==================== block 1
**Block 1: routing congestion**

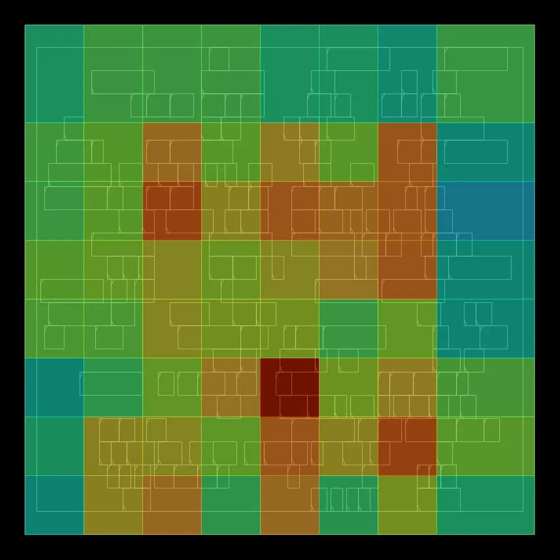
**Block 1: wiring by layer**

Two of the layers only.
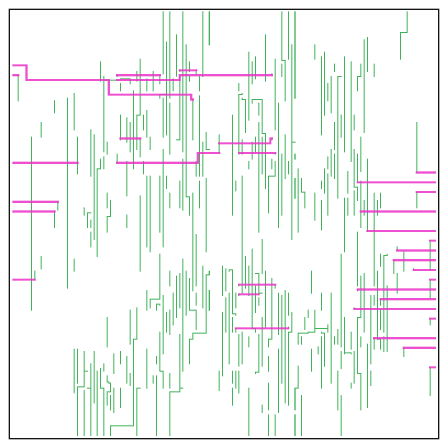
**Block 1: M1 wires**

Bar = 20 um. Supply wires on this layer in gray. Cells faint in the background.
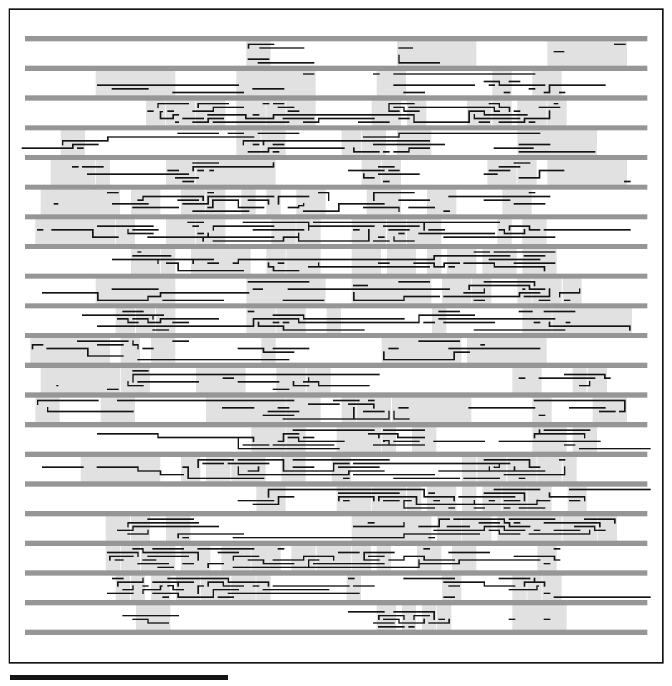
### config.mk
export PLATFORM = sky130hd
export DESIGN_NAME = mips_mc_control
export DESIGN_NICKNAME = d
export VERILOG_FILES = /design/src/rtl/mips_mc_control.sv
export SDC_FILE = /design/constraint.sdc
export NUM_CORES = 1
export LEC_CHECK = 0
export CORE_MARGIN = 1
export CORE_UTILIZATION = 44
export DETAILED_ROUTE_END_ITERATION = 12
export DONT_BUFFER_PORTS = 1
export PLACE_DENSITY_LB_ADDON = 0.05
export REMOVE_ABC_BUFFERS = 1
export SLEW_MARGIN = 20
export SYNTH_ARGS = -nofsm -noshare
export SYNTH_HDL_FRONTEND = slang
export SYNTH_SLANG_ARGS = --single-unit
### constraint.sdc
create_clock -name clk -period 3.84 [get_ports clk]
set_clock_uncertainty 0.1 [all_clocks]
set_input_delay 0.384 -clock clk [delete_from_list [all_inputs] [get_ports clk]]
set_output_delay 0.384 -clock clk [all_outputs]
set_load 0.005 [all_outputs]
### src/rtl/mips_mc_control.sv
// Multicycle MIPS main-control FSM with run/single-step advance qualification,
// illegal-opcode halt and a retired-instruction counter.
module mips_mc_control #(
   parameter int CNT_W           = 16,
   parameter int HALT_ON_ILLEGAL = 1
) (
   input  logic             clk,
   input  logic             rst,
   input  logic             run_mode,
   input  logic             step,
   input  logic [5:0]       op,
   output logic [3:0]       state,
   output logic             iord,
   output logic             alusrca,
   output logic             regdst,
   output logic             memtoreg,
   output logic [1:0]       alusrcb,
   output logic [1:0]       aluop,
   output logic [1:0]       pcsrc,
   output logic             irwrite,
   output logic             pcwrite,
   output logic             regwrite,
   output logic             memwrite,
   output logic             branch,
   output logic             branch_ne,
   output logic             halted,
   output logic [CNT_W-1:0] instr_count
);

   typedef enum logic [3:0] {
      S_FETCH  = 4'd0,
      S_DECODE = 4'd1,
      S_MEMADR = 4'd2,
      S_MEMRD  = 4'd3,
      S_MEMWB  = 4'd4,
      S_MEMWR  = 4'd5,
      S_EXEC   = 4'd6,
      S_ALUWB  = 4'd7,
      S_BEQ    = 4'd8,
      S_ADDIEX = 4'd9,
      S_ADDIWB = 4'd10,
      S_JUMP   = 4'd11,
      S_BNE    = 4'd12,
      S_HALT   = 4'd13
   } state_t;

   localparam logic [5:0] OP_LW   = 6'b100011;
   localparam logic [5:0] OP_SW   = 6'b101011;
   localparam logic [5:0] OP_RTYP = 6'b000000;
   localparam logic [5:0] OP_BEQ  = 6'b000100;
   localparam logic [5:0] OP_BNE  = 6'b000101;
   localparam logic [5:0] OP_ADDI = 6'b001000;
   localparam logic [5:0] OP_J    = 6'b000010;

   state_t cur_state;
   state_t nxt_state;
   logic   step_q;
   logic   step_rise;
   logic   adv;
   logic   en_ok;
   logic   retire;

   assign step_rise = step & ~step_q;
   assign adv       = run_mode | step_rise;
   // Enables are suppressed during the reset cycle even when running.
   assign en_ok     = adv & ~rst;
   assign state     = cur_state;
   assign halted    = (cur_state == S_HALT);

   // Step edge detector; resets high so a button held through reset is ignored.
   always_ff @(posedge clk) begin
      if (rst) step_q <= 1'b1;
      else     step_q <= step;
   end

   // State register, advancing only on a qualified clock.
   always_ff @(posedge clk) begin
      if (rst)      cur_state <= S_FETCH;
      else if (adv) cur_state <= nxt_state;
   end

   // Retired-instruction counter; wraps naturally at 2^CNT_W.
   always_ff @(posedge clk) begin
      if (rst)                instr_count <= '0;
      else if (adv && retire) instr_count <= instr_count + CNT_W'(1);
   end

   // Next-state decode; retire marks a return to FETCH that completes an instruction.
   always_comb begin
      nxt_state = cur_state;
      retire    = 1'b0;
      case (cur_state)
         S_FETCH:  nxt_state = S_DECODE;
         S_DECODE: begin
            case (op)
               OP_LW, OP_SW: nxt_state = S_MEMADR;
               OP_RTYP:      nxt_state = S_EXEC;
               OP_BEQ:       nxt_state = S_BEQ;
               OP_BNE:       nxt_state = S_BNE;
               OP_ADDI:      nxt_state = S_ADDIEX;
               OP_J:         nxt_state = S_JUMP;
               default: begin
                  if (HALT_ON_ILLEGAL != 0) begin
                     nxt_state = S_HALT;
                  end else begin
                     nxt_state = S_FETCH;
                     retire    = 1'b1;
                  end
               end
            endcase
         end
         S_MEMADR: nxt_state = (op == OP_LW) ? S_MEMRD : S_MEMWR;
         S_MEMRD:  nxt_state = S_MEMWB;
         S_EXEC:   nxt_state = S_ALUWB;
         S_ADDIEX: nxt_state = S_ADDIWB;
         S_MEMWB, S_MEMWR, S_ALUWB, S_ADDIWB, S_BEQ, S_BNE, S_JUMP: begin
            nxt_state = S_FETCH;
            retire    = 1'b1;
         end
         S_HALT:   nxt_state = S_HALT;
         default:  nxt_state = S_FETCH;
      endcase
   end

   // Datapath selects from state; write enables additionally gated by en_ok.
   always_comb begin
      iord      = 1'b0;
      alusrca   = 1'b0;
      regdst    = 1'b0;
      memtoreg  = 1'b0;
      alusrcb   = 2'b00;
      aluop     = 2'b00;
      pcsrc     = 2'b00;
      irwrite   = 1'b0;
      pcwrite   = 1'b0;
      regwrite  = 1'b0;
      memwrite  = 1'b0;
      branch    = 1'b0;
      branch_ne = 1'b0;
      case (cur_state)
         S_FETCH: begin
            alusrcb = 2'b01;
            irwrite = en_ok;
            pcwrite = en_ok;
         end
         S_DECODE: alusrcb = 2'b11;
         S_MEMADR, S_ADDIEX: begin
            alusrca = 1'b1;
            alusrcb = 2'b10;
         end
         S_MEMRD: iord = 1'b1;
         S_MEMWR: begin
            iord     = 1'b1;
            memwrite = en_ok;
         end
         S_MEMWB: begin
            memtoreg = 1'b1;
            regwrite = en_ok;
         end
         S_EXEC: begin
            alusrca = 1'b1;
            aluop   = 2'b10;
         end
         S_ALUWB: begin
            regdst   = 1'b1;
            regwrite = en_ok;
         end
         S_ADDIWB: regwrite = en_ok;
         S_BEQ: begin
            alusrca = 1'b1;
            aluop   = 2'b01;
            pcsrc   = 2'b01;
            branch  = en_ok;
         end
         S_BNE: begin
            alusrca   = 1'b1;
            aluop     = 2'b01;
            pcsrc     = 2'b01;
            branch_ne = en_ok;
         end
         S_JUMP: begin
            pcsrc   = 2'b10;
            pcwrite = en_ok;
         end
         // HALT parks the selects at their FETCH values with no enables.
         S_HALT: alusrcb = 2'b01;
         default: ;
      endcase
   end

endmodule

==> flow_summary.json <==
{
  "area_leaders": "dfxtp_1 29%, or4_1 5.6%, a21oi_1 5.5%",
  "comb_power_share": 0.178,
  "cts_tree": "built",
  "clkTransAtPathRegs_ns": 0.12,
  "max_freq_mhz": 393,
  "synthCells": 188,
  "hold_class": "in -> reg",
  "cap_violations": 0,
  "sh_seq_area": 0.286,
  "nWellTaps": 44,
  "period_minus_slack_ns": 2.54,
  "die_y_um": 59.8,
  "pwr-share-clk": 0.253,
  "ys_warn_count": 0,
  "synth_top_area_share": 0.286,
  "place_inst": 216,
  "final_cell_area_mm2": 0.00147,
  "numSynthFlops": 21,
  "met1_length_um": 1750,
  "end_kind": "output pin",
  "met3_length_um": 226,
  "largest_class": "logic gates",
  "gr-total-overflow": 0,
  "clk_share": 0.0179,
  "logic_area_um2": 941,
  "wl_met2_um": 1630,
  "slowest_delay_ns": 0.62,
  "diodes": 0,
  "worst_ep_required_time_ns": 3.36,
  "status": "complete, no violations",
  "buf_share": 0.00511,
  "nClkBuffers": 4,
  "dp.final_hpwl_um": 2490,
  "use_met1": 0.293,
  "ys_sh_simple": 0.318,
  "p_total_uw": 425,
  "design.seq.count": 21,
  "synthToLayoutAreaGrowth_pct": 0.0853,
  "grt_max_degree": 32
}
Notes on 'routing congestion' of block 1 above:
GR peak layer: met2
met2 track demand over resource: 0.316
DR WL/cell: 16.4 um

Notes on 'wiring by layer' of block 1 above:
[magenta] met3 | wire length: 227 um
[green] met2 | wire length: 1,630 um

Notes on 'M1 wires' of block 1 above:
main direction: horizontal
wire length on this layer: 1,750 um
nets with wire on the layer: 168
longest straight run: 22.5 um
share of all routed wire: 49%

-- path summary, 6_finish.rpt --
path	cells after the start	endpoint
worst max-delay path	3	branch
worst min-delay path	1	instr_count[5]
worst max register to register	5	instr_count[14]
worst min register to register	2	instr_count[15]
-- registers in the layout, indices dropped and copies added, names as in the netlist --
name and cells:
step_q 1, instr_count 16, state 4
-- cells in the mapped netlist (all sizes together) (5+ instances only) --
library cell and count:
o21ai 9, dfxtp 21, o31ai 9, clkbuf 9
a21oi 16, inv 5, nor2 11, or3 6
or4 11, nand2b 5, nor3 8, o2111ai 6
nand2 11, buf 8
-- cells in the final DEF (no fill, tap or decap), drive strengths merged, types with 2 or more instances in the layout --
master,Yosys,final
or4,11,11
nand3b,2,2
and3,2,2
nand3,3,3
nor2,11,11
nor3,8,8
nand4,3,3
a211oi,3,3
o21ai,9,9
nor2b,3,3
a32oi,2,2
o31ai,9,9
nand2,11,11
or3,6,6
o22ai,2,2
a31oi,2,2
and4,3,3
nor4b,2,2
o2111ai,6,6
dfxtp,21,21
a221oi,4,4
nor4,2,2
nand2b,5,5
clkbuf,9,4
inv,5,5
o21a,4,4
or2,4,4
a21oi,16,16

==================== block 2
--- src/rtl/mem_port_arbiter_if.sv ---
// Requester and memory-side signal bundle for mem_port_arbiter.
// The master modport is the environment (requesters plus memory); the slave modport is the arbiter.
interface mem_port_arbiter_if #(
    parameter int unsigned ADDR_W = 32
);
    localparam int unsigned DATA_W = 32;

    // instruction-fetch requester
    logic              i_req;
    logic [ADDR_W-1:0] i_adr;
    logic              i_ack;
    logic [DATA_W-1:0] i_rdata;

    // load/store requester
    logic              d_req;
    logic              d_we;
    logic [ADDR_W-1:0] d_adr;
    logic [DATA_W-1:0] d_wdata;
    logic              d_ack;
    logic [DATA_W-1:0] d_rdata;

    // single-port memory
    logic [ADDR_W-1:0] mem_adr;
    logic [DATA_W-1:0] to_be_written_data;
    logic              MemWrite;
    logic [DATA_W-1:0] read_data;

    logic              busy;

    modport master (
        output i_req, i_adr, d_req, d_we, d_adr, d_wdata, read_data,
        input  i_ack, i_rdata, d_ack, d_rdata,
        input  mem_adr, to_be_written_data, MemWrite, busy
    );

    modport slave (
        input  i_req, i_adr, d_req, d_we, d_adr, d_wdata, read_data,
        output i_ack, i_rdata, d_ack, d_rdata,
        output mem_adr, to_be_written_data, MemWrite, busy
    );
endinterface

--- src/rtl/mem_port_arbiter.sv ---
// Round-robin arbiter sharing one word-aligned memory port between the
// fetch requester (read-only) and the load/store requester.
// Every access is held on the memory for LATENCY cycles, then acked for one cycle.
module mem_port_arbiter #(
    parameter int unsigned LATENCY = 1,
    parameter int unsigned ADDR_W  = 32
) (
    input logic               clk,
    input logic               rst,
    mem_port_arbiter_if.slave bus
);
    localparam int unsigned CNT_W  = 4;
    localparam int unsigned DATA_W = 32;
    localparam logic [ADDR_W-1:0] WORD_MASK = ~(ADDR_W'(3));
    localparam logic [CNT_W-1:0]  CNT_LOAD  = CNT_W'(LATENCY - 1);

    typedef enum logic [1:0] {
        IDLE   = 2'd0,
        ACCESS = 2'd1,
        RESP   = 2'd2
    } state_t;

    typedef enum logic {
        OWN_I = 1'b0,
        OWN_D = 1'b1
    } owner_t;

    state_t            state_q,     state_d;
    logic [CNT_W-1:0]  cnt_q,       cnt_d;
    owner_t            owner_q,     owner_d;
    owner_t            rr_last_q,   rr_last_d;
    logic [ADDR_W-1:0] adr_q,       adr_d;
    logic              we_q,        we_d;
    logic [DATA_W-1:0] wdata_q,     wdata_d;
    logic [ADDR_W-1:0] mem_adr_q,   mem_adr_d;
    logic [DATA_W-1:0] mem_wdata_q, mem_wdata_d;
    logic              mem_we_q,    mem_we_d;
    logic              i_ack_q,     i_ack_d;
    logic              d_ack_q,     d_ack_d;
    logic [DATA_W-1:0] i_rdata_q,   i_rdata_d;
    logic [DATA_W-1:0] d_rdata_q,   d_rdata_d;
    logic              busy_q,      busy_d;
    owner_t            grant;

    // State and registered outputs; reset abandons any transaction in flight.
    always_ff @(posedge clk or posedge rst) begin
        if (rst) begin
            state_q     <= IDLE;
            cnt_q       <= '0;
            owner_q     <= OWN_I;
            rr_last_q   <= OWN_I;
            adr_q       <= '0;
            we_q        <= 1'b0;
            wdata_q     <= '0;
            mem_adr_q   <= '0;
            mem_wdata_q <= '0;
            mem_we_q    <= 1'b0;
            i_ack_q     <= 1'b0;
            d_ack_q     <= 1'b0;
            i_rdata_q   <= '0;
            d_rdata_q   <= '0;
            busy_q      <= 1'b0;
        end else begin
            state_q     <= state_d;
            cnt_q       <= cnt_d;
            owner_q     <= owner_d;
            rr_last_q   <= rr_last_d;
            adr_q       <= adr_d;
            we_q        <= we_d;
            wdata_q     <= wdata_d;
            mem_adr_q   <= mem_adr_d;
            mem_wdata_q <= mem_wdata_d;
            mem_we_q    <= mem_we_d;
            i_ack_q     <= i_ack_d;
            d_ack_q     <= d_ack_d;
            i_rdata_q   <= i_rdata_d;
            d_rdata_q   <= d_rdata_d;
            busy_q      <= busy_d;
        end
    end

    // Next state plus next value of every output register, as seen in the coming cycle.
    always_comb begin
        state_d     = state_q;
        cnt_d       = cnt_q;
        owner_d     = owner_q;
        rr_last_d   = rr_last_q;
        adr_d       = adr_q;
        we_d        = we_q;
        wdata_d     = wdata_q;
        i_rdata_d   = i_rdata_q;
        d_rdata_d   = d_rdata_q;
        mem_adr_d   = '0;
        mem_wdata_d = '0;
        mem_we_d    = 1'b0;
        i_ack_d     = 1'b0;
        d_ack_d     = 1'b0;
        busy_d      = 1'b0;
        grant       = OWN_I;

        case (state_q)
            IDLE: begin
                if (bus.i_req || bus.d_req) begin
                    // On a conflict the requester not served last time wins.
                    if (bus.i_req && bus.d_req) begin
                        grant = (rr_last_q == OWN_I) ? OWN_D : OWN_I;
                    end else begin
                        grant = bus.d_req ? OWN_D : OWN_I;
                    end
                    owner_d     = grant;
                    adr_d       = (grant == OWN_D) ? bus.d_adr : bus.i_adr;
                    we_d        = (grant == OWN_D) && bus.d_we;
                    wdata_d     = (grant == OWN_D) ? bus.d_wdata : '0;
                    cnt_d       = CNT_LOAD;
                    state_d     = ACCESS;
                    busy_d      = 1'b1;
                    mem_adr_d   = adr_d & WORD_MASK;
                    mem_wdata_d = wdata_d;
                    // a single-cycle access writes in its first (and last) cycle
                    mem_we_d    = we_d && (cnt_d == '0);
                end
            end

            ACCESS: begin
                busy_d = 1'b1;
                if (cnt_q == '0) begin
                    // Last access cycle: capture the read word and ack in the next cycle.
                    state_d = RESP;
                    if (owner_q == OWN_D) begin
                        d_ack_d = 1'b1;
                        if (!we_q) begin
                            d_rdata_d = bus.read_data;
                        end
                    end else begin
                        i_ack_d   = 1'b1;
                        i_rdata_d = bus.read_data;
                    end
                end else begin
                    cnt_d       = cnt_q - CNT_W'(1);
                    mem_adr_d   = adr_q & WORD_MASK;
                    mem_wdata_d = wdata_q;
                    // exactly one write edge per store, at the end of the last cycle
                    mem_we_d    = we_q && (cnt_d == '0);
                end
            end

            RESP: begin
                rr_last_d = owner_q;
                state_d   = IDLE;
            end

            default: begin
                state_d = IDLE;
            end
        endcase
    end

    assign bus.mem_adr            = mem_adr_q;
    assign bus.to_be_written_data = mem_wdata_q;
    assign bus.MemWrite           = mem_we_q;
    assign bus.i_ack              = i_ack_q;
    assign bus.d_ack              = d_ack_q;
    assign bus.i_rdata            = i_rdata_q;
    assign bus.d_rdata            = d_rdata_q;
    assign bus.busy               = busy_q;
endmodule

--- src/flat_wrapper.sv ---
// flat-port wrapper written by rule: the top's interface ports become plain ports
module mem_port_arbiter_flat 
#(
    parameter int unsigned LATENCY = 1,
    parameter int unsigned ADDR_W  = 32
)
  (clk, rst, bus_i_req, bus_i_adr, bus_d_req, bus_d_we, bus_d_adr, bus_d_wdata, bus_read_data, bus_i_ack, bus_i_rdata, bus_d_ack, bus_d_rdata, bus_mem_adr, bus_to_be_written_data, bus_MemWrite, bus_busy);
  mem_port_arbiter_if #(.ADDR_W(ADDR_W)) bus_i ();
  input logic clk;
  input logic rst;
  input wire logic [$bits(bus_i.i_req)-1:0] bus_i_req;
  input wire logic [$bits(bus_i.i_adr)-1:0] bus_i_adr;
  input wire logic [$bits(bus_i.d_req)-1:0] bus_d_req;
  input wire logic [$bits(bus_i.d_we)-1:0] bus_d_we;
  input wire logic [$bits(bus_i.d_adr)-1:0] bus_d_adr;
  input wire logic [$bits(bus_i.d_wdata)-1:0] bus_d_wdata;
  input wire logic [$bits(bus_i.read_data)-1:0] bus_read_data;
  output wire logic [$bits(bus_i.i_ack)-1:0] bus_i_ack;
  output wire logic [$bits(bus_i.i_rdata)-1:0] bus_i_rdata;
  output wire logic [$bits(bus_i.d_ack)-1:0] bus_d_ack;
  output wire logic [$bits(bus_i.d_rdata)-1:0] bus_d_rdata;
  output wire logic [$bits(bus_i.mem_adr)-1:0] bus_mem_adr;
  output wire logic [$bits(bus_i.to_be_written_data)-1:0] bus_to_be_written_data;
  output wire logic [$bits(bus_i.MemWrite)-1:0] bus_MemWrite;
  output wire logic [$bits(bus_i.busy)-1:0] bus_busy;
  assign bus_i.i_req = bus_i_req;
  assign bus_i.i_adr = bus_i_adr;
  assign bus_i.d_req = bus_d_req;
  assign bus_i.d_we = bus_d_we;
  assign bus_i.d_adr = bus_d_adr;
  assign bus_i.d_wdata = bus_d_wdata;
  assign bus_i.read_data = bus_read_data;
  assign bus_i_ack = bus_i.i_ack;
  assign bus_i_rdata = bus_i.i_rdata;
  assign bus_d_ack = bus_i.d_ack;
  assign bus_d_rdata = bus_i.d_rdata;
  assign bus_mem_adr = bus_i.mem_adr;
  assign bus_to_be_written_data = bus_i.to_be_written_data;
  assign bus_MemWrite = bus_i.MemWrite;
  assign bus_busy = bus_i.busy;
  mem_port_arbiter #(.LATENCY(LATENCY), .ADDR_W(ADDR_W)) u_core (.clk(clk), .rst(rst), .bus(bus_i));
endmodule
--- config.mk ---
export PLATFORM = sky130hd
export DESIGN_NAME = mem_port_arbiter_flat
export DESIGN_NICKNAME = d
export VERILOG_FILES = /design/src/rtl/mem_port_arbiter_if.sv /design/src/rtl/mem_port_arbiter.sv /design/src/flat_wrapper.sv
export SDC_FILE = /design/constraint.sdc
export NUM_CORES = 1
export LEC_CHECK = 0
export CAP_MARGIN = 20
export CORE_AREA = 2 2 161 163
export CTS_CLUSTER_SIZE = 12
export DETAILED_ROUTE_END_ITERATION = 16
export DIE_AREA = 0 0 163 165
export PLACE_DENSITY = 0.63
export RECOVER_POWER = 50
export SKIP_CTS_REPAIR_TIMING = 1
export SYNTH_ARGS = -nofsm -noshare
export SYNTH_HDL_FRONTEND = slang
export SYNTH_SLANG_ARGS = --single-unit
export TNS_END_PERCENT = 20
--- constraint.sdc ---
create_clock -name clk -period 7.95 [get_ports clk]
set_input_delay 1.59 -clock clk [delete_from_list [all_inputs] [get_ports clk]]
set_output_delay 1.59 -clock clk [all_outputs]
set_load 0.005 [all_outputs]
==> flow_summary.json <==
{
  "final_cell_area_mm2": 0.0113,
  "sh_comb_area": 0.219,
  "clk_share": 0.0617,
  "gp_congestion": 0.742,
  "end_kind": "flop",
  "avgSynthCellArea_um2": 14.4,
  "violations": "capacitance limit, slew limit",
  "p_total_uw": 3890,
  "inv_count": 5,
  "rrSetupSlack_ns": 5.03,
  "largest_class": "flip-flops and latches",
  "seq_power_share": 0.411,
  "viasPerCell": 4.77,
  "clock_skew_ns": 0.0177,
  "worst_pin_slew_ns": 2.07,
  "cap_violations": 3,
  "slew_violations": 102,
  "synthFlopType": "dfrtp_1",
  "status": "complete, but fails checks",
  "startpoint": "bus_i_req",
  "period_minus_slack_ns": 4.34
}
==> flip-flops by register name (all words and copies together), names as in the netlist, 2 cells and up <==
register	count
u_core.bus.to_be_written_data	32
u_core.bus.i_rdata	32
u_core.cnt_q	4
u_core.adr_q	30
u_core.wdata_q	32
u_core.bus.mem_adr	30
u_core.bus.d_rdata	32
u_core.state_q	2
==> power groups by stage <==
stage / clock network, uW / registers [uW] / logic (uW)
after detailed placement: 0 / 1620 / 1360
after CTS: 1020 / 1610 / 1360
after floorplan: 0 / 1620 / 604
after global routing: 1070 / 1650 / 1420
final: 996 / 1600 / 1290
after global placement: 0 / 1610 / 1340
==> kinds of logic (layout without fill, tap and decap cells) <==
group,after synthesis,after routing,synth area share
DFF,201,201,0.652
AOI/OAI and AO/OA,164,164,0.156
and+or+nand+nor,22,22,0.0190
adders and majority gates,2,2,0.00324
other,1,2,0.000486
xor gates and xnor gates,2,2,0.00227
buffers and inverters,47,307,0.0327
muxes,96,96,0.135
==> routing by layer <==
metal  track usage  share of wire  up-vias
li1              -              -     2468
met2         0.227           0.47      210
met3        0.0457          0.089       33
met4        0.0386          0.022        0
met5             0              0        -
met1         0.179           0.42     2664
**Block 2: M1 wires**

Bar = 50 um. Supply wires on this layer in gray. Cells faint in the background.
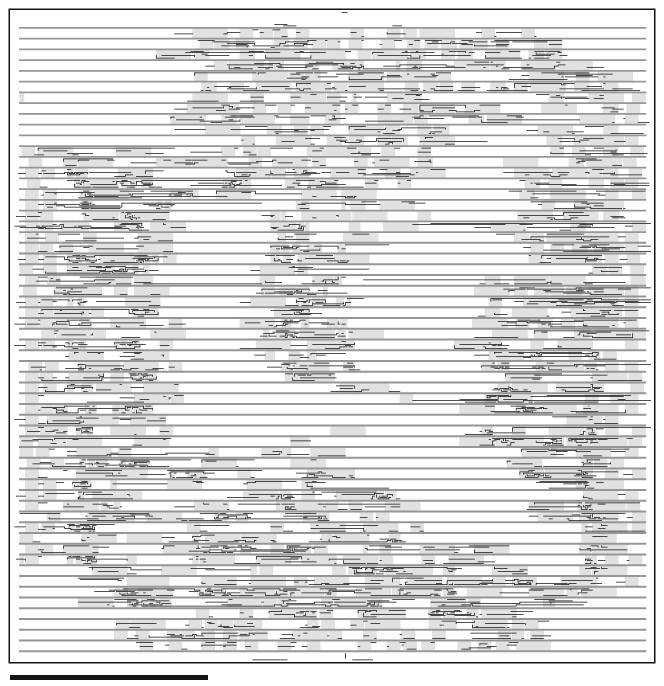
nets with wire on the layer: 788
longest straight run: 55.7 um
share of all routed wire: 42%
via count: 5,375
GRT met1 Usage: 0.179
WL final: 19,200 um

**Block 2: wires at chosen ports, followed through buffers**

Bar = 50 um.
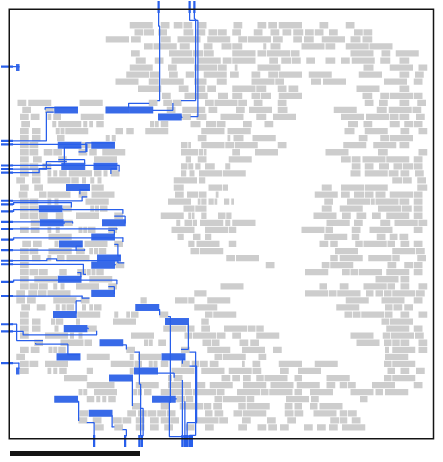
[blue] `bus_mem_adr` | bits: 32 | direction: output | end cells: 32 | buffers: 30 | wire: 1,160 um


==================== block 3
`config.mk`:
```
export PLATFORM = sky130hd
export DESIGN_NAME = alu_issue_ctrl
export DESIGN_NICKNAME = d
export VERILOG_FILES = /design/src/rtl/alu_pkg.sv /design/src/rtl/alu_issue_ctrl.sv
export SDC_FILE = /design/constraint.sdc
export NUM_CORES = 1
export LEC_CHECK = 0
export ABC_AREA = 1
export ABC_CLOCK_PERIOD_IN_PS = 1600
export CAP_MARGIN = 20
export CELL_PAD_IN_SITES_DETAIL_PLACEMENT = 0
export CELL_PAD_IN_SITES_GLOBAL_PLACEMENT = 1
export CORE_MARGIN = 8
export CORE_UTILIZATION = 32
export DETAILED_ROUTE_END_ITERATION = 8
export GPL_TIMING_DRIVEN = 0
export PLACE_DENSITY_LB_ADDON = 0.1
export SLEW_MARGIN = 15
export SYNTH_ARGS = -nofsm -noshare
export SYNTH_HDL_FRONTEND = slang
export SYNTH_SLANG_ARGS = --single-unit
```
`constraint.sdc`:
```
create_clock -name clk -period 1.6 [get_ports clk]
set_input_delay 0.24 -clock clk [delete_from_list [all_inputs] [get_ports clk]]
set_output_delay 0.24 -clock clk [all_outputs]
set_load 0.01 [all_outputs]
```
`src/rtl/alu_pkg.sv`:
```
// Shared definitions for the ALU core interface: opcodes, widths and the
// issue controller state encoding.
package alu_pkg;

    localparam int unsigned ALU_OPW  = 8;
    localparam int unsigned ALU_RESW = 16;
    localparam int unsigned OPCW     = 4;

    typedef logic [OPCW-1:0] opcode_t;

    localparam opcode_t OP_ANDM = 4'b0000;
    localparam opcode_t OP_NAND = 4'b0001;
    localparam opcode_t OP_NOR  = 4'b0010;
    localparam opcode_t OP_XOR  = 4'b0011;
    localparam opcode_t OP_NOT  = 4'b0100;
    localparam opcode_t OP_ADD  = 4'b0101;
    localparam opcode_t OP_SUB  = 4'b0110;
    localparam opcode_t OP_NEG  = 4'b0111;
    localparam opcode_t OP_SHL  = 4'b1000;
    localparam opcode_t OP_SHR  = 4'b1001;
    localparam opcode_t OP_ROL  = 4'b1010;
    localparam opcode_t OP_ROR  = 4'b1011;

    localparam opcode_t OP_LAST_VALID = OP_ROR;

    typedef enum logic [1:0] {
        IDLE   = 2'd0,
        DRIVE  = 2'd1,
        RESULT = 2'd2
    } state_t;

    // Opcodes above OP_LAST_VALID are never shown to the core.
    function automatic logic op_supported(input opcode_t op);
        return op <= OP_LAST_VALID;
    endfunction

endpackage

```
`src/rtl/alu_issue_ctrl.sv`:
```
// Issues one decoded command to the ALU core, waits a fixed settle window,
// captures the core result with status flags and hands it to writeback.
module alu_issue_ctrl
    import alu_pkg::*;
#(
    parameter int unsigned SETTLE_CYCLES = 1,
    parameter int unsigned OPW           = ALU_OPW,
    parameter int unsigned RESW          = ALU_RESW
) (
    input  logic            clk,
    input  logic            rst_n,
    input  logic            cmd_valid,
    output logic            cmd_ready,
    input  logic [3:0]      cmd_opcode,
    input  logic [OPW-1:0]  cmd_opa,
    input  logic [OPW-1:0]  cmd_opb,
    output logic            alu_enable,
    output logic [3:0]      alu_opcode,
    output logic [OPW-1:0]  alu_opa,
    output logic [OPW-1:0]  alu_opb,
    input  logic [RESW-1:0] alu_result,
    output logic            res_valid,
    input  logic            res_ready,
    output logic [RESW-1:0] res_data,
    output logic            res_zero,
    output logic            res_neg,
    output logic            res_err,
    output logic            busy,
    output logic [15:0]     op_count
);

    localparam int unsigned CNTW = 4;

    state_t          state_q,      state_d;
    logic [CNTW-1:0] cnt_q,        cnt_d;
    logic            alu_enable_q, alu_enable_d;
    opcode_t         alu_opcode_q, alu_opcode_d;
    logic [OPW-1:0]  alu_opa_q,    alu_opa_d;
    logic [OPW-1:0]  alu_opb_q,    alu_opb_d;
    logic [RESW-1:0] res_data_q,   res_data_d;
    logic            res_zero_q,   res_zero_d;
    logic            res_neg_q,    res_neg_d;
    logic            res_err_q,    res_err_d;
    logic [15:0]     op_count_q,   op_count_d;
    logic [RESW-1:0] capt;
    logic            accept;

    // Ready is combinational on res_ready so a handoff can accept the next command.
    assign cmd_ready = rst_n && ((state_q == IDLE) || ((state_q == RESULT) && res_ready));
    assign accept    = cmd_valid && cmd_ready;

    always_comb begin
        state_d      = state_q;
        cnt_d        = cnt_q;
        alu_enable_d = alu_enable_q;
        alu_opcode_d = alu_opcode_q;
        alu_opa_d    = alu_opa_q;
        alu_opb_d    = alu_opb_q;
        res_data_d   = res_data_q;
        res_zero_d   = res_zero_q;
        res_neg_d    = res_neg_q;
        res_err_d    = res_err_q;
        op_count_d   = op_count_q;
        capt         = '0;

        case (state_q)
            IDLE: begin
                if (accept) begin
                    state_d      = DRIVE;
                    cnt_d        = CNTW'(SETTLE_CYCLES - 1);
                    alu_enable_d = op_supported(cmd_opcode);
                    alu_opcode_d = cmd_opcode;
                    alu_opa_d    = cmd_opa;
                    alu_opb_d    = cmd_opb;
                end
            end
            DRIVE: begin
                if (cnt_q == '0) begin
                    // Unsupported opcodes report zero with err, at the same latency.
                    if (op_supported(alu_opcode_q)) begin
                        capt      = alu_result;
                        res_err_d = 1'b0;
                    end else begin
                        capt      = '0;
                        res_err_d = 1'b1;
                    end
                    state_d      = RESULT;
                    alu_enable_d = 1'b0;
                    res_data_d   = capt;
                    res_zero_d   = (capt == '0);
                    res_neg_d    = capt[RESW-1];
                end else begin
                    cnt_d = cnt_q - CNTW'(1);
                end
            end
            RESULT: begin
                if (res_ready) begin
                    op_count_d = op_count_q + 16'd1;
                    if (accept) begin
                        state_d      = DRIVE;
                        cnt_d        = CNTW'(SETTLE_CYCLES - 1);
                        alu_enable_d = op_supported(cmd_opcode);
                        alu_opcode_d = cmd_opcode;
                        alu_opa_d    = cmd_opa;
                        alu_opb_d    = cmd_opb;
                    end else begin
                        state_d = IDLE;
                    end
                end
            end
            default: state_d = IDLE;
        endcase
    end

    always_ff @(posedge clk or negedge rst_n) begin
        if (!rst_n) begin
            state_q      <= IDLE;
            cnt_q        <= '0;
            alu_enable_q <= 1'b0;
            alu_opcode_q <= '0;
            alu_opa_q    <= '0;
            alu_opb_q    <= '0;
            res_data_q   <= '0;
            res_zero_q   <= 1'b0;
            res_neg_q    <= 1'b0;
            res_err_q    <= 1'b0;
            op_count_q   <= '0;
        end else begin
            state_q      <= state_d;
            cnt_q        <= cnt_d;
            alu_enable_q <= alu_enable_d;
            alu_opcode_q <= alu_opcode_d;
            alu_opa_q    <= alu_opa_d;
            alu_opb_q    <= alu_opb_d;
            res_data_q   <= res_data_d;
            res_zero_q   <= res_zero_d;
            res_neg_q    <= res_neg_d;
            res_err_q    <= res_err_d;
            op_count_q   <= op_count_d;
        end
    end

    assign alu_enable = alu_enable_q;
    assign alu_opcode = alu_opcode_q;
    assign alu_opa    = alu_opa_q;
    assign alu_opb    = alu_opb_q;
    assign res_valid  = (state_q == RESULT);
    assign res_data   = res_data_q;
    assign res_zero   = res_zero_q;
    assign res_neg    = res_neg_q;
    assign res_err    = res_err_q;
    assign busy       = (state_q != IDLE);
    assign op_count   = op_count_q;

endmodule

```
**Block 3: wires at chosen ports, followed through buffers**

Bar = 20 um.
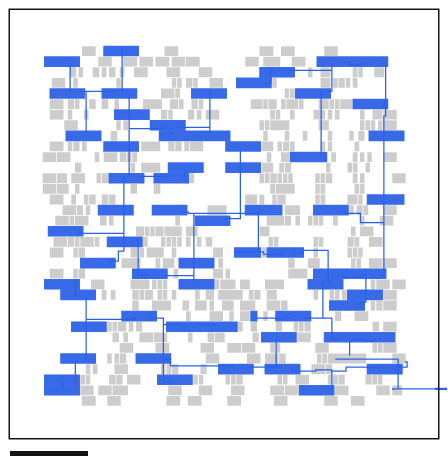
[blue] `rst_n` | bits: 1 | direction: input | end cells: 63 | buffers: 3 | wire: 618 um

**Block 3: M1 wires**

Bar = 20 um. Supply wires on this layer in gray. Cells faint in the background.
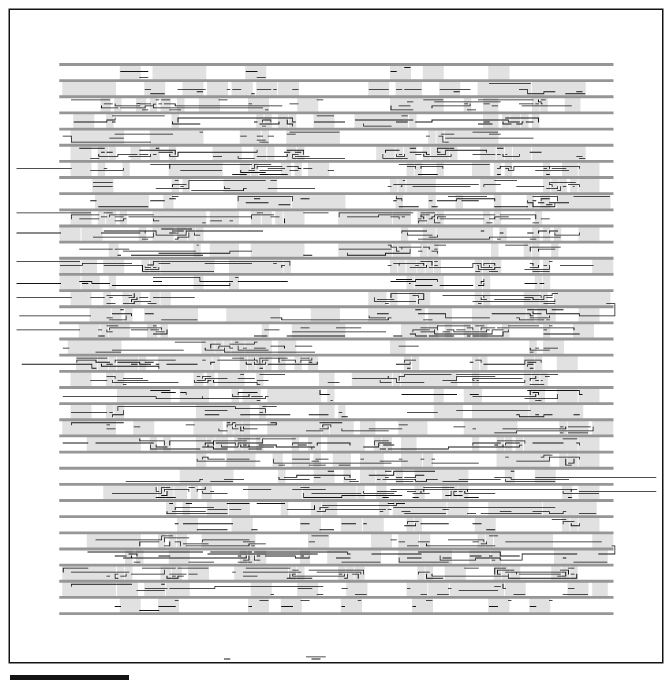
nets with wire on the layer: 467
longest straight run: 31.3 um
wire length on this layer: 3,570 um
share of all routed wire: 44%
main direction: horizontal

==> flow_summary.json <==
{
  "status": "complete, but fails checks",
  "violations": "hold timing",
  "buf_share": 0.275,
  "use_met1": 0.169,
  "wl_met2_um": 3900,
  "internal_power_uw": 4420,
  "clk_share": 0.0388,
  "met3_usage": 0.0369,
  "timing.hold.ws_ns": -0.121,
  "seq_area_mm2": 0.00153,
  "gp_congestion": 0.749,
  "synthesis.area_mm2": 0.00282,
  "cellPowerDensity_mw_per_mm2": 1650,
  "logic_gates": 252,
  "grt_max_degree": 48,
  "final-hold-violation-count": 45,
  "cts_buffers": 9,
  "hold_class": "in -> async",
  "cp_max_fo": 3,
  "grt.busiest_layer": "met2",
  "yosys_area_mm2": 0.00282,
  "path_cells": "inv_2 > nand3_4 > a21boi_4 > buf_6 > buf_6",
  "yosysUniqueCellTypes": 25,
  "cts_tree": "built",
  "grt_pass1_vias": 2583,
  "inv_count": 23,
  "clkSinkCount": 61,
  "cap_violations": 0,
  "met3_length_um": 474,
  "switching_power_uw": 2580,
  "layout.cells.non_filler": 581,
  "fp-utilization": 0.326
}
## worst paths after layout
kind	startpoint	to	cells past startpoint
worst max register to register	state_q[1]	res_data[12]	5
worst min register to register	cnt_q[0]	cnt_q[0]	1
min in group clk	cmd_opb[3]	alu_opb[3]	3
worst min-delay path	rst_n	alu_opa[5]	2
max in group asynchronous	rst_n	res_data[13]	2
worst max-delay path	state_q[0]	cmd_ready	5
## flip-flops by register name, indices dropped and copies added (netlist names)
signal	count
alu_enable	1
res_data	16
cnt_q	4
alu_opcode	4
alu_opa	8
state_q	2
res_err	1
alu_opb	8
res_zero	1
op_count	16
## logic make-up after synthesis
kind of cell,share of synthesized area
AOI/OAI and AO/OA,0.0546
xor gates and xnor gates,0.0311
adders and majority gates,0.0133
buffers and inverters,0.0560
DFF,0.542
and+or+nand+nor,0.303
## worst reg2reg max path: cells and delay by family (launching register included)
kind	cells	cell delay, ns
buffers and inverters	2	0.37
AND/OR/NAND/NOR	2	0.42
AND-OR/OR-AND	1	0.22
flip-flops	1	0.39
## power groups by stage
stage	logic, uW	registers [uW]	clock network (uW)
finish	3250	2550	1200
global route	3600	2630	1300
CTS	3230	2540	1250
detailed placement	3190	2560	0
global placement	3150	2550	0
floorplan	1250	2760	0

==================== block 4
File: src/rtl/bc_pkg.sv
// Shared types and constants for the barcode station-ID receiver.
package bc_pkg;
    typedef enum logic [2:0] {
        IDLE,
        START_LO,
        WAIT_FALL,
        SAMPLE,
        CHECK
    } bc_state_t;

    localparam int         ID_BITS      = 8;
    localparam logic [1:0] VALID_PREFIX = 2'b00;
endpackage

File: src/rtl/bc_sync_edge.sv
// Two-flop synchronizer for the raw barcode line plus a falling-edge detector.
module bc_sync_edge (
    input  logic clk,
    input  logic rst_n,
    input  logic bc,
    output logic sync,
    output logic fall
);
    logic meta;
    logic prev;

    // Flops reset high so an idle-high line never looks like a falling edge.
    always_ff @(posedge clk or negedge rst_n) begin
        if (!rst_n) begin
            meta <= 1'b1;
            sync <= 1'b1;
            prev <= 1'b1;
        end else begin
            meta <= bc;
            sync <= meta;
            prev <= sync;
        end
    end

    assign fall = prev & ~sync;
endmodule

File: src/rtl/barcode_id_rx.sv
// Decodes the serial barcode stream into an 8-bit station ID and posts it
// on the ID / ID_vld / clr_ID_vld handshake.
//
// state     | meaning
// IDLE      | line idle, waiting for the start-bit falling edge
// START_LO  | measuring the start-bit low time (becomes the bit period)
// WAIT_FALL | waiting for the falling edge that opens the next data bit
// SAMPLE    | counting one period from the edge, then sampling the bit
// CHECK     | full byte received; post it or flag it
module barcode_id_rx
    import bc_pkg::*;
#(
    parameter int TMR_W   = 22,
    parameter int MIN_PER = 16,
    parameter int TIMEOUT = 2097152
) (
    input  logic         clk,
    input  logic         rst_n,
    input  logic         BC,
    input  logic         clr_ID_vld,
    output logic [7:0]   ID,
    output logic         ID_vld,
    output logic         id_err
);
    localparam logic [TMR_W-1:0] TMR_MAX   = '1;
    localparam logic [TMR_W-1:0] MIN_PER_T = TMR_W'(MIN_PER);
    localparam logic [TMR_W-1:0] TMO_T     = TMR_W'(TIMEOUT);
    localparam logic [TMR_W-1:0] TMR_ONE   = TMR_W'(1);

    logic sync;
    logic fall;

    bc_state_t            state, state_nxt;
    logic [TMR_W-1:0]     timer, timer_nxt;
    logic [TMR_W-1:0]     period, period_nxt;
    logic [ID_BITS-1:0]   shift, shift_nxt;
    logic [3:0]           cnt, cnt_nxt;
    logic                 post;
    logic                 err;

    bc_sync_edge u_sync (
        .clk   (clk),
        .rst_n (rst_n),
        .bc    (BC),
        .sync  (sync),
        .fall  (fall)
    );

    // The timer restarts at 1 on an edge because the edge cycle is already
    // the first low cycle; a start low of T cycles then latches period = T.
    always_comb begin
        state_nxt  = state;
        timer_nxt  = timer;
        period_nxt = period;
        shift_nxt  = shift;
        cnt_nxt    = cnt;
        post       = 1'b0;
        err        = 1'b0;
        case (state)
            IDLE: begin
                timer_nxt = '0;
                cnt_nxt   = '0;
                if (fall) begin
                    timer_nxt = TMR_ONE;
                    state_nxt = START_LO;
                end
            end
            START_LO: begin
                if (sync) begin
                    timer_nxt = '0;
                    if (timer < MIN_PER_T) begin
                        state_nxt = IDLE;
                    end else begin
                        period_nxt = timer;
                        state_nxt  = WAIT_FALL;
                    end
                end else if (timer == TMR_MAX) begin
                    err       = 1'b1;
                    timer_nxt = '0;
                    cnt_nxt   = '0;
                    state_nxt = IDLE;
                end else begin
                    timer_nxt = timer + TMR_ONE;
                end
            end
            WAIT_FALL: begin
                if (fall) begin
                    timer_nxt = TMR_ONE;
                    state_nxt = SAMPLE;
                end else if (timer == TMO_T) begin
                    err       = 1'b1;
                    timer_nxt = '0;
                    cnt_nxt   = '0;
                    state_nxt = IDLE;
                end else begin
                    timer_nxt = timer + TMR_ONE;
                end
            end
            SAMPLE: begin
                // Edges inside the bit cell are ignored; only the period matters.
                if (timer == period) begin
                    shift_nxt = {shift[ID_BITS-2:0], sync};
                    cnt_nxt   = cnt + 4'd1;
                    timer_nxt = '0;
                    state_nxt = (cnt == 4'(ID_BITS - 1)) ? CHECK : WAIT_FALL;
                end else begin
                    timer_nxt = timer + TMR_ONE;
                end
            end
            CHECK: begin
                if (shift[ID_BITS-1:ID_BITS-2] == VALID_PREFIX) post = 1'b1;
                else                                             err  = 1'b1;
                cnt_nxt   = '0;
                timer_nxt = '0;
                state_nxt = IDLE;
            end
            default: state_nxt = IDLE;
        endcase
    end

    always_ff @(posedge clk or negedge rst_n) begin
        if (!rst_n) begin
            state  <= IDLE;
            timer  <= '0;
            period <= '0;
            shift  <= '0;
            cnt    <= '0;
            ID     <= 8'h00;
            ID_vld <= 1'b0;
            id_err <= 1'b0;
        end else begin
            state  <= state_nxt;
            timer  <= timer_nxt;
            period <= period_nxt;
            shift  <= shift_nxt;
            cnt    <= cnt_nxt;
            id_err <= err;
            if (post) begin
                ID     <= shift;
                ID_vld <= 1'b1;
            end else if (clr_ID_vld) begin
                ID_vld <= 1'b0;
            end
        end
    end
endmodule

File: config.mk
export PLATFORM = sky130hd
export DESIGN_NAME = barcode_id_rx
export DESIGN_NICKNAME = d
export VERILOG_FILES = /design/src/rtl/bc_pkg.sv /design/src/rtl/bc_sync_edge.sv /design/src/rtl/barcode_id_rx.sv
export SDC_FILE = /design/constraint.sdc
export NUM_CORES = 1
export LEC_CHECK = 0
export CAP_MARGIN = 20
export CORE_MARGIN = 2
export CORE_UTILIZATION = 45
export CTS_CLUSTER_DIAMETER = 30
export DETAILED_ROUTE_END_ITERATION = 10
export SYNTH_ARGS = -nofsm -noshare
export SYNTH_HDL_FRONTEND = slang
export SYNTH_SLANG_ARGS = --single-unit
export TNS_END_PERCENT = 5
File: constraint.sdc
create_clock -name clk -period 3.35 [get_ports clk]
set_input_delay 0.67 -clock clk [delete_from_list [all_inputs] [get_ports clk]]
set_output_delay 0.67 -clock clk [all_outputs]
set_load 0.005 [all_outputs]
**Block 4: wiring by layer**

Two of the layers only.
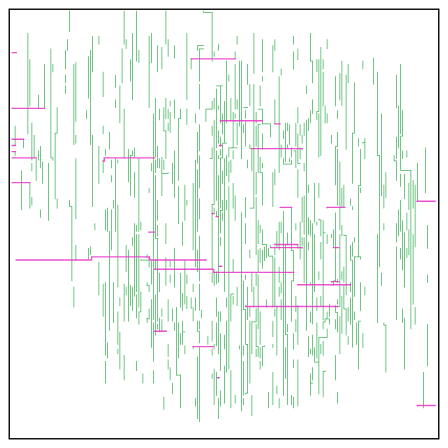
[magenta] met3 | wire length: 208 um
[green] met2 | wire length: 3,540 um
DR WL/cell: 17.0 um
via count: 2,604
GRT Util Overall: 0.199
WL final: 7880 um

==> flow_summary.json <==
{
  "sh_seq_area": 0.450,
  "timing.hold.ws_ns": 0.358,
  "pg_seq_uw": 882,
  "cts_setup_buffers": 0,
  "p_clk_uw": 685,
  "seq_power_share": 0.539,
  "synth_top_area_share": 0.473,
  "grt.busiest_layer": "met2",
  "setup_slack_ns": 0.608,
  "rsz0062_at_grt": "no",
  "warnings": 27,
  "yosysUniqueCellTypes": 54,
  "lay_top_cells": "69 x dfrtp_1, 40 x o21ai_0, 34 x nand2_1, 31 x mux2_2, 24 x xnor2_1",
  "hold-path-endpoint": "u_sync.sync",
  "core.rowCount": 32,
  "die-area_mm2": 0.00884,
  "cts_buffers": 9,
  "comb_power_share": 0.042,
  "numSynthFlops": 72,
  "clock_skew_ns": 0.00669,
  "maxPowerGroup": "registers",
  "viasPerCell": 5.61,
  "p_total_uw": 1640,
  "place_inst": 448,
  "rrSetupSlack_ns": 0.61,
  "layout_top_cell": "dfrtp_1",
  "worst_setup_path_start_kind": "flop",
  "fp-utilization": 0.467,
  "status": "complete, no violations",
  "design.seq.count": 72,
  "max_freq_mhz": 365
}
-- kinds of logic (layout without fill, tap and decap cells) --
| kind of cell | after synthesis | in the layout | share of synthesized area |
|---|---|---|---|
| AND/OR/NAND/NOR | 119 | 119 | 0.174 |
| buffers and inverters | 30 | 40 | 0.0405 |
| AND-OR/OR-AND | 69 | 69 | 0.116 |
| flip-flops | 72 | 72 | 0.495 |
| adder cells (fa/ha/maj) | 3 | 3 | 0.0103 |
| multiplexers | 34 | 34 | 0.104 |
| XOR/XNOR | 25 | 25 | 0.0600 |
-- critical path, stage by stage (launching register included) --
cell and delay, ns:
dfrtp_1 0.45, ha_1 0.22, nand3_1 0.19, nor4_1 0.52, a21oi_2 0.24, a21o_1 0.39
nor3_1 0.27, mux2_2 0.35
-- registers in the layout, summed over array words and instances (netlist names) --
| name | count |
|---|---|
| ID_vld | 1 |
| u_sync.sync | 1 |
| u_sync.meta | 1 |
| id_err | 1 |
| timer | 22 |
| ID | 8 |
| shift | 8 |
| u_sync.prev | 1 |
| period | 22 |
| cnt | 4 |
| state | 3 |

==================== block 5
<file path="src/rtl/serial_tx_fifo.sv">
// rtl/serial_tx_fifo.sv - first-word fall-through byte FIFO feeding serial_transmitter
// Optional drop counter output enabled by SERIAL_TX_FIFO_DROP_COUNT_EN.
module serial_tx_fifo #(
  parameter int DATA_WIDTH = 8,
  parameter int DEPTH      = 16,
  localparam int ADDR_WIDTH = $clog2(DEPTH)
) (
  input  logic                  clock,
  input  logic                  reset_n,
  input  logic [DATA_WIDTH-1:0] wr_data,
  input  logic                  wr_en,
  output logic                  full,
  output logic                  empty,
  output logic [ADDR_WIDTH:0]   count,
  output logic [DATA_WIDTH-1:0] tx_data,
  output logic                  tx_data_available,
  input  logic                  tx_ready,
  output logic                  overflow,
  input  logic                  overflow_clear
`ifdef SERIAL_TX_FIFO_DROP_COUNT_EN
  ,
  output logic [7:0]            drop_count
`endif
);

  localparam logic [ADDR_WIDTH:0] PtrOne     = 1;
  localparam logic [ADDR_WIDTH:0] DepthCount = DEPTH;

  logic [DATA_WIDTH-1:0] mem_q [DEPTH];

  logic [ADDR_WIDTH:0] wr_ptr_q, wr_ptr_d;
  logic [ADDR_WIDTH:0] rd_ptr_q, rd_ptr_d;
  logic [ADDR_WIDTH:0] count_q, count_d;
  logic                overflow_q, overflow_d;
  logic                do_push, do_pop, do_drop;

  assign full              = (count_q == DepthCount);
  assign empty             = (count_q == '0);
  assign count             = count_q;
  assign tx_data_available = !empty;
  assign tx_data           = mem_q[rd_ptr_q[ADDR_WIDTH-1:0]];
  assign overflow          = overflow_q;

  // Full is taken from registered occupancy only, so a same-cycle pop never frees room.
  assign do_push = wr_en && !full;
  assign do_drop = wr_en && full;
  assign do_pop  = tx_data_available && tx_ready;

  always_comb begin
    wr_ptr_d   = wr_ptr_q;
    rd_ptr_d   = rd_ptr_q;
    count_d    = count_q;
    overflow_d = overflow_q;
    if (do_push) wr_ptr_d = wr_ptr_q + PtrOne;
    if (do_pop)  rd_ptr_d = rd_ptr_q + PtrOne;
    case ({do_push, do_pop})
      2'b10:   count_d = count_q + PtrOne;
      2'b01:   count_d = count_q - PtrOne;
      default: count_d = count_q;
    endcase
    if (do_drop)             overflow_d = 1'b1;
    else if (overflow_clear) overflow_d = 1'b0;
  end

  always_ff @(posedge clock or negedge reset_n) begin
    if (!reset_n) begin
      wr_ptr_q   <= '0;
      rd_ptr_q   <= '0;
      count_q    <= '0;
      overflow_q <= 1'b0;
    end else begin
      wr_ptr_q   <= wr_ptr_d;
      rd_ptr_q   <= rd_ptr_d;
      count_q    <= count_d;
      overflow_q <= overflow_d;
    end
  end

  always_ff @(posedge clock) begin
    if (do_push) mem_q[wr_ptr_q[ADDR_WIDTH-1:0]] <= wr_data;
  end

`ifdef SERIAL_TX_FIFO_DROP_COUNT_EN
  logic [7:0] drop_count_q, drop_count_d;

  // An increment on the clearing cycle restarts the count at one.
  always_comb begin
    drop_count_d = drop_count_q;
    if (do_drop) begin
      if (overflow_clear)              drop_count_d = 8'd1;
      else if (drop_count_q != 8'hFF)  drop_count_d = drop_count_q + 8'd1;
    end else if (overflow_clear) begin
      drop_count_d = 8'd0;
    end
  end

  always_ff @(posedge clock or negedge reset_n) begin
    if (!reset_n) drop_count_q <= 8'd0;
    else          drop_count_q <= drop_count_d;
  end

  assign drop_count = drop_count_q;
`endif

endmodule

</file>
<file path="config.mk">
export PLATFORM = sky130hd
export DESIGN_NAME = serial_tx_fifo
export DESIGN_NICKNAME = d
export VERILOG_FILES = /design/src/rtl/serial_tx_fifo.sv
export SDC_FILE = /design/constraint.sdc
export NUM_CORES = 1
export LEC_CHECK = 0
export CAP_MARGIN = 20
export CORE_ASPECT_RATIO = 1.75
export CORE_MARGIN = 3
export CORE_UTILIZATION = 55
export DETAILED_ROUTE_END_ITERATION = 6
export DONT_BUFFER_PORTS = 1
export PLACE_DENSITY = 0.7
export SETUP_SLACK_MARGIN = 0.05
export SYNTH_ARGS = -nofsm -noshare
export SYNTH_HDL_FRONTEND = slang
export SYNTH_SLANG_ARGS = --single-unit
</file>
<file path="constraint.sdc">
create_clock -name clock -period 3.4 [get_ports clock]
set_input_delay 0.68 -clock clock [delete_from_list [all_inputs] [get_ports clock]]
set_output_delay 0.68 -clock clock [all_outputs]
set_load 0.01 [all_outputs]
</file>
**Block 5: wires at chosen ports, followed through buffers**

Bar = 20 um.
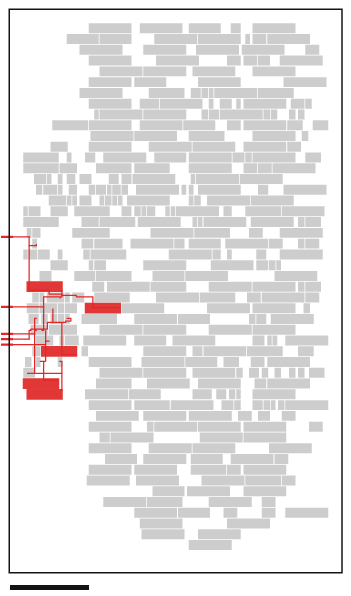
[red] `count` | bits: 5 | direction: output | end cells: 5 | buffers: 0 | wire: 172 um
PortBufs: 0
number of placed I/O pins: 30

==> flow_summary.json <==
{
  "status": "complete, no violations",
  "met1_length_um": 4190,
  "yosys.area.top_type": "edfxtp_1",
  "ant_nets": 0,
  "cts_buffers": 17,
  "highest_layer": "met4",
  "rrSetupSlack_ns": 0.42,
  "pwr-share-clk": 0.336,
  "p_leak_uw": 0.00230,
  "synth-xor-area-share": 0.0151,
  "core.rowCount": 49,
  "grt_pass1_wl_um": 17900,
  "end_kind": "output pin",
  "die-area_mm2": 0.0119,
  "comb_power_share": 0.266,
  "reg2reg_from": "count[1]",
  "dp.final_hpwl_um": 7280,
  "hold_depth": 0,
  "synth-async-reset-ratio": 0.0986,
  "final-hold-violation-count": 0,
  "grt.busiest_layer": "met2",
  "cts_setup_buffers": 0,
  "avgSynthCellArea_um2": 17.3,
  "wl_um": 11200,
  "fp.dieW_um": 83.7,
  "met3_usage": 0.0423
}
-- cell type report --
class	instances	area (um^2)	share of cell area
clock buffers	21	460	0.0700
clock inverters	11	188	0.0285
inverters	10	37.5	0.00571
multi-input cells	166	1460	0.222
flip-flops and latches	142	4200	0.638
well taps	127	159	0.0242
repair buffers	8	75.1	0.0114
-- per-stage QoR --
step            util  instances  cell area [um^2]  power (uW)  setup slack, ns
3_5_place_dp   0.575        452              5920        3970            0.416
4_1_cts        0.638        485              6580        5980            0.373
5_1_grt        0.638        485              6580        6220            0.188
3_3_place_gp   0.575        452              5920        3920            0.524
2_1_floorplan      -        336              5810        3610            0.679
6_report       0.638        485              6580        5940            0.293
-- state kept, by name, indices dropped and copies added (netlist names) --
name      cells
wr_ptr_q      4
mem_q       128
overflow      1
rd_ptr_q      4
count         5
-- synthesized netlist by cell type (all sizes together) (2+ instances only) --
cell and n:
a21oi 10, a221oi 8, a22oi 8, and2 3, buf 13, clkbuf 5, dfrtp 14, edfxtp 128
ha 9, inv 10, mux2 9, mux2i 25, mux4 16, nand2 19, nand2b 3, nand3 2
nor2 12, nor2b 2, nor3 4, o21ai 20, xnor2 7, xor2 3

==================== block 6
**Block 6: routing congestion**

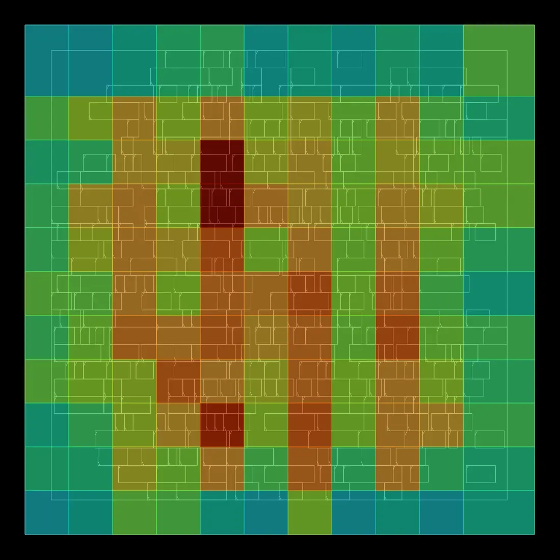
**Block 6: wiring by layer**

Two of the layers only.
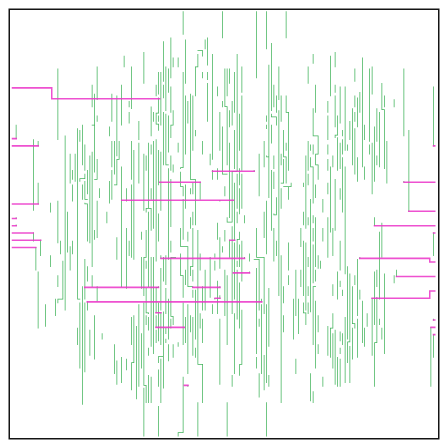
### config.mk
export PLATFORM = sky130hd
export DESIGN_NAME = number_bank
export DESIGN_NICKNAME = d
export VERILOG_FILES = /design/src/rtl/number_bank.sv
export SDC_FILE = /design/constraint.sdc
export NUM_CORES = 1
export LEC_CHECK = 0
export ABC_CLOCK_PERIOD_IN_PS = 1800
export CAP_MARGIN = 15
export CORE_MARGIN = 4
export CORE_UTILIZATION = 42
export DETAILED_ROUTE_END_ITERATION = 10
export PLACE_DENSITY = 0.64
export SYNTH_ARGS = -nofsm -noshare
export SYNTH_HDL_FRONTEND = slang
export SYNTH_SLANG_ARGS = --single-unit
### constraint.sdc
create_clock -name clk -period 1.8 [get_ports clk]
set_input_delay 0.36 -clock clk [delete_from_list [all_inputs] [get_ports clk]]
set_output_delay 0.36 -clock clk [all_outputs]
set_load 0.03 [all_outputs]
### src/rtl/number_bank.sv
// Bank of NCH small constant channels, each counting per its own mode on tick.
// Writes load value/mode/lock unless the channel is locked; rdata/rwrap give a registered read port.
module number_bank #(
  parameter int unsigned       WIDTH = 3,
  parameter int unsigned       NCH   = 4,
  parameter int unsigned       AW    = 2,
  parameter logic [WIDTH-1:0]  INIT  = {WIDTH{1'b1}}
) (
  input  logic                 clk,
  input  logic                 rst,
  input  logic                 we,
  input  logic [AW-1:0]        waddr,
  input  logic [WIDTH-1:0]     wdata,
  input  logic [1:0]           wmode,
  input  logic                 wlock,
  input  logic                 tick,
  input  logic [AW-1:0]        raddr,
  output logic [WIDTH-1:0]     rdata,
  output logic                 rwrap,
  output logic [NCH*WIDTH-1:0] A,
  output logic                 werr
);

  localparam logic [1:0] MODE_HOLD = 2'b00;
  localparam logic [1:0] MODE_INC  = 2'b01;
  localparam logic [1:0] MODE_DEC  = 2'b10;
  localparam logic [1:0] MODE_ROTL = 2'b11;

  logic [WIDTH-1:0] val_q  [NCH];
  logic [WIDTH-1:0] val_d  [NCH];
  logic [1:0]       mode_q [NCH];
  logic [1:0]       mode_d [NCH];
  logic             lock_q [NCH];
  logic             lock_d [NCH];
  logic             wrap_q [NCH];
  logic             wrap_d [NCH];

  // Shift-or form keeps WIDTH=1 legal: the rotate collapses to the identity.
  function automatic logic [WIDTH-1:0] rotl1(input logic [WIDTH-1:0] v);
    return WIDTH'((v << 1) | (v >> (WIDTH - 1)));
  endfunction

  // Next state per channel: an accepted write wins over tick.
  always_comb begin
    for (int i = 0; i < NCH; i++) begin
      val_d[i]  = val_q[i];
      mode_d[i] = mode_q[i];
      lock_d[i] = lock_q[i];
      wrap_d[i] = wrap_q[i];
      if (we && (waddr == AW'(i)) && !lock_q[i]) begin
        val_d[i]  = wdata;
        mode_d[i] = wmode;
        lock_d[i] = wlock;
        wrap_d[i] = 1'b0;
      end else if (tick) begin
        case (mode_q[i])
          MODE_INC: begin
            val_d[i] = val_q[i] + WIDTH'(1);
            if (val_q[i] == {WIDTH{1'b1}}) wrap_d[i] = 1'b1;
          end
          MODE_DEC: begin
            val_d[i] = val_q[i] - WIDTH'(1);
            if (val_q[i] == '0) wrap_d[i] = 1'b1;
          end
          MODE_ROTL: val_d[i] = rotl1(val_q[i]);
          MODE_HOLD: val_d[i] = val_q[i];
          default:   val_d[i] = val_q[i];
        endcase
      end
    end
  end

  // Channel state and read port; the read port captures the post-edge state.
  always_ff @(posedge clk) begin
    if (rst) begin
      for (int i = 0; i < NCH; i++) begin
        val_q[i]  <= INIT;
        mode_q[i] <= MODE_HOLD;
        lock_q[i] <= 1'b0;
        wrap_q[i] <= 1'b0;
      end
      rdata <= INIT;
      rwrap <= 1'b0;
      werr  <= 1'b0;
    end else begin
      for (int i = 0; i < NCH; i++) begin
        val_q[i]  <= val_d[i];
        mode_q[i] <= mode_d[i];
        lock_q[i] <= lock_d[i];
        wrap_q[i] <= wrap_d[i];
      end
      rdata <= val_d[raddr];
      rwrap <= wrap_d[raddr];
      werr  <= we && lock_q[waddr];
    end
  end

  for (genvar g = 0; g < NCH; g++) begin : g_flat
    assign A[g*WIDTH +: WIDTH] = val_q[g];
  end

endmodule

==> flow_summary.json <==
{
  "p_leak_uw": 0.00137,
  "clkSinkCount": 33,
  "drc": 0,
  "grt_pass1_vias": 2142,
  "sh_comb_area": 0.481,
  "n_all_buffers": 84,
  "status": "complete, but fails checks",
  "gr-total-overflow": 0,
  "cp_max_fo": 3,
  "final-hold-violation-count": 0,
  "violations": "setup timing",
  "warnings": 37,
  "slowest_delay_ns": 0.47,
  "fp-utilization": 0.431,
  "logic_area_mm2": 0.00157,
  "yosys_area_mm2": 0.00219,
  "synthesis.area_mm2": 0.00219,
  "nClkBuffers": 7,
  "finalSetupViolCount": 3,
  "antenna_found_initial": 0,
  "nets": 373,
  "ys_sh_simple": 0.273,
  "clk_share": 0.0357,
  "worstSetupPathType": "reg -> reg",
  "fp.dieW_um": 80.2,
  "cts_hold_buf": 0,
  "yosys.area_share.aoi": 0.203,
  "grt_pass1_wl_um": 10200,
  "setup_slack_ns": -0.0926,
  "cts_tree": "built",
  "min_from": "wrap_q[3]",
  "synth-xor-area-share": 0.0280,
  "fin_tns_setup_ns": -0.221,
  "synthFlopType": "dfxtp_1",
  "worst_pin_slew_ns": 0.396,
  "diodes": 0,
  "reg2reg_depth": 8,
  "dp.final_hpwl_um": 4510,
  "slew_headroom": 0.735,
  "reg_top3": "val_q: 12 flops, mode_q: 8 flops",
  "ys_cells": 264,
  "edf_count": 0,
  "logic_family": "simple AND/OR/NAND/NOR gates"
}
About 'routing congestion' of block 6:
DR WL/cell: 14.6 um
final core occ: 0.643

About 'wiring by layer' of block 6:
[green] met2 | wire length: 2,920 um
[magenta] met3 | wire length: 229 um
WL final: 6060 um
GRT Util Overall: 0.202
via count: 2,169

[synthesized netlist by cell type, types with 3 or more instances]
cell / n / area (um^2)
nand4b_1: 4 / 35.0
and3b_1: 4 / 35.0
o21ai_0: 16 / 80.1
inv_1: 24 / 90.1
dfxtp_1: 33 / 661
nand2_1: 26 / 97.6
nor2b_1: 8 / 50.1
or2_2: 6 / 37.5
o211ai_1: 4 / 30.0
nor2_1: 21 / 78.8
a221oi_1: 3 / 26.3
a211oi_1: 3 / 22.5
a31oi_1: 6 / 37.5
a21oi_1: 12 / 60.1
a22oi_1: 4 / 30.0
fa_1: 4 / 80.1
nand3b_1: 4 / 30.0
clkbuf_1: 7 / 26.3
ha_1: 12 / 150
a21o_1: 3 / 22.5
nand2b_1: 7 / 43.8
xnor2_1: 7 / 61.3
buf_2: 3 / 15.0
and3_1: 6 / 37.5
[layer usage]
metal / GRT usage / routed length [um]
met1: 0.278 / 2870
met2: 0.329 / 2920
met3: 0.0437 / 228
met4: 0.0304 / 40
met5: 0 / 0
[power by group]
| group | switching, uW | total, uW | internal (uW) |
|---|---|---|---|
| Sequential | 35.6 | 813 | 777 |
| Clock | 272 | 724 | 451 |
| Combinational | 340 | 661 | 321 |

==================== block 7
**Block 7: wiring by layer**

Two of the layers only.
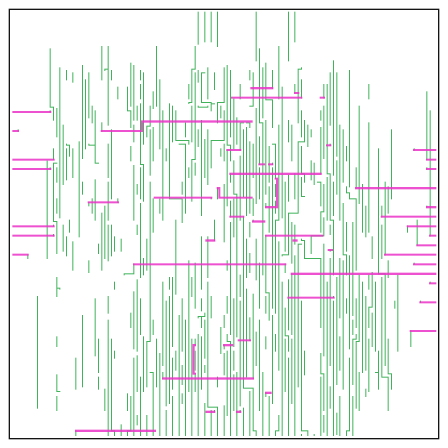
**Block 7: routing congestion**

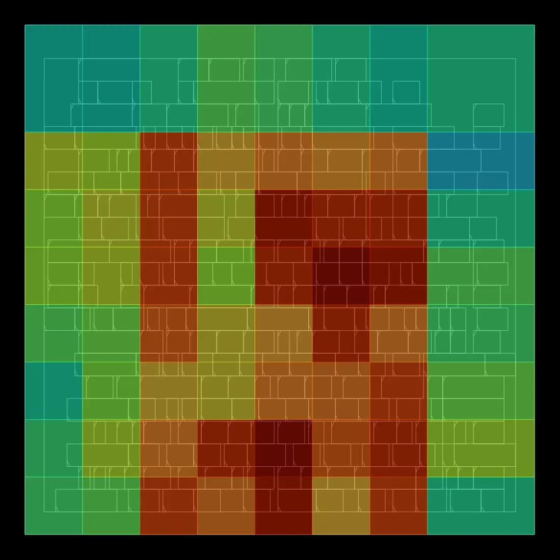
`config.mk`:
```
export PLATFORM = sky130hd
export DESIGN_NAME = branch_mux
export DESIGN_NICKNAME = d
export VERILOG_FILES = /design/src/rtl/branch_mux_pkg.sv /design/src/rtl/branch_taken_counter.sv /design/src/rtl/branch_mux.sv
export SDC_FILE = /design/constraint.sdc
export NUM_CORES = 1
export LEC_CHECK = 0
export CORE_MARGIN = 2
export CORE_UTILIZATION = 46
export CTS_BUF_LIST = sky130_fd_sc_hd__clkbuf_2 sky130_fd_sc_hd__clkbuf_4 sky130_fd_sc_hd__clkbuf_8
export DETAILED_ROUTE_END_ITERATION = 10
export GPL_ROUTABILITY_DRIVEN = 0
export PLACE_DENSITY = 0.95
export SETUP_SLACK_MARGIN = 0.5
export SLEW_MARGIN = 25
export SYNTH_ARGS = -nofsm -noshare
export SYNTH_HDL_FRONTEND = slang
export SYNTH_SLANG_ARGS = --single-unit
export TNS_END_PERCENT = 1
```
`constraint.sdc`:
```
create_clock -name clk -period 2.4 [get_ports clk]
set_input_delay 0.48 -clock clk [delete_from_list [all_inputs] [get_ports clk]]
set_output_delay 0.48 -clock clk [all_outputs]
set_load 0.01 [all_outputs]
```
`src/rtl/branch_mux_pkg.sv`:
```
// rtl/branch_mux_pkg.sv - shared constants for the branch offset mux
// Contents:
//   DEF_WIDTH     default branch offset width
//   DEF_CNT_WIDTH default taken-branch counter width
//   ZERO_OFFSET   all-zero offset driven when the branch is not taken
package branch_mux_pkg;
  localparam int DEF_WIDTH     = 16;
  localparam int DEF_CNT_WIDTH = 16;
  localparam logic [DEF_WIDTH-1:0] ZERO_OFFSET = '0;
endpackage

```
`src/rtl/branch_taken_counter.sv`:
```
// rtl/branch_taken_counter.sv - saturating count of taken branches
// Ports:
//   clk   in   system clock, rising edge
//   rst   in   synchronous active-high reset, clears count
//   inc   in   increment request for this cycle
//   count out  registered count, sticks at all-ones
module branch_taken_counter
  import branch_mux_pkg::*;
#(
  parameter int CNT_WIDTH = DEF_CNT_WIDTH
) (
  input  logic                 clk,
  input  logic                 rst,
  input  logic                 inc,
  output logic [CNT_WIDTH-1:0] count
);

  logic [CNT_WIDTH-1:0] r_count;
  logic                 w_at_max;

  assign w_at_max = (r_count == {CNT_WIDTH{1'b1}});

  // Reset wins over a same-edge increment; saturation blocks wrap to zero.
  always_ff @(posedge clk) begin
    if (rst) begin
      r_count <= '0;
    end else if (inc && !w_at_max) begin
      r_count <= r_count + CNT_WIDTH'(1);
    end
  end

  assign count = r_count;

endmodule

```
`src/rtl/branch_mux.sv`:
```
// rtl/branch_mux.sv - branch offset select with flags and taken-branch history
// Ports:
//   clk         in   system clock, rising edge
//   rst         in   synchronous active-high reset (registered state only)
//   Branch_Inst in   two's complement branch offset from decode
//   Branch_Sel  in   1 = branch taken, pass offset; 0 = force zero
//   B_Mux_Out   out  selected offset to the PC adder (combinational)
//   B_Neg       out  sign bit of B_Mux_Out (combinational)
//   B_Zero      out  B_Mux_Out is zero (combinational)
//   Last_Offset out  most recent taken offset (registered)
//   Taken_Cnt   out  saturating count of taken cycles (registered)
module branch_mux
  import branch_mux_pkg::*;
#(
  parameter int WIDTH     = DEF_WIDTH,
  parameter int CNT_WIDTH = DEF_CNT_WIDTH
) (
  input  logic                 clk,
  input  logic                 rst,
  input  logic [WIDTH-1:0]     Branch_Inst,
  input  logic                 Branch_Sel,
  output logic [WIDTH-1:0]     B_Mux_Out,
  output logic                 B_Neg,
  output logic                 B_Zero,
  output logic [WIDTH-1:0]     Last_Offset,
  output logic [CNT_WIDTH-1:0] Taken_Cnt
);

  logic [WIDTH-1:0] w_zero_off;
  logic [WIDTH-1:0] w_mux;
  logic [WIDTH-1:0] r_last_offset;

  // Zero-extends or truncates the package constant to this instance's width.
  assign w_zero_off = WIDTH'(ZERO_OFFSET);

  // Pure combinational path: no dependence on clk or rst.
  assign w_mux     = Branch_Sel ? Branch_Inst : w_zero_off;
  assign B_Mux_Out = w_mux;
  assign B_Neg     = w_mux[WIDTH-1];
  assign B_Zero    = (w_mux == w_zero_off);

  always_ff @(posedge clk) begin
    if (rst) begin
      r_last_offset <= '0;
    end else if (Branch_Sel) begin
      r_last_offset <= Branch_Inst;
    end
  end

  assign Last_Offset = r_last_offset;

  branch_taken_counter #(
    .CNT_WIDTH(CNT_WIDTH)
  ) u_taken_cnt (
    .clk  (clk),
    .rst  (rst),
    .inc  (Branch_Sel),
    .count(Taken_Cnt)
  );

endmodule

```
==> flow_summary.json <==
{
  "status": "complete, no violations",
  "cts_resized": 69,
  "layout.cells.non_filler": 310,
  "cpMaxStageDelayCell": "nor4_4",
  "pwr-share-clk": 0.307,
  "timing.rr.end": "u_taken_cnt.count[14]",
  "drt_iter0_markers": 98,
  "slew_headroom": 0.630,
  "grt_pass1_vias": 1669,
  "finalSetupViolCount": 0,
  "rsz0062_at_grt": "yes",
  "switching_share": 0.258,
  "synth-async-reset-ratio": 0,
  "internal_power_uw": 845,
  "lay_top_cells": "33 x clkdlybuf4s50_1, 32 x dfxtp_1, 31 x dlygate4sd2_1, 26 x nor2_1, 25 x buf_4",
  "seq_power_share": 0.493,
  "final_cell_area_mm2": 0.00252,
  "pin_count": 69,
  "placed_cell_area_mm2": 0.00235,
  "cap_violations": 0,
  "fp-utilization": 0.488,
  "hold_depth": 2,
  "fin_tns_setup_ns": 0,
  "antenna_found_initial": 0,
  "met1_length_um": 2010,
  "p_clk_uw": 350,
  "maxPowerGroup": "registers",
  "avgSynthCellArea_um2": 8.84,
  "cp.depth": 6
}
## Picture notes: 'wiring by layer' of block 7
[magenta] met3 | wire length: 251 um
[green] met2 | wire length: 2,600 um
via count: 1,697
GRT Util Overall: 0.301
DR WL/cell: 16.4 um
WL final: 5080 um

## Picture notes: 'routing congestion' of block 7
met2 track demand over resource: 0.521
GR peak layer: met2
GRT met1 Usage: 0.324
final core occ: 0.820

-- cells in the mapped netlist, types with 2 or more instances --
master | number | area (um^2)
a211oi_1 | 3 | 22.5
a21oi_1 | 23 | 115
a31oi_1 | 2 | 12.5
and2_1 | 16 | 100
and4_1 | 4 | 35.0
clkbuf_1 | 5 | 18.8
dfxtp_1 | 32 | 641
inv_1 | 3 | 11.3
mux2_1 | 2 | 22.5
nand2b_1 | 2 | 12.5
nand3_1 | 4 | 20.0
nand4_1 | 3 | 18.8
nor2_1 | 26 | 97.6
nor2b_1 | 3 | 18.8
nor3_1 | 4 | 20.0
nor4_1 | 5 | 31.3
nor4_2 | 2 | 25.0
o31ai_1 | 4 | 30.0
or4_1 | 4 | 30.0
-- registers in the layout (all words and copies together), names as in the netlist --
signal / cells
Last_Offset: 16
u_taken_cnt.count: 16
-- area by class of cell --
type                    count  area share
clock buffers               8      0.0263
flip-flops and latches     32       0.254
multi-input cells         126       0.351
repair buffers             96       0.341
inverters                   4     0.00595
well taps                  44      0.0218
-- worst register-to-register path, stage by stage (launching register included) --
cell and delay, ns:
dfxtp_1 0.43, ha_1 0.27, nand3_1 0.24, nor4_2 0.46, a31oi_1 0.14, a211oi_1 0.23

==================== block 8
**Block 8: routing congestion**

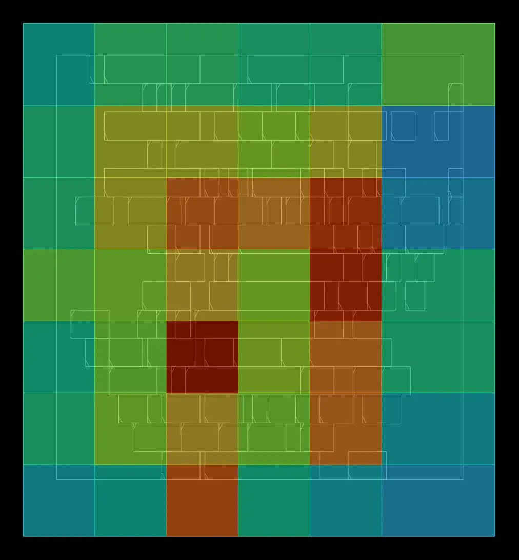
**Block 8: sequential cells grouped by signal name**

Bar = 10 um. Other sequential cells in the stronger gray, the rest of the logic in the fainter gray.
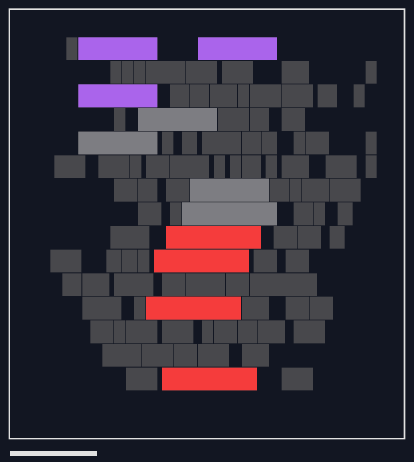
--- src/rtl/ascensor_floor_ctrl_pkg.sv ---
// Shared types and constants for the elevator floor-counter controller.
package ascensor_pkg;

    localparam int FLOOR_W = 4;

    typedef enum logic [2:0] {
        S_RST  = 3'd0,
        S_INIT = 3'd1,
        S_IDLE = 3'd2,
        S_MOVE = 3'd3,
        S_DOOR = 3'd4
    } st_t;

    // Width of the shared pace timer: it must reach max(travel, door) - 1.
    function automatic int tmr_width(input int travel, input int door);
        int m;
        m = (travel > door) ? travel : door;
        return (m <= 1) ? 1 : $clog2(m);
    endfunction

endpackage

--- src/rtl/ascensor_floor_ctrl_if.sv ---
// Floor-request valid/ready handshake between call logic and the controller.
interface ascensor_floor_ctrl_if;
    import ascensor_pkg::*;

    logic               req_valid;
    logic [FLOOR_W-1:0] req_floor;
    logic               req_ready;

    modport master (output req_valid, output req_floor, input req_ready);
    modport slave  (input req_valid, input req_floor, output req_ready);
endinterface

--- src/rtl/ascensor_floor_ctrl_pace_timer.sv ---
// Clearable modulo counter; tc_o flags the terminal value last_i.
module pace_timer #(
    parameter int W = 3
) (
    input  logic         clk,
    input  logic         rst_n,
    input  logic         clr_i,
    input  logic [W-1:0] last_i,
    output logic         tc_o
);
    logic [W-1:0] cnt_q, cnt_d;

    assign tc_o = (cnt_q == last_i);

    // Restart on clear, wrap after the terminal value, otherwise advance.
    always_comb begin
        cnt_d = cnt_q + 1'b1;
        if (clr_i || tc_o) cnt_d = '0;
    end

    // Timer register.
    always_ff @(posedge clk or negedge rst_n) begin
        if (!rst_n) cnt_q <= '0;
        else        cnt_q <= cnt_d;
    end
endmodule

--- src/rtl/ascensor_floor_ctrl.sv ---
// Sequences the elevator floor counter: home load, paced stepping, door hold.
module ascensor_floor_ctrl
    import ascensor_pkg::*;
#(
    parameter int NUM_FLOORS    = 16,
    parameter int HOME_FLOOR    = 0,
    parameter int TRAVEL_CYCLES = 4,
    parameter int DOOR_CYCLES   = 8
) (
    input  logic               clk,
    input  logic               rst_n,
    ascensor_floor_ctrl_if.slave req,
    output logic               cnt_enb,
    output logic               cnt_modo,
    output logic               cnt_dir,
    output logic [FLOOR_W-1:0] cnt_data,
    input  logic [FLOOR_W-1:0] cnt_q,
    output logic               moving,
    output logic               door_open,
    output logic               done,
    output logic               err
);
    localparam int TW = tmr_width(TRAVEL_CYCLES, DOOR_CYCLES);
    localparam logic [TW-1:0]      TRV_LAST  = TW'(TRAVEL_CYCLES - 1);
    localparam logic [TW-1:0]      DOOR_LAST = TW'(DOOR_CYCLES - 1);
    localparam logic [FLOOR_W-1:0] HOME_L    = FLOOR_W'(HOME_FLOOR);
    localparam logic [FLOOR_W-1:0] TOP_L     = FLOOR_W'(NUM_FLOORS - 1);
    localparam logic [FLOOR_W:0]   NF_L      = (FLOOR_W + 1)'(NUM_FLOORS);

    st_t                state_q, state_d;
    logic [FLOOR_W-1:0] target_q, target_d;
    logic               dir_q, dir_d;
    logic               err_q, err_d;
    logic               tmr_tc;
    logic               tmr_clr;
    logic [TW-1:0]      tmr_last;
    logic               accept;
    logic               at_target;
    logic               step_ok;
    logic               step;

    assign req.req_ready = (state_q == S_IDLE);
    assign accept        = (state_q == S_IDLE) && req.req_valid;
    assign at_target     = (cnt_q == target_q);
    // Never step past the top floor or below floor 0, even if the counter misbehaves.
    assign step_ok       = dir_q ? (cnt_q != TOP_L) : (cnt_q != '0);
    assign step          = (state_q == S_MOVE) && tmr_tc && !at_target && step_ok;
    assign tmr_clr       = (state_d != state_q);
    assign tmr_last      = (state_q == S_MOVE) ? TRV_LAST : DOOR_LAST;
    assign err           = err_q;

    pace_timer #(.W(TW)) u_pace (
        .clk    (clk),
        .rst_n  (rst_n),
        .clr_i  (tmr_clr),
        .last_i (tmr_last),
        .tc_o   (tmr_tc)
    );

    // Next-state logic: request acceptance, arrival and door timeout.
    always_comb begin
        state_d  = state_q;
        target_d = target_q;
        dir_d    = dir_q;
        err_d    = 1'b0;
        case (state_q)
            S_RST:  state_d = S_INIT;
            S_INIT: state_d = S_IDLE;
            S_IDLE: begin
                if (accept) begin
                    target_d = req.req_floor;
                    if ({1'b0, req.req_floor} >= NF_L) begin
                        err_d = 1'b1;
                    end else if (req.req_floor == cnt_q) begin
                        state_d = S_DOOR;
                    end else begin
                        state_d = S_MOVE;
                        dir_d   = (req.req_floor > cnt_q);
                    end
                end
            end
            S_MOVE: if (at_target) state_d = S_DOOR;
            S_DOOR: if (tmr_tc) state_d = S_IDLE;
            default: state_d = S_RST;
        endcase
    end

    // Control state, asynchronously returned to S_RST.
    always_ff @(posedge clk or negedge rst_n) begin
        if (!rst_n) begin
            state_q <= S_RST;
            err_q   <= 1'b0;
        end else begin
            state_q <= state_d;
            err_q   <= err_d;
        end
    end

    // Request data; only meaningful once a request has been accepted.
    always_ff @(posedge clk) begin
        target_q <= target_d;
        dir_q    <= dir_d;
    end

    // Output decode from registered state, pace timer and counter value.
    always_comb begin
        cnt_enb   = 1'b0;
        cnt_modo  = 1'b0;
        cnt_dir   = 1'b0;
        cnt_data  = '0;
        moving    = 1'b0;
        door_open = 1'b0;
        done      = 1'b0;
        case (state_q)
            S_INIT: begin
                cnt_enb  = 1'b1;
                cnt_modo = 1'b1;
                cnt_data = HOME_L;
            end
            S_IDLE: cnt_data = HOME_L;
            S_MOVE: begin
                cnt_data = HOME_L;
                moving   = 1'b1;
                if (step) begin
                    cnt_enb = 1'b1;
                    cnt_dir = dir_q;
                end
            end
            S_DOOR: begin
                cnt_data  = HOME_L;
                door_open = 1'b1;
                done      = tmr_tc;
            end
            default: ;
        endcase
    end
endmodule
--- src/flat_wrapper.sv ---
// flat-port wrapper written by rule: the top's interface ports become plain ports
module ascensor_floor_ctrl_flat import ascensor_pkg::*;
#(
    parameter int NUM_FLOORS    = 16,
    parameter int HOME_FLOOR    = 0,
    parameter int TRAVEL_CYCLES = 4,
    parameter int DOOR_CYCLES   = 8
)
  (clk, rst_n, cnt_enb, cnt_modo, cnt_dir, cnt_data, cnt_q, moving, door_open, done, err, req_req_valid, req_req_floor, req_req_ready);
  ascensor_floor_ctrl_if req_i ();
  input  logic clk;
  input  logic rst_n;
  output logic cnt_enb;
  output logic cnt_modo;
  output logic cnt_dir;
  output logic [FLOOR_W-1:0] cnt_data;
  input  logic [FLOOR_W-1:0] cnt_q;
  output logic moving;
  output logic door_open;
  output logic done;
  output logic err;
  input wire logic [$bits(req_i.req_valid)-1:0] req_req_valid;
  input wire logic [$bits(req_i.req_floor)-1:0] req_req_floor;
  output wire logic [$bits(req_i.req_ready)-1:0] req_req_ready;
  assign req_i.req_valid = req_req_valid;
  assign req_i.req_floor = req_req_floor;
  assign req_req_ready = req_i.req_ready;
  ascensor_floor_ctrl #(.NUM_FLOORS(NUM_FLOORS), .HOME_FLOOR(HOME_FLOOR), .TRAVEL_CYCLES(TRAVEL_CYCLES), .DOOR_CYCLES(DOOR_CYCLES)) u_core (.clk(clk), .rst_n(rst_n), .req(req_i), .cnt_enb(cnt_enb), .cnt_modo(cnt_modo), .cnt_dir(cnt_dir), .cnt_data(cnt_data), .cnt_q(cnt_q), .moving(moving), .door_open(door_open), .done(done), .err(err));
endmodule
--- config.mk ---
export PLATFORM = sky130hd
export DESIGN_NAME = ascensor_floor_ctrl_flat
export DESIGN_NICKNAME = d
export VERILOG_FILES = /design/src/rtl/ascensor_floor_ctrl_pkg.sv /design/src/rtl/ascensor_floor_ctrl_if.sv /design/src/rtl/ascensor_floor_ctrl_pace_timer.sv /design/src/rtl/ascensor_floor_ctrl.sv /design/src/flat_wrapper.sv
export SDC_FILE = /design/constraint.sdc
export NUM_CORES = 1
export LEC_CHECK = 0
export CAP_MARGIN = 40
export CORE_ASPECT_RATIO = 1.1
export CORE_MARGIN = 3
export CORE_UTILIZATION = 45
export CTS_CLUSTER_DIAMETER = 150
export CTS_CLUSTER_SIZE = 28
export DETAILED_ROUTE_END_ITERATION = 7
export GPL_ROUTABILITY_DRIVEN = 0
export PLACE_DENSITY = 0.87
export SLEW_MARGIN = 20
export SYNTH_ARGS = -nofsm -noshare
export SYNTH_HDL_FRONTEND = slang
export SYNTH_SLANG_ARGS = --single-unit
--- constraint.sdc ---
create_clock -name clk -period 2.8 [get_ports clk]
set_clock_uncertainty 0.05 [all_clocks]
set_input_delay 0.56 -clock clk [delete_from_list [all_inputs] [get_ports clk]]
set_output_delay 0.56 -clock clk [all_outputs]
set_load 0.02 [all_outputs]
==> flow_summary.json <==
{
  "worstSetupPathType": "in -> out",
  "fin_tns_setup_ns": 0,
  "ys_warn_count": 0,
  "largest_reg_flops": 4,
  "drt_iter0_markers": 26,
  "dp.final_hpwl_um": 1380,
  "cts_buffers": 3,
  "timing.rr.end": "u_core.state_q[0]",
  "logic_gates": 57,
  "cp.depth": 6,
  "grt_pass1_wl_um": 2690,
  "finalCritPeriodShare": 0.977,
  "layout_top_cell": "clkdlybuf4s50_1",
  "reg_top3": "u_core.target_q: 4 flops, u_core.state_q: 3 flops, u_core.u_pace.cnt_q: 3 flops",
  "numSynthFlops": 11,
  "warnings": 26,
  "gr-total-overflow": 0,
  "diodes": 0,
  "core_area_mm2": 0.00160,
  "grt.busiest_layer": "met2",
  "sh_seq_area": 0.302,
  "fp.dieW_um": 45.4,
  "ir_drop_uv": 549,
  "avgSynthCellArea_um2": 9.98,
  "root_buffer": "clkbuf_4",
  "die_y_um": 49.3,
  "nets": 119,
  "pg_seq_uw": 270,
  "timing.hold.ws_ns": 0.384,
  "max_freq_mhz": 366,
  "met3_length_um": 121,
  "inv_count": 7,
  "fill_cells": 128,
  "cts_setup_buffers": 0,
  "p_leak_uw": 0.000467,
  "sh_comb_area": 0.416,
  "status": "complete, no violations"
}
Notes on 'routing congestion' of block 8 above:
GRT met1 Usage: 0.204
DR WL/cell: 13.7 um
final core occ: 0.624
GRT Util Overall: 0.164

Notes on 'sequential cells grouped by signal name' of block 8 above:
[red] `u_core.target_q` | placed flops: 4
[purple] `u_core.u_pace.cnt_q` | placed flops: 3

==> cell usage after synthesis, types with 2 or more instances <==
| library cell | count | share of area |
|---|---|---|
| nor2b_1 | 2 | 0.016 |
| inv_1 | 7 | 0.034 |
| a211o_2 | 2 | 0.026 |
| and2_1 | 2 | 0.016 |
| xor2_1 | 5 | 0.057 |
| nor2_1 | 5 | 0.024 |
| a21oi_1 | 2 | 0.013 |
| edfxtp_1 | 5 | 0.20 |
| nand2b_1 | 2 | 0.016 |
| dfrtp_1 | 6 | 0.20 |
| or3_1 | 2 | 0.016 |
| buf_4 | 5 | 0.049 |
| a21o_1 | 2 | 0.020 |
| nand2_1 | 5 | 0.024 |
| ha_1 | 5 | 0.081 |
| nor3b_2 | 2 | 0.033 |
==> metrics by stage <==
stage / setup WS (ns) / power, uW / utilization / std cells
after global placement: -0.274 / 621 / 0.613 / 115
after detailed placement: -0.325 / 642 / 0.613 / 115
final: 0.0652 / 734 / 0.624 / 119
after global routing: 0.0190 / 791 / 0.624 / 119
after floorplan: 0.686 / 504 / - / 81
after CTS: 0.0477 / 737 / 0.623 / 119

==================== block 9
**Block 9: wires at chosen ports, followed through buffers**

Bar = 50 um.
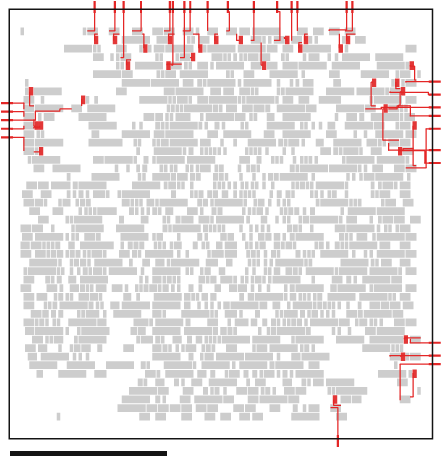
**Block 9: routing congestion**

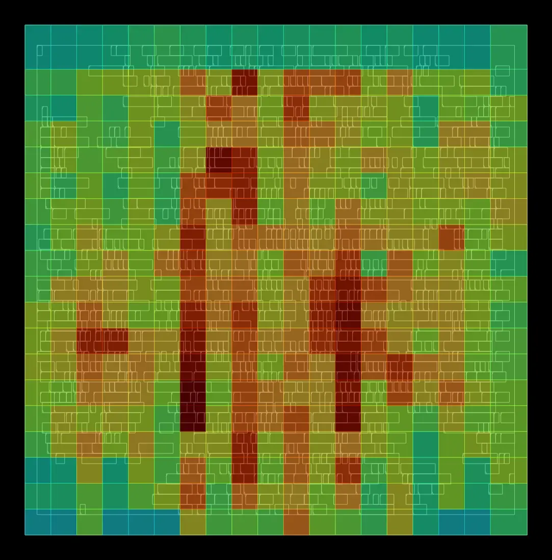
<file path="src/rtl/arm_pkg.sv">
// rtl/arm_pkg.sv - shared ARM front-end types and defaults
package arm_pkg;

    typedef enum logic [1:0] {
        S_START = 2'd0,
        S_FETCH = 2'd1,
        S_HOLD  = 2'd2
    } fetch_state_e;

    localparam logic [31:0] RESET_PC_DEFAULT = 32'h0000_0000;
    localparam logic [31:0] PC_AHEAD_DEFAULT = 32'd8;

endpackage

</file>
<file path="src/rtl/fetch_unit.sv">
// rtl/fetch_unit.sv - instruction fetch: one outstanding request, single-entry decode buffer
module fetch_unit
    import arm_pkg::*;
#(
    parameter logic [31:0] RESET_PC = RESET_PC_DEFAULT,
    parameter logic [31:0] PC_AHEAD = PC_AHEAD_DEFAULT
) (
    input  logic        clk,
    input  logic        rst,
    output logic [31:0] mem_addr,
    output logic        mem_req,
    input  logic        mem_ack,
    input  logic [31:0] mem_rdata,
    input  logic        branch_valid,
    input  logic [31:0] branch_target,
    input  logic        stall,
    output logic [31:0] instr,
    output logic [31:0] instr_pc,
    output logic        instr_valid,
    output logic [31:0] pc_write,
    output logic        pc_w,
    output logic [15:0] fetch_count
);

    fetch_state_e state_q, state_d;
    logic [31:0]  pc_q, pc_d;
    logic [31:0]  instr_q, instr_d;
    logic [31:0]  instr_pc_q, instr_pc_d;
    logic [31:0]  pc_write_q, pc_write_d;
    logic         instr_valid_q, instr_valid_d;
    logic         pc_w_q, pc_w_d;
    logic [15:0]  fetch_count_q, fetch_count_d;

    always_ff @(posedge clk or posedge rst) begin
        if (rst) begin
            state_q       <= S_START;
            pc_q          <= RESET_PC;
            instr_q       <= 32'h0;
            instr_pc_q    <= 32'h0;
            pc_write_q    <= 32'h0;
            instr_valid_q <= 1'b0;
            pc_w_q        <= 1'b0;
            fetch_count_q <= 16'h0;
        end else begin
            state_q       <= state_d;
            pc_q          <= pc_d;
            instr_q       <= instr_d;
            instr_pc_q    <= instr_pc_d;
            pc_write_q    <= pc_write_d;
            instr_valid_q <= instr_valid_d;
            pc_w_q        <= pc_w_d;
            fetch_count_q <= fetch_count_d;
        end
    end

    always_comb begin
        state_d       = state_q;
        pc_d          = pc_q;
        instr_d       = instr_q;
        instr_pc_d    = instr_pc_q;
        pc_write_d    = pc_write_q;
        instr_valid_d = instr_valid_q;
        pc_w_d        = 1'b0;
        fetch_count_d = fetch_count_q;

        // A redirect overrides everything, including a same-cycle memory return.
        if (branch_valid) begin
            pc_d          = branch_target & 32'hFFFF_FFFC;
            instr_valid_d = 1'b0;
            state_d       = S_FETCH;
        end else begin
            case (state_q)
                S_START: state_d = S_FETCH;
                S_FETCH: begin
                    if (mem_ack) begin
                        instr_d       = mem_rdata;
                        instr_pc_d    = pc_q;
                        instr_valid_d = 1'b1;
                        pc_w_d        = 1'b1;
                        pc_write_d    = pc_q + PC_AHEAD;
                        state_d       = S_HOLD;
                    end
                end
                S_HOLD: begin
                    if (!stall) begin
                        pc_d          = pc_q + 32'd4;
                        instr_valid_d = 1'b0;
                        fetch_count_d = fetch_count_q + 16'd1;
                        state_d       = S_FETCH;
                    end
                end
                default: state_d = S_START;
            endcase
        end
    end

    // The request is a pure function of state so reset withdraws it asynchronously.
    assign mem_req     = (state_q == S_FETCH);
    assign mem_addr    = pc_q;
    assign instr       = instr_q;
    assign instr_pc    = instr_pc_q;
    assign instr_valid = instr_valid_q;
    assign pc_write    = pc_write_q;
    assign pc_w        = pc_w_q;
    assign fetch_count = fetch_count_q;

endmodule

</file>
<file path="config.mk">
export PLATFORM = sky130hd
export DESIGN_NAME = fetch_unit
export DESIGN_NICKNAME = d
export VERILOG_FILES = /design/src/rtl/arm_pkg.sv /design/src/rtl/fetch_unit.sv
export SDC_FILE = /design/constraint.sdc
export NUM_CORES = 1
export LEC_CHECK = 0
export ABC_AREA = 1
export CAP_MARGIN = 30
export CORE_AREA = 3 3 131 133
export CTS_CLUSTER_DIAMETER = 200
export DETAILED_ROUTE_END_ITERATION = 7
export DIE_AREA = 0 0 134 136
export PLACE_DENSITY = 0.76
export SYNTH_ARGS = -nofsm -noshare
export SYNTH_HDL_FRONTEND = slang
export SYNTH_SLANG_ARGS = --single-unit
</file>
<file path="constraint.sdc">
create_clock -name clk -period 6 [get_ports clk]
set_input_delay 1.2 -clock clk [delete_from_list [all_inputs] [get_ports clk]]
set_output_delay 1.2 -clock clk [all_outputs]
set_load 0.02 [all_outputs]
</file>
==> flow_summary.json <==
{
  "buf_share": 0.217,
  "cp_max_fo": 9,
  "grt.busiest_layer": "met2",
  "die-area_mm2": 0.0182,
  "drt_iter0_markers": 422,
  "cp.buffers_inverters": 1,
  "crit_family": "buffers and inverters",
  "yosysUniqueCellTypes": 40,
  "synthesis.area_mm2": 0.00718,
  "nClkBuffers": 21,
  "area_leaders": "dfrtp_1 49%, nand2_1 21%, nor2_1 4.5%",
  "warnings": 28,
  "fin_tns_setup_ns": 0,
  "drc": 0,
  "reg2reg_depth": 10,
  "core.rowCount": 46,
  "status": "complete, no violations",
  "nWellTaps": 216,
  "synth-async-reset-ratio": 1.00,
  "final-hold-violation-count": 0,
  "core_area_mm2": 0.0159,
  "n_all_buffers": 217,
  "fp-utilization": 0.450,
  "slew_violations": 0,
  "design.seq.count": 141,
  "pwr-share-clk": 0.321,
  "viasPerCell": 5.02
}
Notes on 'wires at chosen ports, followed through buffers' of block 9 above:
[red] `mem_rdata` | bits: 32 | direction: input | end cells: 32 | buffers: 32 | wire: 526 um
number of placed I/O pins: 216
PortBufs: 207

Notes on 'routing congestion' of block 9 above:
GRT Util Overall: 0.239
DR WL/cell: 15.6 um

==> flip-flops by register name, summed over array words and instances (netlist names) <==
signal	cells
fetch_count	16
instr	32
instr_pc	30
instr_valid	1
mem_addr	30
pc_w	1
pc_write	29
state_q	2
==> placed cells by master, fill, tap and decap left out, types with 5 or more instances in the layout <==
cell             netlist  layout
a21oi_1                5       5
buf_4                 17       8
clkbuf_16              0      17
clkdlybuf4s50_1        0     207
clkinvlp_4             0       5
conb_1                 1       6
dfrtp_1              141     141
inv_1                 52      51
inv_2                  7       7
nand2_1              394     394
nand2_2               13      13
nand3_1               58      58
nand4_1               10      10
nor2_1                86      86
nor2_2                15      15
nor2_4                 9       9
nor3_1                11      11
o211ai_1               5       5
o21ai_0               27      27
o21ai_1               16      16
xnor2_1                5       5
xor2_1                15      15
==> logic make-up (layout without fill, tap and decap cells) <==
| logic type | count (synthesis) | after routing | synth area share |
|---|---|---|---|
| compound gates | 66 | 66 | 0.0514 |
| xor+xnor | 20 | 20 | 0.0244 |
| fa+ha+maj | 3 | 3 | 0.00523 |
| buf+inv | 100 | 308 | 0.0659 |
| flops | 141 | 141 | 0.491 |
| other cells | 1 | 6 | 0.000522 |
| simple gates | 605 | 605 | 0.361 |

==================== block 10
**src/rtl/issue_scheduler.sv**
```systemverilog
// Wakeup/select between the reservation station and ALU0, ALU1 and the memory unit.
// Latency: requests sampled at edge t appear on instr_ready/idx/issue_clear at edge t+1.
// Backpressure: ALUs never stall; the memory unit accepts one op and then blocks until mem_done.
//
// Ports:
//   clk, rst_n      rising-edge clock, asynchronous active-low reset
//   entry_valid     RS slot occupied (one bit per entry)
//   entry_ready     both source operands available
//   entry_is_mem    slot holds a load/store, else an ALU op
//   entry_age       age tag per entry, entry i at [i*AGE_W +: AGE_W]
//   head_age        age tag of the ROB head; ages are compared relative to it
//   flush           synchronous flush: kills grants and any outstanding memory op
//   mem_done        memory unit finished its outstanding op
//   instr_ready     [0]=ALU0, [1]=ALU1, [2]=MEM issue pulse
//   alu0_idx, alu1_idx, mem_idx   RS index per unit, held when the unit's bit is 0
//   issue_clear     one-hot-per-grant clear back to the RS
//   mem_busy        memory op outstanding
//
// Optional build macro ISSUE_PERF_CNT_EN adds perf_issued (total grants) and
// perf_idle (cycles with eligible work but no grant) counters.

module issue_scheduler #(
  parameter int NUM_ENTRIES = 16,
  parameter int IDX_W       = 4,
  parameter int AGE_W       = 6
) (
  input  logic                     clk,
  input  logic                     rst_n,
  input  logic [NUM_ENTRIES-1:0]   entry_valid,
  input  logic [NUM_ENTRIES-1:0]   entry_ready,
  input  logic [NUM_ENTRIES-1:0]   entry_is_mem,
  input  logic [NUM_ENTRIES*AGE_W-1:0] entry_age,
  input  logic [AGE_W-1:0]         head_age,
  input  logic                     flush,
  input  logic                     mem_done,
  output logic [2:0]               instr_ready,
  output logic [IDX_W-1:0]         alu0_idx,
  output logic [IDX_W-1:0]         alu1_idx,
  output logic [IDX_W-1:0]         mem_idx,
  output logic [NUM_ENTRIES-1:0]   issue_clear,
`ifdef ISSUE_PERF_CNT_EN
  output logic [31:0]              perf_issued,
  output logic [31:0]              perf_idle,
`endif
  output logic                     mem_busy
);

  typedef enum logic {M_IDLE = 1'b0, M_WAIT = 1'b1} mstate_t;

  mstate_t state_q, state_d;

  // Eligibility. issue_clear is the registered clear still travelling to the
  // RS, so last cycle's grants are masked until the RS has dropped them.
  logic [NUM_ENTRIES-1:0] alu_elig;
  logic [NUM_ENTRIES-1:0] mem_elig;

  assign alu_elig = entry_valid & entry_ready & ~entry_is_mem & ~issue_clear;
  assign mem_elig = entry_valid & entry_ready &  entry_is_mem & ~issue_clear;

  // Age relative to the ROB head; modular subtraction handles tag wrap.
  logic [AGE_W-1:0] rel_age [NUM_ENTRIES];

  always_comb begin
    for (int i = 0; i < NUM_ENTRIES; i++) begin
      rel_age[i] = entry_age[i*AGE_W +: AGE_W] - head_age;
    end
  end

  // Oldest / second-oldest ALU entry and oldest memory entry. Scanning in
  // ascending index order with a strict less-than keeps ties on the lower index.
  logic             a0_found, a1_found, m_found;
  logic [IDX_W-1:0] a0_sel, a1_sel, m_sel;
  logic [AGE_W-1:0] a0_age, a1_age, m_age;

  always_comb begin
    a0_found = 1'b0;
    a0_sel   = '0;
    a0_age   = '0;
    for (int i = 0; i < NUM_ENTRIES; i++) begin
      if (alu_elig[i] && (!a0_found || rel_age[i] < a0_age)) begin
        a0_found = 1'b1;
        a0_sel   = IDX_W'(i);
        a0_age   = rel_age[i];
      end
    end
  end

  always_comb begin
    a1_found = 1'b0;
    a1_sel   = '0;
    a1_age   = '0;
    for (int i = 0; i < NUM_ENTRIES; i++) begin
      if (alu_elig[i] && (IDX_W'(i) != a0_sel) &&
          (!a1_found || rel_age[i] < a1_age)) begin
        a1_found = 1'b1;
        a1_sel   = IDX_W'(i);
        a1_age   = rel_age[i];
      end
    end
  end

  always_comb begin
    m_found = 1'b0;
    m_sel   = '0;
    m_age   = '0;
    for (int i = 0; i < NUM_ENTRIES; i++) begin
      if (mem_elig[i] && (!m_found || rel_age[i] < m_age)) begin
        m_found = 1'b1;
        m_sel   = IDX_W'(i);
        m_age   = rel_age[i];
      end
    end
  end

  // Grants. a1 can only be found when a0 was, since a1 excludes a0's index.
  // The memory unit issues only from M_IDLE, so a mem_done arriving with a
  // waiting entry costs one bubble cycle before that entry goes out.
  logic                   alu0_gnt, alu1_gnt, mem_gnt;
  logic [NUM_ENTRIES-1:0] clear_d;

  assign alu0_gnt = a0_found & ~flush;
  assign alu1_gnt = a1_found & ~flush;
  assign mem_gnt  = m_found & (state_q == M_IDLE) & ~flush;

  always_comb begin
    clear_d = '0;
    if (alu0_gnt) clear_d = clear_d | (NUM_ENTRIES'(1) << a0_sel);
    if (alu1_gnt) clear_d = clear_d | (NUM_ENTRIES'(1) << a1_sel);
    if (mem_gnt)  clear_d = clear_d | (NUM_ENTRIES'(1) << m_sel);
  end

  // Memory FSM: state register
  always_ff @(posedge clk or negedge rst_n) begin
    if (!rst_n) state_q <= M_IDLE;
    else        state_q <= state_d;
  end

  // Memory FSM: next state. flush wins over both a grant and mem_done.
  always_comb begin
    state_d = state_q;
    if (flush) begin
      state_d = M_IDLE;
    end else begin
      case (state_q)
        M_IDLE:  if (mem_gnt)  state_d = M_WAIT;
        M_WAIT:  if (mem_done) state_d = M_IDLE;
        default: state_d = M_IDLE;
      endcase
    end
  end

  // Memory FSM: outputs
  always_comb begin
    mem_busy = (state_q == M_WAIT);
  end

  // Registered issue outputs. Index registers only load on a grant.
  always_ff @(posedge clk or negedge rst_n) begin
    if (!rst_n) begin
      instr_ready <= '0;
      alu0_idx    <= '0;
      alu1_idx    <= '0;
      mem_idx     <= '0;
      issue_clear <= '0;
    end else begin
      instr_ready <= {mem_gnt, alu1_gnt, alu0_gnt};
      issue_clear <= clear_d;
      if (alu0_gnt) alu0_idx <= a0_sel;
      if (alu1_gnt) alu1_idx <= a1_sel;
      if (mem_gnt)  mem_idx  <= m_sel;
    end
  end

`ifdef ISSUE_PERF_CNT_EN
  // Counters are not cleared by flush; a flushed cycle has no grants and is
  // not counted as idle since nothing was allowed to issue.
  logic any_elig;
  logic any_gnt;

  assign any_elig = (|alu_elig) | (|mem_elig);
  assign any_gnt  = alu0_gnt | alu1_gnt | mem_gnt;

  always_ff @(posedge clk or negedge rst_n) begin
    if (!rst_n) begin
      perf_issued <= '0;
      perf_idle   <= '0;
    end else begin
      perf_issued <= perf_issued + 32'(alu0_gnt) + 32'(alu1_gnt) + 32'(mem_gnt);
      if (any_elig && !any_gnt && !flush) perf_idle <= perf_idle + 32'd1;
    end
  end
`endif

endmodule
```
**config.mk**
```make
export PLATFORM = sky130hd
export DESIGN_NAME = issue_scheduler
export DESIGN_NICKNAME = d
export VERILOG_FILES = /design/src/rtl/issue_scheduler.sv
export SDC_FILE = /design/constraint.sdc
export NUM_CORES = 1
export LEC_CHECK = 0
export ABC_AREA = 1
export CAP_MARGIN = 20
export CORE_MARGIN = 2
export CORE_UTILIZATION = 50
export DETAILED_ROUTE_END_ITERATION = 8
export PLACE_DENSITY = 0.71
export SYNTH_ARGS = -nofsm -noshare
export SYNTH_HDL_FRONTEND = slang
export SYNTH_SLANG_ARGS = --single-unit
```
**constraint.sdc**
```tcl
create_clock -name clk -period 47.6 [get_ports clk]
set_clock_uncertainty 0.05 [all_clocks]
set_input_delay 11.9 -clock clk [delete_from_list [all_inputs] [get_ports clk]]
set_output_delay 11.9 -clock clk [all_outputs]
set_load 0.05 [all_outputs]
```
**Block 10: wires at chosen ports, followed through buffers**

Bar = 50 um.
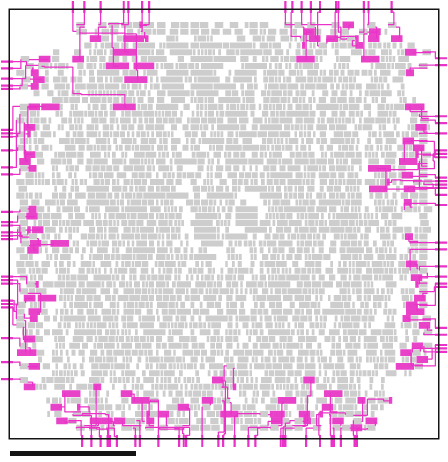
[magenta] `entry_age` | bits: 96 | direction: input | end cells: 112 | buffers: 96 | wire: 1,810 um
PortBufs: 185
number of placed I/O pins: 186

**Block 10: routing congestion**

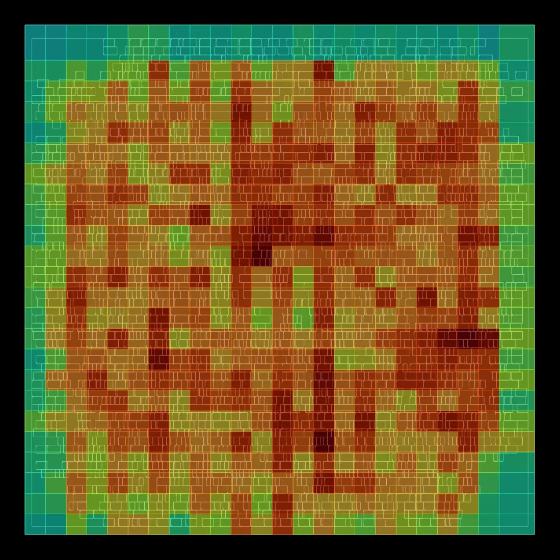
GRT met1 Usage: 0.393
GR peak layer: met2

==> flow_summary.json <==
{
  "violations": "setup timing",
  "p_leak_uw": 0.0105,
  "place_inst": 2991,
  "placed_cell_area_mm2": 0.0179,
  "setup_slack_ns": -0.111,
  "buf_share": 0.215,
  "status": "complete, but fails checks",
  "clkLatencyLatePin_ns": 0.28,
  "ir_drop_uv": 26.7,
  "drc": 0,
  "layout_top_cell": "nand2_1",
  "logic_gates": 1910,
  "ys_sh_simple": 0.294,
  "synthesis.area_mm2": 0.0139,
  "yosysSeqAreaShare": 0.0578,
  "warnings": 27,
  "rrSetupSlack_ns": 11.90,
  "grt_use_total": 0.315,
  "slew_violations": 0,
  "cts_setup_buffers": 1,
  "htree_levels": 2,
  "ys_sh_adder": 0.298,
  "core.rowCount": 60,
  "wl_per_cell_um": 16.7,
  "logic_area_mm2": 0.0136,
  "min_from": "mem_idx[3]",
  "startpoint": "head_age[1]",
  "core_area_mm2": 0.0271,
  "sh_seq_area": 0.0395,
  "largest_class": "logic gates",
  "dr.pass1.iters": 6,
  "antenna_found_initial": 0,
  "cp_max_fo": 6,
  "design.seq.count": 32,
  "finalSetupViolCount": 13,
  "ys_warn_count": 0,
  "synth-async-reset-ratio": 1.00
}
-- where the power goes --
part	internal [uW]	total, uW	switching (uW)
clock network	24.6	36.0	11.4
registers	37.7	48.5	10.8
logic	474	1090	615
-- metal layers --
metal  track usage  vias to the layer above  routed length [um]
met5             0                        -                   0
met4         0.124                        0                1890
met3        0.0187                      123                2860
met2         0.565                      667               25400
met1         0.393                     8146               21400
li1              -                     8512                   -
-- per-stage QoR --
| stage | hold WS, ns | setup TNS [ns] | setup slack (ns) | utilization |
|---|---|---|---|---|
| after floorplan | 0.710 | 0 | 0.0443 | - |
| after global placement | 0.421 | -16.28 | -0.905 | 0.660 |
| after detailed placement | 0.420 | -43.66 | -2.26 | 0.660 |
| after CTS | 0.431 | 0 | 0.0211 | 0.673 |
| after global routing | 0.446 | -43.04 | -2.24 | 0.747 |
| final | 0.432 | -0.655 | -0.111 | 0.747 |
-- tightest hold or removal path, stage by stage (launching register included) --
cell and delay (ns):
dfrtp_1 0.33, nand2_1 0.05, nand2_1 0.06
-- flip-flops by register name (all words and copies together), names as in the netlist --
signal / flops
mem_busy: 1
instr_ready: 3
issue_clear: 16
alu1_idx: 4
alu0_idx: 4
mem_idx: 4

==================== block 11
File: src/rtl/board_io_pkg.sv
// Shared board-level I/O definitions: step FSM encoding and 50 MHz timing defaults.
package board_io_pkg;

    typedef enum logic [1:0] {
        IDLE   = 2'd0,
        FIRE   = 2'd1,
        HOLD   = 2'd2,
        REPEAT = 2'd3
    } step_state_t;

    // 10 ms debounce, 0.5 s to first repeat, 10 steps/s thereafter
    localparam int unsigned DEF_DEBOUNCE_CYCLES = 500_000;
    localparam int unsigned DEF_REPEAT_DELAY    = 25_000_000;
    localparam int unsigned DEF_REPEAT_PERIOD   = 5_000_000;

endpackage

File: src/rtl/debounce_filter.sv
// Two-flop synchroniser followed by a stable-count debouncer; reusable for any push-button.
module debounce_filter
    import board_io_pkg::*;
#(
    parameter int unsigned DEBOUNCE_CYCLES = DEF_DEBOUNCE_CYCLES
) (
    input  logic clk,
    input  logic reset,
    input  logic raw,
    output logic level
);

    localparam logic [23:0] DB_LAST = 24'(DEBOUNCE_CYCLES - 1);

    logic        sync_q;
    logic        sw_s;
    logic [23:0] db_cnt;

    always_ff @(posedge clk) begin
        if (reset) begin
            sync_q <= 1'b0;
            sw_s   <= 1'b0;
            db_cnt <= '0;
            level  <= 1'b0;
        end else begin
            sync_q <= raw;
            sw_s   <= sync_q;
            // any return to agreement restarts the stability window
            if (sw_s == level) begin
                db_cnt <= '0;
            end else if (db_cnt == DB_LAST) begin
                level  <= ~level;
                db_cnt <= '0;
            end else begin
                db_cnt <= db_cnt + 24'd1;
            end
        end
    end

endmodule

File: src/rtl/step_pulse_gen.sv
// Debounced single-step pulse generator with optional auto-repeat and a wrapping step counter.
module step_pulse_gen
    import board_io_pkg::*;
#(
    parameter int unsigned DEBOUNCE_CYCLES = DEF_DEBOUNCE_CYCLES,
    parameter bit          REPEAT_EN       = 1'b0,
    parameter int unsigned REPEAT_DELAY    = DEF_REPEAT_DELAY,
    parameter int unsigned REPEAT_PERIOD   = DEF_REPEAT_PERIOD
) (
    input  logic        clk,
    input  logic        reset,
    input  logic        sw_input,
    output logic        step_pulse,
    output logic        pressed,
    output logic [15:0] step_count
);

    localparam logic [31:0] RPT_DELAY_LD  = 32'(REPEAT_DELAY - 1);
    localparam logic [31:0] RPT_PERIOD_LD = 32'(REPEAT_PERIOD - 1);

    step_state_t state, state_nxt;
    logic [31:0] rpt_cnt, rpt_nxt;

    debounce_filter #(.DEBOUNCE_CYCLES(DEBOUNCE_CYCLES)) u_db (
        .clk   (clk),
        .reset (reset),
        .raw   (sw_input),
        .level (pressed)
    );

    // Every path back to IDLE requires pressed low, so pressed high in IDLE is always a fresh rise.
    always_comb begin
        state_nxt = state;
        rpt_nxt   = rpt_cnt;
        case (state)
            IDLE: if (pressed) state_nxt = FIRE;
            FIRE: begin
                if (pressed) begin
                    state_nxt = HOLD;
                    rpt_nxt   = RPT_DELAY_LD;
                end else begin
                    state_nxt = IDLE;
                end
            end
            HOLD: begin
                if (!pressed) begin
                    state_nxt = IDLE;
                end else if (REPEAT_EN) begin
                    if (rpt_cnt == 32'd0) state_nxt = REPEAT;
                    else                  rpt_nxt   = rpt_cnt - 32'd1;
                end
            end
            REPEAT: begin
                if (pressed) begin
                    state_nxt = HOLD;
                    rpt_nxt   = RPT_PERIOD_LD;
                end else begin
                    state_nxt = IDLE;
                end
            end
            default: state_nxt = IDLE;
        endcase
    end

    always_ff @(posedge clk) begin
        if (reset) begin
            state      <= IDLE;
            rpt_cnt    <= '0;
            step_pulse <= 1'b0;
            step_count <= '0;
        end else begin
            state      <= state_nxt;
            rpt_cnt    <= rpt_nxt;
            // registered so the pulse is aligned with the FIRE/REPEAT state and glitch-free
            step_pulse <= (state_nxt == FIRE) || (state_nxt == REPEAT);
            if (step_pulse) step_count <= step_count + 16'd1;
        end
    end

endmodule
File: config.mk
export PLATFORM = sky130hd
export DESIGN_NAME = step_pulse_gen
export DESIGN_NICKNAME = d
export VERILOG_FILES = /design/src/rtl/board_io_pkg.sv /design/src/rtl/debounce_filter.sv /design/src/rtl/step_pulse_gen.sv
export SDC_FILE = /design/constraint.sdc
export NUM_CORES = 1
export LEC_CHECK = 0
export CAP_MARGIN = 20
export CORE_MARGIN = 10
export CORE_UTILIZATION = 56
export DETAILED_ROUTE_END_ITERATION = 10
export GPL_ROUTABILITY_DRIVEN = 0
export GPL_TIMING_DRIVEN = 0
export PLACE_DENSITY_LB_ADDON = 0.2
export SYNTH_ARGS = -nofsm -noshare
export SYNTH_HDL_FRONTEND = slang
export SYNTH_HIERARCHICAL = 1
export SYNTH_SLANG_ARGS = --single-unit
File: constraint.sdc
create_clock -name clk -period 2.3 [get_ports clk]
set_input_delay 0.46 -clock clk [delete_from_list [all_inputs] [get_ports clk]]
set_output_delay 0.46 -clock clk [all_outputs]
set_load 0.1 [all_outputs]
**Block 11: wires at chosen ports, followed through buffers**

Bar = 20 um.
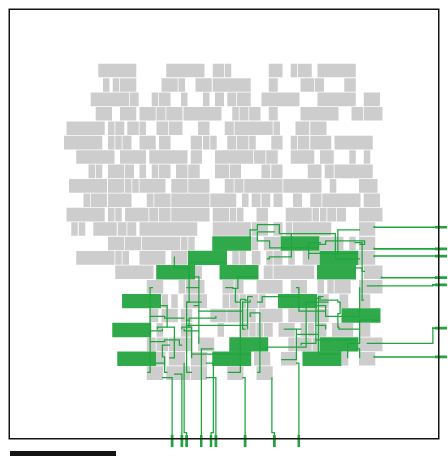
[green] `step_count` | bits: 16 | direction: output | end cells: 16 | buffers: 16 | wire: 679 um
number of placed I/O pins: 21
PortBufs: 20

**Block 11: wiring by layer**

Two of the layers only.
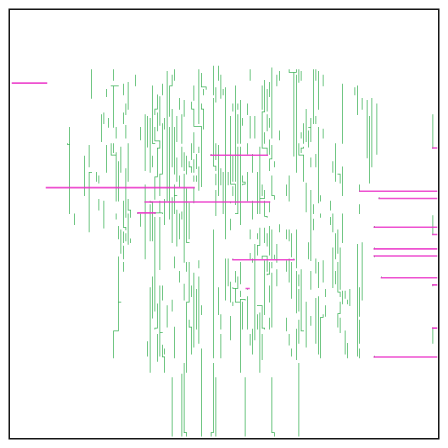
[green] met2 | wire length: 1,850 um
[magenta] met3 | wire length: 169 um

==> flow_summary.json <==
{
  "status": "complete, no violations",
  "hold-path-endpoint": "step_pulse",
  "diodes": 0,
  "grt_max_degree": 14,
  "comb_power_share": 0.014,
  "setup_slack_ns": 0.0526,
  "period_minus_slack_ns": 2.25,
  "cts_resized": 13,
  "logic_family": "simple AND/OR/NAND/NOR gates",
  "cts_tree": "built",
  "cellPowerDensity_mw_per_mm2": 573,
  "highest_layer": "met4",
  "rrSetupSlack_ns": 0.18,
  "rsz0062_at_grt": "no",
  "fill_cells": 306,
  "synthFlopType": "dfxtp_1",
  "ys_sh_mux": 0.0103,
  "reg2reg_depth": 5,
  "die-area_mm2": 0.00653,
  "dp.final_hpwl_um": 2920,
  "synth-async-reset-ratio": 0,
  "seq_power_share": 0.557,
  "layout.cells.non_filler": 313,
  "cp.buffers_inverters": 1,
  "hold_depth": 1,
  "yosysUniqueCellTypes": 37,
  "cp.depth": 1,
  "p_total_uw": 1400,
  "design.seq.count": 45,
  "die_y_um": 80.8,
  "numSynthFlops": 45,
  "startpoint": "step_count[15]",
  "met3_length_um": 168,
  "worst_setup_path_start_kind": "flop",
  "cp_max_fo": 3,
  "path_cells": "clkdlybuf4s50_1",
  "fp-utilization": 0.574,
  "synth_top_area_share": 0.435,
  "yosys.area_share.aoi": 0.0732,
  "crit_family": "buffers and inverters",
  "cts_setup_buffers": 0
}
**Block 11: sequential cells grouped by signal name**

Bar = 20 um. Other sequential cells in the stronger gray, the rest of the logic in the fainter gray.
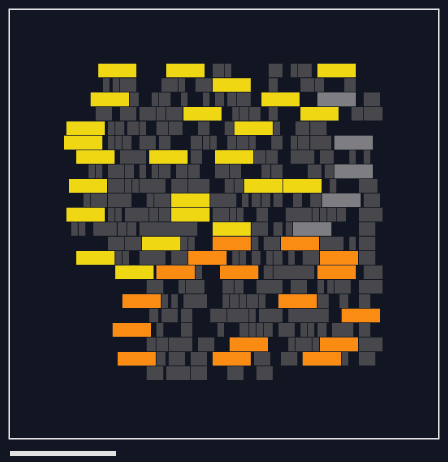
[yellow] `u_db/db_cnt` | placed flops: 24
[orange] `step_count` | placed flops: 16
Register Area: 901 um^2
final core occ: 0.678
Seq group: 782 uW

[power by group through the flow]
| stage | clock network (uW) | registers [uW] | logic, uW |
|---|---|---|---|
| after floorplan | 0 | 800 | 10.9 |
| after global placement | 0 | 800 | 19.2 |
| after detailed placement | 0 | 800 | 19.4 |
| after CTS | 614 | 782 | 19.7 |
| after global routing | 643 | 782 | 22.0 |
| final | 601 | 782 | 19.7 |
[metal layers]
metal / global-route usage / up-vias
met1: 0.167 / 803
li1: - / 879
met5: 0 / -
met4: 0.0381 / 0
met2: 0.213 / 22
met3: 0.0375 / 4
[registers in the layout (all words and copies together), names as in the netlist]
name / cells
u_db/level: 1
u_db/db_cnt: 24
step_count: 16
u_db/sync_q: 1
u_db/sw_s: 1
state: 1
step_pulse: 1
[cells in the final DEF (no fill, tap or decap), types with 4 or more instances in the layout]
cell and n:
a21oi_1 11, clkbuf_8 6, dfxtp_1 45, dlygate4sd2_1 13, dlymetal6s2s_1 4, inv_1 11
nand2_1 12, nand3_1 8, nand4_1 12, nand4_2 4, nor2_1 41, nor3_1 8
nor4_1 7, o21ai_0 7, or3_1 5, or4_1 4, xnor2_1 21, xor2_1 5

==================== block 12
**config.mk**
```make
export PLATFORM = sky130hd
export DESIGN_NAME = seq_pattern_tx
export DESIGN_NICKNAME = d
export VERILOG_FILES = /design/src/rtl/seq_link_pkg.sv /design/src/rtl/seq_tx_shifter.sv /design/src/rtl/seq_pattern_tx.sv
export SDC_FILE = /design/constraint.sdc
export NUM_CORES = 1
export LEC_CHECK = 0
export ABC_CLOCK_PERIOD_IN_PS = 2300
export CORE_MARGIN = 2
export CORE_UTILIZATION = 45
export DETAILED_ROUTE_END_ITERATION = 7
export GPL_ROUTABILITY_DRIVEN = 0
export PLACE_DENSITY = 0.76
export SETUP_SLACK_MARGIN = 0.3
export SYNTH_ARGS = -nofsm -noshare
export SYNTH_HDL_FRONTEND = slang
export SYNTH_SLANG_ARGS = --single-unit
```
**constraint.sdc**
```tcl
create_clock -name clk -period 2.3 [get_ports clk]
set_input_delay 0.46 -clock clk [delete_from_list [all_inputs] [get_ports clk]]
set_output_delay 0.46 -clock clk [all_outputs]
set_load 0.01 [all_outputs]
```
**src/rtl/seq_link_pkg.sv**
```systemverilog
// seq_link_pkg: definitions shared by both ends of the "1011"-sync serial link.
//   state_e  : transmitter FSM states (3-bit encoding)
//   PREAMBLE : sync pattern, sent bit 3 first
//   PRE_LEN  : preamble length in bits
//   cnt_width: width of the bit counter for a given payload width
package seq_link_pkg;

    typedef enum logic [2:0] {
        IDLE = 3'd0,
        PRE  = 3'd1,
        DATA = 3'd2,
        PAR  = 3'd3,
        GAP  = 3'd4
    } state_e;

    localparam logic [3:0] PREAMBLE = 4'b1011;
    localparam int         PRE_LEN  = 4;

    // The bit counter has to index both the preamble and the payload.
    function automatic int cnt_width(input int data_w);
        return $clog2(data_w > PRE_LEN ? data_w : PRE_LEN);
    endfunction

endpackage

```
**src/rtl/seq_tx_shifter.sv**
```systemverilog
// seq_tx_shifter: payload datapath of the serial transmitter.
// Loadable MSB-first shift register; with SEQ_TX_PARITY_EN defined it also
// accumulates even parity over the bits shifted out.
//   clk, rst_n : clock, async active-low reset
//   load       : capture data (takes priority over shift)
//   shift      : shift left by one, MSB leaves the register
//   data       : parallel payload word
//   msb        : current MSB, i.e. the next payload bit to transmit
//   parity     : XOR of all bits shifted out since the last load
//                (port exists only with SEQ_TX_PARITY_EN)
module seq_tx_shifter
    import seq_link_pkg::*;
#(
    parameter int DATA_W = 8
) (
    input  logic              clk,
    input  logic              rst_n,
    input  logic              load,
    input  logic              shift,
    input  logic [DATA_W-1:0] data,
    output logic              msb
`ifdef SEQ_TX_PARITY_EN
    ,
    output logic              parity
`endif
);

    logic [DATA_W-1:0] sreg;

    always_ff @(posedge clk or negedge rst_n) begin
        if (!rst_n) begin
            sreg <= '0;
        end else if (load) begin
            sreg <= data;
        end else if (shift) begin
            sreg <= sreg << 1;
        end
    end

    assign msb = sreg[DATA_W-1];

`ifdef SEQ_TX_PARITY_EN
    // Every payload bit passes the MSB exactly once, so folding the MSB in
    // on each shift yields the parity of the whole word after DATA_W shifts.
    always_ff @(posedge clk or negedge rst_n) begin
        if (!rst_n) begin
            parity <= 1'b0;
        end else if (load) begin
            parity <= 1'b0;
        end else if (shift) begin
            parity <= parity ^ sreg[DATA_W-1];
        end
    end
`endif

endmodule

```
**src/rtl/seq_pattern_tx.sv**
```systemverilog
// seq_pattern_tx: serial frame transmitter for the "1011"-sync link.
// Accepts a payload word over valid/ready, then emits one bit per clock:
// preamble 1011, payload MSB-first, optional even-parity bit, then an idle
// gap of GAP_CYC cycles before the next word is accepted.
// Optional feature macro: SEQ_TX_PARITY_EN (appends the parity bit).
//   clk, rst_n : clock, async active-low reset
//   in_data    : payload word, sampled on an accepted handshake
//   in_valid   : payload available
//   in_ready   : idle and able to accept (combinational from state)
//   tx_bit     : serial output bit (registered)
//   tx_en      : tx_bit carries a frame bit (registered)
//   busy       : not idle
//   frame_done : one-cycle pulse in the cycle after the last frame bit
module seq_pattern_tx #(
    parameter int         DATA_W   = 8,
    parameter int         GAP_CYC  = 2,
    parameter logic [3:0] PREAMBLE = seq_link_pkg::PREAMBLE
) (
    input  logic              clk,
    input  logic              rst_n,
    input  logic [DATA_W-1:0] in_data,
    input  logic              in_valid,
    output logic              in_ready,
    output logic              tx_bit,
    output logic              tx_en,
    output logic              busy,
    output logic              frame_done
);

    import seq_link_pkg::*;

    localparam int CNT_W = cnt_width(DATA_W);
    localparam int GAP_W = 4;

    state_e             state, state_nxt;
    logic [CNT_W-1:0]   bit_cnt, cnt_nxt, cnt_dec;
    logic [GAP_W-1:0]   gap_cnt, gap_nxt;
    logic               bit_nxt, en_nxt, done_nxt;
    logic               load, shift, fin, msb;
`ifdef SEQ_TX_PARITY_EN
    logic               parity;
`endif

    seq_tx_shifter #(.DATA_W(DATA_W)) u_shifter (
        .clk    (clk),
        .rst_n  (rst_n),
        .load   (load),
        .shift  (shift),
        .data   (in_data),
        .msb    (msb)
`ifdef SEQ_TX_PARITY_EN
        ,
        .parity (parity)
`endif
    );

    assign in_ready = (state == IDLE);
    assign busy     = (state != IDLE);
    assign cnt_dec  = bit_cnt - 1'b1;

    // The state register names the phase of the bit currently on tx_bit;
    // each transition computes the bit for the *next* cycle, so tx_bit and
    // tx_en come straight out of flops with no path from the inputs.
    always_comb begin
        state_nxt = state;
        cnt_nxt   = bit_cnt;
        gap_nxt   = gap_cnt;
        bit_nxt   = 1'b0;
        en_nxt    = 1'b0;
        done_nxt  = 1'b0;
        load      = 1'b0;
        shift     = 1'b0;
        fin       = 1'b0;

        case (state)
            IDLE: begin
                if (in_valid && in_ready) begin
                    load      = 1'b1;
                    state_nxt = PRE;
                    cnt_nxt   = CNT_W'(PRE_LEN - 1);
                    bit_nxt   = PREAMBLE[PRE_LEN-1];
                    en_nxt    = 1'b1;
                end
            end
            PRE: begin
                en_nxt = 1'b1;
                if (bit_cnt != '0) begin
                    cnt_nxt = cnt_dec;
                    bit_nxt = PREAMBLE[cnt_dec[1:0]];
                end else begin
                    // Shifter was loaded on accept; its MSB is the first payload bit.
                    state_nxt = DATA;
                    cnt_nxt   = CNT_W'(DATA_W - 1);
                    bit_nxt   = msb;
                    shift     = 1'b1;
                end
            end
            DATA: begin
                if (bit_cnt != '0) begin
                    cnt_nxt = cnt_dec;
                    bit_nxt = msb;
                    en_nxt  = 1'b1;
                    shift   = 1'b1;
                end else begin
`ifdef SEQ_TX_PARITY_EN
                    // All payload bits have left the shifter by now.
                    state_nxt = PAR;
                    bit_nxt   = parity;
                    en_nxt    = 1'b1;
`else
                    fin = 1'b1;
`endif
                end
            end
`ifdef SEQ_TX_PARITY_EN
            PAR: begin
                fin = 1'b1;
            end
`endif
            GAP: begin
                if (gap_cnt != '0) begin
                    gap_nxt = gap_cnt - 1'b1;
                end else begin
                    state_nxt = IDLE;
                end
            end
            default: begin
                state_nxt = IDLE;
            end
        endcase

        // Last frame bit is on the wire: pulse done and enter the gap (or idle).
        if (fin) begin
            done_nxt = 1'b1;
            cnt_nxt  = '0;
            if (GAP_CYC > 0) begin
                state_nxt = GAP;
                gap_nxt   = GAP_W'(GAP_CYC - 1);
            end else begin
                state_nxt = IDLE;
            end
        end
    end

    always_ff @(posedge clk or negedge rst_n) begin
        if (!rst_n) begin
            state      <= IDLE;
            bit_cnt    <= '0;
            gap_cnt    <= '0;
            tx_bit     <= 1'b0;
            tx_en      <= 1'b0;
            frame_done <= 1'b0;
        end else begin
            state      <= state_nxt;
            bit_cnt    <= cnt_nxt;
            gap_cnt    <= gap_nxt;
            tx_bit     <= bit_nxt;
            tx_en      <= en_nxt;
            frame_done <= done_nxt;
        end
    end

endmodule

```
**Block 12: routing congestion**

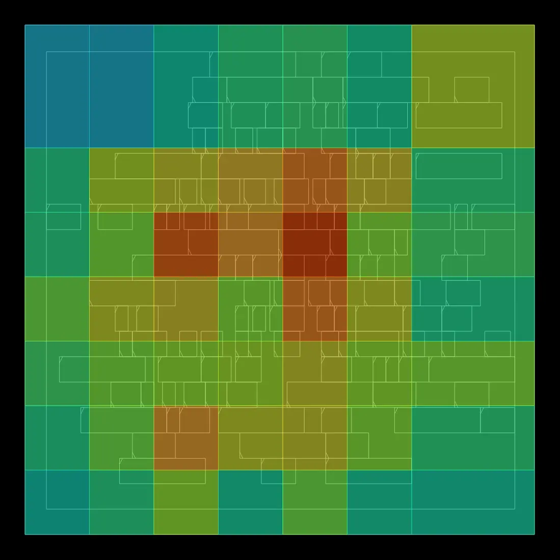
GRT met1 Usage: 0.242
GR peak layer: met2
met2 track demand over resource: 0.249
final core occ: 0.558
routing usage on met3: 0.0246

**Block 12: wires at chosen ports, followed through buffers**

Bar = 20 um.
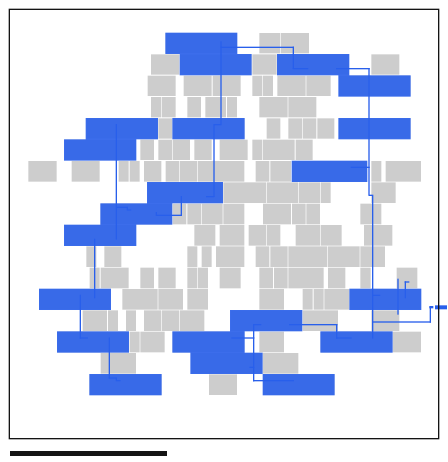
[blue] `rst_n` | bits: 1 | direction: input | end cells: 21 | buffers: 2 | wire: 163 um
number of placed I/O pins: 16
PortBufs: 15

**Block 12: M1 wires**

Bar = 20 um. Supply wires on this layer in gray. Cells faint in the background.
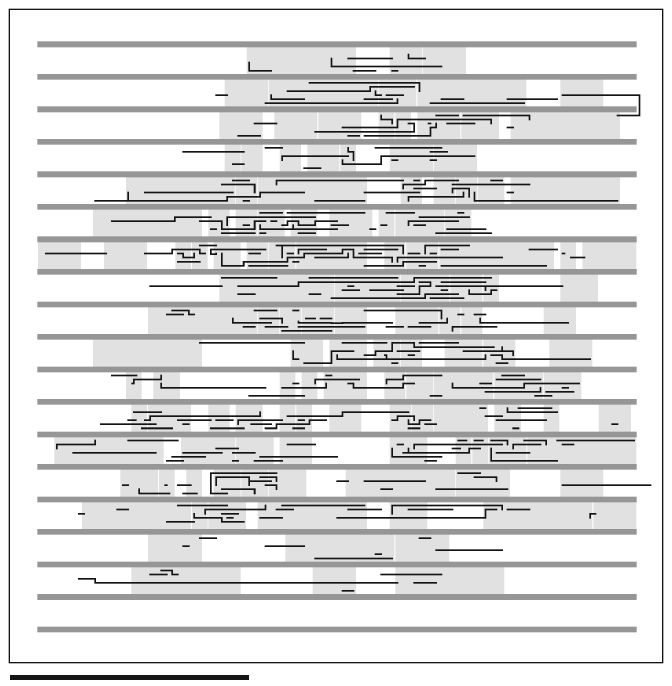
longest straight run: 25.3 um
nets with wire on the layer: 127
share of all routed wire: 46%
wire length on this layer: 1,030 um
main direction: horizontal

==> flow_summary.json <==
{
  "status": "complete, no violations",
  "worst_setup_path_start_kind": "flop",
  "lay_top_cells": "19 x dfrtp_1, 13 x clkdlybuf4s50_1, 8 x o21ai_1, 7 x inv_1, 7 x nor2_1",
  "clkSinkCount": 21,
  "slew_violations": 0,
  "grt_max_degree": 22,
  "sh_comb_area": 0.413,
  "rrSetupSlack_ns": 0.64,
  "p_leak_uw": 0.000641,
  "top_register": "u_shifter.sreg",
  "synth-async-reset-ratio": 1.00,
  "wl_per_cell_um": 13.9,
  "worstSetupPathType": "reg -> out",
  "synthesis.nets": 127,
  "slowest_delay_ns": 0.45,
  "reg2reg_from": "bit_cnt[0]",
  "worst_ep_required_time_ns": 1.84,
  "root_buffer": "clkbuf_4",
  "die-area_mm2": 0.00298,
  "grt_pass1_vias": 786,
  "cp_max_fo": 5,
  "ys_warn_count": 0,
  "top_cells_by_count": "21 x dfrtp_1, 8 x o21ai_1, 7 x inv_1, 7 x nor2_1",
  "fin_tns_setup_ns": 0
}
[report_power, final]
part,leakage [uW],total (uW),internal [uW],switching (uW)
Combinational,0.000368,804,399,405
Sequential,0.000258,610,513,97.5
Clock,0.0000150,179,67.6,112
[worst reg2reg max path, delay by kind of cell, from the launching register on]
family	cells	cell delay, ns
and+or+nand+nor	1	0.21
DFF	1	0.43
AOI/OAI and AO/OA	2	0.28
buffers and inverters	1	0.09
muxes	1	0.36
adders and majority gates	1	0.19
[logic make-up (layout without fill, tap and decap cells)]
group                    Yosys count  in the layout  share of synthesized area
AND/OR/NAND/NOR                   34             34                      0.184
AND-OR/OR-AND                     31             31                      0.181
adder cells (fa/ha/maj)            5              5                     0.0544
multiplexers                       6              6                     0.0577
buffers and inverters             12             31                     0.0511
flip-flops                        21             21                      0.457
XOR/XNOR                           2              2                     0.0152
[per-stage QoR]
stage	std cells	total power [uW]	util	worst slack [ns]	hold WS, ns
after floorplan	111	1200	-	0.768	0.164
after global placement	154	1380	0.539	0.452	0.483
after global routing	160	1730	0.558	0.500	0.507
after CTS	160	1600	0.557	0.312	0.498
final	160	1590	0.558	0.537	0.482
after detailed placement	154	1400	0.539	0.398	0.485

==================== block 13
<file path="src/rtl/vga_timing_gen.sv">
// rtl/vga_timing_gen.sv - parametrised VGA/CEA raster timing generator with pixel enable and output delay
//
// Purpose: walks an (h, v) raster of H_TOTAL x V_TOTAL pixels, advancing one
// pixel per clk_i edge with ce_i=1, and derives sync, display-enable and
// line/frame strobes. The flags can be delayed by PIPE_DELAY pixels so they
// line up with a downstream pixel pipeline; x_o/y_o are never delayed.
//
// Ports:
//   clk_i         system clock
//   rst_ni        synchronous active-low reset (wins over ce_i)
//   ce_i          pixel enable; nothing advances while low
//   x_o, y_o      current raster position, undelayed
//   hsync_o       horizontal sync at polarity HSYNC_POL, delayed
//   vsync_o       vertical sync at polarity VSYNC_POL, delayed
//   de_o          display enable, active-high, delayed
//   line_start_o  one-pixel strobe at h==0, delayed
//   frame_start_o one-pixel strobe at h==0, v==0, delayed
module vga_timing_gen #(
  parameter int H_ACTIVE   = 640,
  parameter int H_FP       = 16,
  parameter int H_SYNC     = 96,
  parameter int H_BP       = 48,
  parameter int V_ACTIVE   = 480,
  parameter int V_FP       = 10,
  parameter int V_SYNC     = 2,
  parameter int V_BP       = 33,
  parameter int HSYNC_POL  = 0,
  parameter int VSYNC_POL  = 0,
  parameter int CNT_W      = 10,
  parameter int PIPE_DELAY = 0
) (
  input  logic             clk_i,
  input  logic             rst_ni,
  input  logic             ce_i,
  output logic [CNT_W-1:0] x_o,
  output logic [CNT_W-1:0] y_o,
  output logic             hsync_o,
  output logic             vsync_o,
  output logic             de_o,
  output logic             line_start_o,
  output logic             frame_start_o
);

  localparam int H_TOTAL = H_ACTIVE + H_FP + H_SYNC + H_BP;
  localparam int V_TOTAL = V_ACTIVE + V_FP + V_SYNC + V_BP;

  // Boundaries are compared one bit wider than the counters so a sync end
  // that lands exactly on 2^CNT_W does not wrap to zero.
  localparam logic [CNT_W:0] H_DE_END = (CNT_W+1)'(H_ACTIVE);
  localparam logic [CNT_W:0] H_HS_BEG = (CNT_W+1)'(H_ACTIVE + H_FP);
  localparam logic [CNT_W:0] H_HS_END = (CNT_W+1)'(H_ACTIVE + H_FP + H_SYNC);
  localparam logic [CNT_W:0] V_DE_END = (CNT_W+1)'(V_ACTIVE);
  localparam logic [CNT_W:0] V_VS_BEG = (CNT_W+1)'(V_ACTIVE + V_FP);
  localparam logic [CNT_W:0] V_VS_END = (CNT_W+1)'(V_ACTIVE + V_FP + V_SYNC);

  localparam logic [CNT_W-1:0] H_LAST = CNT_W'(H_TOTAL - 1);
  localparam logic [CNT_W-1:0] V_LAST = CNT_W'(V_TOTAL - 1);

  localparam logic HS_POL = (HSYNC_POL != 0);
  localparam logic VS_POL = (VSYNC_POL != 0);

  generate
    if (H_SYNC < 1 || V_SYNC < 1 || H_ACTIVE < 1 || V_ACTIVE < 1) begin : g_bad_widths
      $error("vga_timing_gen: H_SYNC, V_SYNC, H_ACTIVE and V_ACTIVE must be >= 1");
    end
    if (H_TOTAL > (1 << CNT_W) || V_TOTAL > (1 << CNT_W)) begin : g_bad_cnt_w
      $error("vga_timing_gen: H_TOTAL/V_TOTAL do not fit in CNT_W bits");
    end
    if (PIPE_DELAY < 0 || PIPE_DELAY > 15) begin : g_bad_delay
      $error("vga_timing_gen: PIPE_DELAY must be 0..15");
    end
  endgenerate

  logic [CNT_W-1:0] h_q, h_d;
  logic [CNT_W-1:0] v_q, v_d;

  always_comb begin
    h_d = h_q;
    v_d = v_q;
    if (ce_i) begin
      if (h_q == H_LAST) begin
        h_d = '0;
        v_d = (v_q == V_LAST) ? '0 : v_q + 1'b1;
      end else begin
        h_d = h_q + 1'b1;
      end
    end
  end

  always_ff @(posedge clk_i) begin
    if (!rst_ni) begin
      h_q <= '0;
      v_q <= '0;
    end else begin
      h_q <= h_d;
      v_q <= v_d;
    end
  end

  // Raw flags are kept active-high internally; polarity is applied only at
  // the outputs so an all-zero (flushed) delay line means "everything idle".
  logic [CNT_W:0] h_ext, v_ext;
  logic [4:0]     raw_flags;   // {fs, ls, de, vs, hs}
  logic [4:0]     dly_flags;

  assign h_ext = {1'b0, h_q};
  assign v_ext = {1'b0, v_q};

  assign raw_flags[0] = (h_ext >= H_HS_BEG) && (h_ext < H_HS_END);
  assign raw_flags[1] = (v_ext >= V_VS_BEG) && (v_ext < V_VS_END);
  assign raw_flags[2] = (h_ext < H_DE_END) && (v_ext < V_DE_END);
  assign raw_flags[3] = (h_q == '0);
  assign raw_flags[4] = (h_q == '0) && (v_q == '0);

  generate
    if (PIPE_DELAY == 0) begin : g_no_delay
      assign dly_flags = raw_flags;
    end else begin : g_delay
      logic [4:0] pipe_q [PIPE_DELAY];

      always_ff @(posedge clk_i) begin
        if (!rst_ni) begin
          for (int i = 0; i < PIPE_DELAY; i++) begin
            pipe_q[i] <= '0;
          end
        end else if (ce_i) begin
          pipe_q[0] <= raw_flags;
          for (int i = 1; i < PIPE_DELAY; i++) begin
            pipe_q[i] <= pipe_q[i-1];
          end
        end
      end

      assign dly_flags = pipe_q[PIPE_DELAY-1];
    end
  endgenerate

  assign x_o           = h_q;
  assign y_o           = v_q;
  assign hsync_o       = dly_flags[0] ^ ~HS_POL;
  assign vsync_o       = dly_flags[1] ^ ~VS_POL;
  assign de_o          = dly_flags[2];
  assign line_start_o  = dly_flags[3];
  assign frame_start_o = dly_flags[4];

endmodule

</file>
<file path="config.mk">
export PLATFORM = sky130hd
export DESIGN_NAME = vga_timing_gen
export DESIGN_NICKNAME = d
export VERILOG_FILES = /design/src/rtl/vga_timing_gen.sv
export SDC_FILE = /design/constraint.sdc
export NUM_CORES = 1
export LEC_CHECK = 0
export CORE_MARGIN = 5
export CORE_UTILIZATION = 43
export CTS_BUF_LIST = sky130_fd_sc_hd__clkbuf_16
export CTS_CLUSTER_SIZE = 16
export DETAILED_ROUTE_END_ITERATION = 10
export GPL_ROUTABILITY_DRIVEN = 0
export GPL_TIMING_DRIVEN = 0
export PLACE_DENSITY = 0.83
export SLEW_MARGIN = 0
export SYNTH_ARGS = -nofsm -noshare
export SYNTH_HDL_FRONTEND = slang
export SYNTH_SLANG_ARGS = --single-unit
</file>
<file path="constraint.sdc">
create_clock -name clk_i -period 1.9 [get_ports clk_i]
set_input_delay 0.38 -clock clk_i [delete_from_list [all_inputs] [get_ports clk_i]]
set_output_delay 0.38 -clock clk_i [all_outputs]
set_load 0.01 [all_outputs]
</file>
**Block 13: routing congestion**

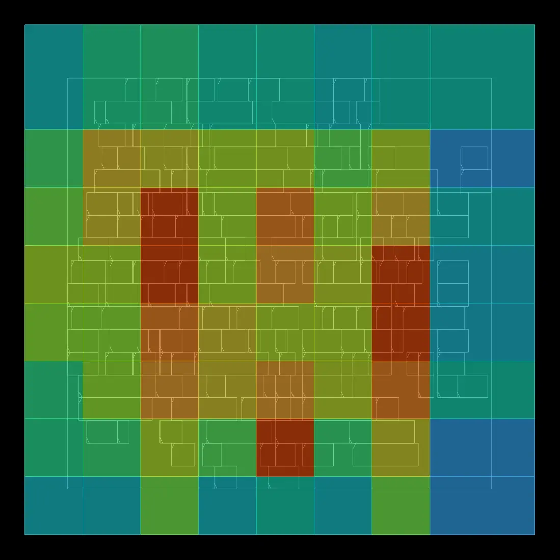
routing usage on met3: 0.0426
GR peak layer: met2
final core occ: 0.667

**Block 13: wiring by layer**

Two of the layers only.
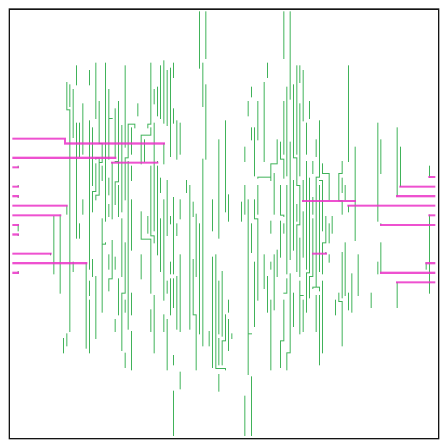
[green] met2 | wire length: 1,560 um
[magenta] met3 | wire length: 132 um
WL final: 2930 um
DR WL/cell: 15.0 um
GRT Util Overall: 0.161
via count: 1,097

**Block 13: wires at chosen ports, followed through buffers**

Bar = 20 um.
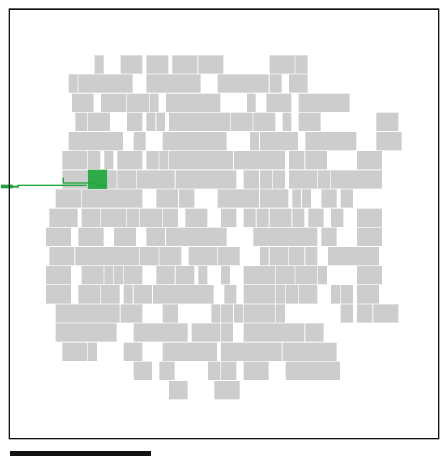
[green] `hsync_o` | bits: 1 | direction: output | end cells: 1 | buffers: 1 | wire: 17.5 um
PortBufs: 26
number of placed I/O pins: 28

==> flow_summary.json <==
{
  "end_kind": "output pin",
  "layout-drive-gt1-share": 0.303,
  "crit_family": "simple AND/OR/NAND/NOR gates",
  "ys_warn_count": 0,
  "final_cell_area_mm2": 0.00165,
  "status": "complete, but fails checks",
  "synthFlopType": "dfxtp_1",
  "rrSetupSlack_ns": 0.03,
  "yosysUniqueCellTypes": 37,
  "p_leak_uw": 0.000594,
  "ir_drop_uv": 730,
  "switching_share": 0.204,
  "fin_tns_setup_ns": -0.117,
  "fp-utilization": 0.447,
  "period_minus_slack_ns": 2.02,
  "dp.final_hpwl_um": 2000,
  "finalSetupViolCount": 1,
  "grt_max_degree": 11,
  "timing.hold.ws_ns": 0.420,
  "yosysSeqAreaShare": 0.361,
  "violations": "setup timing",
  "setup_slack_ns": -0.117
}
==> kinds of logic after synthesis <==
| family | Yosys count | synth area share |
|---|---|---|
| simple gates | 65 | 0.356 |
| buf+inv | 10 | 0.0406 |
| xor+xnor | 12 | 0.0948 |
| flops | 20 | 0.361 |
| fa+ha+maj | 5 | 0.0564 |
| compound gates | 17 | 0.0914 |
==> sequential cells by signal, indices dropped and copies added, names as in the netlist <==
name and count:
x_o 10, y_o 10
==> worst min-delay path by stage <==
stage,end,start,slack [ns],cells past startpoint
floorplan,x_o[1],x_o[1],0.51,2
global placement,x_o[1],x_o[1],0.51,2
detailed placement,x_o[1],x_o[1],0.52,2
CTS,x_o[6],rst_ni,0.42,2
global route,x_o[6],rst_ni,0.43,2
finish,x_o[6],rst_ni,0.42,2
==> area by class of cell <==
type / instances / share of cell area
timing repair buffer: 35 / 0.195
tap: 30 / 0.0227
multi-input combinational: 99 / 0.452
buffer: 2 / 0.00758
clock buffer: 3 / 0.0455
sequential: 20 / 0.264
inverter: 6 / 0.0136
==> metal layers <==
layer	GRT usage	part of all wire	vias to the layer above
met5	0	0	-
met4	0.0279	0	0
met3	0.0426	0.045	0
met2	0.287	0.53	27
met1	0.197	0.42	532
li1	-	-	538

==================== block 14
**Block 14: wiring by layer**

Two of the layers only.
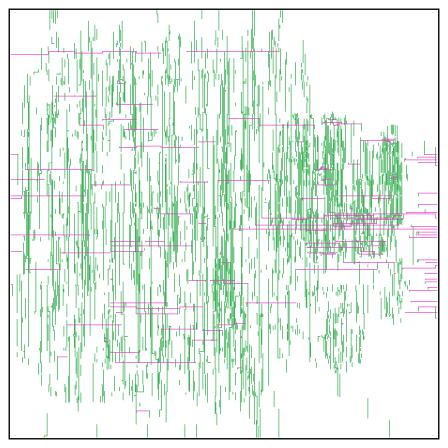
**Block 14: M1 wires**

Bar = 50 um. Supply wires on this layer in gray. Cells faint in the background.
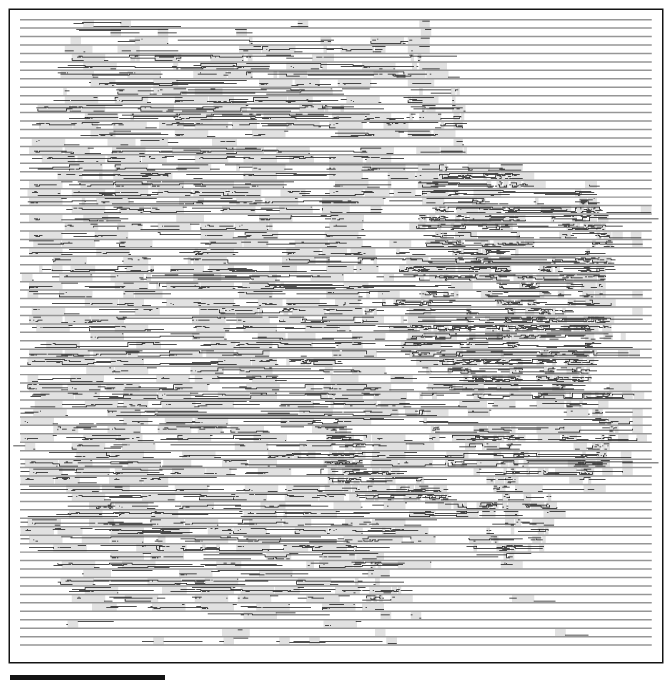
==> src/rtl/port_rd_frontend.sv <==
// port_rd_frontend
//   Egress read frontend for one output port. It arbitrates among the
//   port's 8 priority queues and issues one dequeue request at a time to the
//   SRAM side. Returned words are buffered in a small FIFO, and the
//   rd_sop/rd_vld/rd_data/rd_eop stream is driven out under downstream ready.
//
// Optional build macro:
//   RD_PREFETCH_EN - when defined, the request side does not wait for rd_eop
//                    before issuing the next dequeue. Several packets may then
//                    sit in the FIFO, and they are separated by the last flag.
//
// Ports:
//   clk, rst            clock, synchronous active-high reset
//   wrr_enable          1 = weighted round robin, 0 = strict priority
//   queue_nonempty[7:0] per-priority "has a packet" flags (0 = highest)
//   deq_req/deq_prior   dequeue request and selected queue, held until deq_ack
//   deq_ack             SRAM side accepted the request
//   xfer_data_vld/xfer_data/xfer_end_of_packet
//                       returned word stream
//   xfer_pause          backpressure when free FIFO entries <= PAUSE_LEVEL
//   ready               downstream ready
//   rd_sop/rd_vld/rd_data/rd_eop
//                       egress stream (registered, never two strobes at once)
//   overflow_err        sticky: a word arrived while the FIFO was full
module port_rd_frontend #(
    parameter int unsigned DATA_W      = 16,
    parameter int unsigned FIFO_DEPTH  = 16,
    parameter int unsigned PAUSE_LEVEL = 4
) (
    input  logic              clk,
    input  logic              rst,
    input  logic              wrr_enable,
    input  logic [7:0]        queue_nonempty,
    output logic              deq_req,
    output logic [2:0]        deq_prior,
    input  logic              deq_ack,
    input  logic              xfer_data_vld,
    input  logic [DATA_W-1:0] xfer_data,
    input  logic              xfer_end_of_packet,
    output logic              xfer_pause,
    input  logic              ready,
    output logic              rd_sop,
    output logic              rd_eop,
    output logic              rd_vld,
    output logic [DATA_W-1:0] rd_data,
    output logic              overflow_err
);

    localparam int unsigned PTR_W = $clog2(FIFO_DEPTH);
    localparam int unsigned CNT_W = PTR_W + 1;

    typedef enum logic [1:0] {
        R_IDLE,
        R_REQ,
        R_RECV,
        R_WAIT
    } req_state_t;

    typedef enum logic [1:0] {
        O_IDLE,
        O_SOP,
        O_DATA,
        O_EOP
    } out_state_t;

    // WRR reload weight: queue 0 gets 8 grants per round, queue 7 gets 1.
    function automatic logic [3:0] reload_val(input logic [2:0] p);
        return 4'd8 - {1'b0, p};
    endfunction

    // ------------------------------------------------------------------
    // State
    // ------------------------------------------------------------------
    req_state_t        r_state_q, r_state_d;
    out_state_t        o_state_q, o_state_d;

    logic              deq_req_q, deq_req_d;
    logic [2:0]        deq_prior_q, deq_prior_d;
    logic [3:0]        credit_q [8];
    logic [3:0]        credit_d [8];

    logic [DATA_W:0]   fifo_mem_q [FIFO_DEPTH];
    logic [PTR_W-1:0]  wr_ptr_q, wr_ptr_d;
    logic [PTR_W-1:0]  rd_ptr_q, rd_ptr_d;
    logic [CNT_W-1:0]  count_q, count_d;
    logic              xfer_pause_q, xfer_pause_d;
    logic              overflow_q, overflow_d;

    logic              rd_sop_q, rd_sop_d;
    logic              rd_eop_q, rd_eop_d;
    logic              rd_vld_q, rd_vld_d;
    logic [DATA_W-1:0] rd_data_q, rd_data_d;

    // ------------------------------------------------------------------
    // Arbitration
    // ------------------------------------------------------------------
    logic [7:0]        eligible;
    logic [7:0]        cand;
    logic              credit_reload;
    logic [2:0]        grant;
    logic              found;

    always_comb begin
        eligible      = '0;
        cand          = '0;
        credit_reload = 1'b0;
        grant         = '0;
        found         = 1'b0;
        for (int unsigned p = 0; p < 8; p++) begin
            eligible[p] = queue_nonempty[p] && (credit_q[p] != '0);
        end
        // With WRR, a round ends when no waiting queue has credit left; the
        // reload and the grant from the reloaded values share one cycle.
        if (wrr_enable && (eligible == '0)) begin
            credit_reload = 1'b1;
        end
        if (!wrr_enable || credit_reload) begin
            cand = queue_nonempty;
        end else begin
            cand = eligible;
        end
        for (int unsigned p = 0; p < 8; p++) begin
            if (cand[p] && !found) begin
                grant = 3'(p);
                found = 1'b1;
            end
        end
    end

    // ------------------------------------------------------------------
    // FIFO control
    // ------------------------------------------------------------------
    logic              push_req;
    logic              push_ok;
    logic              pop;
    logic              fifo_full;
    logic              fifo_empty;
    logic [DATA_W:0]   pop_word;

    assign push_req   = (r_state_q == R_RECV) && xfer_data_vld;
    assign fifo_full  = (count_q == CNT_W'(FIFO_DEPTH));
    assign fifo_empty = (count_q == '0);
    assign pop_word   = fifo_mem_q[rd_ptr_q];
    assign pop        = ((o_state_q == O_SOP) || (o_state_q == O_DATA)) &&
                        ready && !fifo_empty;
    // A pop in the same cycle frees the slot, so a push into a full FIFO
    // is only dropped when nothing leaves.
    assign push_ok    = push_req && (!fifo_full || pop);

    always_comb begin
        wr_ptr_d   = wr_ptr_q;
        rd_ptr_d   = rd_ptr_q;
        count_d    = count_q;
        overflow_d = overflow_q;
        if (push_ok) begin
            wr_ptr_d = wr_ptr_q + PTR_W'(1);
        end
        if (pop) begin
            rd_ptr_d = rd_ptr_q + PTR_W'(1);
        end
        case ({push_ok, pop})
            2'b10:   count_d = count_q + CNT_W'(1);
            2'b01:   count_d = count_q - CNT_W'(1);
            default: count_d = count_q;
        endcase
        if (push_req && fifo_full && !pop) begin
            overflow_d = 1'b1;
        end
        xfer_pause_d = ((CNT_W'(FIFO_DEPTH) - count_d) <= CNT_W'(PAUSE_LEVEL));
    end

    // ------------------------------------------------------------------
    // Request FSM (with WRR credit update at grant)
    // ------------------------------------------------------------------
    always_comb begin
        r_state_d   = r_state_q;
        deq_req_d   = deq_req_q;
        deq_prior_d = deq_prior_q;
        credit_d    = credit_q;

        case (r_state_q)
            R_IDLE: begin
                if (queue_nonempty != '0) begin
                    deq_prior_d = grant;
                    deq_req_d   = 1'b1;
                    r_state_d   = R_REQ;
                    if (wrr_enable) begin
                        if (credit_reload) begin
                            for (int unsigned p = 0; p < 8; p++) begin
                                credit_d[p] = reload_val(3'(p));
                            end
                            credit_d[grant] = reload_val(grant) - 4'd1;
                        end else begin
                            credit_d[grant] = credit_q[grant] - 4'd1;
                        end
                    end
                end
            end
            R_REQ: begin
                if (deq_ack) begin
                    deq_req_d = 1'b0;
                    r_state_d = R_RECV;
                end
            end
            R_RECV: begin
                // The end-of-packet word closes the request even if it was
                // dropped on overflow, so the request side cannot stall here.
                if (xfer_data_vld && xfer_end_of_packet) begin
`ifdef RD_PREFETCH_EN
                    r_state_d = R_IDLE;
`else
                    r_state_d = R_WAIT;
`endif
                end
            end
            R_WAIT: begin
                if (rd_eop_q) begin
                    r_state_d = R_IDLE;
                end
            end
            default: r_state_d = R_IDLE;
        endcase
    end

    // ------------------------------------------------------------------
    // Output FSM
    // ------------------------------------------------------------------
    logic data_avail;

    // An incoming push counts as available so rd_sop follows the first push
    // by a single cycle.
    assign data_avail = !fifo_empty || push_req;

    always_comb begin
        o_state_d = o_state_q;
        rd_sop_d  = 1'b0;
        rd_eop_d  = 1'b0;
        rd_vld_d  = 1'b0;
        rd_data_d = rd_data_q;

        case (o_state_q)
            O_IDLE: begin
                if (data_avail) begin
                    rd_sop_d  = 1'b1;
                    o_state_d = O_SOP;
                end
            end
            // O_SOP is the cycle rd_sop is visible; popping is already
            // allowed there so the first rd_vld directly follows rd_sop.
            O_SOP, O_DATA: begin
                o_state_d = O_DATA;
                if (pop) begin
                    rd_vld_d  = 1'b1;
                    rd_data_d = pop_word[DATA_W-1:0];
                    if (pop_word[DATA_W]) begin
                        o_state_d = O_EOP;
                    end
                end
            end
            // O_EOP is the cycle the last rd_vld is visible. rd_eop appears
            // next, while in O_IDLE, and a following packet's rd_sop comes
            // right after it.
            O_EOP: begin
                rd_eop_d  = 1'b1;
                o_state_d = O_IDLE;
            end
            default: o_state_d = O_IDLE;
        endcase
    end

    // ------------------------------------------------------------------
    // Registers
    // ------------------------------------------------------------------
    always_ff @(posedge clk) begin
        if (rst) begin
            r_state_q    <= R_IDLE;
            o_state_q    <= O_IDLE;
            deq_req_q    <= 1'b0;
            deq_prior_q  <= '0;
            for (int unsigned p = 0; p < 8; p++) begin
                credit_q[p] <= reload_val(3'(p));
            end
            wr_ptr_q     <= '0;
            rd_ptr_q     <= '0;
            count_q      <= '0;
            xfer_pause_q <= 1'b0;
            overflow_q   <= 1'b0;
            rd_sop_q     <= 1'b0;
            rd_eop_q     <= 1'b0;
            rd_vld_q     <= 1'b0;
            rd_data_q    <= '0;
        end else begin
            r_state_q    <= r_state_d;
            o_state_q    <= o_state_d;
            deq_req_q    <= deq_req_d;
            deq_prior_q  <= deq_prior_d;
            credit_q     <= credit_d;
            wr_ptr_q     <= wr_ptr_d;
            rd_ptr_q     <= rd_ptr_d;
            count_q      <= count_d;
            xfer_pause_q <= xfer_pause_d;
            overflow_q   <= overflow_d;
            rd_sop_q     <= rd_sop_d;
            rd_eop_q     <= rd_eop_d;
            rd_vld_q     <= rd_vld_d;
            rd_data_q    <= rd_data_d;
        end
    end

    // Storage needs no reset; the pointers define what is valid.
    always_ff @(posedge clk) begin
        if (push_ok) begin
            fifo_mem_q[wr_ptr_q] <= {xfer_end_of_packet, xfer_data};
        end
    end

    assign deq_req      = deq_req_q;
    assign deq_prior    = deq_prior_q;
    assign xfer_pause   = xfer_pause_q;
    assign overflow_err = overflow_q;
    assign rd_sop       = rd_sop_q;
    assign rd_eop       = rd_eop_q;
    assign rd_vld       = rd_vld_q;
    assign rd_data      = rd_data_q;

endmodule
==> config.mk <==
export PLATFORM = sky130hd
export DESIGN_NAME = port_rd_frontend
export DESIGN_NICKNAME = d
export VERILOG_FILES = /design/src/rtl/port_rd_frontend.sv
export SDC_FILE = /design/constraint.sdc
export NUM_CORES = 1
export LEC_CHECK = 0
export CAP_MARGIN = 10
export CORE_MARGIN = 3
export CORE_UTILIZATION = 35
export CTS_CLUSTER_DIAMETER = 150
export CTS_CLUSTER_SIZE = 10
export DETAILED_ROUTE_END_ITERATION = 8
export PLACE_DENSITY_LB_ADDON = 0.15
export SLEW_MARGIN = 25
export SYNTH_ARGS = -nofsm -noshare
export SYNTH_HDL_FRONTEND = slang
export SYNTH_SLANG_ARGS = --single-unit
==> constraint.sdc <==
create_clock -name clk -period 5.3 [get_ports clk]
set_clock_uncertainty 0.2 [all_clocks]
set_input_delay 1.06 -clock clk [delete_from_list [all_inputs] [get_ports clk]]
set_output_delay 1.06 -clock clk [all_outputs]
set_load 0.005 [all_outputs]
==> flow_summary.json <==
{
  "final-hold-violation-count": 0,
  "nets": 1044,
  "p_total_uw": 6160,
  "hold_class": "reg -> reg",
  "ir_drop_uv": 252,
  "antenna_found_initial": 0,
  "max_freq_mhz": 224,
  "period_minus_slack_ns": 4.47,
  "yosys_area_mm2": 0.0145,
  "cts_tree": "built",
  "worst_setup_path_start_kind": "input pin",
  "cp.buffers_inverters": 2,
  "ys_sh_adder": 0.0151,
  "timing.rr.end": "credit_q[25]",
  "ant_nets": 0,
  "startpoint": "queue_nonempty[6]",
  "hold-path-endpoint": "deq_prior[2]",
  "die-area_mm2": 0.0440,
  "endpoint": "credit_q[25]",
  "p_leak_uw": 0.00535,
  "yosys.area.top_type": "edfxtp_1",
  "path_cells": "clkdlybuf4s50_1 > o41a_1 > nor3_1 > a211oi_1 > nor2_1 > o21a_1 > a2111o_1 > a21oi_4 > inv_2 > ha_1 > nand2_1 > nor3_1 > o21ai_0",
  "rrSetupSlack_ns": 1.16,
  "fp.dieW_um": 210,
  "cts_setup_buffers": 0,
  "gp_congestion": 0.887,
  "avgSynthCellArea_um2": 16.0,
  "cts_hold_buf": 0,
  "status": "complete, no violations",
  "slew_violations": 0,
  "finalSetupViolCount": 0,
  "reg2reg_depth": 12,
  "timing.hold.ws_ns": 0.255,
  "min_from": "deq_prior[2]",
  "cts_buffers": 40,
  "fin_tns_setup_ns": 0,
  "cpMaxStageDelayCell": "clkdlybuf4s50_1",
  "slowest_delay_ns": 0.62,
  "clkLatencyLatePin_ns": 0.53,
  "yosysSeqAreaShare": 0.669
}
About 'wiring by layer' of block 14:
[magenta] met3 | wire length: 1,880 um
[green] met2 | wire length: 17,100 um
DR WL/cell: 23.6 um
via count: 8,428
WL final: 36,600 um
GRT Util Overall: 0.168

About 'M1 wires' of block 14:
main direction: horizontal
share of all routed wire: 46%
nets with wire on the layer: 975
longest straight run: 65.8 um

[cell type report]
cell class / count / area (um^2) / area share
sequential: 350 / 9740 / 0.573
clock buffer: 60 / 1120 / 0.0658
timing repair buffer: 86 / 791 / 0.0465
tap: 532 / 666 / 0.0392
inverter: 18 / 67.6 / 0.00398
clock inverter: 1 / 16.3 / 0.000957
multi-input combinational: 500 / 4590 / 0.270
[power by group]
part           switching, uW  internal, uW  total (uW)
clock network           1000          1440        2450
logic                    352           271         623
registers               67.2          3020        3090
[layout by cell type, fill, tap and decap left out, types with 5 or more instances in the layout]
master,n
edfxtp_1,272
mux4_2,84
nand2_1,82
dfxtp_1,74
clkdlybuf4s50_1,54
a21oi_1,48
nor2_1,48
clkbuf_16,42
buf_4,30
nand3_1,22
nor3_1,18
clkbuf_1,18
inv_1,17
ha_1,16
o21ai_1,13
nor2_2,13
o21ai_0,12
nand2b_1,8
a31oi_1,8
nor4_1,7
nand4_1,7
o41ai_2,6
or3_1,6
xor2_1,6
o41a_1,5
mux2i_1,5
[routing by layer]
metal	global-route usage	vias up	part of all wire
met2	0.263	217	0.47
met5	0	-	0
met4	0.0485	0	0.024
met3	0.0326	71	0.051
li1	-	3776	-
met1	0.240	4364	0.46

==================== block 15
**Block 15: wiring by layer**

Two of the layers only.
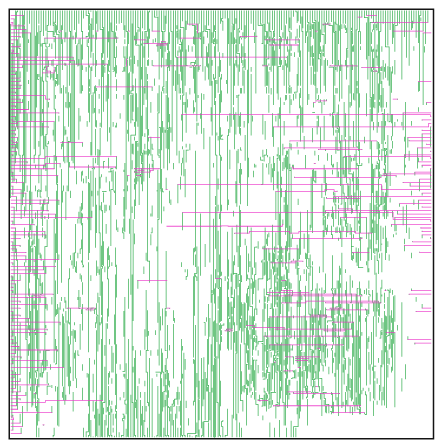
**Block 15: routing congestion**

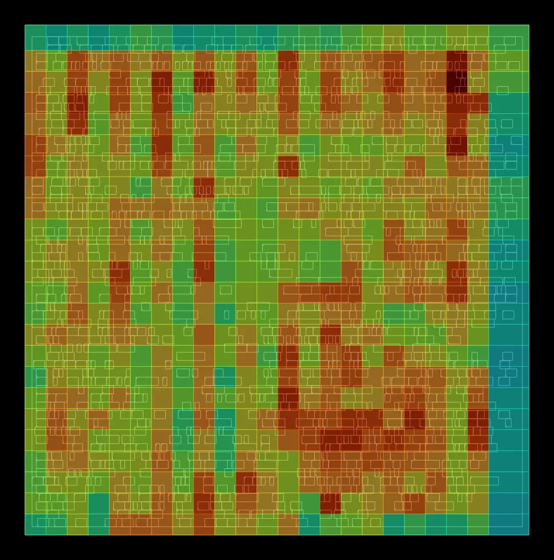
===== src/rtl/noc_out_arbiter.sv =====
`default_nettype none
// ============================================================================
// Module      : noc_out_arbiter
// Description : Per-output switch arbiter. Packet-level round-robin with
//               wormhole locking, feeding a single registered flit slot.
// Revision    : 1.0 - initial release
// ============================================================================
module noc_out_arbiter #(
    parameter int NUM_IN = 5,
    parameter int FLIT_W = 64
) (
    input  logic                     clk,
    input  logic                     rst_n,
    input  logic [NUM_IN-1:0]        req,
    input  logic [NUM_IN*FLIT_W-1:0] in_flit,
    output logic [NUM_IN-1:0]        gnt,
    output logic [FLIT_W-1:0]        out_flit,
    output logic                     out_valid,
    input  logic                     out_ready,
    output logic                     locked,
    output logic [2:0]               owner,
    output logic [15:0]              pkt_cnt,
    output logic                     proto_err
);

    localparam logic       c_ST_IDLE   = 1'b0;
    localparam logic       c_ST_LOCKED = 1'b1;
    localparam logic [1:0] c_TYPE_HEAD = 2'b01;

    logic                r_state;
    logic [2:0]          r_ptr;
    logic [2:0]          r_owner;
    logic [FLIT_W-1:0]   r_out_flit;
    logic                r_out_valid;
    logic [15:0]         r_pkt_cnt;
    logic                r_proto_err;

    logic [1:0]          w_type [NUM_IN];
    logic [NUM_IN-1:0]   w_head_ok;
    logic [NUM_IN-1:0]   w_eligible;
    logic                w_slot_free;
    logic                w_idle_err;
    logic                w_found;
    logic                w_owner_req;
    logic [2:0]          w_winner;
    int                  w_idx;
    logic [NUM_IN-1:0]   w_gnt;
    logic                w_any_gnt;
    logic [FLIT_W-1:0]   w_gnt_flit;
    logic [1:0]          w_gnt_type;

    // Type bit 0 set means the flit may open a packet (head or single).
    generate
        for (genvar gi = 0; gi < NUM_IN; gi++) begin : g_type
            assign w_type[gi]    = in_flit[gi*FLIT_W + FLIT_W - 2 +: 2];
            assign w_head_ok[gi] = w_type[gi][0];
        end
    endgenerate

    always_comb begin
        w_slot_free = !r_out_valid || out_ready;
        w_eligible  = (r_state == c_ST_IDLE) ? (req & w_head_ok) : '0;
        w_idle_err  = (r_state == c_ST_IDLE) && (|(req & ~w_head_ok));
        w_found     = 1'b0;
        w_winner    = '0;
        w_idx       = 0;
        w_owner_req = 1'b0;
        for (int k = 0; k < NUM_IN; k++) begin
            w_idx = int'(r_ptr) + k;
            if (w_idx >= NUM_IN) begin
                w_idx = w_idx - NUM_IN;
            end
            if (!w_found && w_eligible[w_idx[2:0]]) begin
                w_found  = 1'b1;
                w_winner = w_idx[2:0];
            end
        end
        for (int i = 0; i < NUM_IN; i++) begin
            if (r_owner == 3'(i) && req[i]) begin
                w_owner_req = 1'b1;
            end
        end
        if (r_state == c_ST_LOCKED) begin
            w_winner = r_owner;
            w_found  = w_owner_req;
        end
        w_gnt      = '0;
        w_gnt_flit = '0;
        for (int i = 0; i < NUM_IN; i++) begin
            if (rst_n && w_slot_free && w_found && (w_winner == 3'(i))) begin
                w_gnt[i] = 1'b1;
            end
            if (w_winner == 3'(i)) begin
                w_gnt_flit = in_flit[i*FLIT_W +: FLIT_W];
            end
        end
        w_any_gnt  = |w_gnt;
        w_gnt_type = w_gnt_flit[FLIT_W-1 -: 2];
    end

    always_ff @(posedge clk) begin
        if (!rst_n) begin
            r_state     <= c_ST_IDLE;
            r_ptr       <= '0;
            r_owner     <= '0;
            r_out_flit  <= '0;
            r_out_valid <= 1'b0;
            r_pkt_cnt   <= '0;
            r_proto_err <= 1'b0;
        end else begin
            if (w_any_gnt) begin
                r_out_flit  <= w_gnt_flit;
                r_out_valid <= 1'b1;
            end else if (out_ready) begin
                r_out_valid <= 1'b0;
            end

            if (w_idle_err) begin
                r_proto_err <= 1'b1;
            end

            if (w_any_gnt) begin
                if (r_state == c_ST_IDLE) begin
                    r_ptr <= (w_winner == 3'(NUM_IN - 1)) ? 3'd0 : w_winner + 3'd1;
                    if (w_gnt_type == c_TYPE_HEAD) begin
                        r_state <= c_ST_LOCKED;
                        r_owner <= w_winner;
                    end else begin
                        r_pkt_cnt <= r_pkt_cnt + 16'd1;
                    end
                end else begin
                    // Type bit 1 set closes the packet (tail or single).
                    if (w_gnt_type[1]) begin
                        r_state   <= c_ST_IDLE;
                        r_pkt_cnt <= r_pkt_cnt + 16'd1;
                    end else if (w_gnt_type == c_TYPE_HEAD) begin
                        r_proto_err <= 1'b1;
                    end
                end
            end
        end
    end

    assign gnt       = w_gnt;
    assign out_flit  = r_out_flit;
    assign out_valid = r_out_valid;
    assign locked    = (r_state == c_ST_LOCKED);
    assign owner     = r_owner;
    assign pkt_cnt   = r_pkt_cnt;
    assign proto_err = r_proto_err;

endmodule
`default_nettype wire


===== config.mk =====
export PLATFORM = sky130hd
export DESIGN_NAME = noc_out_arbiter
export DESIGN_NICKNAME = d
export VERILOG_FILES = /design/src/rtl/noc_out_arbiter.sv
export SDC_FILE = /design/constraint.sdc
export NUM_CORES = 1
export LEC_CHECK = 0
export CORE_AREA = 2 2 163 165
export DETAILED_ROUTE_END_ITERATION = 12
export DIE_AREA = 0 0 165 167
export GPL_TIMING_DRIVEN = 0
export PLACE_DENSITY_LB_ADDON = 0.12
export SLEW_MARGIN = 5
export SYNTH_ARGS = -nofsm -noshare
export SYNTH_HDL_FRONTEND = slang
export SYNTH_SLANG_ARGS = --single-unit

===== constraint.sdc =====
create_clock -name clk -period 5.2 [get_ports clk]
set_input_delay 1.04 -clock clk [delete_from_list [all_inputs] [get_ports clk]]
set_output_delay 1.04 -clock clk [all_outputs]
set_load 0.03 [all_outputs]

==> flow_summary.json <==
{
  "status": "complete, no violations",
  "cp_max_fo": 7,
  "pin_count": 419,
  "buf_share": 0.388,
  "drt_iter0_markers": 797,
  "fin_tns_setup_ns": 0,
  "cts_buffers": 9,
  "via_count": 9382,
  "rrSetupSlack_ns": 0.05,
  "warnings": 36,
  "core_area_mm2": 0.0258,
  "port_buffers": 417,
  "rsz0062_at_grt": "yes",
  "edf_count": 0,
  "finalSetupViolCount": 0
}
## Picture notes: 'wiring by layer' of block 15
[green] met2 | wire length: 19,300 um
[magenta] met3 | wire length: 2,780 um
DR WL/cell: 22.5 um
GRT Util Overall: 0.273

## Picture notes: 'routing congestion' of block 15
routing usage on met3: 0.0575
GRT met1 Usage: 0.355
GR peak layer: met2
final core occ: 0.495
met2 track demand over resource: 0.459

-- cell families (layout without fill, tap and decap cells) --
kind of cell	after synthesis	in the layout	synth area share
AOI/OAI and AO/OA	375	376	0.400
xor gates and xnor gates	1	1	0.00129
other	0	3	0
and+or+nand+nor	350	350	0.230
adders and majority gates	15	15	0.0287
muxes	13	13	0.0195
buffers and inverters	102	570	0.0582
DFF	89	89	0.262
-- cell usage in the layout, fill, tap and decap left out, drive strengths merged, types with 19 or more instances in the layout --
master,n
a221oi,69
nand2,41
dfxtp,89
nor2,218
buf,60
a22oi,63
a211oi,74
a21oi,90
clkbuf,76
clkdlybuf4s50,404
inv,19
-- what timing repair did --
item,in CTS,in global routing
gates cloned,0,1
gates resized,163,97
setup endpoints to repair,94,89
pin swaps,20,22
setup buffers,29,9
-- per-layer routing --
metal  GRT usage  wire length [um]
met1       0.355             16800
met2       0.459             19300
met3      0.0575              2780
met4      0.0631               611
met5           0                 0
-- state kept, by name (all words and copies together) (netlist names) --
signal	flops
pkt_cnt	16
r_ptr	3
owner	3
out_valid	1
proto_err	1
locked	1
out_flit	64

==================== block 16
## config.mk

```make
export PLATFORM = sky130hd
export DESIGN_NAME = pe_act_broadcast
export DESIGN_NICKNAME = d
export VERILOG_FILES = /design/src/rtl/pe_act_broadcast.sv
export SDC_FILE = /design/constraint.sdc
export NUM_CORES = 1
export LEC_CHECK = 0
export ABC_AREA = 1
export CAP_MARGIN = 5
export CORE_ASPECT_RATIO = 1.25
export CORE_MARGIN = 2
export CORE_UTILIZATION = 45
export DETAILED_ROUTE_END_ITERATION = 7
export GPL_TIMING_DRIVEN = 0
export PLACE_DENSITY = 0.9
export SYNTH_ARGS = -nofsm -noshare
export SYNTH_HDL_FRONTEND = slang
export SYNTH_SLANG_ARGS = --single-unit
```

## constraint.sdc

```tcl
create_clock -name clk -period 4.1 [get_ports clk]
set_input_delay 1.025 -clock clk [delete_from_list [all_inputs] [get_ports clk]]
set_output_delay 1.025 -clock clk [all_outputs]
set_load 0.005 [all_outputs]
```

## src/rtl/pe_act_broadcast.sv

```systemverilog
// rtl/pe_act_broadcast.sv - PE activation scanner/broadcaster; optional nz_cnt via PE_BCAST_STATS_EN
// Scans the local activation register file and emits {PE_IDX, addr, value} for nonzero values, then an all-zero terminator.
module pe_act_broadcast #(
   parameter int DATA_W = 16,
   parameter int LOCAL_W = 4,
   localparam int IDX_W = 6 + LOCAL_W
) (
   input  logic                      clk,
   input  logic                      rst_n,
   input  logic [5:0]                PE_IDX,
   input  logic                      start_broadcast,
   input  logic [LOCAL_W:0]          act_no,
   input  logic                      act_regfile_dir,
   output logic                      rd_en,
   output logic                      rd_bank,
   output logic [LOCAL_W-1:0]        rd_addr,
   input  logic [DATA_W-1:0]         rd_data,
   output logic                      pkt_valid,
   input  logic                      pkt_ready,
   output logic [IDX_W+DATA_W-1:0]   pkt_data,
   output logic                      busy,
   output logic                      bcast_done
`ifdef PE_BCAST_STATS_EN
   ,
   output logic [LOCAL_W:0]          nz_cnt
`endif
);

   typedef enum logic [2:0] {IDLE, READ, EVAL, SEND, TERM} state_t;

   localparam logic [LOCAL_W:0] ACT_MAX = {1'b1, {LOCAL_W{1'b0}}};

   state_t           state;
   logic [LOCAL_W:0] addr;
   logic [LOCAL_W:0] act_cnt;
   logic [LOCAL_W:0] addr_nxt;
   logic             last;
   logic             step;

   // addr is one bit wider than rd_addr so a full scan of 2^LOCAL_W ends without wrap
   assign addr_nxt = addr + 1'b1;
   assign last     = (addr_nxt == act_cnt);
   assign step     = ((state == EVAL) && (rd_data == '0)) || ((state == SEND) && pkt_ready);
   assign busy     = (state != IDLE);

   always_ff @(posedge clk or negedge rst_n) begin
      if (!rst_n) begin
         state      <= IDLE;
         addr       <= '0;
         act_cnt    <= '0;
         rd_en      <= 1'b0;
         rd_bank    <= 1'b0;
         rd_addr    <= '0;
         pkt_valid  <= 1'b0;
         pkt_data   <= '0;
         bcast_done <= 1'b0;
`ifdef PE_BCAST_STATS_EN
         nz_cnt     <= '0;
`endif
      end else begin
         bcast_done <= 1'b0;
         case (state)
            IDLE: begin
               if (start_broadcast) begin
                  act_cnt <= (act_no > ACT_MAX) ? ACT_MAX : act_no;
                  rd_bank <= act_regfile_dir;
                  addr    <= '0;
                  rd_addr <= '0;
`ifdef PE_BCAST_STATS_EN
                  nz_cnt  <= '0;
`endif
                  if (act_no == '0) begin
                     state     <= TERM;
                     pkt_valid <= 1'b1;
                     pkt_data  <= '0;
                  end else begin
                     state <= READ;
                     rd_en <= 1'b1;
                  end
               end
            end
            READ: begin
               rd_en <= 1'b0;
               state <= EVAL;
            end
            EVAL: begin
               if (rd_data != '0) begin
                  pkt_data  <= {PE_IDX, addr[LOCAL_W-1:0], rd_data};
                  pkt_valid <= 1'b1;
                  state     <= SEND;
               end
            end
            SEND: begin
`ifdef PE_BCAST_STATS_EN
               if (pkt_ready) nz_cnt <= nz_cnt + 1'b1;
`endif
            end
            TERM: begin
               if (pkt_ready) begin
                  pkt_valid  <= 1'b0;
                  bcast_done <= 1'b1;
                  state      <= IDLE;
               end
            end
            default: state <= IDLE;
         endcase

         // Shared advance after a zero value or an accepted data packet
         if (step) begin
            addr      <= addr_nxt;
            rd_addr   <= addr_nxt[LOCAL_W-1:0];
            pkt_data  <= '0;
            pkt_valid <= last;
            rd_en     <= !last;
            state     <= last ? TERM : READ;
         end
      end
   end

endmodule

```

**Block 16: wiring by layer**

Two of the layers only.
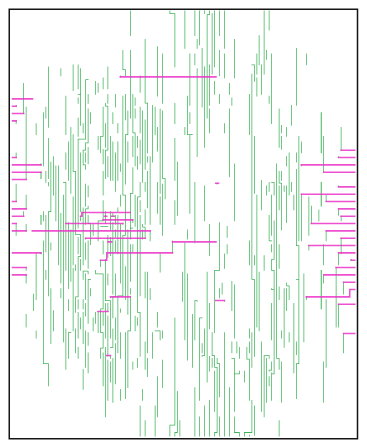
[magenta] met3 | wire length: 248 um
[green] met2 | wire length: 2,620 um

**Block 16: M1 wires**

Bar = 20 um. Supply wires on this layer in gray. Cells faint in the background.
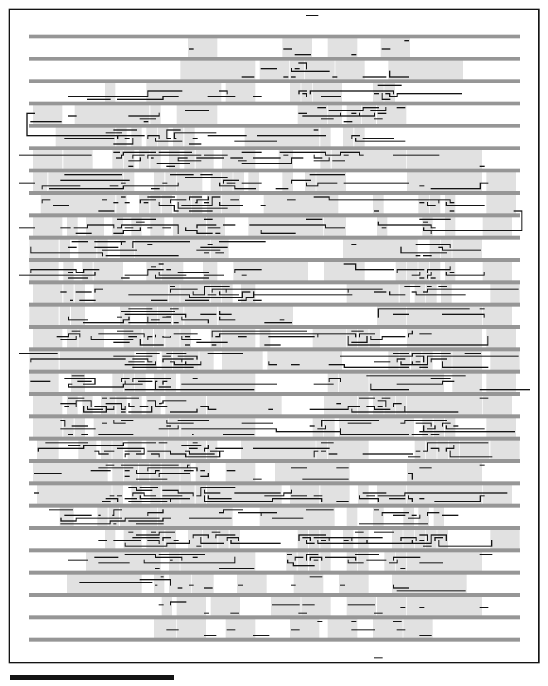
longest straight run: 20.7 um
share of all routed wire: 39%
nets with wire on the layer: 314
wire length on this layer: 1,910 um

==> flow_summary.json <==
{
  "fin_tns_setup_ns": 0,
  "placed_cell_area_mm2": 0.00279,
  "endpoint": "busy",
  "pwr-share-clk": 0.137,
  "ir_drop_uv": 379,
  "reg2reg_from": "rd_addr[0]",
  "cellPowerDensity_mw_per_mm2": 701,
  "internal_power_uw": 1230,
  "status": "complete, but fails checks",
  "synth_top_area_share": 0.526,
  "startpoint": "state[1]",
  "pre_cts_slack_ns": 1.26,
  "drc": 1,
  "slew_violations": 0,
  "path_cells": "nor2_1 > inv_2 > nor2_4 > inv_2 > clkdlybuf4s50_1",
  "rsz0062_at_grt": "no",
  "violations": "DRC",
  "finalSetupViolCount": 0,
  "seq_power_share": 0.361,
  "warnings": 26,
  "lay_top_cells": "109 x nand2_1, 65 x clkdlybuf4s50_1, 43 x dfrtp_1, 22 x nor2_1, 21 x inv_1",
  "antenna_found_initial": 0,
  "cts_setup_buffers": 0,
  "synthesis.nets": 290,
  "drt_iter0_markers": 114,
  "rrSetupSlack_ns": 2.28,
  "powerComb_uw": 1020,
  "layout-drive-gt1-share": 0.0873,
  "p_total_uw": 2020
}
**Block 16: routing congestion**

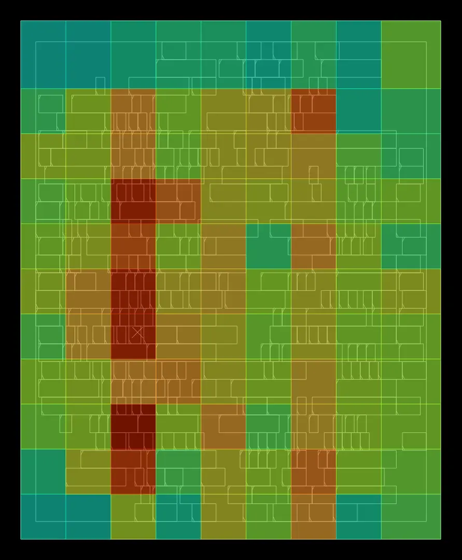
GRT met1 Usage: 0.232
DR WL/cell: 12.5 um

==> layout make-up <==
| class | instances | share of cell area |
|---|---|---|
| repair buffers | 67 | 0.234 |
| plain buffers | 8 | 0.0208 |
| multi-input cells | 181 | 0.283 |
| flip-flops and latches | 43 | 0.373 |
| clock inverters | 3 | 0.00824 |
| inverters | 25 | 0.0325 |
| well taps | 58 | 0.0251 |
| clock buffers | 5 | 0.0238 |
==> worst max-delay path: cells and delay by family (launching register included) <==
| kind | cells | cell delay [ns] |
|---|---|---|
| buf+inv | 3 | 0.57 |
| flops | 1 | 0.43 |
| simple gates | 2 | 0.25 |
==> layer usage <==
layer / vias to the layer above / part of all wire / wire [um] / global-route usage
li1: 948 / - / - / -
met1: 880 / 0.39 / 1910 / 0.232
met2: 59 / 0.54 / 2620 / 0.397
met3: 10 / 0.051 / 247 / 0.0465
met4: 0 / 0.020 / 96 / 0.0787
met5: - / 0 / 0 / 0
==> sequential cells by signal (all words and copies together) (netlist names) <==
signal	cells
state	3
pkt_data	26
pkt_valid	1
act_cnt	5
rd_addr	3
addr	2
rd_bank	1
bcast_done	1
rd_en	1

==================== block 17
**Block 17: routing congestion**

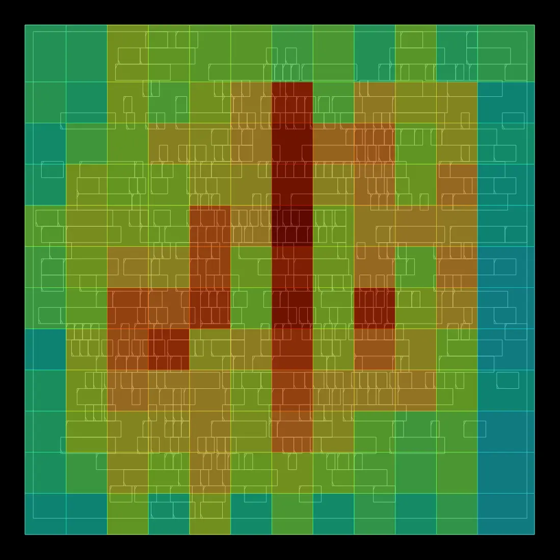
**Block 17: sequential cells grouped by signal name**

Bar = 20 um. Other sequential cells in the stronger gray, the rest of the logic in the fainter gray.
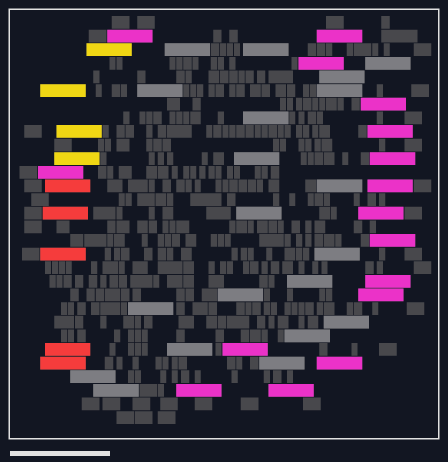
**Block 17: wires at chosen ports, followed through buffers**

Bar = 20 um.
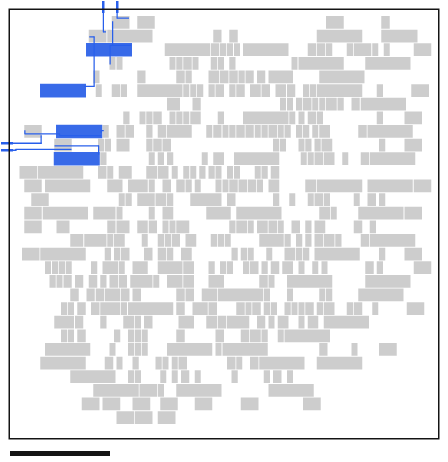
===== src/rtl/run_segment_tracker_pkg.sv =====
// run_segment_tracker_pkg
// Shared definitions for the JPEG-LS run-mode length coder:
//   - default widths (run counter, RUNindex, J) and RUNindex saturation value
//   - event type encodings placed on ev_type (SEG / EOL / INT)
//   - FSM state encodings (IDLE / RUN)
//   - j_of_index(): the constant RUNindex -> J table
package run_segment_tracker_pkg;

  localparam int RUNCNT_W_DEF = 16;
  localparam int RI_W_DEF     = 5;
  localparam int J_W_DEF      = 4;
  localparam int RI_MAX_DEF   = 31;

  // SEG and EOL both put a '1' in the bitstream; INT puts a '0' followed by J bits of ev_rem.
  typedef enum logic [1:0] {
    EV_SEG = 2'd0,
    EV_EOL = 2'd1,
    EV_INT = 2'd2
  } ev_type_e;

  typedef enum logic [0:0] {
    ST_IDLE = 1'b0,
    ST_RUN  = 1'b1
  } state_e;

  // Run-length order J for each RUNindex; a full segment is 2**J run pixels.
  function automatic logic [3:0] j_of_index(input logic [4:0] ri);
    logic [3:0] j;
    case (ri)
      5'd0,  5'd1,  5'd2,  5'd3:  j = 4'd0;
      5'd4,  5'd5,  5'd6,  5'd7:  j = 4'd1;
      5'd8,  5'd9,  5'd10, 5'd11: j = 4'd2;
      5'd12, 5'd13, 5'd14, 5'd15: j = 4'd3;
      5'd16, 5'd17:               j = 4'd4;
      5'd18, 5'd19:               j = 4'd5;
      5'd20, 5'd21:               j = 4'd6;
      5'd22, 5'd23:               j = 4'd7;
      5'd24:                      j = 4'd8;
      5'd25:                      j = 4'd9;
      5'd26:                      j = 4'd10;
      5'd27:                      j = 4'd11;
      5'd28:                      j = 4'd12;
      5'd29:                      j = 4'd13;
      5'd30:                      j = 4'd14;
      5'd31:                      j = 4'd15;
      default:                    j = 4'd0;
    endcase
    return j;
  endfunction

endpackage


===== src/rtl/run_segment_tracker_if.sv =====
// run_segment_tracker_if
// Bundles the pixel-event input channel and the run-event output channel.
//   pixel channel : in_valid, in_ready, in_run, in_eol
//   event channel : ev_valid, ev_ready, ev_type, ev_j, ev_rem
//   status        : run_index, run_active
// Modports: slave = the tracker itself, master = the environment around it.
interface run_segment_tracker_if #(
  parameter int RUNCNT_W = 16,
  parameter int RI_W     = 5,
  parameter int J_W      = 4
) ();
  import run_segment_tracker_pkg::*;

  logic                in_valid;
  logic                in_ready;
  logic                in_run;
  logic                in_eol;
  logic                ev_valid;
  logic                ev_ready;
  ev_type_e            ev_type;
  logic [J_W-1:0]      ev_j;
  logic [RUNCNT_W-1:0] ev_rem;
  logic [RI_W-1:0]     run_index;
  logic                run_active;

  modport slave (
    input  in_valid, in_run, in_eol, ev_ready,
    output in_ready, ev_valid, ev_type, ev_j, ev_rem, run_index, run_active
  );

  modport master (
    output in_valid, in_run, in_eol, ev_ready,
    input  in_ready, ev_valid, ev_type, ev_j, ev_rem, run_index, run_active
  );

endinterface


===== src/rtl/run_segment_tracker_j_lut.sv =====
// run_j_lut
// Pure ROM mapping the current RUNindex to its run order J.
//   ri : RUNindex in
//   j  : J[ri] out
module run_j_lut #(
  parameter int RI_W = 5,
  parameter int J_W  = 4
) (
  input  logic [RI_W-1:0] ri,
  output logic [J_W-1:0]  j
);
  import run_segment_tracker_pkg::*;

  assign j = J_W'(j_of_index(5'(ri)));

endmodule


===== src/rtl/run_segment_tracker.sv =====
// run_segment_tracker
// JPEG-LS run-mode length coder stage between mode decision and the Golomb/bit packer.
// Counts run pixels, emits a SEG event for every completed 2**J segment, an EOL event
// for a partial run closed by end of line, and an INT event (with the remainder count)
// when a run is interrupted. Maintains RUNindex across runs. One registered event slot,
// back-pressured through in_ready = !ev_valid || ev_ready.
// Ports:
//   clk, reset (async, active low)
//   bus        : run_segment_tracker_if.slave (pixel in, event out, run_index, run_active)
//   run_total, seg_count : only when RUN_SEG_STATS_EN is defined
module run_segment_tracker #(
  parameter int RUNCNT_W = 16,
  parameter int RI_W     = 5,
  parameter int J_W      = 4,
  parameter int RI_MAX   = 31
) (
  input  logic                  clk,
  input  logic                  reset,
  run_segment_tracker_if.slave  bus
`ifdef RUN_SEG_STATS_EN
  ,
  output logic [RUNCNT_W+8-1:0] run_total,
  output logic [7:0]            seg_count
`endif
);
  import run_segment_tracker_pkg::*;

  state_e              state_q, state_d;
  logic [RUNCNT_W-1:0] run_cnt_q, run_cnt_d;
  logic [RI_W-1:0]     ri_q, ri_d;
  logic                ev_valid_q, ev_valid_d;
  ev_type_e            ev_type_q, ev_type_d;
  logic [J_W-1:0]      ev_j_q, ev_j_d;
  logic [RUNCNT_W-1:0] ev_rem_q, ev_rem_d;

  logic                in_ready_s;
  logic                accept_s;
  logic [J_W-1:0]      j_cur_s;
  logic [RUNCNT_W-1:0] cnt_inc_s;
  logic [RUNCNT_W-1:0] seg_len_s;
  logic                seg_hit_s;
  logic [RI_W-1:0]     ri_up_s;
  logic [RI_W-1:0]     ri_dn_s;
  logic                close_s;
  logic                seg_fire_s;
  logic                run_px_s;

  run_j_lut #(
    .RI_W (RI_W),
    .J_W  (J_W)
  ) u_j_lut (
    .ri (ri_q),
    .j  (j_cur_s)
  );

  assign in_ready_s = !ev_valid_q || bus.ev_ready;
  assign accept_s   = bus.in_valid && in_ready_s;
  assign cnt_inc_s  = run_cnt_q + RUNCNT_W'(1);
  assign seg_len_s  = RUNCNT_W'(1) << j_cur_s;
  assign seg_hit_s  = (cnt_inc_s == seg_len_s);
  assign ri_up_s    = (ri_q >= RI_W'(RI_MAX)) ? RI_W'(RI_MAX) : (ri_q + RI_W'(1));
  assign ri_dn_s    = (ri_q == RI_W'(0)) ? RI_W'(0) : (ri_q - RI_W'(1));

  assign bus.in_ready   = in_ready_s;
  assign bus.ev_valid   = ev_valid_q;
  assign bus.ev_type    = ev_type_q;
  assign bus.ev_j       = ev_j_q;
  assign bus.ev_rem     = ev_rem_q;
  assign bus.run_index  = ri_q;
  assign bus.run_active = (state_q == ST_RUN);

  // Next-state / event formation for one accepted pixel; ev_j always uses J before the RI update.
  always_comb begin
    state_d    = state_q;
    run_cnt_d  = run_cnt_q;
    ri_d       = ri_q;
    ev_valid_d = ev_valid_q;
    ev_type_d  = ev_type_q;
    ev_j_d     = ev_j_q;
    ev_rem_d   = ev_rem_q;
    close_s    = 1'b0;
    seg_fire_s = 1'b0;
    run_px_s   = 1'b0;

    if (accept_s) begin
      ev_valid_d = 1'b1;
      ev_j_d     = j_cur_s;
      ev_rem_d   = RUNCNT_W'(0);
      if (bus.in_run) begin
        run_px_s = 1'b1;
        if (seg_hit_s) begin
          // A segment completing on the EOL pixel leaves nothing over, so no EOL event follows.
          ev_type_d  = EV_SEG;
          seg_fire_s = 1'b1;
          run_cnt_d  = RUNCNT_W'(0);
          ri_d       = ri_up_s;
          if (bus.in_eol) begin
            close_s = 1'b1;
            state_d = ST_IDLE;
          end else begin
            state_d = ST_RUN;
          end
        end else if (bus.in_eol) begin
          // cnt_inc_s is at least 1 here, so a partial run is always pending.
          ev_type_d = EV_EOL;
          run_cnt_d = RUNCNT_W'(0);
          close_s   = 1'b1;
          state_d   = ST_IDLE;
        end else begin
          ev_valid_d = 1'b0;
          ev_type_d  = EV_SEG;
          ev_j_d     = J_W'(0);
          run_cnt_d  = cnt_inc_s;
          state_d    = ST_RUN;
        end
      end else begin
        ev_type_d = EV_INT;
        ev_rem_d  = run_cnt_q;
        run_cnt_d = RUNCNT_W'(0);
        ri_d      = ri_dn_s;
        close_s   = 1'b1;
        state_d   = ST_IDLE;
      end
    end else if (ev_valid_q && bus.ev_ready) begin
      ev_valid_d = 1'b0;
      ev_type_d  = EV_SEG;
      ev_j_d     = J_W'(0);
      ev_rem_d   = RUNCNT_W'(0);
    end else begin
      ev_valid_d = ev_valid_q;
    end
  end

  // State, counters and the single event slot.
  always_ff @(posedge clk or negedge reset) begin
    if (!reset) begin
      state_q    <= ST_IDLE;
      run_cnt_q  <= RUNCNT_W'(0);
      ri_q       <= RI_W'(0);
      ev_valid_q <= 1'b0;
      ev_type_q  <= EV_SEG;
      ev_j_q     <= J_W'(0);
      ev_rem_q   <= RUNCNT_W'(0);
    end else begin
      state_q    <= state_d;
      run_cnt_q  <= run_cnt_d;
      ri_q       <= ri_d;
      ev_valid_q <= ev_valid_d;
      ev_type_q  <= ev_type_d;
      ev_j_q     <= ev_j_d;
      ev_rem_q   <= ev_rem_d;
    end
  end

`ifdef RUN_SEG_STATS_EN
  logic [RUNCNT_W+8-1:0] run_total_q, run_total_d;
  logic [7:0]            seg_count_q, seg_count_d;

  // Per-run statistics, cleared once the closing event has been formed.
  always_comb begin
    run_total_d = run_total_q;
    seg_count_d = seg_count_q;
    if (close_s) begin
      run_total_d = (RUNCNT_W+8)'(0);
      seg_count_d = 8'd0;
    end else if (run_px_s) begin
      run_total_d = run_total_q + (RUNCNT_W+8)'(1);
      seg_count_d = seg_fire_s ? (seg_count_q + 8'd1) : seg_count_q;
    end else begin
      run_total_d = run_total_q;
    end
  end

  // Statistics registers.
  always_ff @(posedge clk or negedge reset) begin
    if (!reset) begin
      run_total_q <= (RUNCNT_W+8)'(0);
      seg_count_q <= 8'd0;
    end else begin
      run_total_q <= run_total_d;
      seg_count_q <= seg_count_d;
    end
  end

  assign run_total = run_total_q;
  assign seg_count = seg_count_q;
`endif

endmodule


===== src/flat_wrapper.sv =====
// flat-port wrapper written by rule: the top's interface ports become plain ports
module run_segment_tracker_flat import run_segment_tracker_pkg::*;
#(
  parameter int RUNCNT_W = 16,
  parameter int RI_W     = 5,
  parameter int J_W      = 4,
  parameter int RI_MAX   = 31
)
  (clk, reset, bus_in_valid, bus_in_run, bus_in_eol, bus_ev_ready, bus_in_ready, bus_ev_valid, bus_ev_type, bus_ev_j, bus_ev_rem, bus_run_index, bus_run_active);
  run_segment_tracker_if #(.RUNCNT_W(RUNCNT_W), .RI_W(RI_W), .J_W(J_W)) bus_i ();
  input  logic clk;
  input  logic reset;
  input wire logic [$bits(bus_i.in_valid)-1:0] bus_in_valid;
  input wire logic [$bits(bus_i.in_run)-1:0] bus_in_run;
  input wire logic [$bits(bus_i.in_eol)-1:0] bus_in_eol;
  input wire logic [$bits(bus_i.ev_ready)-1:0] bus_ev_ready;
  output wire logic [$bits(bus_i.in_ready)-1:0] bus_in_ready;
  output wire logic [$bits(bus_i.ev_valid)-1:0] bus_ev_valid;
  output wire logic [$bits(bus_i.ev_type)-1:0] bus_ev_type;
  output wire logic [$bits(bus_i.ev_j)-1:0] bus_ev_j;
  output wire logic [$bits(bus_i.ev_rem)-1:0] bus_ev_rem;
  output wire logic [$bits(bus_i.run_index)-1:0] bus_run_index;
  output wire logic [$bits(bus_i.run_active)-1:0] bus_run_active;
  assign bus_i.in_valid = bus_in_valid;
  assign bus_i.in_run = bus_in_run;
  assign bus_i.in_eol = bus_in_eol;
  assign bus_i.ev_ready = bus_ev_ready;
  assign bus_in_ready = bus_i.in_ready;
  assign bus_ev_valid = bus_i.ev_valid;
  assign bus_ev_type = bus_i.ev_type;
  assign bus_ev_j = bus_i.ev_j;
  assign bus_ev_rem = bus_i.ev_rem;
  assign bus_run_index = bus_i.run_index;
  assign bus_run_active = bus_i.run_active;
  run_segment_tracker #(.RUNCNT_W(RUNCNT_W), .RI_W(RI_W), .J_W(J_W), .RI_MAX(RI_MAX)) u_core (.clk(clk), .reset(reset), .bus(bus_i));
endmodule

===== config.mk =====
export PLATFORM = sky130hd
export DESIGN_NAME = run_segment_tracker_flat
export DESIGN_NICKNAME = d
export VERILOG_FILES = /design/src/rtl/run_segment_tracker_pkg.sv /design/src/rtl/run_segment_tracker_if.sv /design/src/rtl/run_segment_tracker_j_lut.sv /design/src/rtl/run_segment_tracker.sv /design/src/flat_wrapper.sv
export SDC_FILE = /design/constraint.sdc
export NUM_CORES = 1
export LEC_CHECK = 0
export ABC_AREA = 1
export ABC_CLOCK_PERIOD_IN_PS = 4250
export CAP_MARGIN = 15
export CORE_UTILIZATION = 40
export CTS_CLUSTER_DIAMETER = 60
export CTS_CLUSTER_SIZE = 40
export DETAILED_ROUTE_END_ITERATION = 6
export GPL_TIMING_DRIVEN = 0
export HOLD_SLACK_MARGIN = 0.03
export PLACE_DENSITY_LB_ADDON = 0.25
export SETUP_SLACK_MARGIN = 0.15
export SLEW_MARGIN = 20
export SYNTH_ARGS = -nofsm -noshare
export SYNTH_HDL_FRONTEND = slang
export SYNTH_SLANG_ARGS = --single-unit

===== constraint.sdc =====
create_clock -name clk -period 4.25 [get_ports clk]
set_clock_uncertainty 0.15 [all_clocks]
set_input_delay 0.85 -clock clk [delete_from_list [all_inputs] [get_ports clk]]
set_output_delay 0.85 -clock clk [all_outputs]
set_load 0.02 [all_outputs]

==> flow_summary.json <==
{
  "met1_length_um": 3190,
  "inv_count": 43,
  "max_freq_mhz": 325,
  "gp_congestion": 0.871,
  "place_inst": 512,
  "viasPerCell": 5.17,
  "startpoint": "bus_ev_ready",
  "dp.final_hpwl_um": 5250,
  "crit_family": "buffers and inverters",
  "grt_pass1_vias": 2495,
  "cellPowerDensity_mw_per_mm2": 443,
  "cpMaxStageDelayCell": "clkdlybuf4s50_1",
  "logic_area_mm2": 0.00145,
  "nClkBuffers": 5,
  "period_minus_slack_ns": 3.07,
  "crit_top_cell": "clkdlybuf4s50_1",
  "timing.hold.ws_ns": 0.327,
  "cts_resized": 0,
  "nets": 449,
  "logic_gates": 298,
  "via_count": 2687,
  "synth-async-reset-ratio": 1.00,
  "synthCells": 396,
  "warnings": 27,
  "largest_class": "logic gates",
  "diodes": 0,
  "cts_hold_buf": 0,
  "end_kind": "output pin",
  "status": "complete, no violations",
  "edf_count": 0,
  "hold_class": "in -> async"
}
About 'routing congestion' of block 17:
routing usage on met3: 0.0370
GRT Util Overall: 0.209
GR peak layer: met2
met2 track demand over resource: 0.331

About 'sequential cells grouped by signal name' of block 17:
[yellow] `u_core.bus.ev_j` | placed flops: 4 | where: top left
[red] `u_core.bus.run_index` | placed flops: 5
[magenta] `u_core.bus.ev_rem` | placed flops: 16
not colored: 20
Register Area: 0.00113 mm^2
register share of the cell area: 0.337
final core occ: 0.494
Seq group: 530 uW

About 'wires at chosen ports, followed through buffers' of block 17:
[blue] `bus_ev_j` | bits: 4 | direction: output | end cells: 4 | buffers: 4 | wire: 80.1 um

-- logic make-up (layout without fill, tap and decap cells) --
family,count (synthesis),in the layout,share of synthesized area
xor gates and xnor gates,7,7,0.0220
and+or+nand+nor,240,240,0.389
adders and majority gates,4,4,0.0180
DFF,45,45,0.404
buffers and inverters,53,97,0.0759
AOI/OAI and AO/OA,47,47,0.0907
-- report_power, final --
part	switching [uW]	internal (uW)	total, uW
Combinational	425	247	672
Clock	160	117	277
Sequential	54.9	475	530
-- layout by cell type, fill, tap and decap left out, types with 8 or more instances in the layout --
master / count
nand2_1: 132
nor2_2: 11
o22ai_1: 9
clkdlybuf4s50_1: 34
nand4_1: 8
o21ai_0: 30
inv_1: 34
dfrtp_1: 45
nor2_1: 20
nand3_1: 54
-- cells in the mapped netlist (4+ instances only) --
master      n
nor2_2     11
nand2_2     5
ha_1        4
nand2_1   132
nor2_1     20
nand3_1    54
o21ai_0    30
inv_1      34
xor2_1      5
clkbuf_1    6
dfrtp_1    45
nand4_1     8
inv_2       7
o22ai_1     9

==================== block 18
**config.mk**
```make
export PLATFORM = sky130hd
export DESIGN_NAME = regfile_write_scheduler
export DESIGN_NICKNAME = d
export VERILOG_FILES = /design/src/rtl/sched_pkg.sv /design/src/rtl/regfile_write_scheduler_arb.sv /design/src/rtl/regfile_write_scheduler.sv
export SDC_FILE = /design/constraint.sdc
export NUM_CORES = 1
export LEC_CHECK = 0
export ABC_CLOCK_PERIOD_IN_PS = 1600
export CORE_MARGIN = 1.5
export CORE_UTILIZATION = 46
export CTS_BUF_LIST = sky130_fd_sc_hd__clkbuf_2 sky130_fd_sc_hd__clkbuf_4 sky130_fd_sc_hd__clkbuf_8
export DETAILED_ROUTE_END_ITERATION = 7
export PLACE_DENSITY = 0.83
export SETUP_SLACK_MARGIN = 0.02
export SYNTH_ARGS = -nofsm -noshare
export SYNTH_HDL_FRONTEND = slang
export SYNTH_SLANG_ARGS = --single-unit
```
**constraint.sdc**
```tcl
create_clock -name clock -period 1.6 [get_ports clock]
set_input_delay 0.24 -clock clock [delete_from_list [all_inputs] [get_ports clock]]
set_output_delay 0.24 -clock clock [all_outputs]
set_load 0.005 [all_outputs]
```
**src/rtl/sched_pkg.sv**
```systemverilog
// Shared types and constants for the register file write scheduler.
// Defines the writeback source enum and the {rd, data} request struct.
package sched_pkg;

  localparam int XLEN_DEFAULT = 32;
  localparam int REG_ADDR_W   = 5;

  typedef enum logic {
    WB_SRC_ALU = 1'b0,
    WB_SRC_MEM = 1'b1
  } wb_src_e;

  typedef struct packed {
    logic [REG_ADDR_W-1:0]   rd;
    logic [XLEN_DEFAULT-1:0] data;
  } wb_req_t;

endpackage

```
**src/rtl/regfile_write_scheduler_arb.sv**
```systemverilog
// wb_arb2: two-requester writeback arbiter, one-hot grant_alu/grant_mem,
// plus any_grant. SCHED_RR_EN selects round-robin (adds clock/reset_n).
module wb_arb2
  import sched_pkg::*;
(
`ifdef SCHED_RR_EN
  input  logic clock,
  input  logic reset_n,
`endif
  input  logic alu_valid,
  input  logic mem_valid,
  output logic grant_alu,
  output logic grant_mem,
  output logic any_grant
);

  logic mem_first;
  logic mem_win;
  logic alu_win;

`ifdef SCHED_RR_EN
  wb_src_e last_q;

  // mem has the tie only if the ALU was granted last.
  assign mem_first = (last_q == WB_SRC_ALU);

  always_ff @(posedge clock or negedge reset_n) begin
    if (!reset_n) begin
      last_q <= WB_SRC_ALU;
    end else if (any_grant) begin
      last_q <= grant_mem ? WB_SRC_MEM
                          : WB_SRC_ALU;
    end
  end
`else
  assign mem_first = 1'b1;
`endif

  assign mem_win = mem_valid &
                   (mem_first | ~alu_valid);
  assign alu_win = alu_valid & ~mem_win;

  always_comb begin
    grant_alu = 1'b0;
    grant_mem = 1'b0;
    unique case (1'b1)
      mem_win: grant_mem = 1'b1;
      alu_win: grant_alu = 1'b1;
      default: ;
    endcase
  end

  assign any_grant = grant_alu | grant_mem;

endmodule

```
**src/rtl/regfile_write_scheduler.sv**
```systemverilog
// Arbitrates the register file write port between ALU and load writeback,
// drives a registered wr_en/wr_rd/wr_data stage and a load busy scoreboard.
// Ports: clock, reset_n (async low); alu_*/mem_* valid/ready sources;
// issue_valid/issue_rd load issue; rs1/rs2 -> rs1_busy/rs2_busy;
// wr_en/wr_rd/wr_data to the register file. Option: SCHED_RR_EN.
module regfile_write_scheduler
  import sched_pkg::*;
#(
  parameter  int XLEN  = XLEN_DEFAULT,
  parameter  int NREGS = 32,
  localparam int AW    = $clog2(NREGS)
) (
  input  logic            clock,
  input  logic            reset_n,
  input  logic            alu_valid,
  input  logic [AW-1:0]   alu_rd,
  input  logic [XLEN-1:0] alu_data,
  output logic            alu_ready,
  input  logic            mem_valid,
  input  logic [AW-1:0]   mem_rd,
  input  logic [XLEN-1:0] mem_data,
  output logic            mem_ready,
  input  logic            issue_valid,
  input  logic [AW-1:0]   issue_rd,
  input  logic [AW-1:0]   rs1,
  input  logic [AW-1:0]   rs2,
  output logic            rs1_busy,
  output logic            rs2_busy,
  output logic            wr_en,
  output logic [AW-1:0]   wr_rd,
  output logic [XLEN-1:0] wr_data
);

  logic grant_alu;
  logic grant_mem;
  logic any_grant;

  wb_arb2 u_arb (
`ifdef SCHED_RR_EN
    .clock     (clock),
    .reset_n   (reset_n),
`endif
    .alu_valid (alu_valid),
    .mem_valid (mem_valid),
    .grant_alu (grant_alu),
    .grant_mem (grant_mem),
    .any_grant (any_grant)
  );

  assign alu_ready = grant_alu;
  assign mem_ready = grant_mem;

  logic [AW-1:0]   win_rd;
  logic [XLEN-1:0] win_data;

  assign win_rd   = grant_mem ? mem_rd : alu_rd;
  assign win_data = grant_mem ? mem_data : alu_data;

  wb_src_e wr_src_q;
  logic    wr_src_mem;

  assign wr_src_mem = (wr_src_q == WB_SRC_MEM);

  always_ff @(posedge clock or negedge reset_n) begin
    if (!reset_n) begin
      wr_en    <= 1'b0;
      wr_rd    <= '0;
      wr_data  <= '0;
      wr_src_q <= WB_SRC_ALU;
    end else if (any_grant) begin
      wr_en    <= (win_rd != '0);
      wr_rd    <= win_rd;
      wr_data  <= win_data;
      wr_src_q <= grant_mem ? WB_SRC_MEM
                            : WB_SRC_ALU;
    end else begin
      wr_en <= 1'b0;
    end
  end

  logic [NREGS-1:1] busy_q;
  logic [NREGS-1:1] busy_set;
  logic [NREGS-1:1] busy_clr;
  logic [NREGS-1:0] busy_full;

  // Clear on the edge the register file commits the load data,
  // so busy drops exactly when the new value becomes readable.
  always_comb begin
    busy_set = '0;
    busy_clr = '0;
    for (int i = 1; i < NREGS; i++) begin
      busy_set[i] = issue_valid &&
                    (issue_rd == AW'(i));
      busy_clr[i] = wr_en && wr_src_mem &&
                    (wr_rd == AW'(i));
    end
  end

  always_ff @(posedge clock or negedge reset_n) begin
    if (!reset_n) begin
      busy_q <= '0;
    end else begin
      busy_q <= (busy_q & ~busy_clr) | busy_set;
    end
  end

  assign busy_full = {busy_q, 1'b0};
  assign rs1_busy  = busy_full[rs1];
  assign rs2_busy  = busy_full[rs2];

endmodule

```
**Block 18: sequential cells grouped by signal name**

Bar = 20 um. Other sequential cells in the stronger gray, the rest of the logic in the fainter gray.
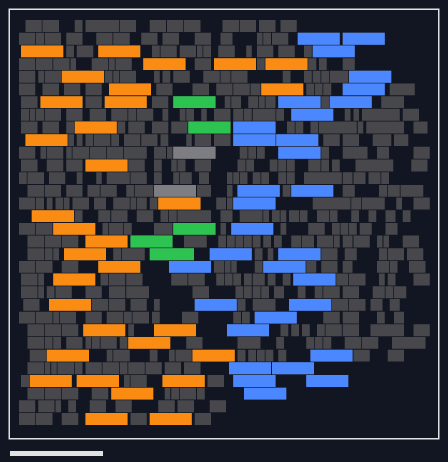
[green] `wr_rd` | placed flops: 5 | where: middle
[blue] `busy_q` | placed flops: 31
[orange] `wr_data` | placed flops: 32

**Block 18: wiring by layer**

Two of the layers only.
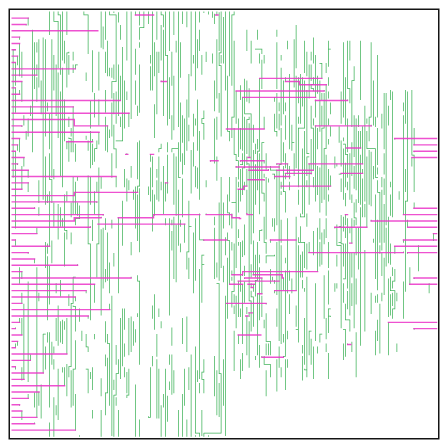
[green] met2 | wire length: 5,330 um
[magenta] met3 | wire length: 961 um
GRT Util Overall: 0.259
WL final: 10,800 um
DR WL/cell: 17.3 um

==> flow_summary.json <==
{
  "status": "complete, but fails checks",
  "violations": "setup timing",
  "clock_skew_ns": 0.00811,
  "synth-xor-area-share": 0,
  "seq_area_mm2": 0.00175,
  "setup_slack_ns": -0.430,
  "hold_class": "in -> reg",
  "switching_power_uw": 1600,
  "port_buffers": 135,
  "fin_tns_setup_ns": -0.742,
  "warnings": 28,
  "use_met2": 0.443,
  "ys_cells": 372,
  "yosys.area.top_type": "dfrtp_1",
  "logic_area_mm2": 0.00182,
  "layout_top_cell": "clkdlybuf4s50_1",
  "hold_depth": 3,
  "reg_top3": "wr_data: 32 flops, busy_q: 31 flops, wr_rd: 5 flops",
  "rsz0062_at_grt": "yes",
  "cpMaxStageDelayCell": "mux4_2",
  "root_buffer": "clkbuf_8",
  "ant_nets": 0,
  "maxPowerGroup": "registers",
  "finalSetupViolCount": 2,
  "ys_sh_mux": 0.192,
  "viasPerCell": 5.60,
  "seq_power_share": 0.472,
  "comb_power_share": 0.288
}
## worst max-delay path: cells and delay by family, from the launching register on
family / cells / cell delay (ns)
buf+inv: 2 / 0.27
mux: 1 / 0.47
simple gates: 2 / 0.26
compound gates: 1 / 0.06
flops: 1 / 0.40
## stage by stage
stage / std cells / total power (uW) / hold WS, ns / utilization
finish: 627 / 5160 / 0.293 / 0.705
global route: 627 / 5420 / 0.340 / 0.705
CTS: 626 / 5150 / 0.288 / 0.704
detailed placement: 605 / 3850 / 0.294 / 0.673
global placement: 605 / 3790 / 0.297 / 0.673
floorplan: 372 / 3060 / -0.0556 / -
## path summary, 6_finish.rpt
path | startpoint | endpoint | slack, ns
worst max-delay path | busy_q[23] | rs1_busy | -0.43
max in group asynchronous | reset_n | wr_rd[2] | 0.83
min in group asynchronous | reset_n | wr_data[20] | 0.44
worst min-delay path | alu_valid | wr_en | 0.29
worst min register to register | wr_src_mem | wr_src_mem | 0.50
worst max register to register | wr_rd[1] | busy_q[16] | 0.20
## layer usage
metal	vias up	part of all wire	wire length [um]
li1	1640	-	-
met1	1670	0.39	4270
met2	171	0.49	5330
met3	28	0.089	960
met4	0	0.025	271
met5	-	0	0

==================== block 19
**Block 19: routing congestion**

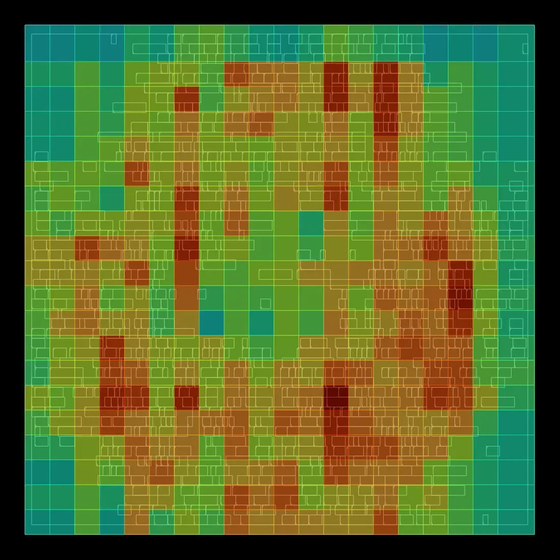
**Block 19: M1 wires**

Bar = 50 um. Supply wires on this layer in gray. Cells faint in the background.
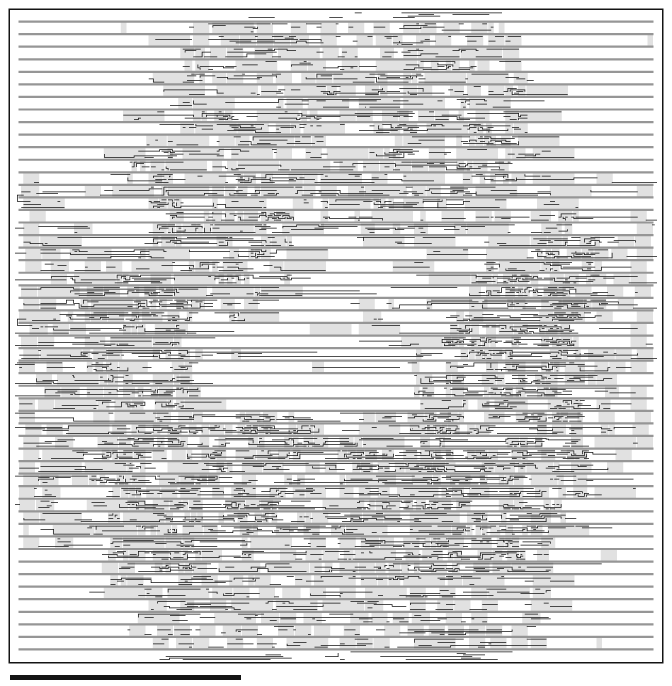
[src/rtl/pc_fetch_unit.sv]
// pc_fetch_unit: MIPS fetch stage owning the PC; fetches over req/ack with a
// sticky timeout fault, holds the instruction until it retires.
module pc_fetch_unit #(
    parameter logic [31:0] RESET_PC = 32'h0000_0000,
    parameter int unsigned TIMEOUT  = 16
) (
    input  logic        clk,
    input  logic        rst_n,
    output logic        imem_req,
    output logic [31:0] imem_addr,
    input  logic [31:0] imem_rdata,
    input  logic        imem_ack,
    input  logic        stall,
    input  logic        jump,
    input  logic        branch,
    input  logic        zero,
    output logic [31:0] instr,
    output logic [5:0]  opcode,
    output logic        instr_valid,
    output logic [31:0] pc,
    output logic [31:0] pc_plus4,
    output logic [31:0] retired,
    output logic        fetch_err
);
    localparam logic [1:0] S_FETCH = 2'd0;
    localparam logic [1:0] S_EXEC  = 2'd1;
    localparam logic [1:0] S_HALT  = 2'd2;

    logic [1:0]  state_q, state_d;
    logic [31:0] pc_q, pc_d, instr_q, instr_d, retired_q, retired_d;
    logic [15:0] cnt_q, cnt_d;
    logic        err_q, err_d;
    logic        acked, timed_out, retire;
    logic [31:0] br_tgt, next_pc;

    assign pc_plus4  = pc_q + 32'd4;
    assign br_tgt    = pc_plus4 + {{14{instr_q[15]}}, instr_q[15:0], 2'b00};
    assign next_pc   = jump ? {pc_plus4[31:28], instr_q[25:0], 2'b00}
                     : (branch && zero) ? br_tgt : pc_plus4;
    // ack on the last allowed cycle still wins over the timeout
    assign acked     = state_q == S_FETCH && imem_ack;
    assign timed_out = state_q == S_FETCH && !imem_ack && cnt_q == 16'(TIMEOUT - 1);
    assign retire    = state_q == S_EXEC && !stall;

    always_comb begin
        state_d   = acked ? S_EXEC : timed_out ? S_HALT : retire ? S_FETCH : state_q;
        cnt_d     = (state_q == S_FETCH && !acked && !timed_out) ? cnt_q + 16'd1 : 16'd0;
        instr_d   = acked ? imem_rdata : instr_q;
        pc_d      = retire ? next_pc : pc_q;
        retired_d = retire ? retired_q + 32'd1 : retired_q;
        err_d     = err_q | timed_out;
    end

    always_ff @(posedge clk or negedge rst_n) begin
        if (!rst_n) begin
            state_q   <= S_FETCH;
            pc_q      <= RESET_PC;
            instr_q   <= 32'd0;
            retired_q <= 32'd0;
            cnt_q     <= 16'd0;
            err_q     <= 1'b0;
        end else begin
            state_q   <= state_d;
            pc_q      <= pc_d;
            instr_q   <= instr_d;
            retired_q <= retired_d;
            cnt_q     <= cnt_d;
            err_q     <= err_d;
        end
    end

    assign imem_req    = state_q == S_FETCH;
    assign instr_valid = state_q == S_EXEC;
    assign imem_addr   = {pc_q[31:2], 2'b00};
    assign instr       = instr_q;
    assign opcode      = instr_q[31:26];
    assign pc          = pc_q;
    assign retired     = retired_q;
    assign fetch_err   = err_q;
endmodule
[config.mk]
export PLATFORM = sky130hd
export DESIGN_NAME = pc_fetch_unit
export DESIGN_NICKNAME = d
export VERILOG_FILES = /design/src/rtl/pc_fetch_unit.sv
export SDC_FILE = /design/constraint.sdc
export NUM_CORES = 1
export LEC_CHECK = 0
export CORE_MARGIN = 1.5
export CORE_UTILIZATION = 40
export DETAILED_ROUTE_END_ITERATION = 8
export GPL_TIMING_DRIVEN = 1
export HOLD_SLACK_MARGIN = 0.1
export PLACE_DENSITY = 0.73
export SETUP_SLACK_MARGIN = 0.15
export SLEW_MARGIN = 25
export SYNTH_ARGS = -nofsm -noshare
export SYNTH_HDL_FRONTEND = slang
export SYNTH_SLANG_ARGS = --single-unit
[constraint.sdc]
create_clock -name clk -period 9.64 [get_ports clk]
set_input_delay 2.892 -clock clk [delete_from_list [all_inputs] [get_ports clk]]
set_output_delay 2.892 -clock clk [all_outputs]
set_load 0.01 [all_outputs]
==> flow_summary.json <==
{
  "synthFlopType": "dfrtp_1",
  "diodes": 0,
  "wl_per_cell_um": 18.0,
  "pwr-share-clk": 0.181,
  "layout.cells.non_filler": 1235,
  "synth-async-reset-ratio": 1.00,
  "gr-total-overflow": 0,
  "status": "complete, no violations",
  "final-hold-violation-count": 0,
  "edf_count": 0,
  "numSynthFlops": 113,
  "via_count": 6904,
  "clockBufferDepth": 2,
  "core.rowCount": 50,
  "warnings": 32,
  "area_leaders": "dfrtp_1 37%, xnor2_1 6.3%, ha_1 6.2%",
  "synth_top_area_share": 0.370,
  "cts_hold_buf": 0,
  "yosysUniqueCellTypes": 74,
  "ir_drop_uv": 188,
  "cp_max_fo": 7,
  "top_cell": "dfrtp_1",
  "internal_power_uw": 2070,
  "comb_power_share": 0.593,
  "grt_max_degree": 60,
  "p_clk_uw": 649,
  "top_cells_by_count": "113 x dfrtp_1, 82 x nand2_1, 68 x nor2_1, 55 x xnor2_1, 42 x buf_4",
  "slew_headroom": 0.348,
  "end_kind": "output pin",
  "cellPowerDensity_mw_per_mm2": 354,
  "p_leak_uw": 0.00436,
  "gp_congestion": 0.915,
  "cts_setup_buffers": 0,
  "ys_cells": 829,
  "finalCritPeriodShare": 0.679,
  "viasPerCell": 5.59,
  "grt_pass1_vias": 6645,
  "clkLatencyLatePin_ns": 0.42,
  "switching_power_uw": 1520,
  "layout-drive-gt1-share": 0.0929,
  "max_freq_mhz": 153,
  "worst_pin_slew_ns": 0.978,
  "fp.dieW_um": 141,
  "die_y_um": 141,
  "grt_pass1_wl_um": 35700
}
Notes on 'routing congestion' of block 19 above:
GRT met1 Usage: 0.303
GRT Util Overall: 0.226

Notes on 'M1 wires' of block 19 above:
wire length on this layer: 9,950 um
longest straight run: 65.8 um

[state kept, by name (all words and copies together), names as in the netlist]
signal,count
retired,32
state_q,2
fetch_err,1
cnt_q,16
instr,32
pc,30
[per-layer routing]
layer  track usage  wire, um  up-vias
met3        0.0387      1190       28
li1              -         -     3232
met5             0         0        -
met1         0.303      9950     3391
met2         0.372     10700      253
met4        0.0724       372        0
[metrics by stage]
stage               instance area (um^2)  setup WS [ns]  hold slack (ns)
floorplan                           7660           4.48            0.425
global placement                    9560           3.68            0.446
detailed placement                  9560           3.60            0.449
CTS                                10200           3.11            0.463
global route                       10200           2.94            0.480
finish                             10200           3.09            0.465
[area by class of cell]
type / count / area (um^2)
fill: 1679 / 8550
multi-input combinational: 636 / 4330
sequential: 113 / 2830
timing repair buffer: 207 / 2050
clock buffer: 19 / 443
tap: 234 / 293
clock inverter: 13 / 159
inverter: 13 / 48.8
[final timing paths]
path | from | endpoint | slack, ns
max in group asynchronous | rst_n | pc[10] | 5.83
max | pc[2] | pc_plus4[26] | 3.09
min reg2reg | fetch_err | fetch_err | 0.46
max reg2reg | pc[2] | pc[31] | 4.88
min | fetch_err | fetch_err | 0.46
min in group asynchronous | rst_n | retired[30] | 2.51

==================== block 20
**Block 20: routing congestion**

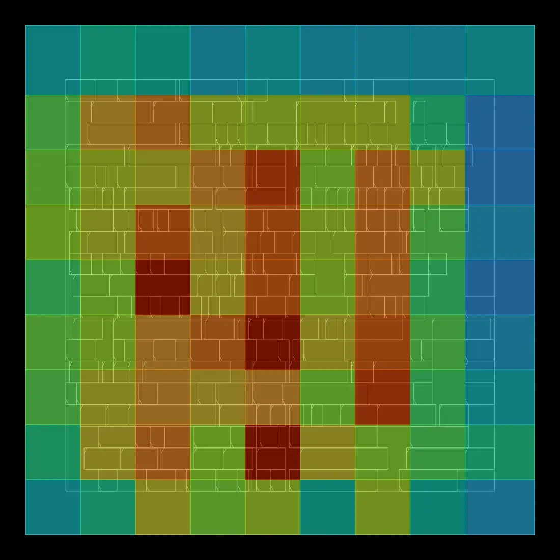
**Block 20: sequential cells grouped by signal name**

Bar = 20 um. Other sequential cells in the stronger gray, the rest of the logic in the fainter gray.
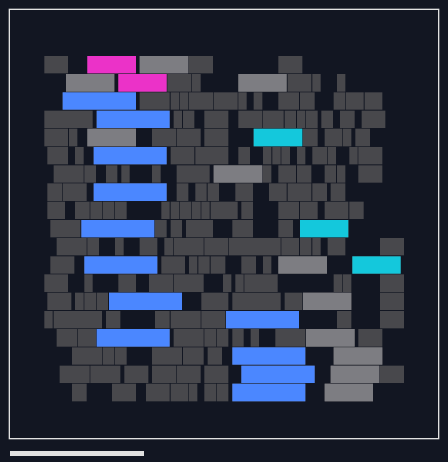
$ cat src/rtl/nim_turn_ctrl.sv
// Nim game sequencer: three heaps, alternating turns, move validation and score strobes.
// Define NIM_MISERE_EN for misère play (the last taker loses).
module nim_turn_ctrl #(
    parameter int HEAP_W     = 4,
    parameter int HEAP0_INIT = 3,
    parameter int HEAP1_INIT = 5,
    parameter int HEAP2_INIT = 7,
    parameter int MAX_TAKE   = 3
) (
    input  logic              clk,
    input  logic              reset,
    input  logic              start,
    input  logic              move_req,
    input  logic [1:0]        heap_sel,
    input  logic [2:0]        take_cnt,
    output logic              move_ready,
    output logic              cur_player,
    output logic [HEAP_W-1:0] heap0,
    output logic [HEAP_W-1:0] heap1,
    output logic [HEAP_W-1:0] heap2,
    output logic              invalid_move,
    output logic              game_over,
    output logic              inc_lp,
    output logic              inc_rp,
    output logic              dec_lp,
    output logic              dec_rp
);

`ifdef NIM_MISERE_EN
    localparam logic MISERE = 1'b1;
`else
    localparam logic MISERE = 1'b0;
`endif

    typedef enum logic [2:0] {IDLE, LOAD, WAIT_MOVE, CHECK, END_TEST, OVER} state_t;

    state_t            state;
    logic [1:0]        sel_q;
    logic [2:0]        take_q;
    logic [HEAP_W-1:0] heap_q [3];
    logic [HEAP_W-1:0] sel_heap;
    logic              illegal;
    logic              all_zero;
    logic              winner;

    assign heap0 = heap_q[0];
    assign heap1 = heap_q[1];
    assign heap2 = heap_q[2];

    always_comb begin
        sel_heap = '0;
        case (sel_q)
            2'd0:    sel_heap = heap_q[0];
            2'd1:    sel_heap = heap_q[1];
            2'd2:    sel_heap = heap_q[2];
            default: sel_heap = '0;
        endcase
        illegal = (take_q == '0) || (int'(take_q) > MAX_TAKE) ||
                  (sel_q == 2'd3) || (int'(take_q) > int'(sel_heap));
        all_zero = (heap_q[0] == '0) && (heap_q[1] == '0) && (heap_q[2] == '0);
        // Under misère the scorer is the opponent of the last taker.
        winner = cur_player ^ MISERE;
    end

    always_ff @(posedge clk) begin
        if (reset) begin
            state        <= IDLE;
            heap_q[0]    <= '0;
            heap_q[1]    <= '0;
            heap_q[2]    <= '0;
            sel_q        <= '0;
            take_q       <= '0;
            cur_player   <= 1'b0;
            move_ready   <= 1'b0;
            game_over    <= 1'b0;
            invalid_move <= 1'b0;
            inc_lp       <= 1'b0;
            inc_rp       <= 1'b0;
            dec_lp       <= 1'b0;
            dec_rp       <= 1'b0;
        end else begin
            invalid_move <= 1'b0;
            inc_lp       <= 1'b0;
            inc_rp       <= 1'b0;
            dec_lp       <= 1'b0;
            dec_rp       <= 1'b0;
            case (state)
                IDLE: begin
                    if (start) state <= LOAD;
                end
                LOAD: begin
                    heap_q[0]  <= HEAP_W'(HEAP0_INIT);
                    heap_q[1]  <= HEAP_W'(HEAP1_INIT);
                    heap_q[2]  <= HEAP_W'(HEAP2_INIT);
                    cur_player <= 1'b0;
                    state      <= WAIT_MOVE;
                    move_ready <= 1'b1;
                end
                WAIT_MOVE: begin
                    if (start) begin
                        state      <= LOAD;
                        move_ready <= 1'b0;
                    end else if (move_req) begin
                        sel_q      <= heap_sel;
                        take_q     <= take_cnt;
                        state      <= CHECK;
                        move_ready <= 1'b0;
                    end
                end
                CHECK: begin
                    if (start) begin
                        state <= LOAD;
                    end else if (illegal) begin
                        invalid_move <= 1'b1;
                        dec_lp       <= ~cur_player;
                        dec_rp       <= cur_player;
                        state        <= WAIT_MOVE;
                        move_ready   <= 1'b1;
                    end else begin
                        case (sel_q)
                            2'd0:    heap_q[0] <= heap_q[0] - HEAP_W'(take_q);
                            2'd1:    heap_q[1] <= heap_q[1] - HEAP_W'(take_q);
                            default: heap_q[2] <= heap_q[2] - HEAP_W'(take_q);
                        endcase
                        state <= END_TEST;
                    end
                end
                END_TEST: begin
                    if (start) begin
                        state <= LOAD;
                    end else if (all_zero) begin
                        inc_lp    <= ~winner;
                        inc_rp    <= winner;
                        game_over <= 1'b1;
                        state     <= OVER;
                    end else begin
                        cur_player <= ~cur_player;
                        move_ready <= 1'b1;
                        state      <= WAIT_MOVE;
                    end
                end
                OVER: begin
                    if (start) begin
                        game_over <= 1'b0;
                        state     <= LOAD;
                    end
                end
                default: state <= IDLE;
            endcase
        end
    end

endmodule
$ cat config.mk
export PLATFORM = sky130hd
export DESIGN_NAME = nim_turn_ctrl
export DESIGN_NICKNAME = d
export VERILOG_FILES = /design/src/rtl/nim_turn_ctrl.sv
export SDC_FILE = /design/constraint.sdc
export NUM_CORES = 1
export LEC_CHECK = 0
export ABC_AREA = 0
export CORE_MARGIN = 5
export CORE_UTILIZATION = 59
export CTS_BUF_LIST = sky130_fd_sc_hd__clkbuf_8
export CTS_CLUSTER_SIZE = 40
export DETAILED_ROUTE_END_ITERATION = 6
export PLACE_DENSITY = 0.87
export SLEW_MARGIN = 20
export SYNTH_ARGS = -nofsm -noshare
export SYNTH_HDL_FRONTEND = slang
export SYNTH_SLANG_ARGS = --single-unit
$ cat constraint.sdc
create_clock -name clk -period 7.1 [get_ports clk]
set_clock_uncertainty 0.05 [all_clocks]
set_input_delay 1.42 -clock clk [delete_from_list [all_inputs] [get_ports clk]]
set_output_delay 1.42 -clock clk [all_outputs]
set_load 0.1 [all_outputs]
==> flow_summary.json <==
{
  "status": "complete, no violations",
  "switching_share": 0.358,
  "grt_pass1_vias": 1480,
  "period_minus_slack_ns": 3.59,
  "gp_congestion": 0.898,
  "drc": 0,
  "die-area_mm2": 0.00409,
  "cts_tree": "built",
  "seq_power_share": 0.486,
  "cts_setup_buffers": 0,
  "ys_sh_simple": 0.185,
  "cp.buffers_inverters": 1,
  "switching_power_uw": 141,
  "htree_levels": 1,
  "cts_resized": 0,
  "root_buffer": "clkbuf_8",
  "largest_reg_flops": 12,
  "cellPowerDensity_mw_per_mm2": 194,
  "ys_sh_mux": 0.0584,
  "slowest_delay_ns": 0.58,
  "via_count": 1484,
  "yosys_area_mm2": 0.00172,
  "largest_class": "logic gates",
  "met3_length_um": 242,
  "drt_iter0_markers": 141,
  "timing.hold.ws_ns": 0.489,
  "end_kind": "flop",
  "warnings": 26,
  "cts_hold_buf": 0,
  "core.rowCount": 19,
  "pwr-share-clk": 0.211,
  "worst_ep_required_time_ns": 6.96,
  "slew_headroom": 0.342,
  "logic_family": "simple AND/OR/NAND/NOR gates",
  "p_leak_uw": 0.000802,
  "design.seq.count": 28,
  "wl_um": 4080,
  "nets": 228,
  "clkLatencyLatePin_ns": 0.27,
  "inv_count": 13,
  "wl_met2_um": 2160,
  "pin_count": 29
}
## Picture notes: 'routing congestion' of block 20
GRT met1 Usage: 0.256
DR WL/cell: 17.5 um
GR peak layer: met2

## Picture notes: 'sequential cells grouped by signal name' of block 20
[magenta] `sel_q` | placed flops: 2
[blue] `heap_q` | placed flops: 12
[cyan] `state` | placed flops: 3
not colored: 11

final timing paths:
check / slack (ns) / startpoint / cells after the start / to
worst max register to register: 3.92 / sel_q[1] / 8 / heap_q[0][2]
worst min register to register: 0.49 / move_ready / 2 / move_ready
worst min-delay path: 0.49 / move_ready / 2 / move_ready
worst max-delay path: 3.51 / start / 5 / heap_q[0][2]
per-stage QoR:
stage	instance area [um^2]	utilization	cells	setup slack [ns]	power (uW)
after CTS	2030	0.729	233	3.55	393
final	2030	0.729	233	3.51	394
after global placement	1990	0.714	230	3.41	308
after floorplan	1720	-	179	4.03	283
after global routing	2030	0.729	233	3.31	411
after detailed placement	1990	0.714	230	3.27	313
cell usage after synthesis (all sizes together) (3+ instances only):
cell type	count	area (um^2)
dfxtp	16	320
nor2b	6	37.5
o21a	4	30.0
or4	3	30.0
nand2	8	30.0
or3	6	37.5
nand2b	3	18.8
a21oi	12	60.1
o21ai	17	85.1
nor2	19	71.3
fa	3	60.1
edfxtp	12	360
xor2	3	26.3
ha	12	150
mux2i	10	100
clkbuf	4	16.3
buf	4	32.5
inv	13	48.8

==================== block 21
[src/rtl/spike_syn_decoder.sv]
// Spike-to-number decoder: turns a neuron's 1-bit spike level into a decaying
// synaptic trace and a windowed spike-event rate with a one-cycle valid strobe.
module spike_syn_decoder #(
    parameter int unsigned WINDOW      = 16,
    parameter logic [7:0]  WEIGHT      = 8'd16,
    parameter int unsigned DECAY_SHIFT = 3
) (
    input  logic       clk,
    input  logic       rst_n,
    input  logic       en,
    input  logic       spike_in,
    output logic [7:0] syn_current,
    output logic [7:0] rate,
    output logic       rate_valid,
    output logic       sat_flag
);

    localparam int unsigned DATA_W  = 8;
    localparam int unsigned TRACE_W = DATA_W + 1;
    localparam int unsigned CNT_W   = 16;
    localparam logic [CNT_W-1:0]   WIN_LAST = CNT_W'(WINDOW - 1);
    localparam logic [TRACE_W-1:0] TRACE_MAX = TRACE_W'(255);

    logic               spike_prev;
    logic               evt;
    logic [CNT_W-1:0]   window_cnt;
    logic [DATA_W-1:0]  spike_cnt;
    logic [DATA_W-1:0]  cnt_inc;
    logic [DATA_W-1:0]  leak;
    logic [TRACE_W-1:0] trace_sum;

    // Rising-edge event, saturating count and 9-bit leaky-integrator sum
    always_comb begin
        evt       = spike_in & ~spike_prev;
        cnt_inc   = (spike_cnt == 8'hFF) ? 8'hFF : spike_cnt + DATA_W'(evt);
        leak      = syn_current >> DECAY_SHIFT;
        trace_sum = TRACE_W'(syn_current) - TRACE_W'(leak)
                  + (evt ? TRACE_W'(WEIGHT) : TRACE_W'(0));
    end

    // Edge detector tracks the input regardless of en, so edges during pause are lost
    always_ff @(posedge clk) begin
        if (!rst_n) spike_prev <= 1'b0;
        else        spike_prev <= spike_in;
    end

    // Synaptic trace with saturation and sticky flag
    always_ff @(posedge clk) begin
        if (!rst_n) begin
            syn_current <= '0;
            sat_flag    <= 1'b0;
        end else if (en) begin
            if (trace_sum > TRACE_MAX) begin
                syn_current <= 8'hFF;
                sat_flag    <= 1'b1;
            end else begin
                syn_current <= trace_sum[DATA_W-1:0];
            end
        end
    end

    // Window counter; the closing cycle's event belongs to the closing window
    always_ff @(posedge clk) begin
        if (!rst_n) begin
            window_cnt <= '0;
            spike_cnt  <= '0;
            rate       <= '0;
            rate_valid <= 1'b0;
        end else begin
            rate_valid <= 1'b0;
            if (en) begin
                if (window_cnt == WIN_LAST) begin
                    rate       <= cnt_inc;
                    rate_valid <= 1'b1;
                    spike_cnt  <= '0;
                    window_cnt <= '0;
                end else begin
                    window_cnt <= window_cnt + CNT_W'(1);
                    spike_cnt  <= cnt_inc;
                end
            end
        end
    end

endmodule

[config.mk]
export PLATFORM = sky130hd
export DESIGN_NAME = spike_syn_decoder
export DESIGN_NICKNAME = d
export VERILOG_FILES = /design/src/rtl/spike_syn_decoder.sv
export SDC_FILE = /design/constraint.sdc
export NUM_CORES = 1
export LEC_CHECK = 0
export ABC_AREA = 1
export CAP_MARGIN = 20
export CORE_UTILIZATION = 40
export CTS_CLUSTER_DIAMETER = 200
export DETAILED_ROUTE_END_ITERATION = 7
export GPL_ROUTABILITY_DRIVEN = 0
export MAX_ROUTING_LAYER = met4
export SLEW_MARGIN = 20
export SYNTH_ARGS = -nofsm -noshare
export SYNTH_HDL_FRONTEND = slang
export SYNTH_SLANG_ARGS = --single-unit
[constraint.sdc]
create_clock -name clk -period 2.4 [get_ports clk]
set_input_delay 0.48 -clock clk [delete_from_list [all_inputs] [get_ports clk]]
set_output_delay 0.48 -clock clk [all_outputs]
set_load 0.05 [all_outputs]
==> flow_summary.json <==
{
  "layout-drive-gt1-share": 0.0933,
  "logic_area_mm2": 0.00133,
  "p_leak_uw": 0.00127,
  "synth-async-reset-ratio": 0,
  "finalSetupViolCount": 0,
  "status": "complete, no violations",
  "fp-utilization": 0.424,
  "reg2reg_from": "syn_current[7]",
  "placed_cell_area_mm2": 0.00273,
  "pre_cts_slack_ns": -0.115,
  "viasPerCell": 4.72,
  "fin_tns_setup_ns": 0,
  "synthToLayoutAreaGrowth_pct": 18.4,
  "final-hold-violation-count": 0,
  "min_from": "rate[4]",
  "drt_iter0_markers": 104,
  "internal_power_uw": 1510,
  "cpMaxStageDelayCell": "dfxtp_4",
  "layout.cells.non_filler": 458,
  "yosysUniqueCellTypes": 31,
  "switching_power_uw": 1160,
  "root_buffer": "clkbuf_8",
  "ant_nets": 0,
  "synthesis.area_mm2": 0.00239,
  "ir_drop_uv": 921,
  "seq_power_share": 0.317,
  "edf_count": 0,
  "sh_seq_area": 0.305,
  "n_all_buffers": 30,
  "worst_ep_required_time_ns": 2.59,
  "buf_share": 0.0980
}
routing by layer:
metal / part of all wire / vias up / track usage
met3: 0.030 / 5 / 0.0309
met4: 0.012 / 0 / 0.0545
li1: - / 1179 / -
met1: 0.51 / 944 / 0.239
met5: 0 / - / -
met2: 0.45 / 35 / 0.285
critical path, delay by kind of cell (launching register included):
| family | cells | cell delay [ns] |
|---|---|---|
| flops | 1 | 0.37 |
| fa+ha+maj | 2 | 0.60 |
| compound gates | 2 | 0.30 |
| xor+xnor | 1 | 0.15 |
| buf+inv | 2 | 0.14 |
| simple gates | 5 | 0.50 |
what timing repair did:
action | CTS | global route
gates resized | 0 | 4
buffers inserted | 0 | 0
setup endpoints to repair | 0 | 3
endpoints found under the hold margin | 0 | 0
sequential cells by signal, indices dropped and copies added (netlist names):
signal	flops
window_cnt	16
rate	8
spike_cnt	8
syn_current	8
rate_valid	1
sat_flag	1
spike_prev	1
power groups by stage:
stage	Sequential [uW]	Clock [uW]	Combinational (uW)
3_3_place_gp	859	0	1320
4_1_cts	843	475	1340
5_1_grt	857	505	1540
6_report	844	459	1360
3_5_place_dp	858	0	1330
2_1_floorplan	1030	0	808
**Block 21: routing congestion**

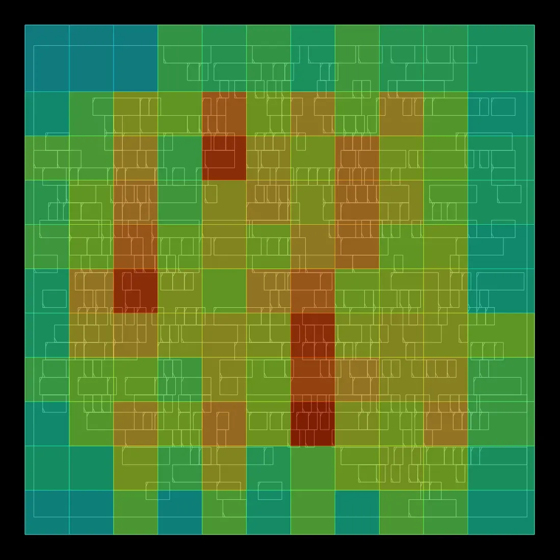
GR peak layer: met2
DR WL/cell: 11.1 um
met2 track demand over resource: 0.285
GRT met1 Usage: 0.239

**Block 21: M1 wires**

Bar = 20 um. Supply wires on this layer in gray. Cells faint in the background.
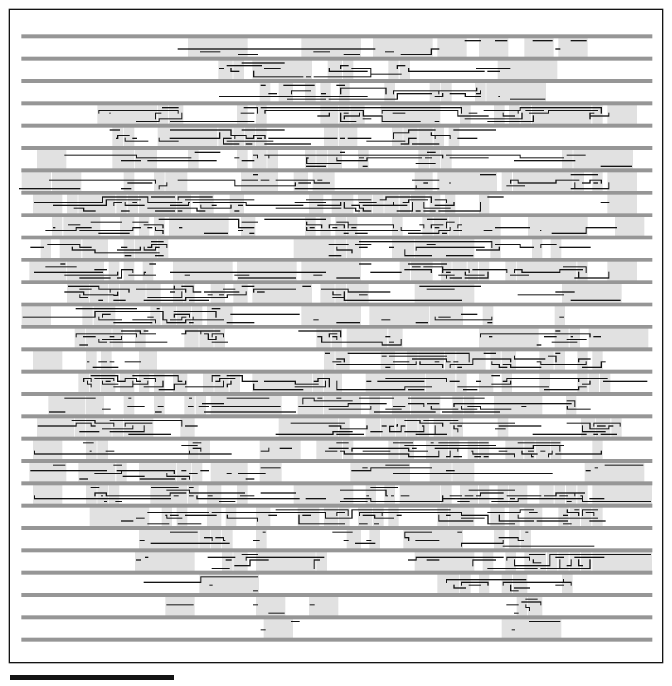
wire length on this layer: 2,580 um
longest straight run: 24.4 um
main direction: horizontal
share of all routed wire: 51%
nets with wire on the layer: 369
WL final: 5080 um
via count: 2,163

**Block 21: wires at chosen ports, followed through buffers**

Bar = 20 um.
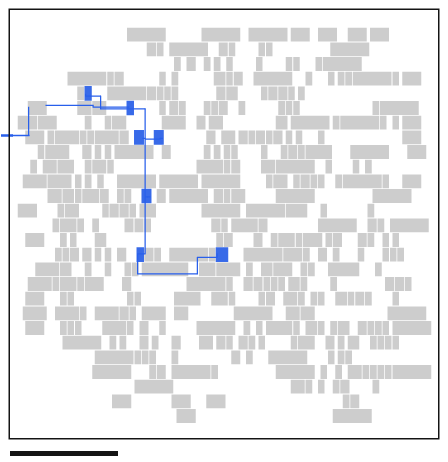
[blue] `rst_n` | bits: 1 | direction: input | end cells: 7 | buffers: 2 | wire: 92.9 um
number of placed I/O pins: 22
PortBufs: 21


==================== block 22
**Block 22: wiring by layer**

Two of the layers only.
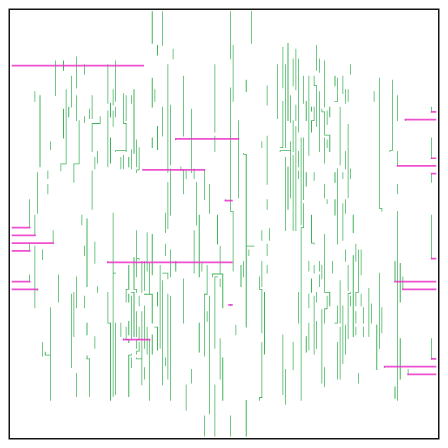
**Block 22: routing congestion**

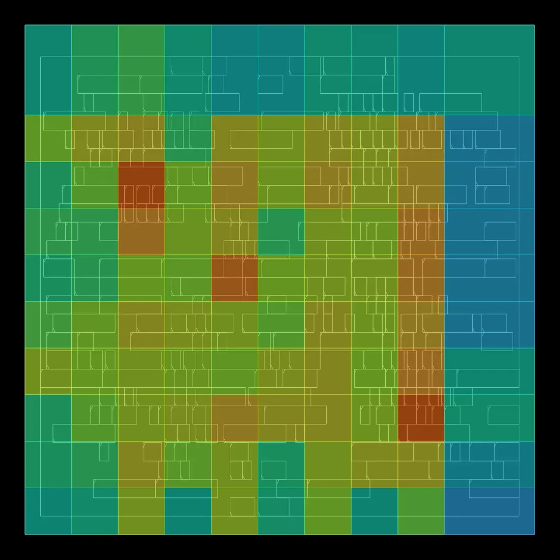
**Block 22: M1 wires**

Bar = 20 um. Supply wires on this layer in gray. Cells faint in the background.
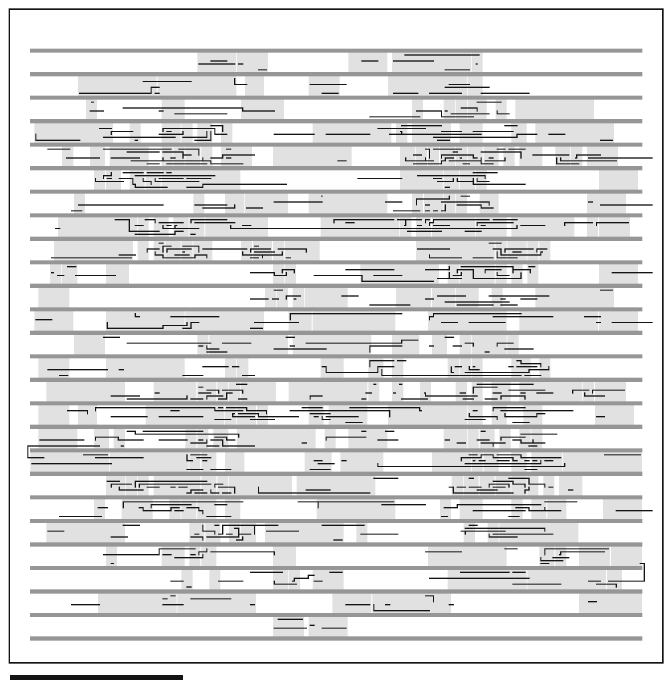
### src/rtl/cdc_pulse_rx_multi_if.sv
// Event-crossing bundle between a consumer and the receive side of a toggle pulse crossing.
// The slave modport is the crossing itself; the master modport is its consumer/source.
interface cdc_pulse_rx_multi_if #(
  parameter int CHANNELS = 4
);
  logic [CHANNELS-1:0] tgl_in;
  logic [CHANNELS-1:0] evt_pulse;
  logic [CHANNELS-1:0] evt_valid;
  logic [CHANNELS-1:0] evt_ready;
  logic [CHANNELS-1:0] overflow;
  logic [CHANNELS-1:0] ovf_clr;

  modport master (
    output tgl_in,
    output evt_ready,
    output ovf_clr,
    input  evt_pulse,
    input  evt_valid,
    input  overflow
  );

  modport slave (
    input  tgl_in,
    input  evt_ready,
    input  ovf_clr,
    output evt_pulse,
    output evt_valid,
    output overflow
  );
endinterface

### src/rtl/cdc_pulse_rx_multi.sv
// Multi-channel toggle-to-pulse receiver: synchronises foreign-domain toggles, emits one-cycle
// pulses and queues events in saturating pending counters drained by valid/ready.
module cdc_pulse_rx_multi #(
  parameter int CHANNELS    = 4,
  parameter int SYNC_STAGES = 2,
  parameter int CNT_W       = 3
) (
  input  logic                  clk,
  input  logic                  reset_n,
  cdc_pulse_rx_multi_if.slave   bus
);
  localparam logic [CNT_W-1:0]  CNT_MAX   = {CNT_W{1'b1}};
  localparam logic [CNT_W-1:0]  CNT_ONE   = CNT_W'(1);
  localparam int                INIT_W    = $clog2(SYNC_STAGES + 1) + 1;
  localparam logic [INIT_W-1:0] INIT_LAST = INIT_W'(SYNC_STAGES);
  localparam logic [INIT_W-1:0] INIT_ONE  = INIT_W'(1);

  typedef enum logic {ST_INIT, ST_RUN} state_t;

  state_t              state;
  logic [INIT_W-1:0]   init_cnt;
  logic                run;

  logic [CHANNELS-1:0] sync_q [SYNC_STAGES];
  logic [CHANNELS-1:0] edge_ref;
  logic [CHANNELS-1:0] evt_raw;
  logic [CHANNELS-1:0] evt;
  logic [CHANNELS-1:0] pop;
  logic [CHANNELS-1:0] ovf_set;

  logic [CHANNELS-1:0] pulse_q;
  logic [CHANNELS-1:0] valid_q;
  logic [CHANNELS-1:0] ovf_q;
  logic [CNT_W-1:0]    cnt     [CHANNELS];
  logic [CNT_W-1:0]    cnt_nxt [CHANNELS];

  // INIT lasts long enough for a level held through reset to reach edge_ref without an event
  always_ff @(posedge clk or negedge reset_n) begin
    if (!reset_n) begin
      state    <= ST_INIT;
      init_cnt <= '0;
    end else begin
      case (state)
        ST_INIT: begin
          if (init_cnt == INIT_LAST) begin
            state <= ST_RUN;
          end else begin
            init_cnt <= init_cnt + INIT_ONE;
          end
        end
        ST_RUN:  state <= ST_RUN;
        default: state <= ST_INIT;
      endcase
    end
  end

  assign run = (state == ST_RUN);

  always_ff @(posedge clk or negedge reset_n) begin
    if (!reset_n) begin
      for (int s = 0; s < SYNC_STAGES; s++) begin
        sync_q[s] <= '0;
      end
      edge_ref <= '0;
    end else begin
      sync_q[0] <= bus.tgl_in;
      for (int s = 1; s < SYNC_STAGES; s++) begin
        sync_q[s] <= sync_q[s-1];
      end
      edge_ref <= sync_q[SYNC_STAGES-1];
    end
  end

  assign evt_raw = sync_q[SYNC_STAGES-1] ^ edge_ref;

  // A full counter with a simultaneous pop absorbs the event; only an unpopped one overflows
  always_comb begin
    evt     = evt_raw & {CHANNELS{run}};
    pop     = valid_q & bus.evt_ready & {CHANNELS{run}};
    ovf_set = '0;
    for (int c = 0; c < CHANNELS; c++) begin
      cnt_nxt[c] = cnt[c];
      if (evt[c] && !pop[c]) begin
        if (cnt[c] == CNT_MAX) begin
          ovf_set[c] = 1'b1;
        end else begin
          cnt_nxt[c] = cnt[c] + CNT_ONE;
        end
      end else if (!evt[c] && pop[c]) begin
        cnt_nxt[c] = cnt[c] - CNT_ONE;
      end
    end
  end

  always_ff @(posedge clk or negedge reset_n) begin
    if (!reset_n) begin
      for (int c = 0; c < CHANNELS; c++) begin
        cnt[c] <= '0;
      end
      pulse_q <= '0;
      valid_q <= '0;
      ovf_q   <= '0;
    end else begin
      pulse_q <= evt;
      for (int c = 0; c < CHANNELS; c++) begin
        cnt[c]     <= cnt_nxt[c];
        valid_q[c] <= (cnt_nxt[c] != '0);
      end
      ovf_q <= ovf_set | (ovf_q & ~bus.ovf_clr);
    end
  end

  assign bus.evt_pulse = pulse_q;
  assign bus.evt_valid = valid_q;
  assign bus.overflow  = ovf_q;
endmodule

### src/flat_wrapper.sv
// flat-port wrapper written by rule: the top's interface ports become plain ports
module cdc_pulse_rx_multi_flat 
#(
  parameter int CHANNELS    = 4,
  parameter int SYNC_STAGES = 2,
  parameter int CNT_W       = 3
)
  (clk, reset_n, bus_tgl_in, bus_evt_ready, bus_ovf_clr, bus_evt_pulse, bus_evt_valid, bus_overflow);
  cdc_pulse_rx_multi_if #(.CHANNELS(CHANNELS)) bus_i ();
  input  logic clk;
  input  logic reset_n;
  input wire logic [$bits(bus_i.tgl_in)-1:0] bus_tgl_in;
  input wire logic [$bits(bus_i.evt_ready)-1:0] bus_evt_ready;
  input wire logic [$bits(bus_i.ovf_clr)-1:0] bus_ovf_clr;
  output wire logic [$bits(bus_i.evt_pulse)-1:0] bus_evt_pulse;
  output wire logic [$bits(bus_i.evt_valid)-1:0] bus_evt_valid;
  output wire logic [$bits(bus_i.overflow)-1:0] bus_overflow;
  assign bus_i.tgl_in = bus_tgl_in;
  assign bus_i.evt_ready = bus_evt_ready;
  assign bus_i.ovf_clr = bus_ovf_clr;
  assign bus_evt_pulse = bus_i.evt_pulse;
  assign bus_evt_valid = bus_i.evt_valid;
  assign bus_overflow = bus_i.overflow;
  cdc_pulse_rx_multi #(.CHANNELS(CHANNELS), .SYNC_STAGES(SYNC_STAGES), .CNT_W(CNT_W)) u_core (.clk(clk), .reset_n(reset_n), .bus(bus_i));
endmodule
### config.mk
export PLATFORM = sky130hd
export DESIGN_NAME = cdc_pulse_rx_multi_flat
export DESIGN_NICKNAME = d
export VERILOG_FILES = /design/src/rtl/cdc_pulse_rx_multi_if.sv /design/src/rtl/cdc_pulse_rx_multi.sv /design/src/flat_wrapper.sv
export SDC_FILE = /design/constraint.sdc
export NUM_CORES = 1
export LEC_CHECK = 0
export ABC_AREA = 1
export CAP_MARGIN = 20
export CORE_MARGIN = 2
export CORE_UTILIZATION = 40
export DETAILED_ROUTE_END_ITERATION = 12
export SKIP_CTS_REPAIR_TIMING = 1
export SLEW_MARGIN = 0
export SYNTH_ARGS = -nofsm -noshare
export SYNTH_HDL_FRONTEND = slang
export SYNTH_SLANG_ARGS = --single-unit
### constraint.sdc
create_clock -name clk -period 1.6 [get_ports clk]
set_clock_uncertainty 0.2 [all_clocks]
set_input_delay 0.32 -clock clk [delete_from_list [all_inputs] [get_ports clk]]
set_output_delay 0.32 -clock clk [all_outputs]
set_load 0.01 [all_outputs]
==> flow_summary.json <==
{
  "status": "complete, no violations",
  "drc": 0,
  "final-hold-violation-count": 0,
  "pwr-share-clk": 0.189,
  "layout_top_cell": "nand2_1",
  "slew_headroom": 0.857,
  "endpoint": "u_core.bus.evt_valid[3]",
  "cp.depth": 8,
  "dr.pass1.iters": 4,
  "clkLatencyLatePin_ns": 0.28,
  "grt_pass1_vias": 1400,
  "clkSinkCount": 40,
  "worstSetupPathType": "reg -> reg",
  "reg_top3": "u_core.cnt: 12 flops, u_core.sync_q: 8 flops",
  "placed_cell_area_mm2": 0.00244,
  "final_cell_area_mm2": 0.00267,
  "avgSynthCellArea_um2": 8.91,
  "wl_um": 3700,
  "timing.hold.ws_ns": 0.151,
  "dp.final_hpwl_um": 2620,
  "grt_pass1_wl_um": 5950,
  "timing.rr.end": "u_core.bus.evt_valid[3]",
  "root_buffer": "clkbuf_8",
  "crit_family": "flip-flops",
  "synthesis.nets": 253,
  "pg_seq_uw": 1420,
  "gp_congestion": 0.802,
  "cp.buffers_inverters": 1,
  "cpMaxStageDelayCell": "dfrtp_1",
  "setup_slack_ns": 0.0773,
  "synthesis.area_mm2": 0.00204,
  "htree_levels": 2,
  "switching_share": 0.368,
  "diodes": 0,
  "startpoint": "u_core.cnt[1]",
  "antenna_found_initial": 0,
  "drt_iter0_markers": 76,
  "p_leak_uw": 0.00145,
  "fin_util": 0.555
}
Notes on 'wiring by layer' of block 22 above:
[green] met2 | wire length: 1,830 um
[magenta] met3 | wire length: 139 um

Notes on 'routing congestion' of block 22 above:
DR WL/cell: 10.8 um
GR peak layer: met2
GRT Util Overall: 0.140

Notes on 'M1 wires' of block 22 above:
share of all routed wire: 46%
wire length on this layer: 1,700 um
longest straight run: 33.1 um
nets with wire on the layer: 267

==> kinds of logic after synthesis <==
logic type	after synthesis	share of synthesized area
AND/OR/NAND/NOR	118	0.318
XOR/XNOR	2	0.00859
AND-OR/OR-AND	10	0.0245
buffers and inverters	49	0.0975
adder cells (fa/ha/maj)	10	0.0613
flip-flops	40	0.490
==> synth_stat cells <==
master	n	area, um^2
nand2_1	45	169
inv_1	43	161
dfrtp_1	40	1000
nand3_1	36	180
ha_1	10	125
nor2_1	9	33.8
o21ai_0	9	45.0
nand4_1	8	50.1
inv_2	4	15.0
nand2_2	4	25.0
nand3_2	4	40.0
nor2_2	4	25.0
nor2_4	4	45.0
nor2_8	4	80.1
xor2_1	2	17.5
buf_6	1	11.3
inv_8	1	11.3
o21ai_1	1	5.00
==> layer usage <==
metal,share of wire,global-route usage
met4,0.0097,0.0468
met5,0,0
met3,0.038,0.0410
met1,0.46,0.167
met2,0.49,0.242
==> area by class of cell <==
cell class	instances	area, um^2
repair buffers	40	403
multi-input cells	140	901
fillers	457	2140
well taps	67	83.8
flip-flops and latches	40	1000
clock buffers	7	96.3
inverters	48	188

==================== block 23
**Block 23: wires at chosen ports, followed through buffers**

Bar = 20 um.
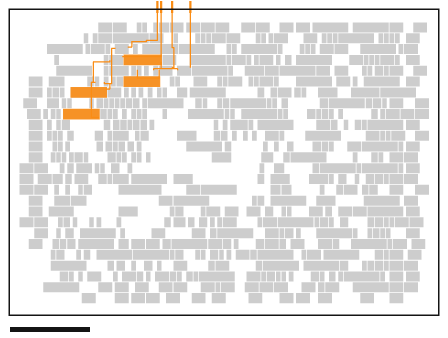
**Block 23: routing congestion**

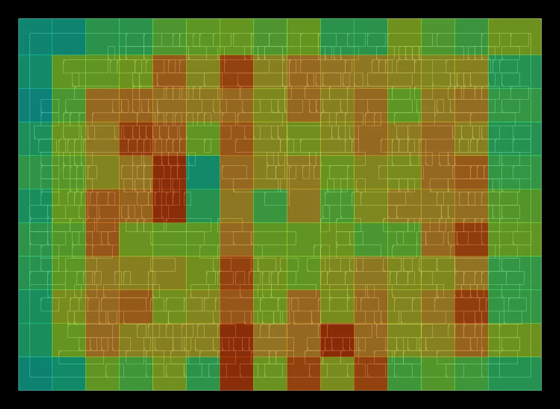
## src/rtl/alu_arb_pkg.sv

```systemverilog
// Shared definitions for the ALU arbiter: FSM states, ALU control codes,
// MIPS funct codes and the funct -> ALU control decode.
package alu_arb_pkg;

  typedef enum logic [1:0] {
    ST_IDLE = 2'd0,
    ST_EXEC = 2'd1,
    ST_RESP = 2'd2
  } state_e;

  // 4-bit ALU control codes
  localparam logic [3:0] ALU_AND  = 4'b0000;
  localparam logic [3:0] ALU_OR   = 4'b0001;
  localparam logic [3:0] ALU_ADD  = 4'b0010;
  localparam logic [3:0] ALU_NOR  = 4'b0011;
  localparam logic [3:0] ALU_XOR  = 4'b0100;
  localparam logic [3:0] ALU_SUB  = 4'b0110;
  localparam logic [3:0] ALU_SLT  = 4'b0111;
  localparam logic [3:0] ALU_MUL  = 4'b1001;
  localparam logic [3:0] ALU_SLL  = 4'b1010;
  localparam logic [3:0] ALU_SRL  = 4'b1101;
  localparam logic [3:0] ALU_SLTU = 4'b1110;
  localparam logic [3:0] ALU_SRA  = 4'b1111;

  // MIPS-style 6-bit funct codes
  localparam logic [5:0] F_AND  = 6'b100100;
  localparam logic [5:0] F_OR   = 6'b100101;
  localparam logic [5:0] F_ADD  = 6'b100000;
  localparam logic [5:0] F_SUB  = 6'b100010;
  localparam logic [5:0] F_SLT  = 6'b101010;
  localparam logic [5:0] F_NOR  = 6'b100111;
  localparam logic [5:0] F_MUL  = 6'b011000;
  localparam logic [5:0] F_SLL  = 6'b000000;
  localparam logic [5:0] F_SRL  = 6'b000010;
  localparam logic [5:0] F_XOR  = 6'b100110;
  localparam logic [5:0] F_SLTU = 6'b101011;
  localparam logic [5:0] F_SRA  = 6'b000011;

  // Unknown funct codes fall back to ADD.
  function automatic logic [3:0] funct_to_ctrl(input logic [5:0] funct);
    logic [3:0] ctrl;
    case (funct)
      F_AND:   ctrl = ALU_AND;
      F_OR:    ctrl = ALU_OR;
      F_ADD:   ctrl = ALU_ADD;
      F_SUB:   ctrl = ALU_SUB;
      F_SLT:   ctrl = ALU_SLT;
      F_NOR:   ctrl = ALU_NOR;
      F_MUL:   ctrl = ALU_MUL;
      F_SLL:   ctrl = ALU_SLL;
      F_SRL:   ctrl = ALU_SRL;
      F_XOR:   ctrl = ALU_XOR;
      F_SLTU:  ctrl = ALU_SLTU;
      F_SRA:   ctrl = ALU_SRA;
      default: ctrl = ALU_ADD;
    endcase
    return ctrl;
  endfunction

  // True when the funct appears in the decode table.
  function automatic logic funct_known(input logic [5:0] funct);
    logic known;
    case (funct)
      F_AND, F_OR, F_ADD, F_SUB, F_SLT, F_NOR,
      F_MUL, F_SLL, F_SRL, F_XOR, F_SLTU, F_SRA: known = 1'b1;
      default:                                   known = 1'b0;
    endcase
    return known;
  endfunction

endpackage

```

## src/rtl/alu_rr_pick.sv

```systemverilog
// Rotating-priority picker: scans req_valid upward from ptr (mod NREQ) and
// returns a one-hot grant for the first set bit plus its index.
module alu_rr_pick #(
  parameter int NREQ = 2
) (
  input  logic [NREQ-1:0]         req_valid,
  input  logic [$clog2(NREQ)-1:0] ptr,
  output logic [NREQ-1:0]         grant,
  output logic [$clog2(NREQ)-1:0] idx
);

  localparam int IW = $clog2(NREQ);

  // Walk the requesters in rotated order; the first valid one wins.
  always_comb begin
    logic          found;
    logic [IW-1:0] j;
    // NOTE: every output gets a default before the loop so no path leaves it
    // unassigned, which would otherwise infer a latch.
    grant = '0;
    idx   = '0;
    found = 1'b0;
    for (int i = 0; i < NREQ; i++) begin
      // NOTE: blocking assignments here are combinational temporaries that
      // must update within the same loop pass.
      j = IW'((int'(ptr) + i) % NREQ);
      if (!found && req_valid[j]) begin
        found    = 1'b1;
        grant[j] = 1'b1;
        idx      = j;
      end
    end
  end

endmodule

```

## src/rtl/alu_arbiter.sv

```systemverilog
// Round-robin arbiter sharing one combinational ALU between NREQ requesters.
// Decodes funct to ALU control, holds the operands for a funct-dependent
// number of cycles, then returns the captured result on a valid/ready channel.
// Optional build macro ALU_ARB_FUNCT_CHECK_EN: unknown funct codes are
// answered immediately with resp_err=1 and a zero result instead of ADD.
module alu_arbiter
  import alu_arb_pkg::*;
#(
  parameter int N          = 16,
  parameter int NREQ       = 2,
  parameter int MUL_CYCLES = 3
) (
  input  logic                    clk,
  input  logic                    rst,
  input  logic [NREQ-1:0]         req_valid,
  output logic [NREQ-1:0]         req_ready,
  input  logic [6*NREQ-1:0]       req_funct,
  input  logic [N*NREQ-1:0]       req_a,
  input  logic [N*NREQ-1:0]       req_b,
  output logic                    resp_valid,
  input  logic                    resp_ready,
  output logic [$clog2(NREQ)-1:0] resp_id,
  output logic [N-1:0]            resp_result,
  output logic                    resp_err,
  output logic [3:0]              alu_control,
  output logic [N-1:0]            alu_a,
  output logic [N-1:0]            alu_b,
  input  logic [N-1:0]            alu_result
);

  localparam int IW    = $clog2(NREQ);
  localparam int CNT_W = (MUL_CYCLES > 1) ? $clog2(MUL_CYCLES) : 1;

  state_e           state_q, state_d;
  logic [IW-1:0]    ptr_q, ptr_d;
  logic [CNT_W-1:0] cnt_q, cnt_d;
  logic             resp_valid_q, resp_valid_d;
  logic [IW-1:0]    resp_id_q, resp_id_d;
  logic [N-1:0]     resp_result_q, resp_result_d;
  logic             resp_err_q, resp_err_d;
  logic [3:0]       alu_control_q, alu_control_d;
  logic [N-1:0]     alu_a_q, alu_a_d;
  logic [N-1:0]     alu_b_q, alu_b_d;

  logic [NREQ-1:0]  grant;
  logic [IW-1:0]    pick_idx;
  logic [5:0]       sel_funct;
  logic [N-1:0]     sel_a;
  logic [N-1:0]     sel_b;

  alu_rr_pick #(.NREQ(NREQ)) u_pick (
    .req_valid (req_valid),
    .ptr       (ptr_q),
    .grant     (grant),
    .idx       (pick_idx)
  );

  // Route the winning requester's funct and operands using the one-hot grant.
  always_comb begin
    sel_funct = '0;
    sel_a     = '0;
    sel_b     = '0;
    for (int i = 0; i < NREQ; i++) begin
      if (grant[i]) begin
        sel_funct = req_funct[6*i +: 6];
        sel_a     = req_a[N*i +: N];
        sel_b     = req_b[N*i +: N];
      end
    end
  end

  // Next-state logic for the IDLE -> EXEC -> RESP sequence.
  always_comb begin
    state_d       = state_q;
    ptr_d         = ptr_q;
    cnt_d         = cnt_q;
    resp_valid_d  = resp_valid_q;
    resp_id_d     = resp_id_q;
    resp_result_d = resp_result_q;
    resp_err_d    = resp_err_q;
    alu_control_d = alu_control_q;
    alu_a_d       = alu_a_q;
    alu_b_d       = alu_b_q;
    req_ready     = '0;
    case (state_q)
      ST_IDLE: begin
        req_ready = grant;
        if (|grant) begin
          resp_id_d  = pick_idx;
          resp_err_d = 1'b0;
`ifdef ALU_ARB_FUNCT_CHECK_EN
          if (!funct_known(sel_funct)) begin
            // Illegal funct: answer at once, leave the ALU inputs untouched.
            resp_err_d    = 1'b1;
            resp_result_d = '0;
            resp_valid_d  = 1'b1;
            state_d       = ST_RESP;
          end else
`endif
          begin
            alu_control_d = funct_to_ctrl(sel_funct);
            alu_a_d       = sel_a;
            alu_b_d       = sel_b;
            cnt_d         = (sel_funct == F_MUL) ? CNT_W'(MUL_CYCLES - 1) : '0;
            state_d       = ST_EXEC;
          end
        end
      end
      ST_EXEC: begin
        if (cnt_q != '0) begin
          cnt_d = cnt_q - CNT_W'(1);
        end else begin
          resp_result_d = alu_result;
          resp_valid_d  = 1'b1;
          state_d       = ST_RESP;
        end
      end
      ST_RESP: begin
        if (resp_ready) begin
          resp_valid_d = 1'b0;
          ptr_d        = (resp_id_q == IW'(NREQ - 1)) ? '0 : resp_id_q + IW'(1);
          state_d      = ST_IDLE;
        end
      end
      default: state_d = ST_IDLE;
    endcase
  end

  // State and registered outputs; reset aborts any operation in flight.
  // NOTE: sequential state uses non-blocking assignments so every flop
  // samples the pre-edge values of the others.
  always_ff @(posedge clk or posedge rst) begin
    if (rst) begin
      state_q       <= ST_IDLE;
      ptr_q         <= '0;
      cnt_q         <= '0;
      resp_valid_q  <= 1'b0;
      resp_id_q     <= '0;
      resp_result_q <= '0;
      resp_err_q    <= 1'b0;
      alu_control_q <= ALU_ADD;
      alu_a_q       <= '0;
      alu_b_q       <= '0;
    end else begin
      state_q       <= state_d;
      ptr_q         <= ptr_d;
      cnt_q         <= cnt_d;
      resp_valid_q  <= resp_valid_d;
      resp_id_q     <= resp_id_d;
      resp_result_q <= resp_result_d;
      resp_err_q    <= resp_err_d;
      alu_control_q <= alu_control_d;
      alu_a_q       <= alu_a_d;
      alu_b_q       <= alu_b_d;
    end
  end

  assign resp_valid  = resp_valid_q;
  assign resp_id     = resp_id_q;
  assign resp_result = resp_result_q;
  assign resp_err    = resp_err_q;
  assign alu_control = alu_control_q;
  assign alu_a       = alu_a_q;
  assign alu_b       = alu_b_q;

endmodule

```

## config.mk

```make
export PLATFORM = sky130hd
export DESIGN_NAME = alu_arbiter
export DESIGN_NICKNAME = d
export VERILOG_FILES = /design/src/rtl/alu_arb_pkg.sv /design/src/rtl/alu_rr_pick.sv /design/src/rtl/alu_arbiter.sv
export SDC_FILE = /design/constraint.sdc
export NUM_CORES = 1
export LEC_CHECK = 0
export ABC_AREA = 1
export CAP_MARGIN = 20
export CORE_ASPECT_RATIO = 0.7
export CORE_MARGIN = 2
export CORE_UTILIZATION = 40
export DETAILED_ROUTE_END_ITERATION = 16
export GPL_TIMING_DRIVEN = 0
export PLACE_DENSITY = 0.8
export SKIP_CTS_REPAIR_TIMING = 1
export SYNTH_ARGS = -nofsm -noshare
export SYNTH_HDL_FRONTEND = slang
export SYNTH_HIERARCHICAL = 1
export SYNTH_SLANG_ARGS = --single-unit
```

## constraint.sdc

```tcl
create_clock -name clk -period 3.1 [get_ports clk]
set_input_delay 0.62 -clock clk [delete_from_list [all_inputs] [get_ports clk]]
set_output_delay 0.62 -clock clk [all_outputs]
set_load 0.01 [all_outputs]
```

==> flow_summary.json <==
{
  "status": "complete, no violations",
  "core_area_mm2": 0.00729,
  "pre_cts_slack_ns": -0.328,
  "max_freq_mhz": 332,
  "period_minus_slack_ns": 3.02,
  "ys_sh_adder": 0.00417,
  "placed_cell_area_mm2": 0.00466,
  "reg2reg_depth": 8,
  "endpoint": "req_ready[0]",
  "fin_tns_setup_ns": 0,
  "clock_skew_ns": 0.0117,
  "setup_slack_ns": 0.0847,
  "ys_sh_simple": 0.342,
  "synthToLayoutAreaGrowth_pct": 62.2,
  "rsz0062_at_grt": "no",
  "worstSetupPathType": "in -> out"
}
About 'wires at chosen ports, followed through buffers' of block 23:
[orange] `alu_control` | bits: 4 | direction: output | end cells: 4 | buffers: 4 | wire: 121 um
PortBufs: 152
number of placed I/O pins: 154

About 'routing congestion' of block 23:
final core occ: 0.668
met2 track demand over resource: 0.387
GRT Util Overall: 0.246
GRT met1 Usage: 0.344

-- synth_stat cells, types with 2 or more instances --
library cell / n
inv_2: 3
a31oi_1: 32
nand3_2: 2
clkbuf_1: 10
nor2_4: 2
dfrtp_1: 58
a21oi_1: 4
nor2_1: 50
nand2_2: 6
nor2_2: 2
buf_2: 5
inv_1: 18
buf_4: 5
nand2_1: 128
buf_6: 2
nand3_1: 46
o21ai_1: 3
o21ai_0: 5
-- worst max-delay path, stage by stage --
cell	delay, ns
clkdlybuf4s50_1	0.51
a21boi_2	0.32
buf_6	0.21
inv_1	0.07
nor2_1	0.10
clkdlybuf4s50_1	0.56
-- final cells by class --
class                   instances  area, um^2
plain buffers                  21         119
repair buffers                153        1540
clock inverters                 6        63.8
fillers                       623        2420
inverters                      21        78.8
flip-flops and latches         59        1480
well taps                      98         123
multi-input cells             287        1330
clock buffers                  10         138
-- layer usage --
layer | global-route usage | wire, um | share of wire
met1 | 0.344 | 4400 | 0.45
met2 | 0.387 | 4390 | 0.45
met3 | 0.0633 | 772 | 0.080
met4 | 0.0526 | 131 | 0.014
met5 | 0 | 0 | 0
-- report_power, final --
group / internal, uW / switching [uW]
clock: 393 / 316
combinational: 1100 / 1110
sequential: 1170 / 210


## Gallery

Sequential cells grouped by signal name.
image #1
Bar = 50 um. Other sequential cells in the stronger gray, the rest of the logic in the fainter gray.
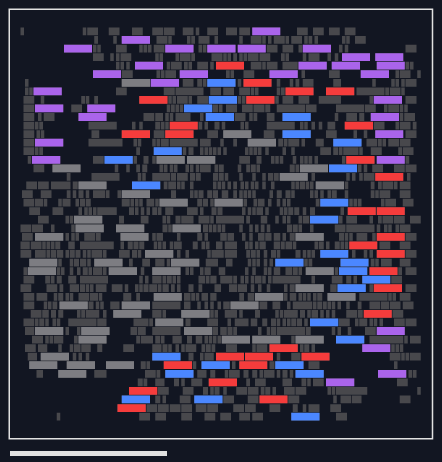
image #2
Bar = 20 um. Other sequential cells in the stronger gray, the rest of the logic in the fainter gray.
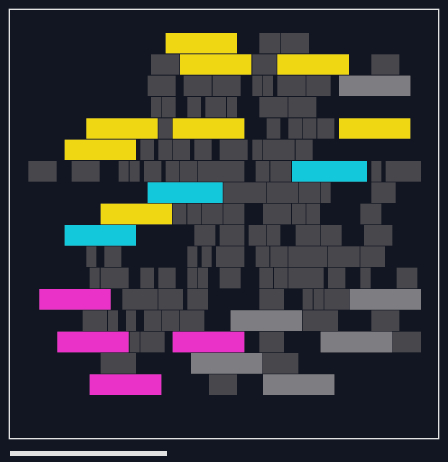
image #3
Bar = 20 um. Other sequential cells in the stronger gray, the rest of the logic in the fainter gray.
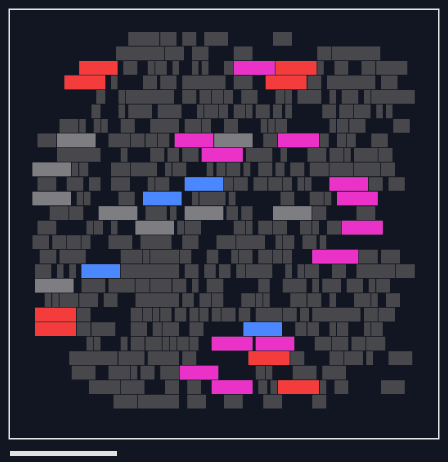
image #4
Bar = 20 um. Other sequential cells in the stronger gray, the rest of the logic in the fainter gray.
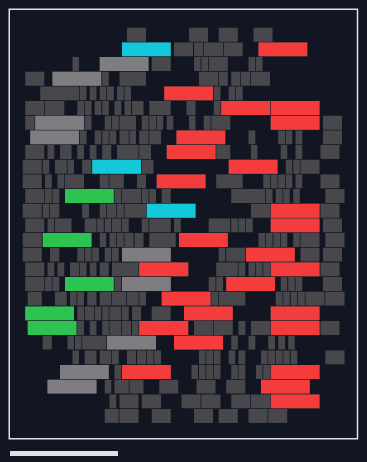
image #5
Bar = 50 um. Other sequential cells in the stronger gray, the rest of the logic in the fainter gray.
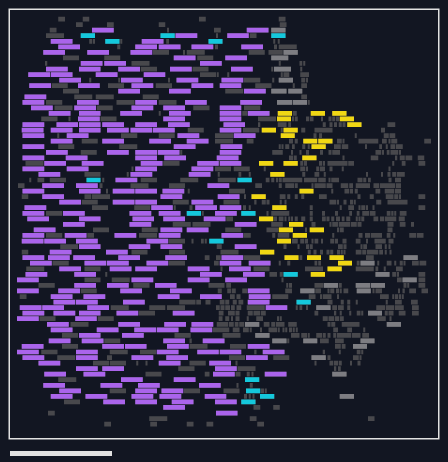
image #6
Bar = 50 um. Other sequential cells in the stronger gray, the rest of the logic in the fainter gray.
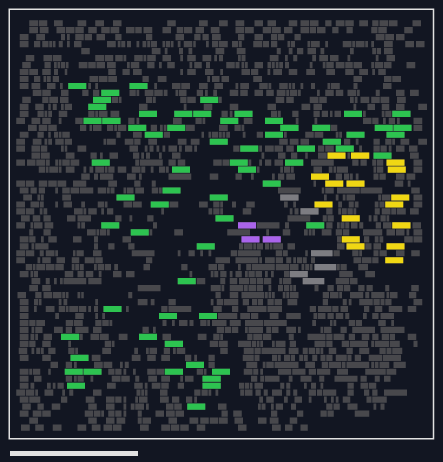
Image #2 is block 12.
Image #3 is block 6.
Image #6 is block 15.
Image #5 is block 14.
Image #4 is block 16.
Image #1 is block 9.
Of these, fewest sequential cells: image #2
Of these, largest die: image #5

Key to image #4:
[green] `act_cnt` | placed flops: 5
[red] `pkt_data` | placed flops: 26
[cyan] `state` | placed flops: 3


==> screenshots <==
Routing congestion.
(a)
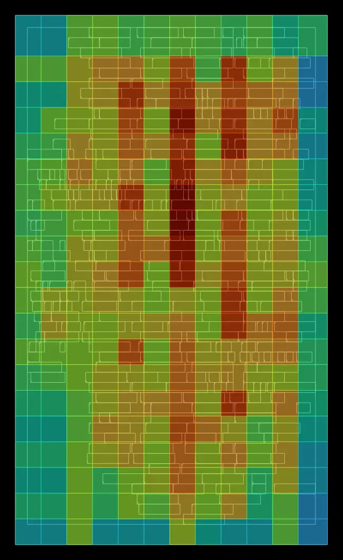
(b)
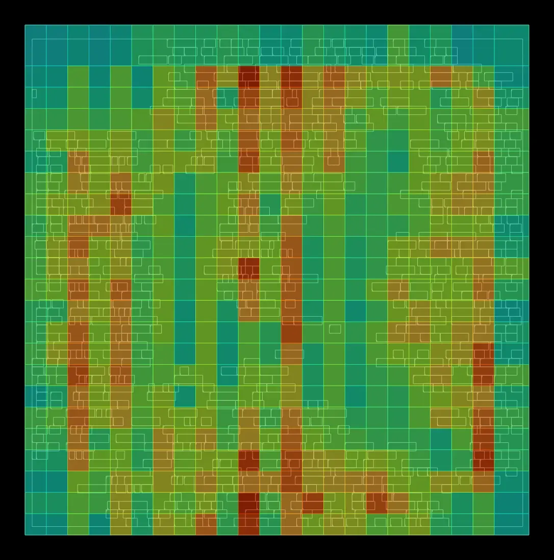
(c)
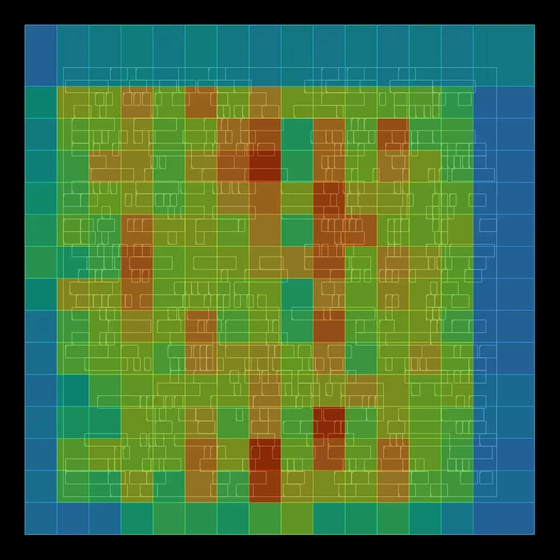
(d)
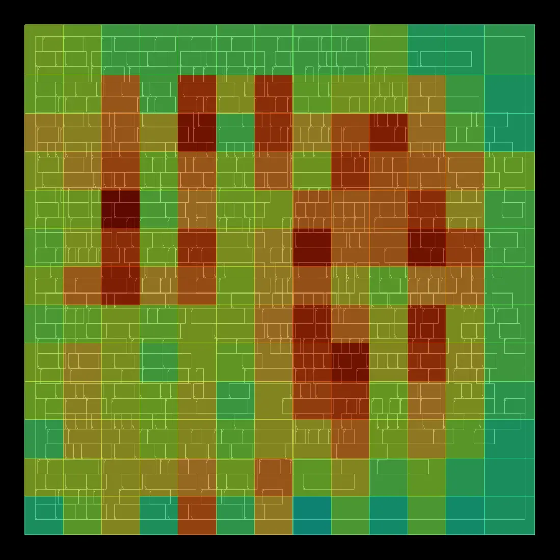
(e)
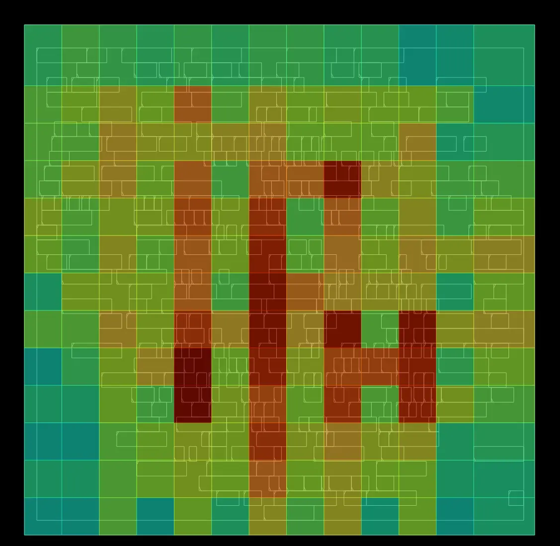
(f)
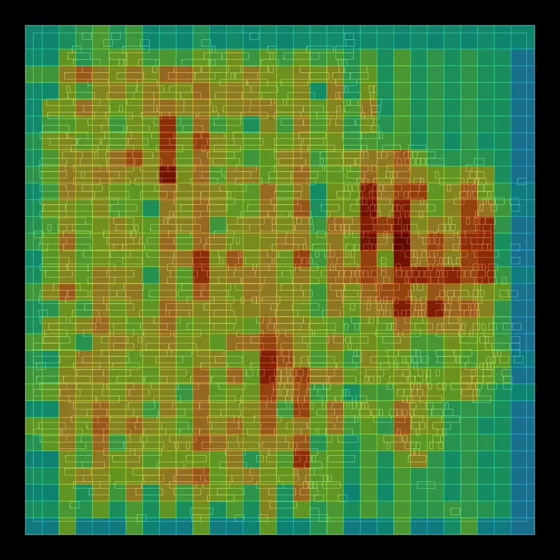
- (d) = block 18
- (b) = block 2
- (a) = block 5
- (c) = block 3
- (e) = block 4
- (f) = block 14
The one with the least wire per cell is (c).
The one with the highest track usage is (d).

Power is estimated from default activity; no workload was simulated.
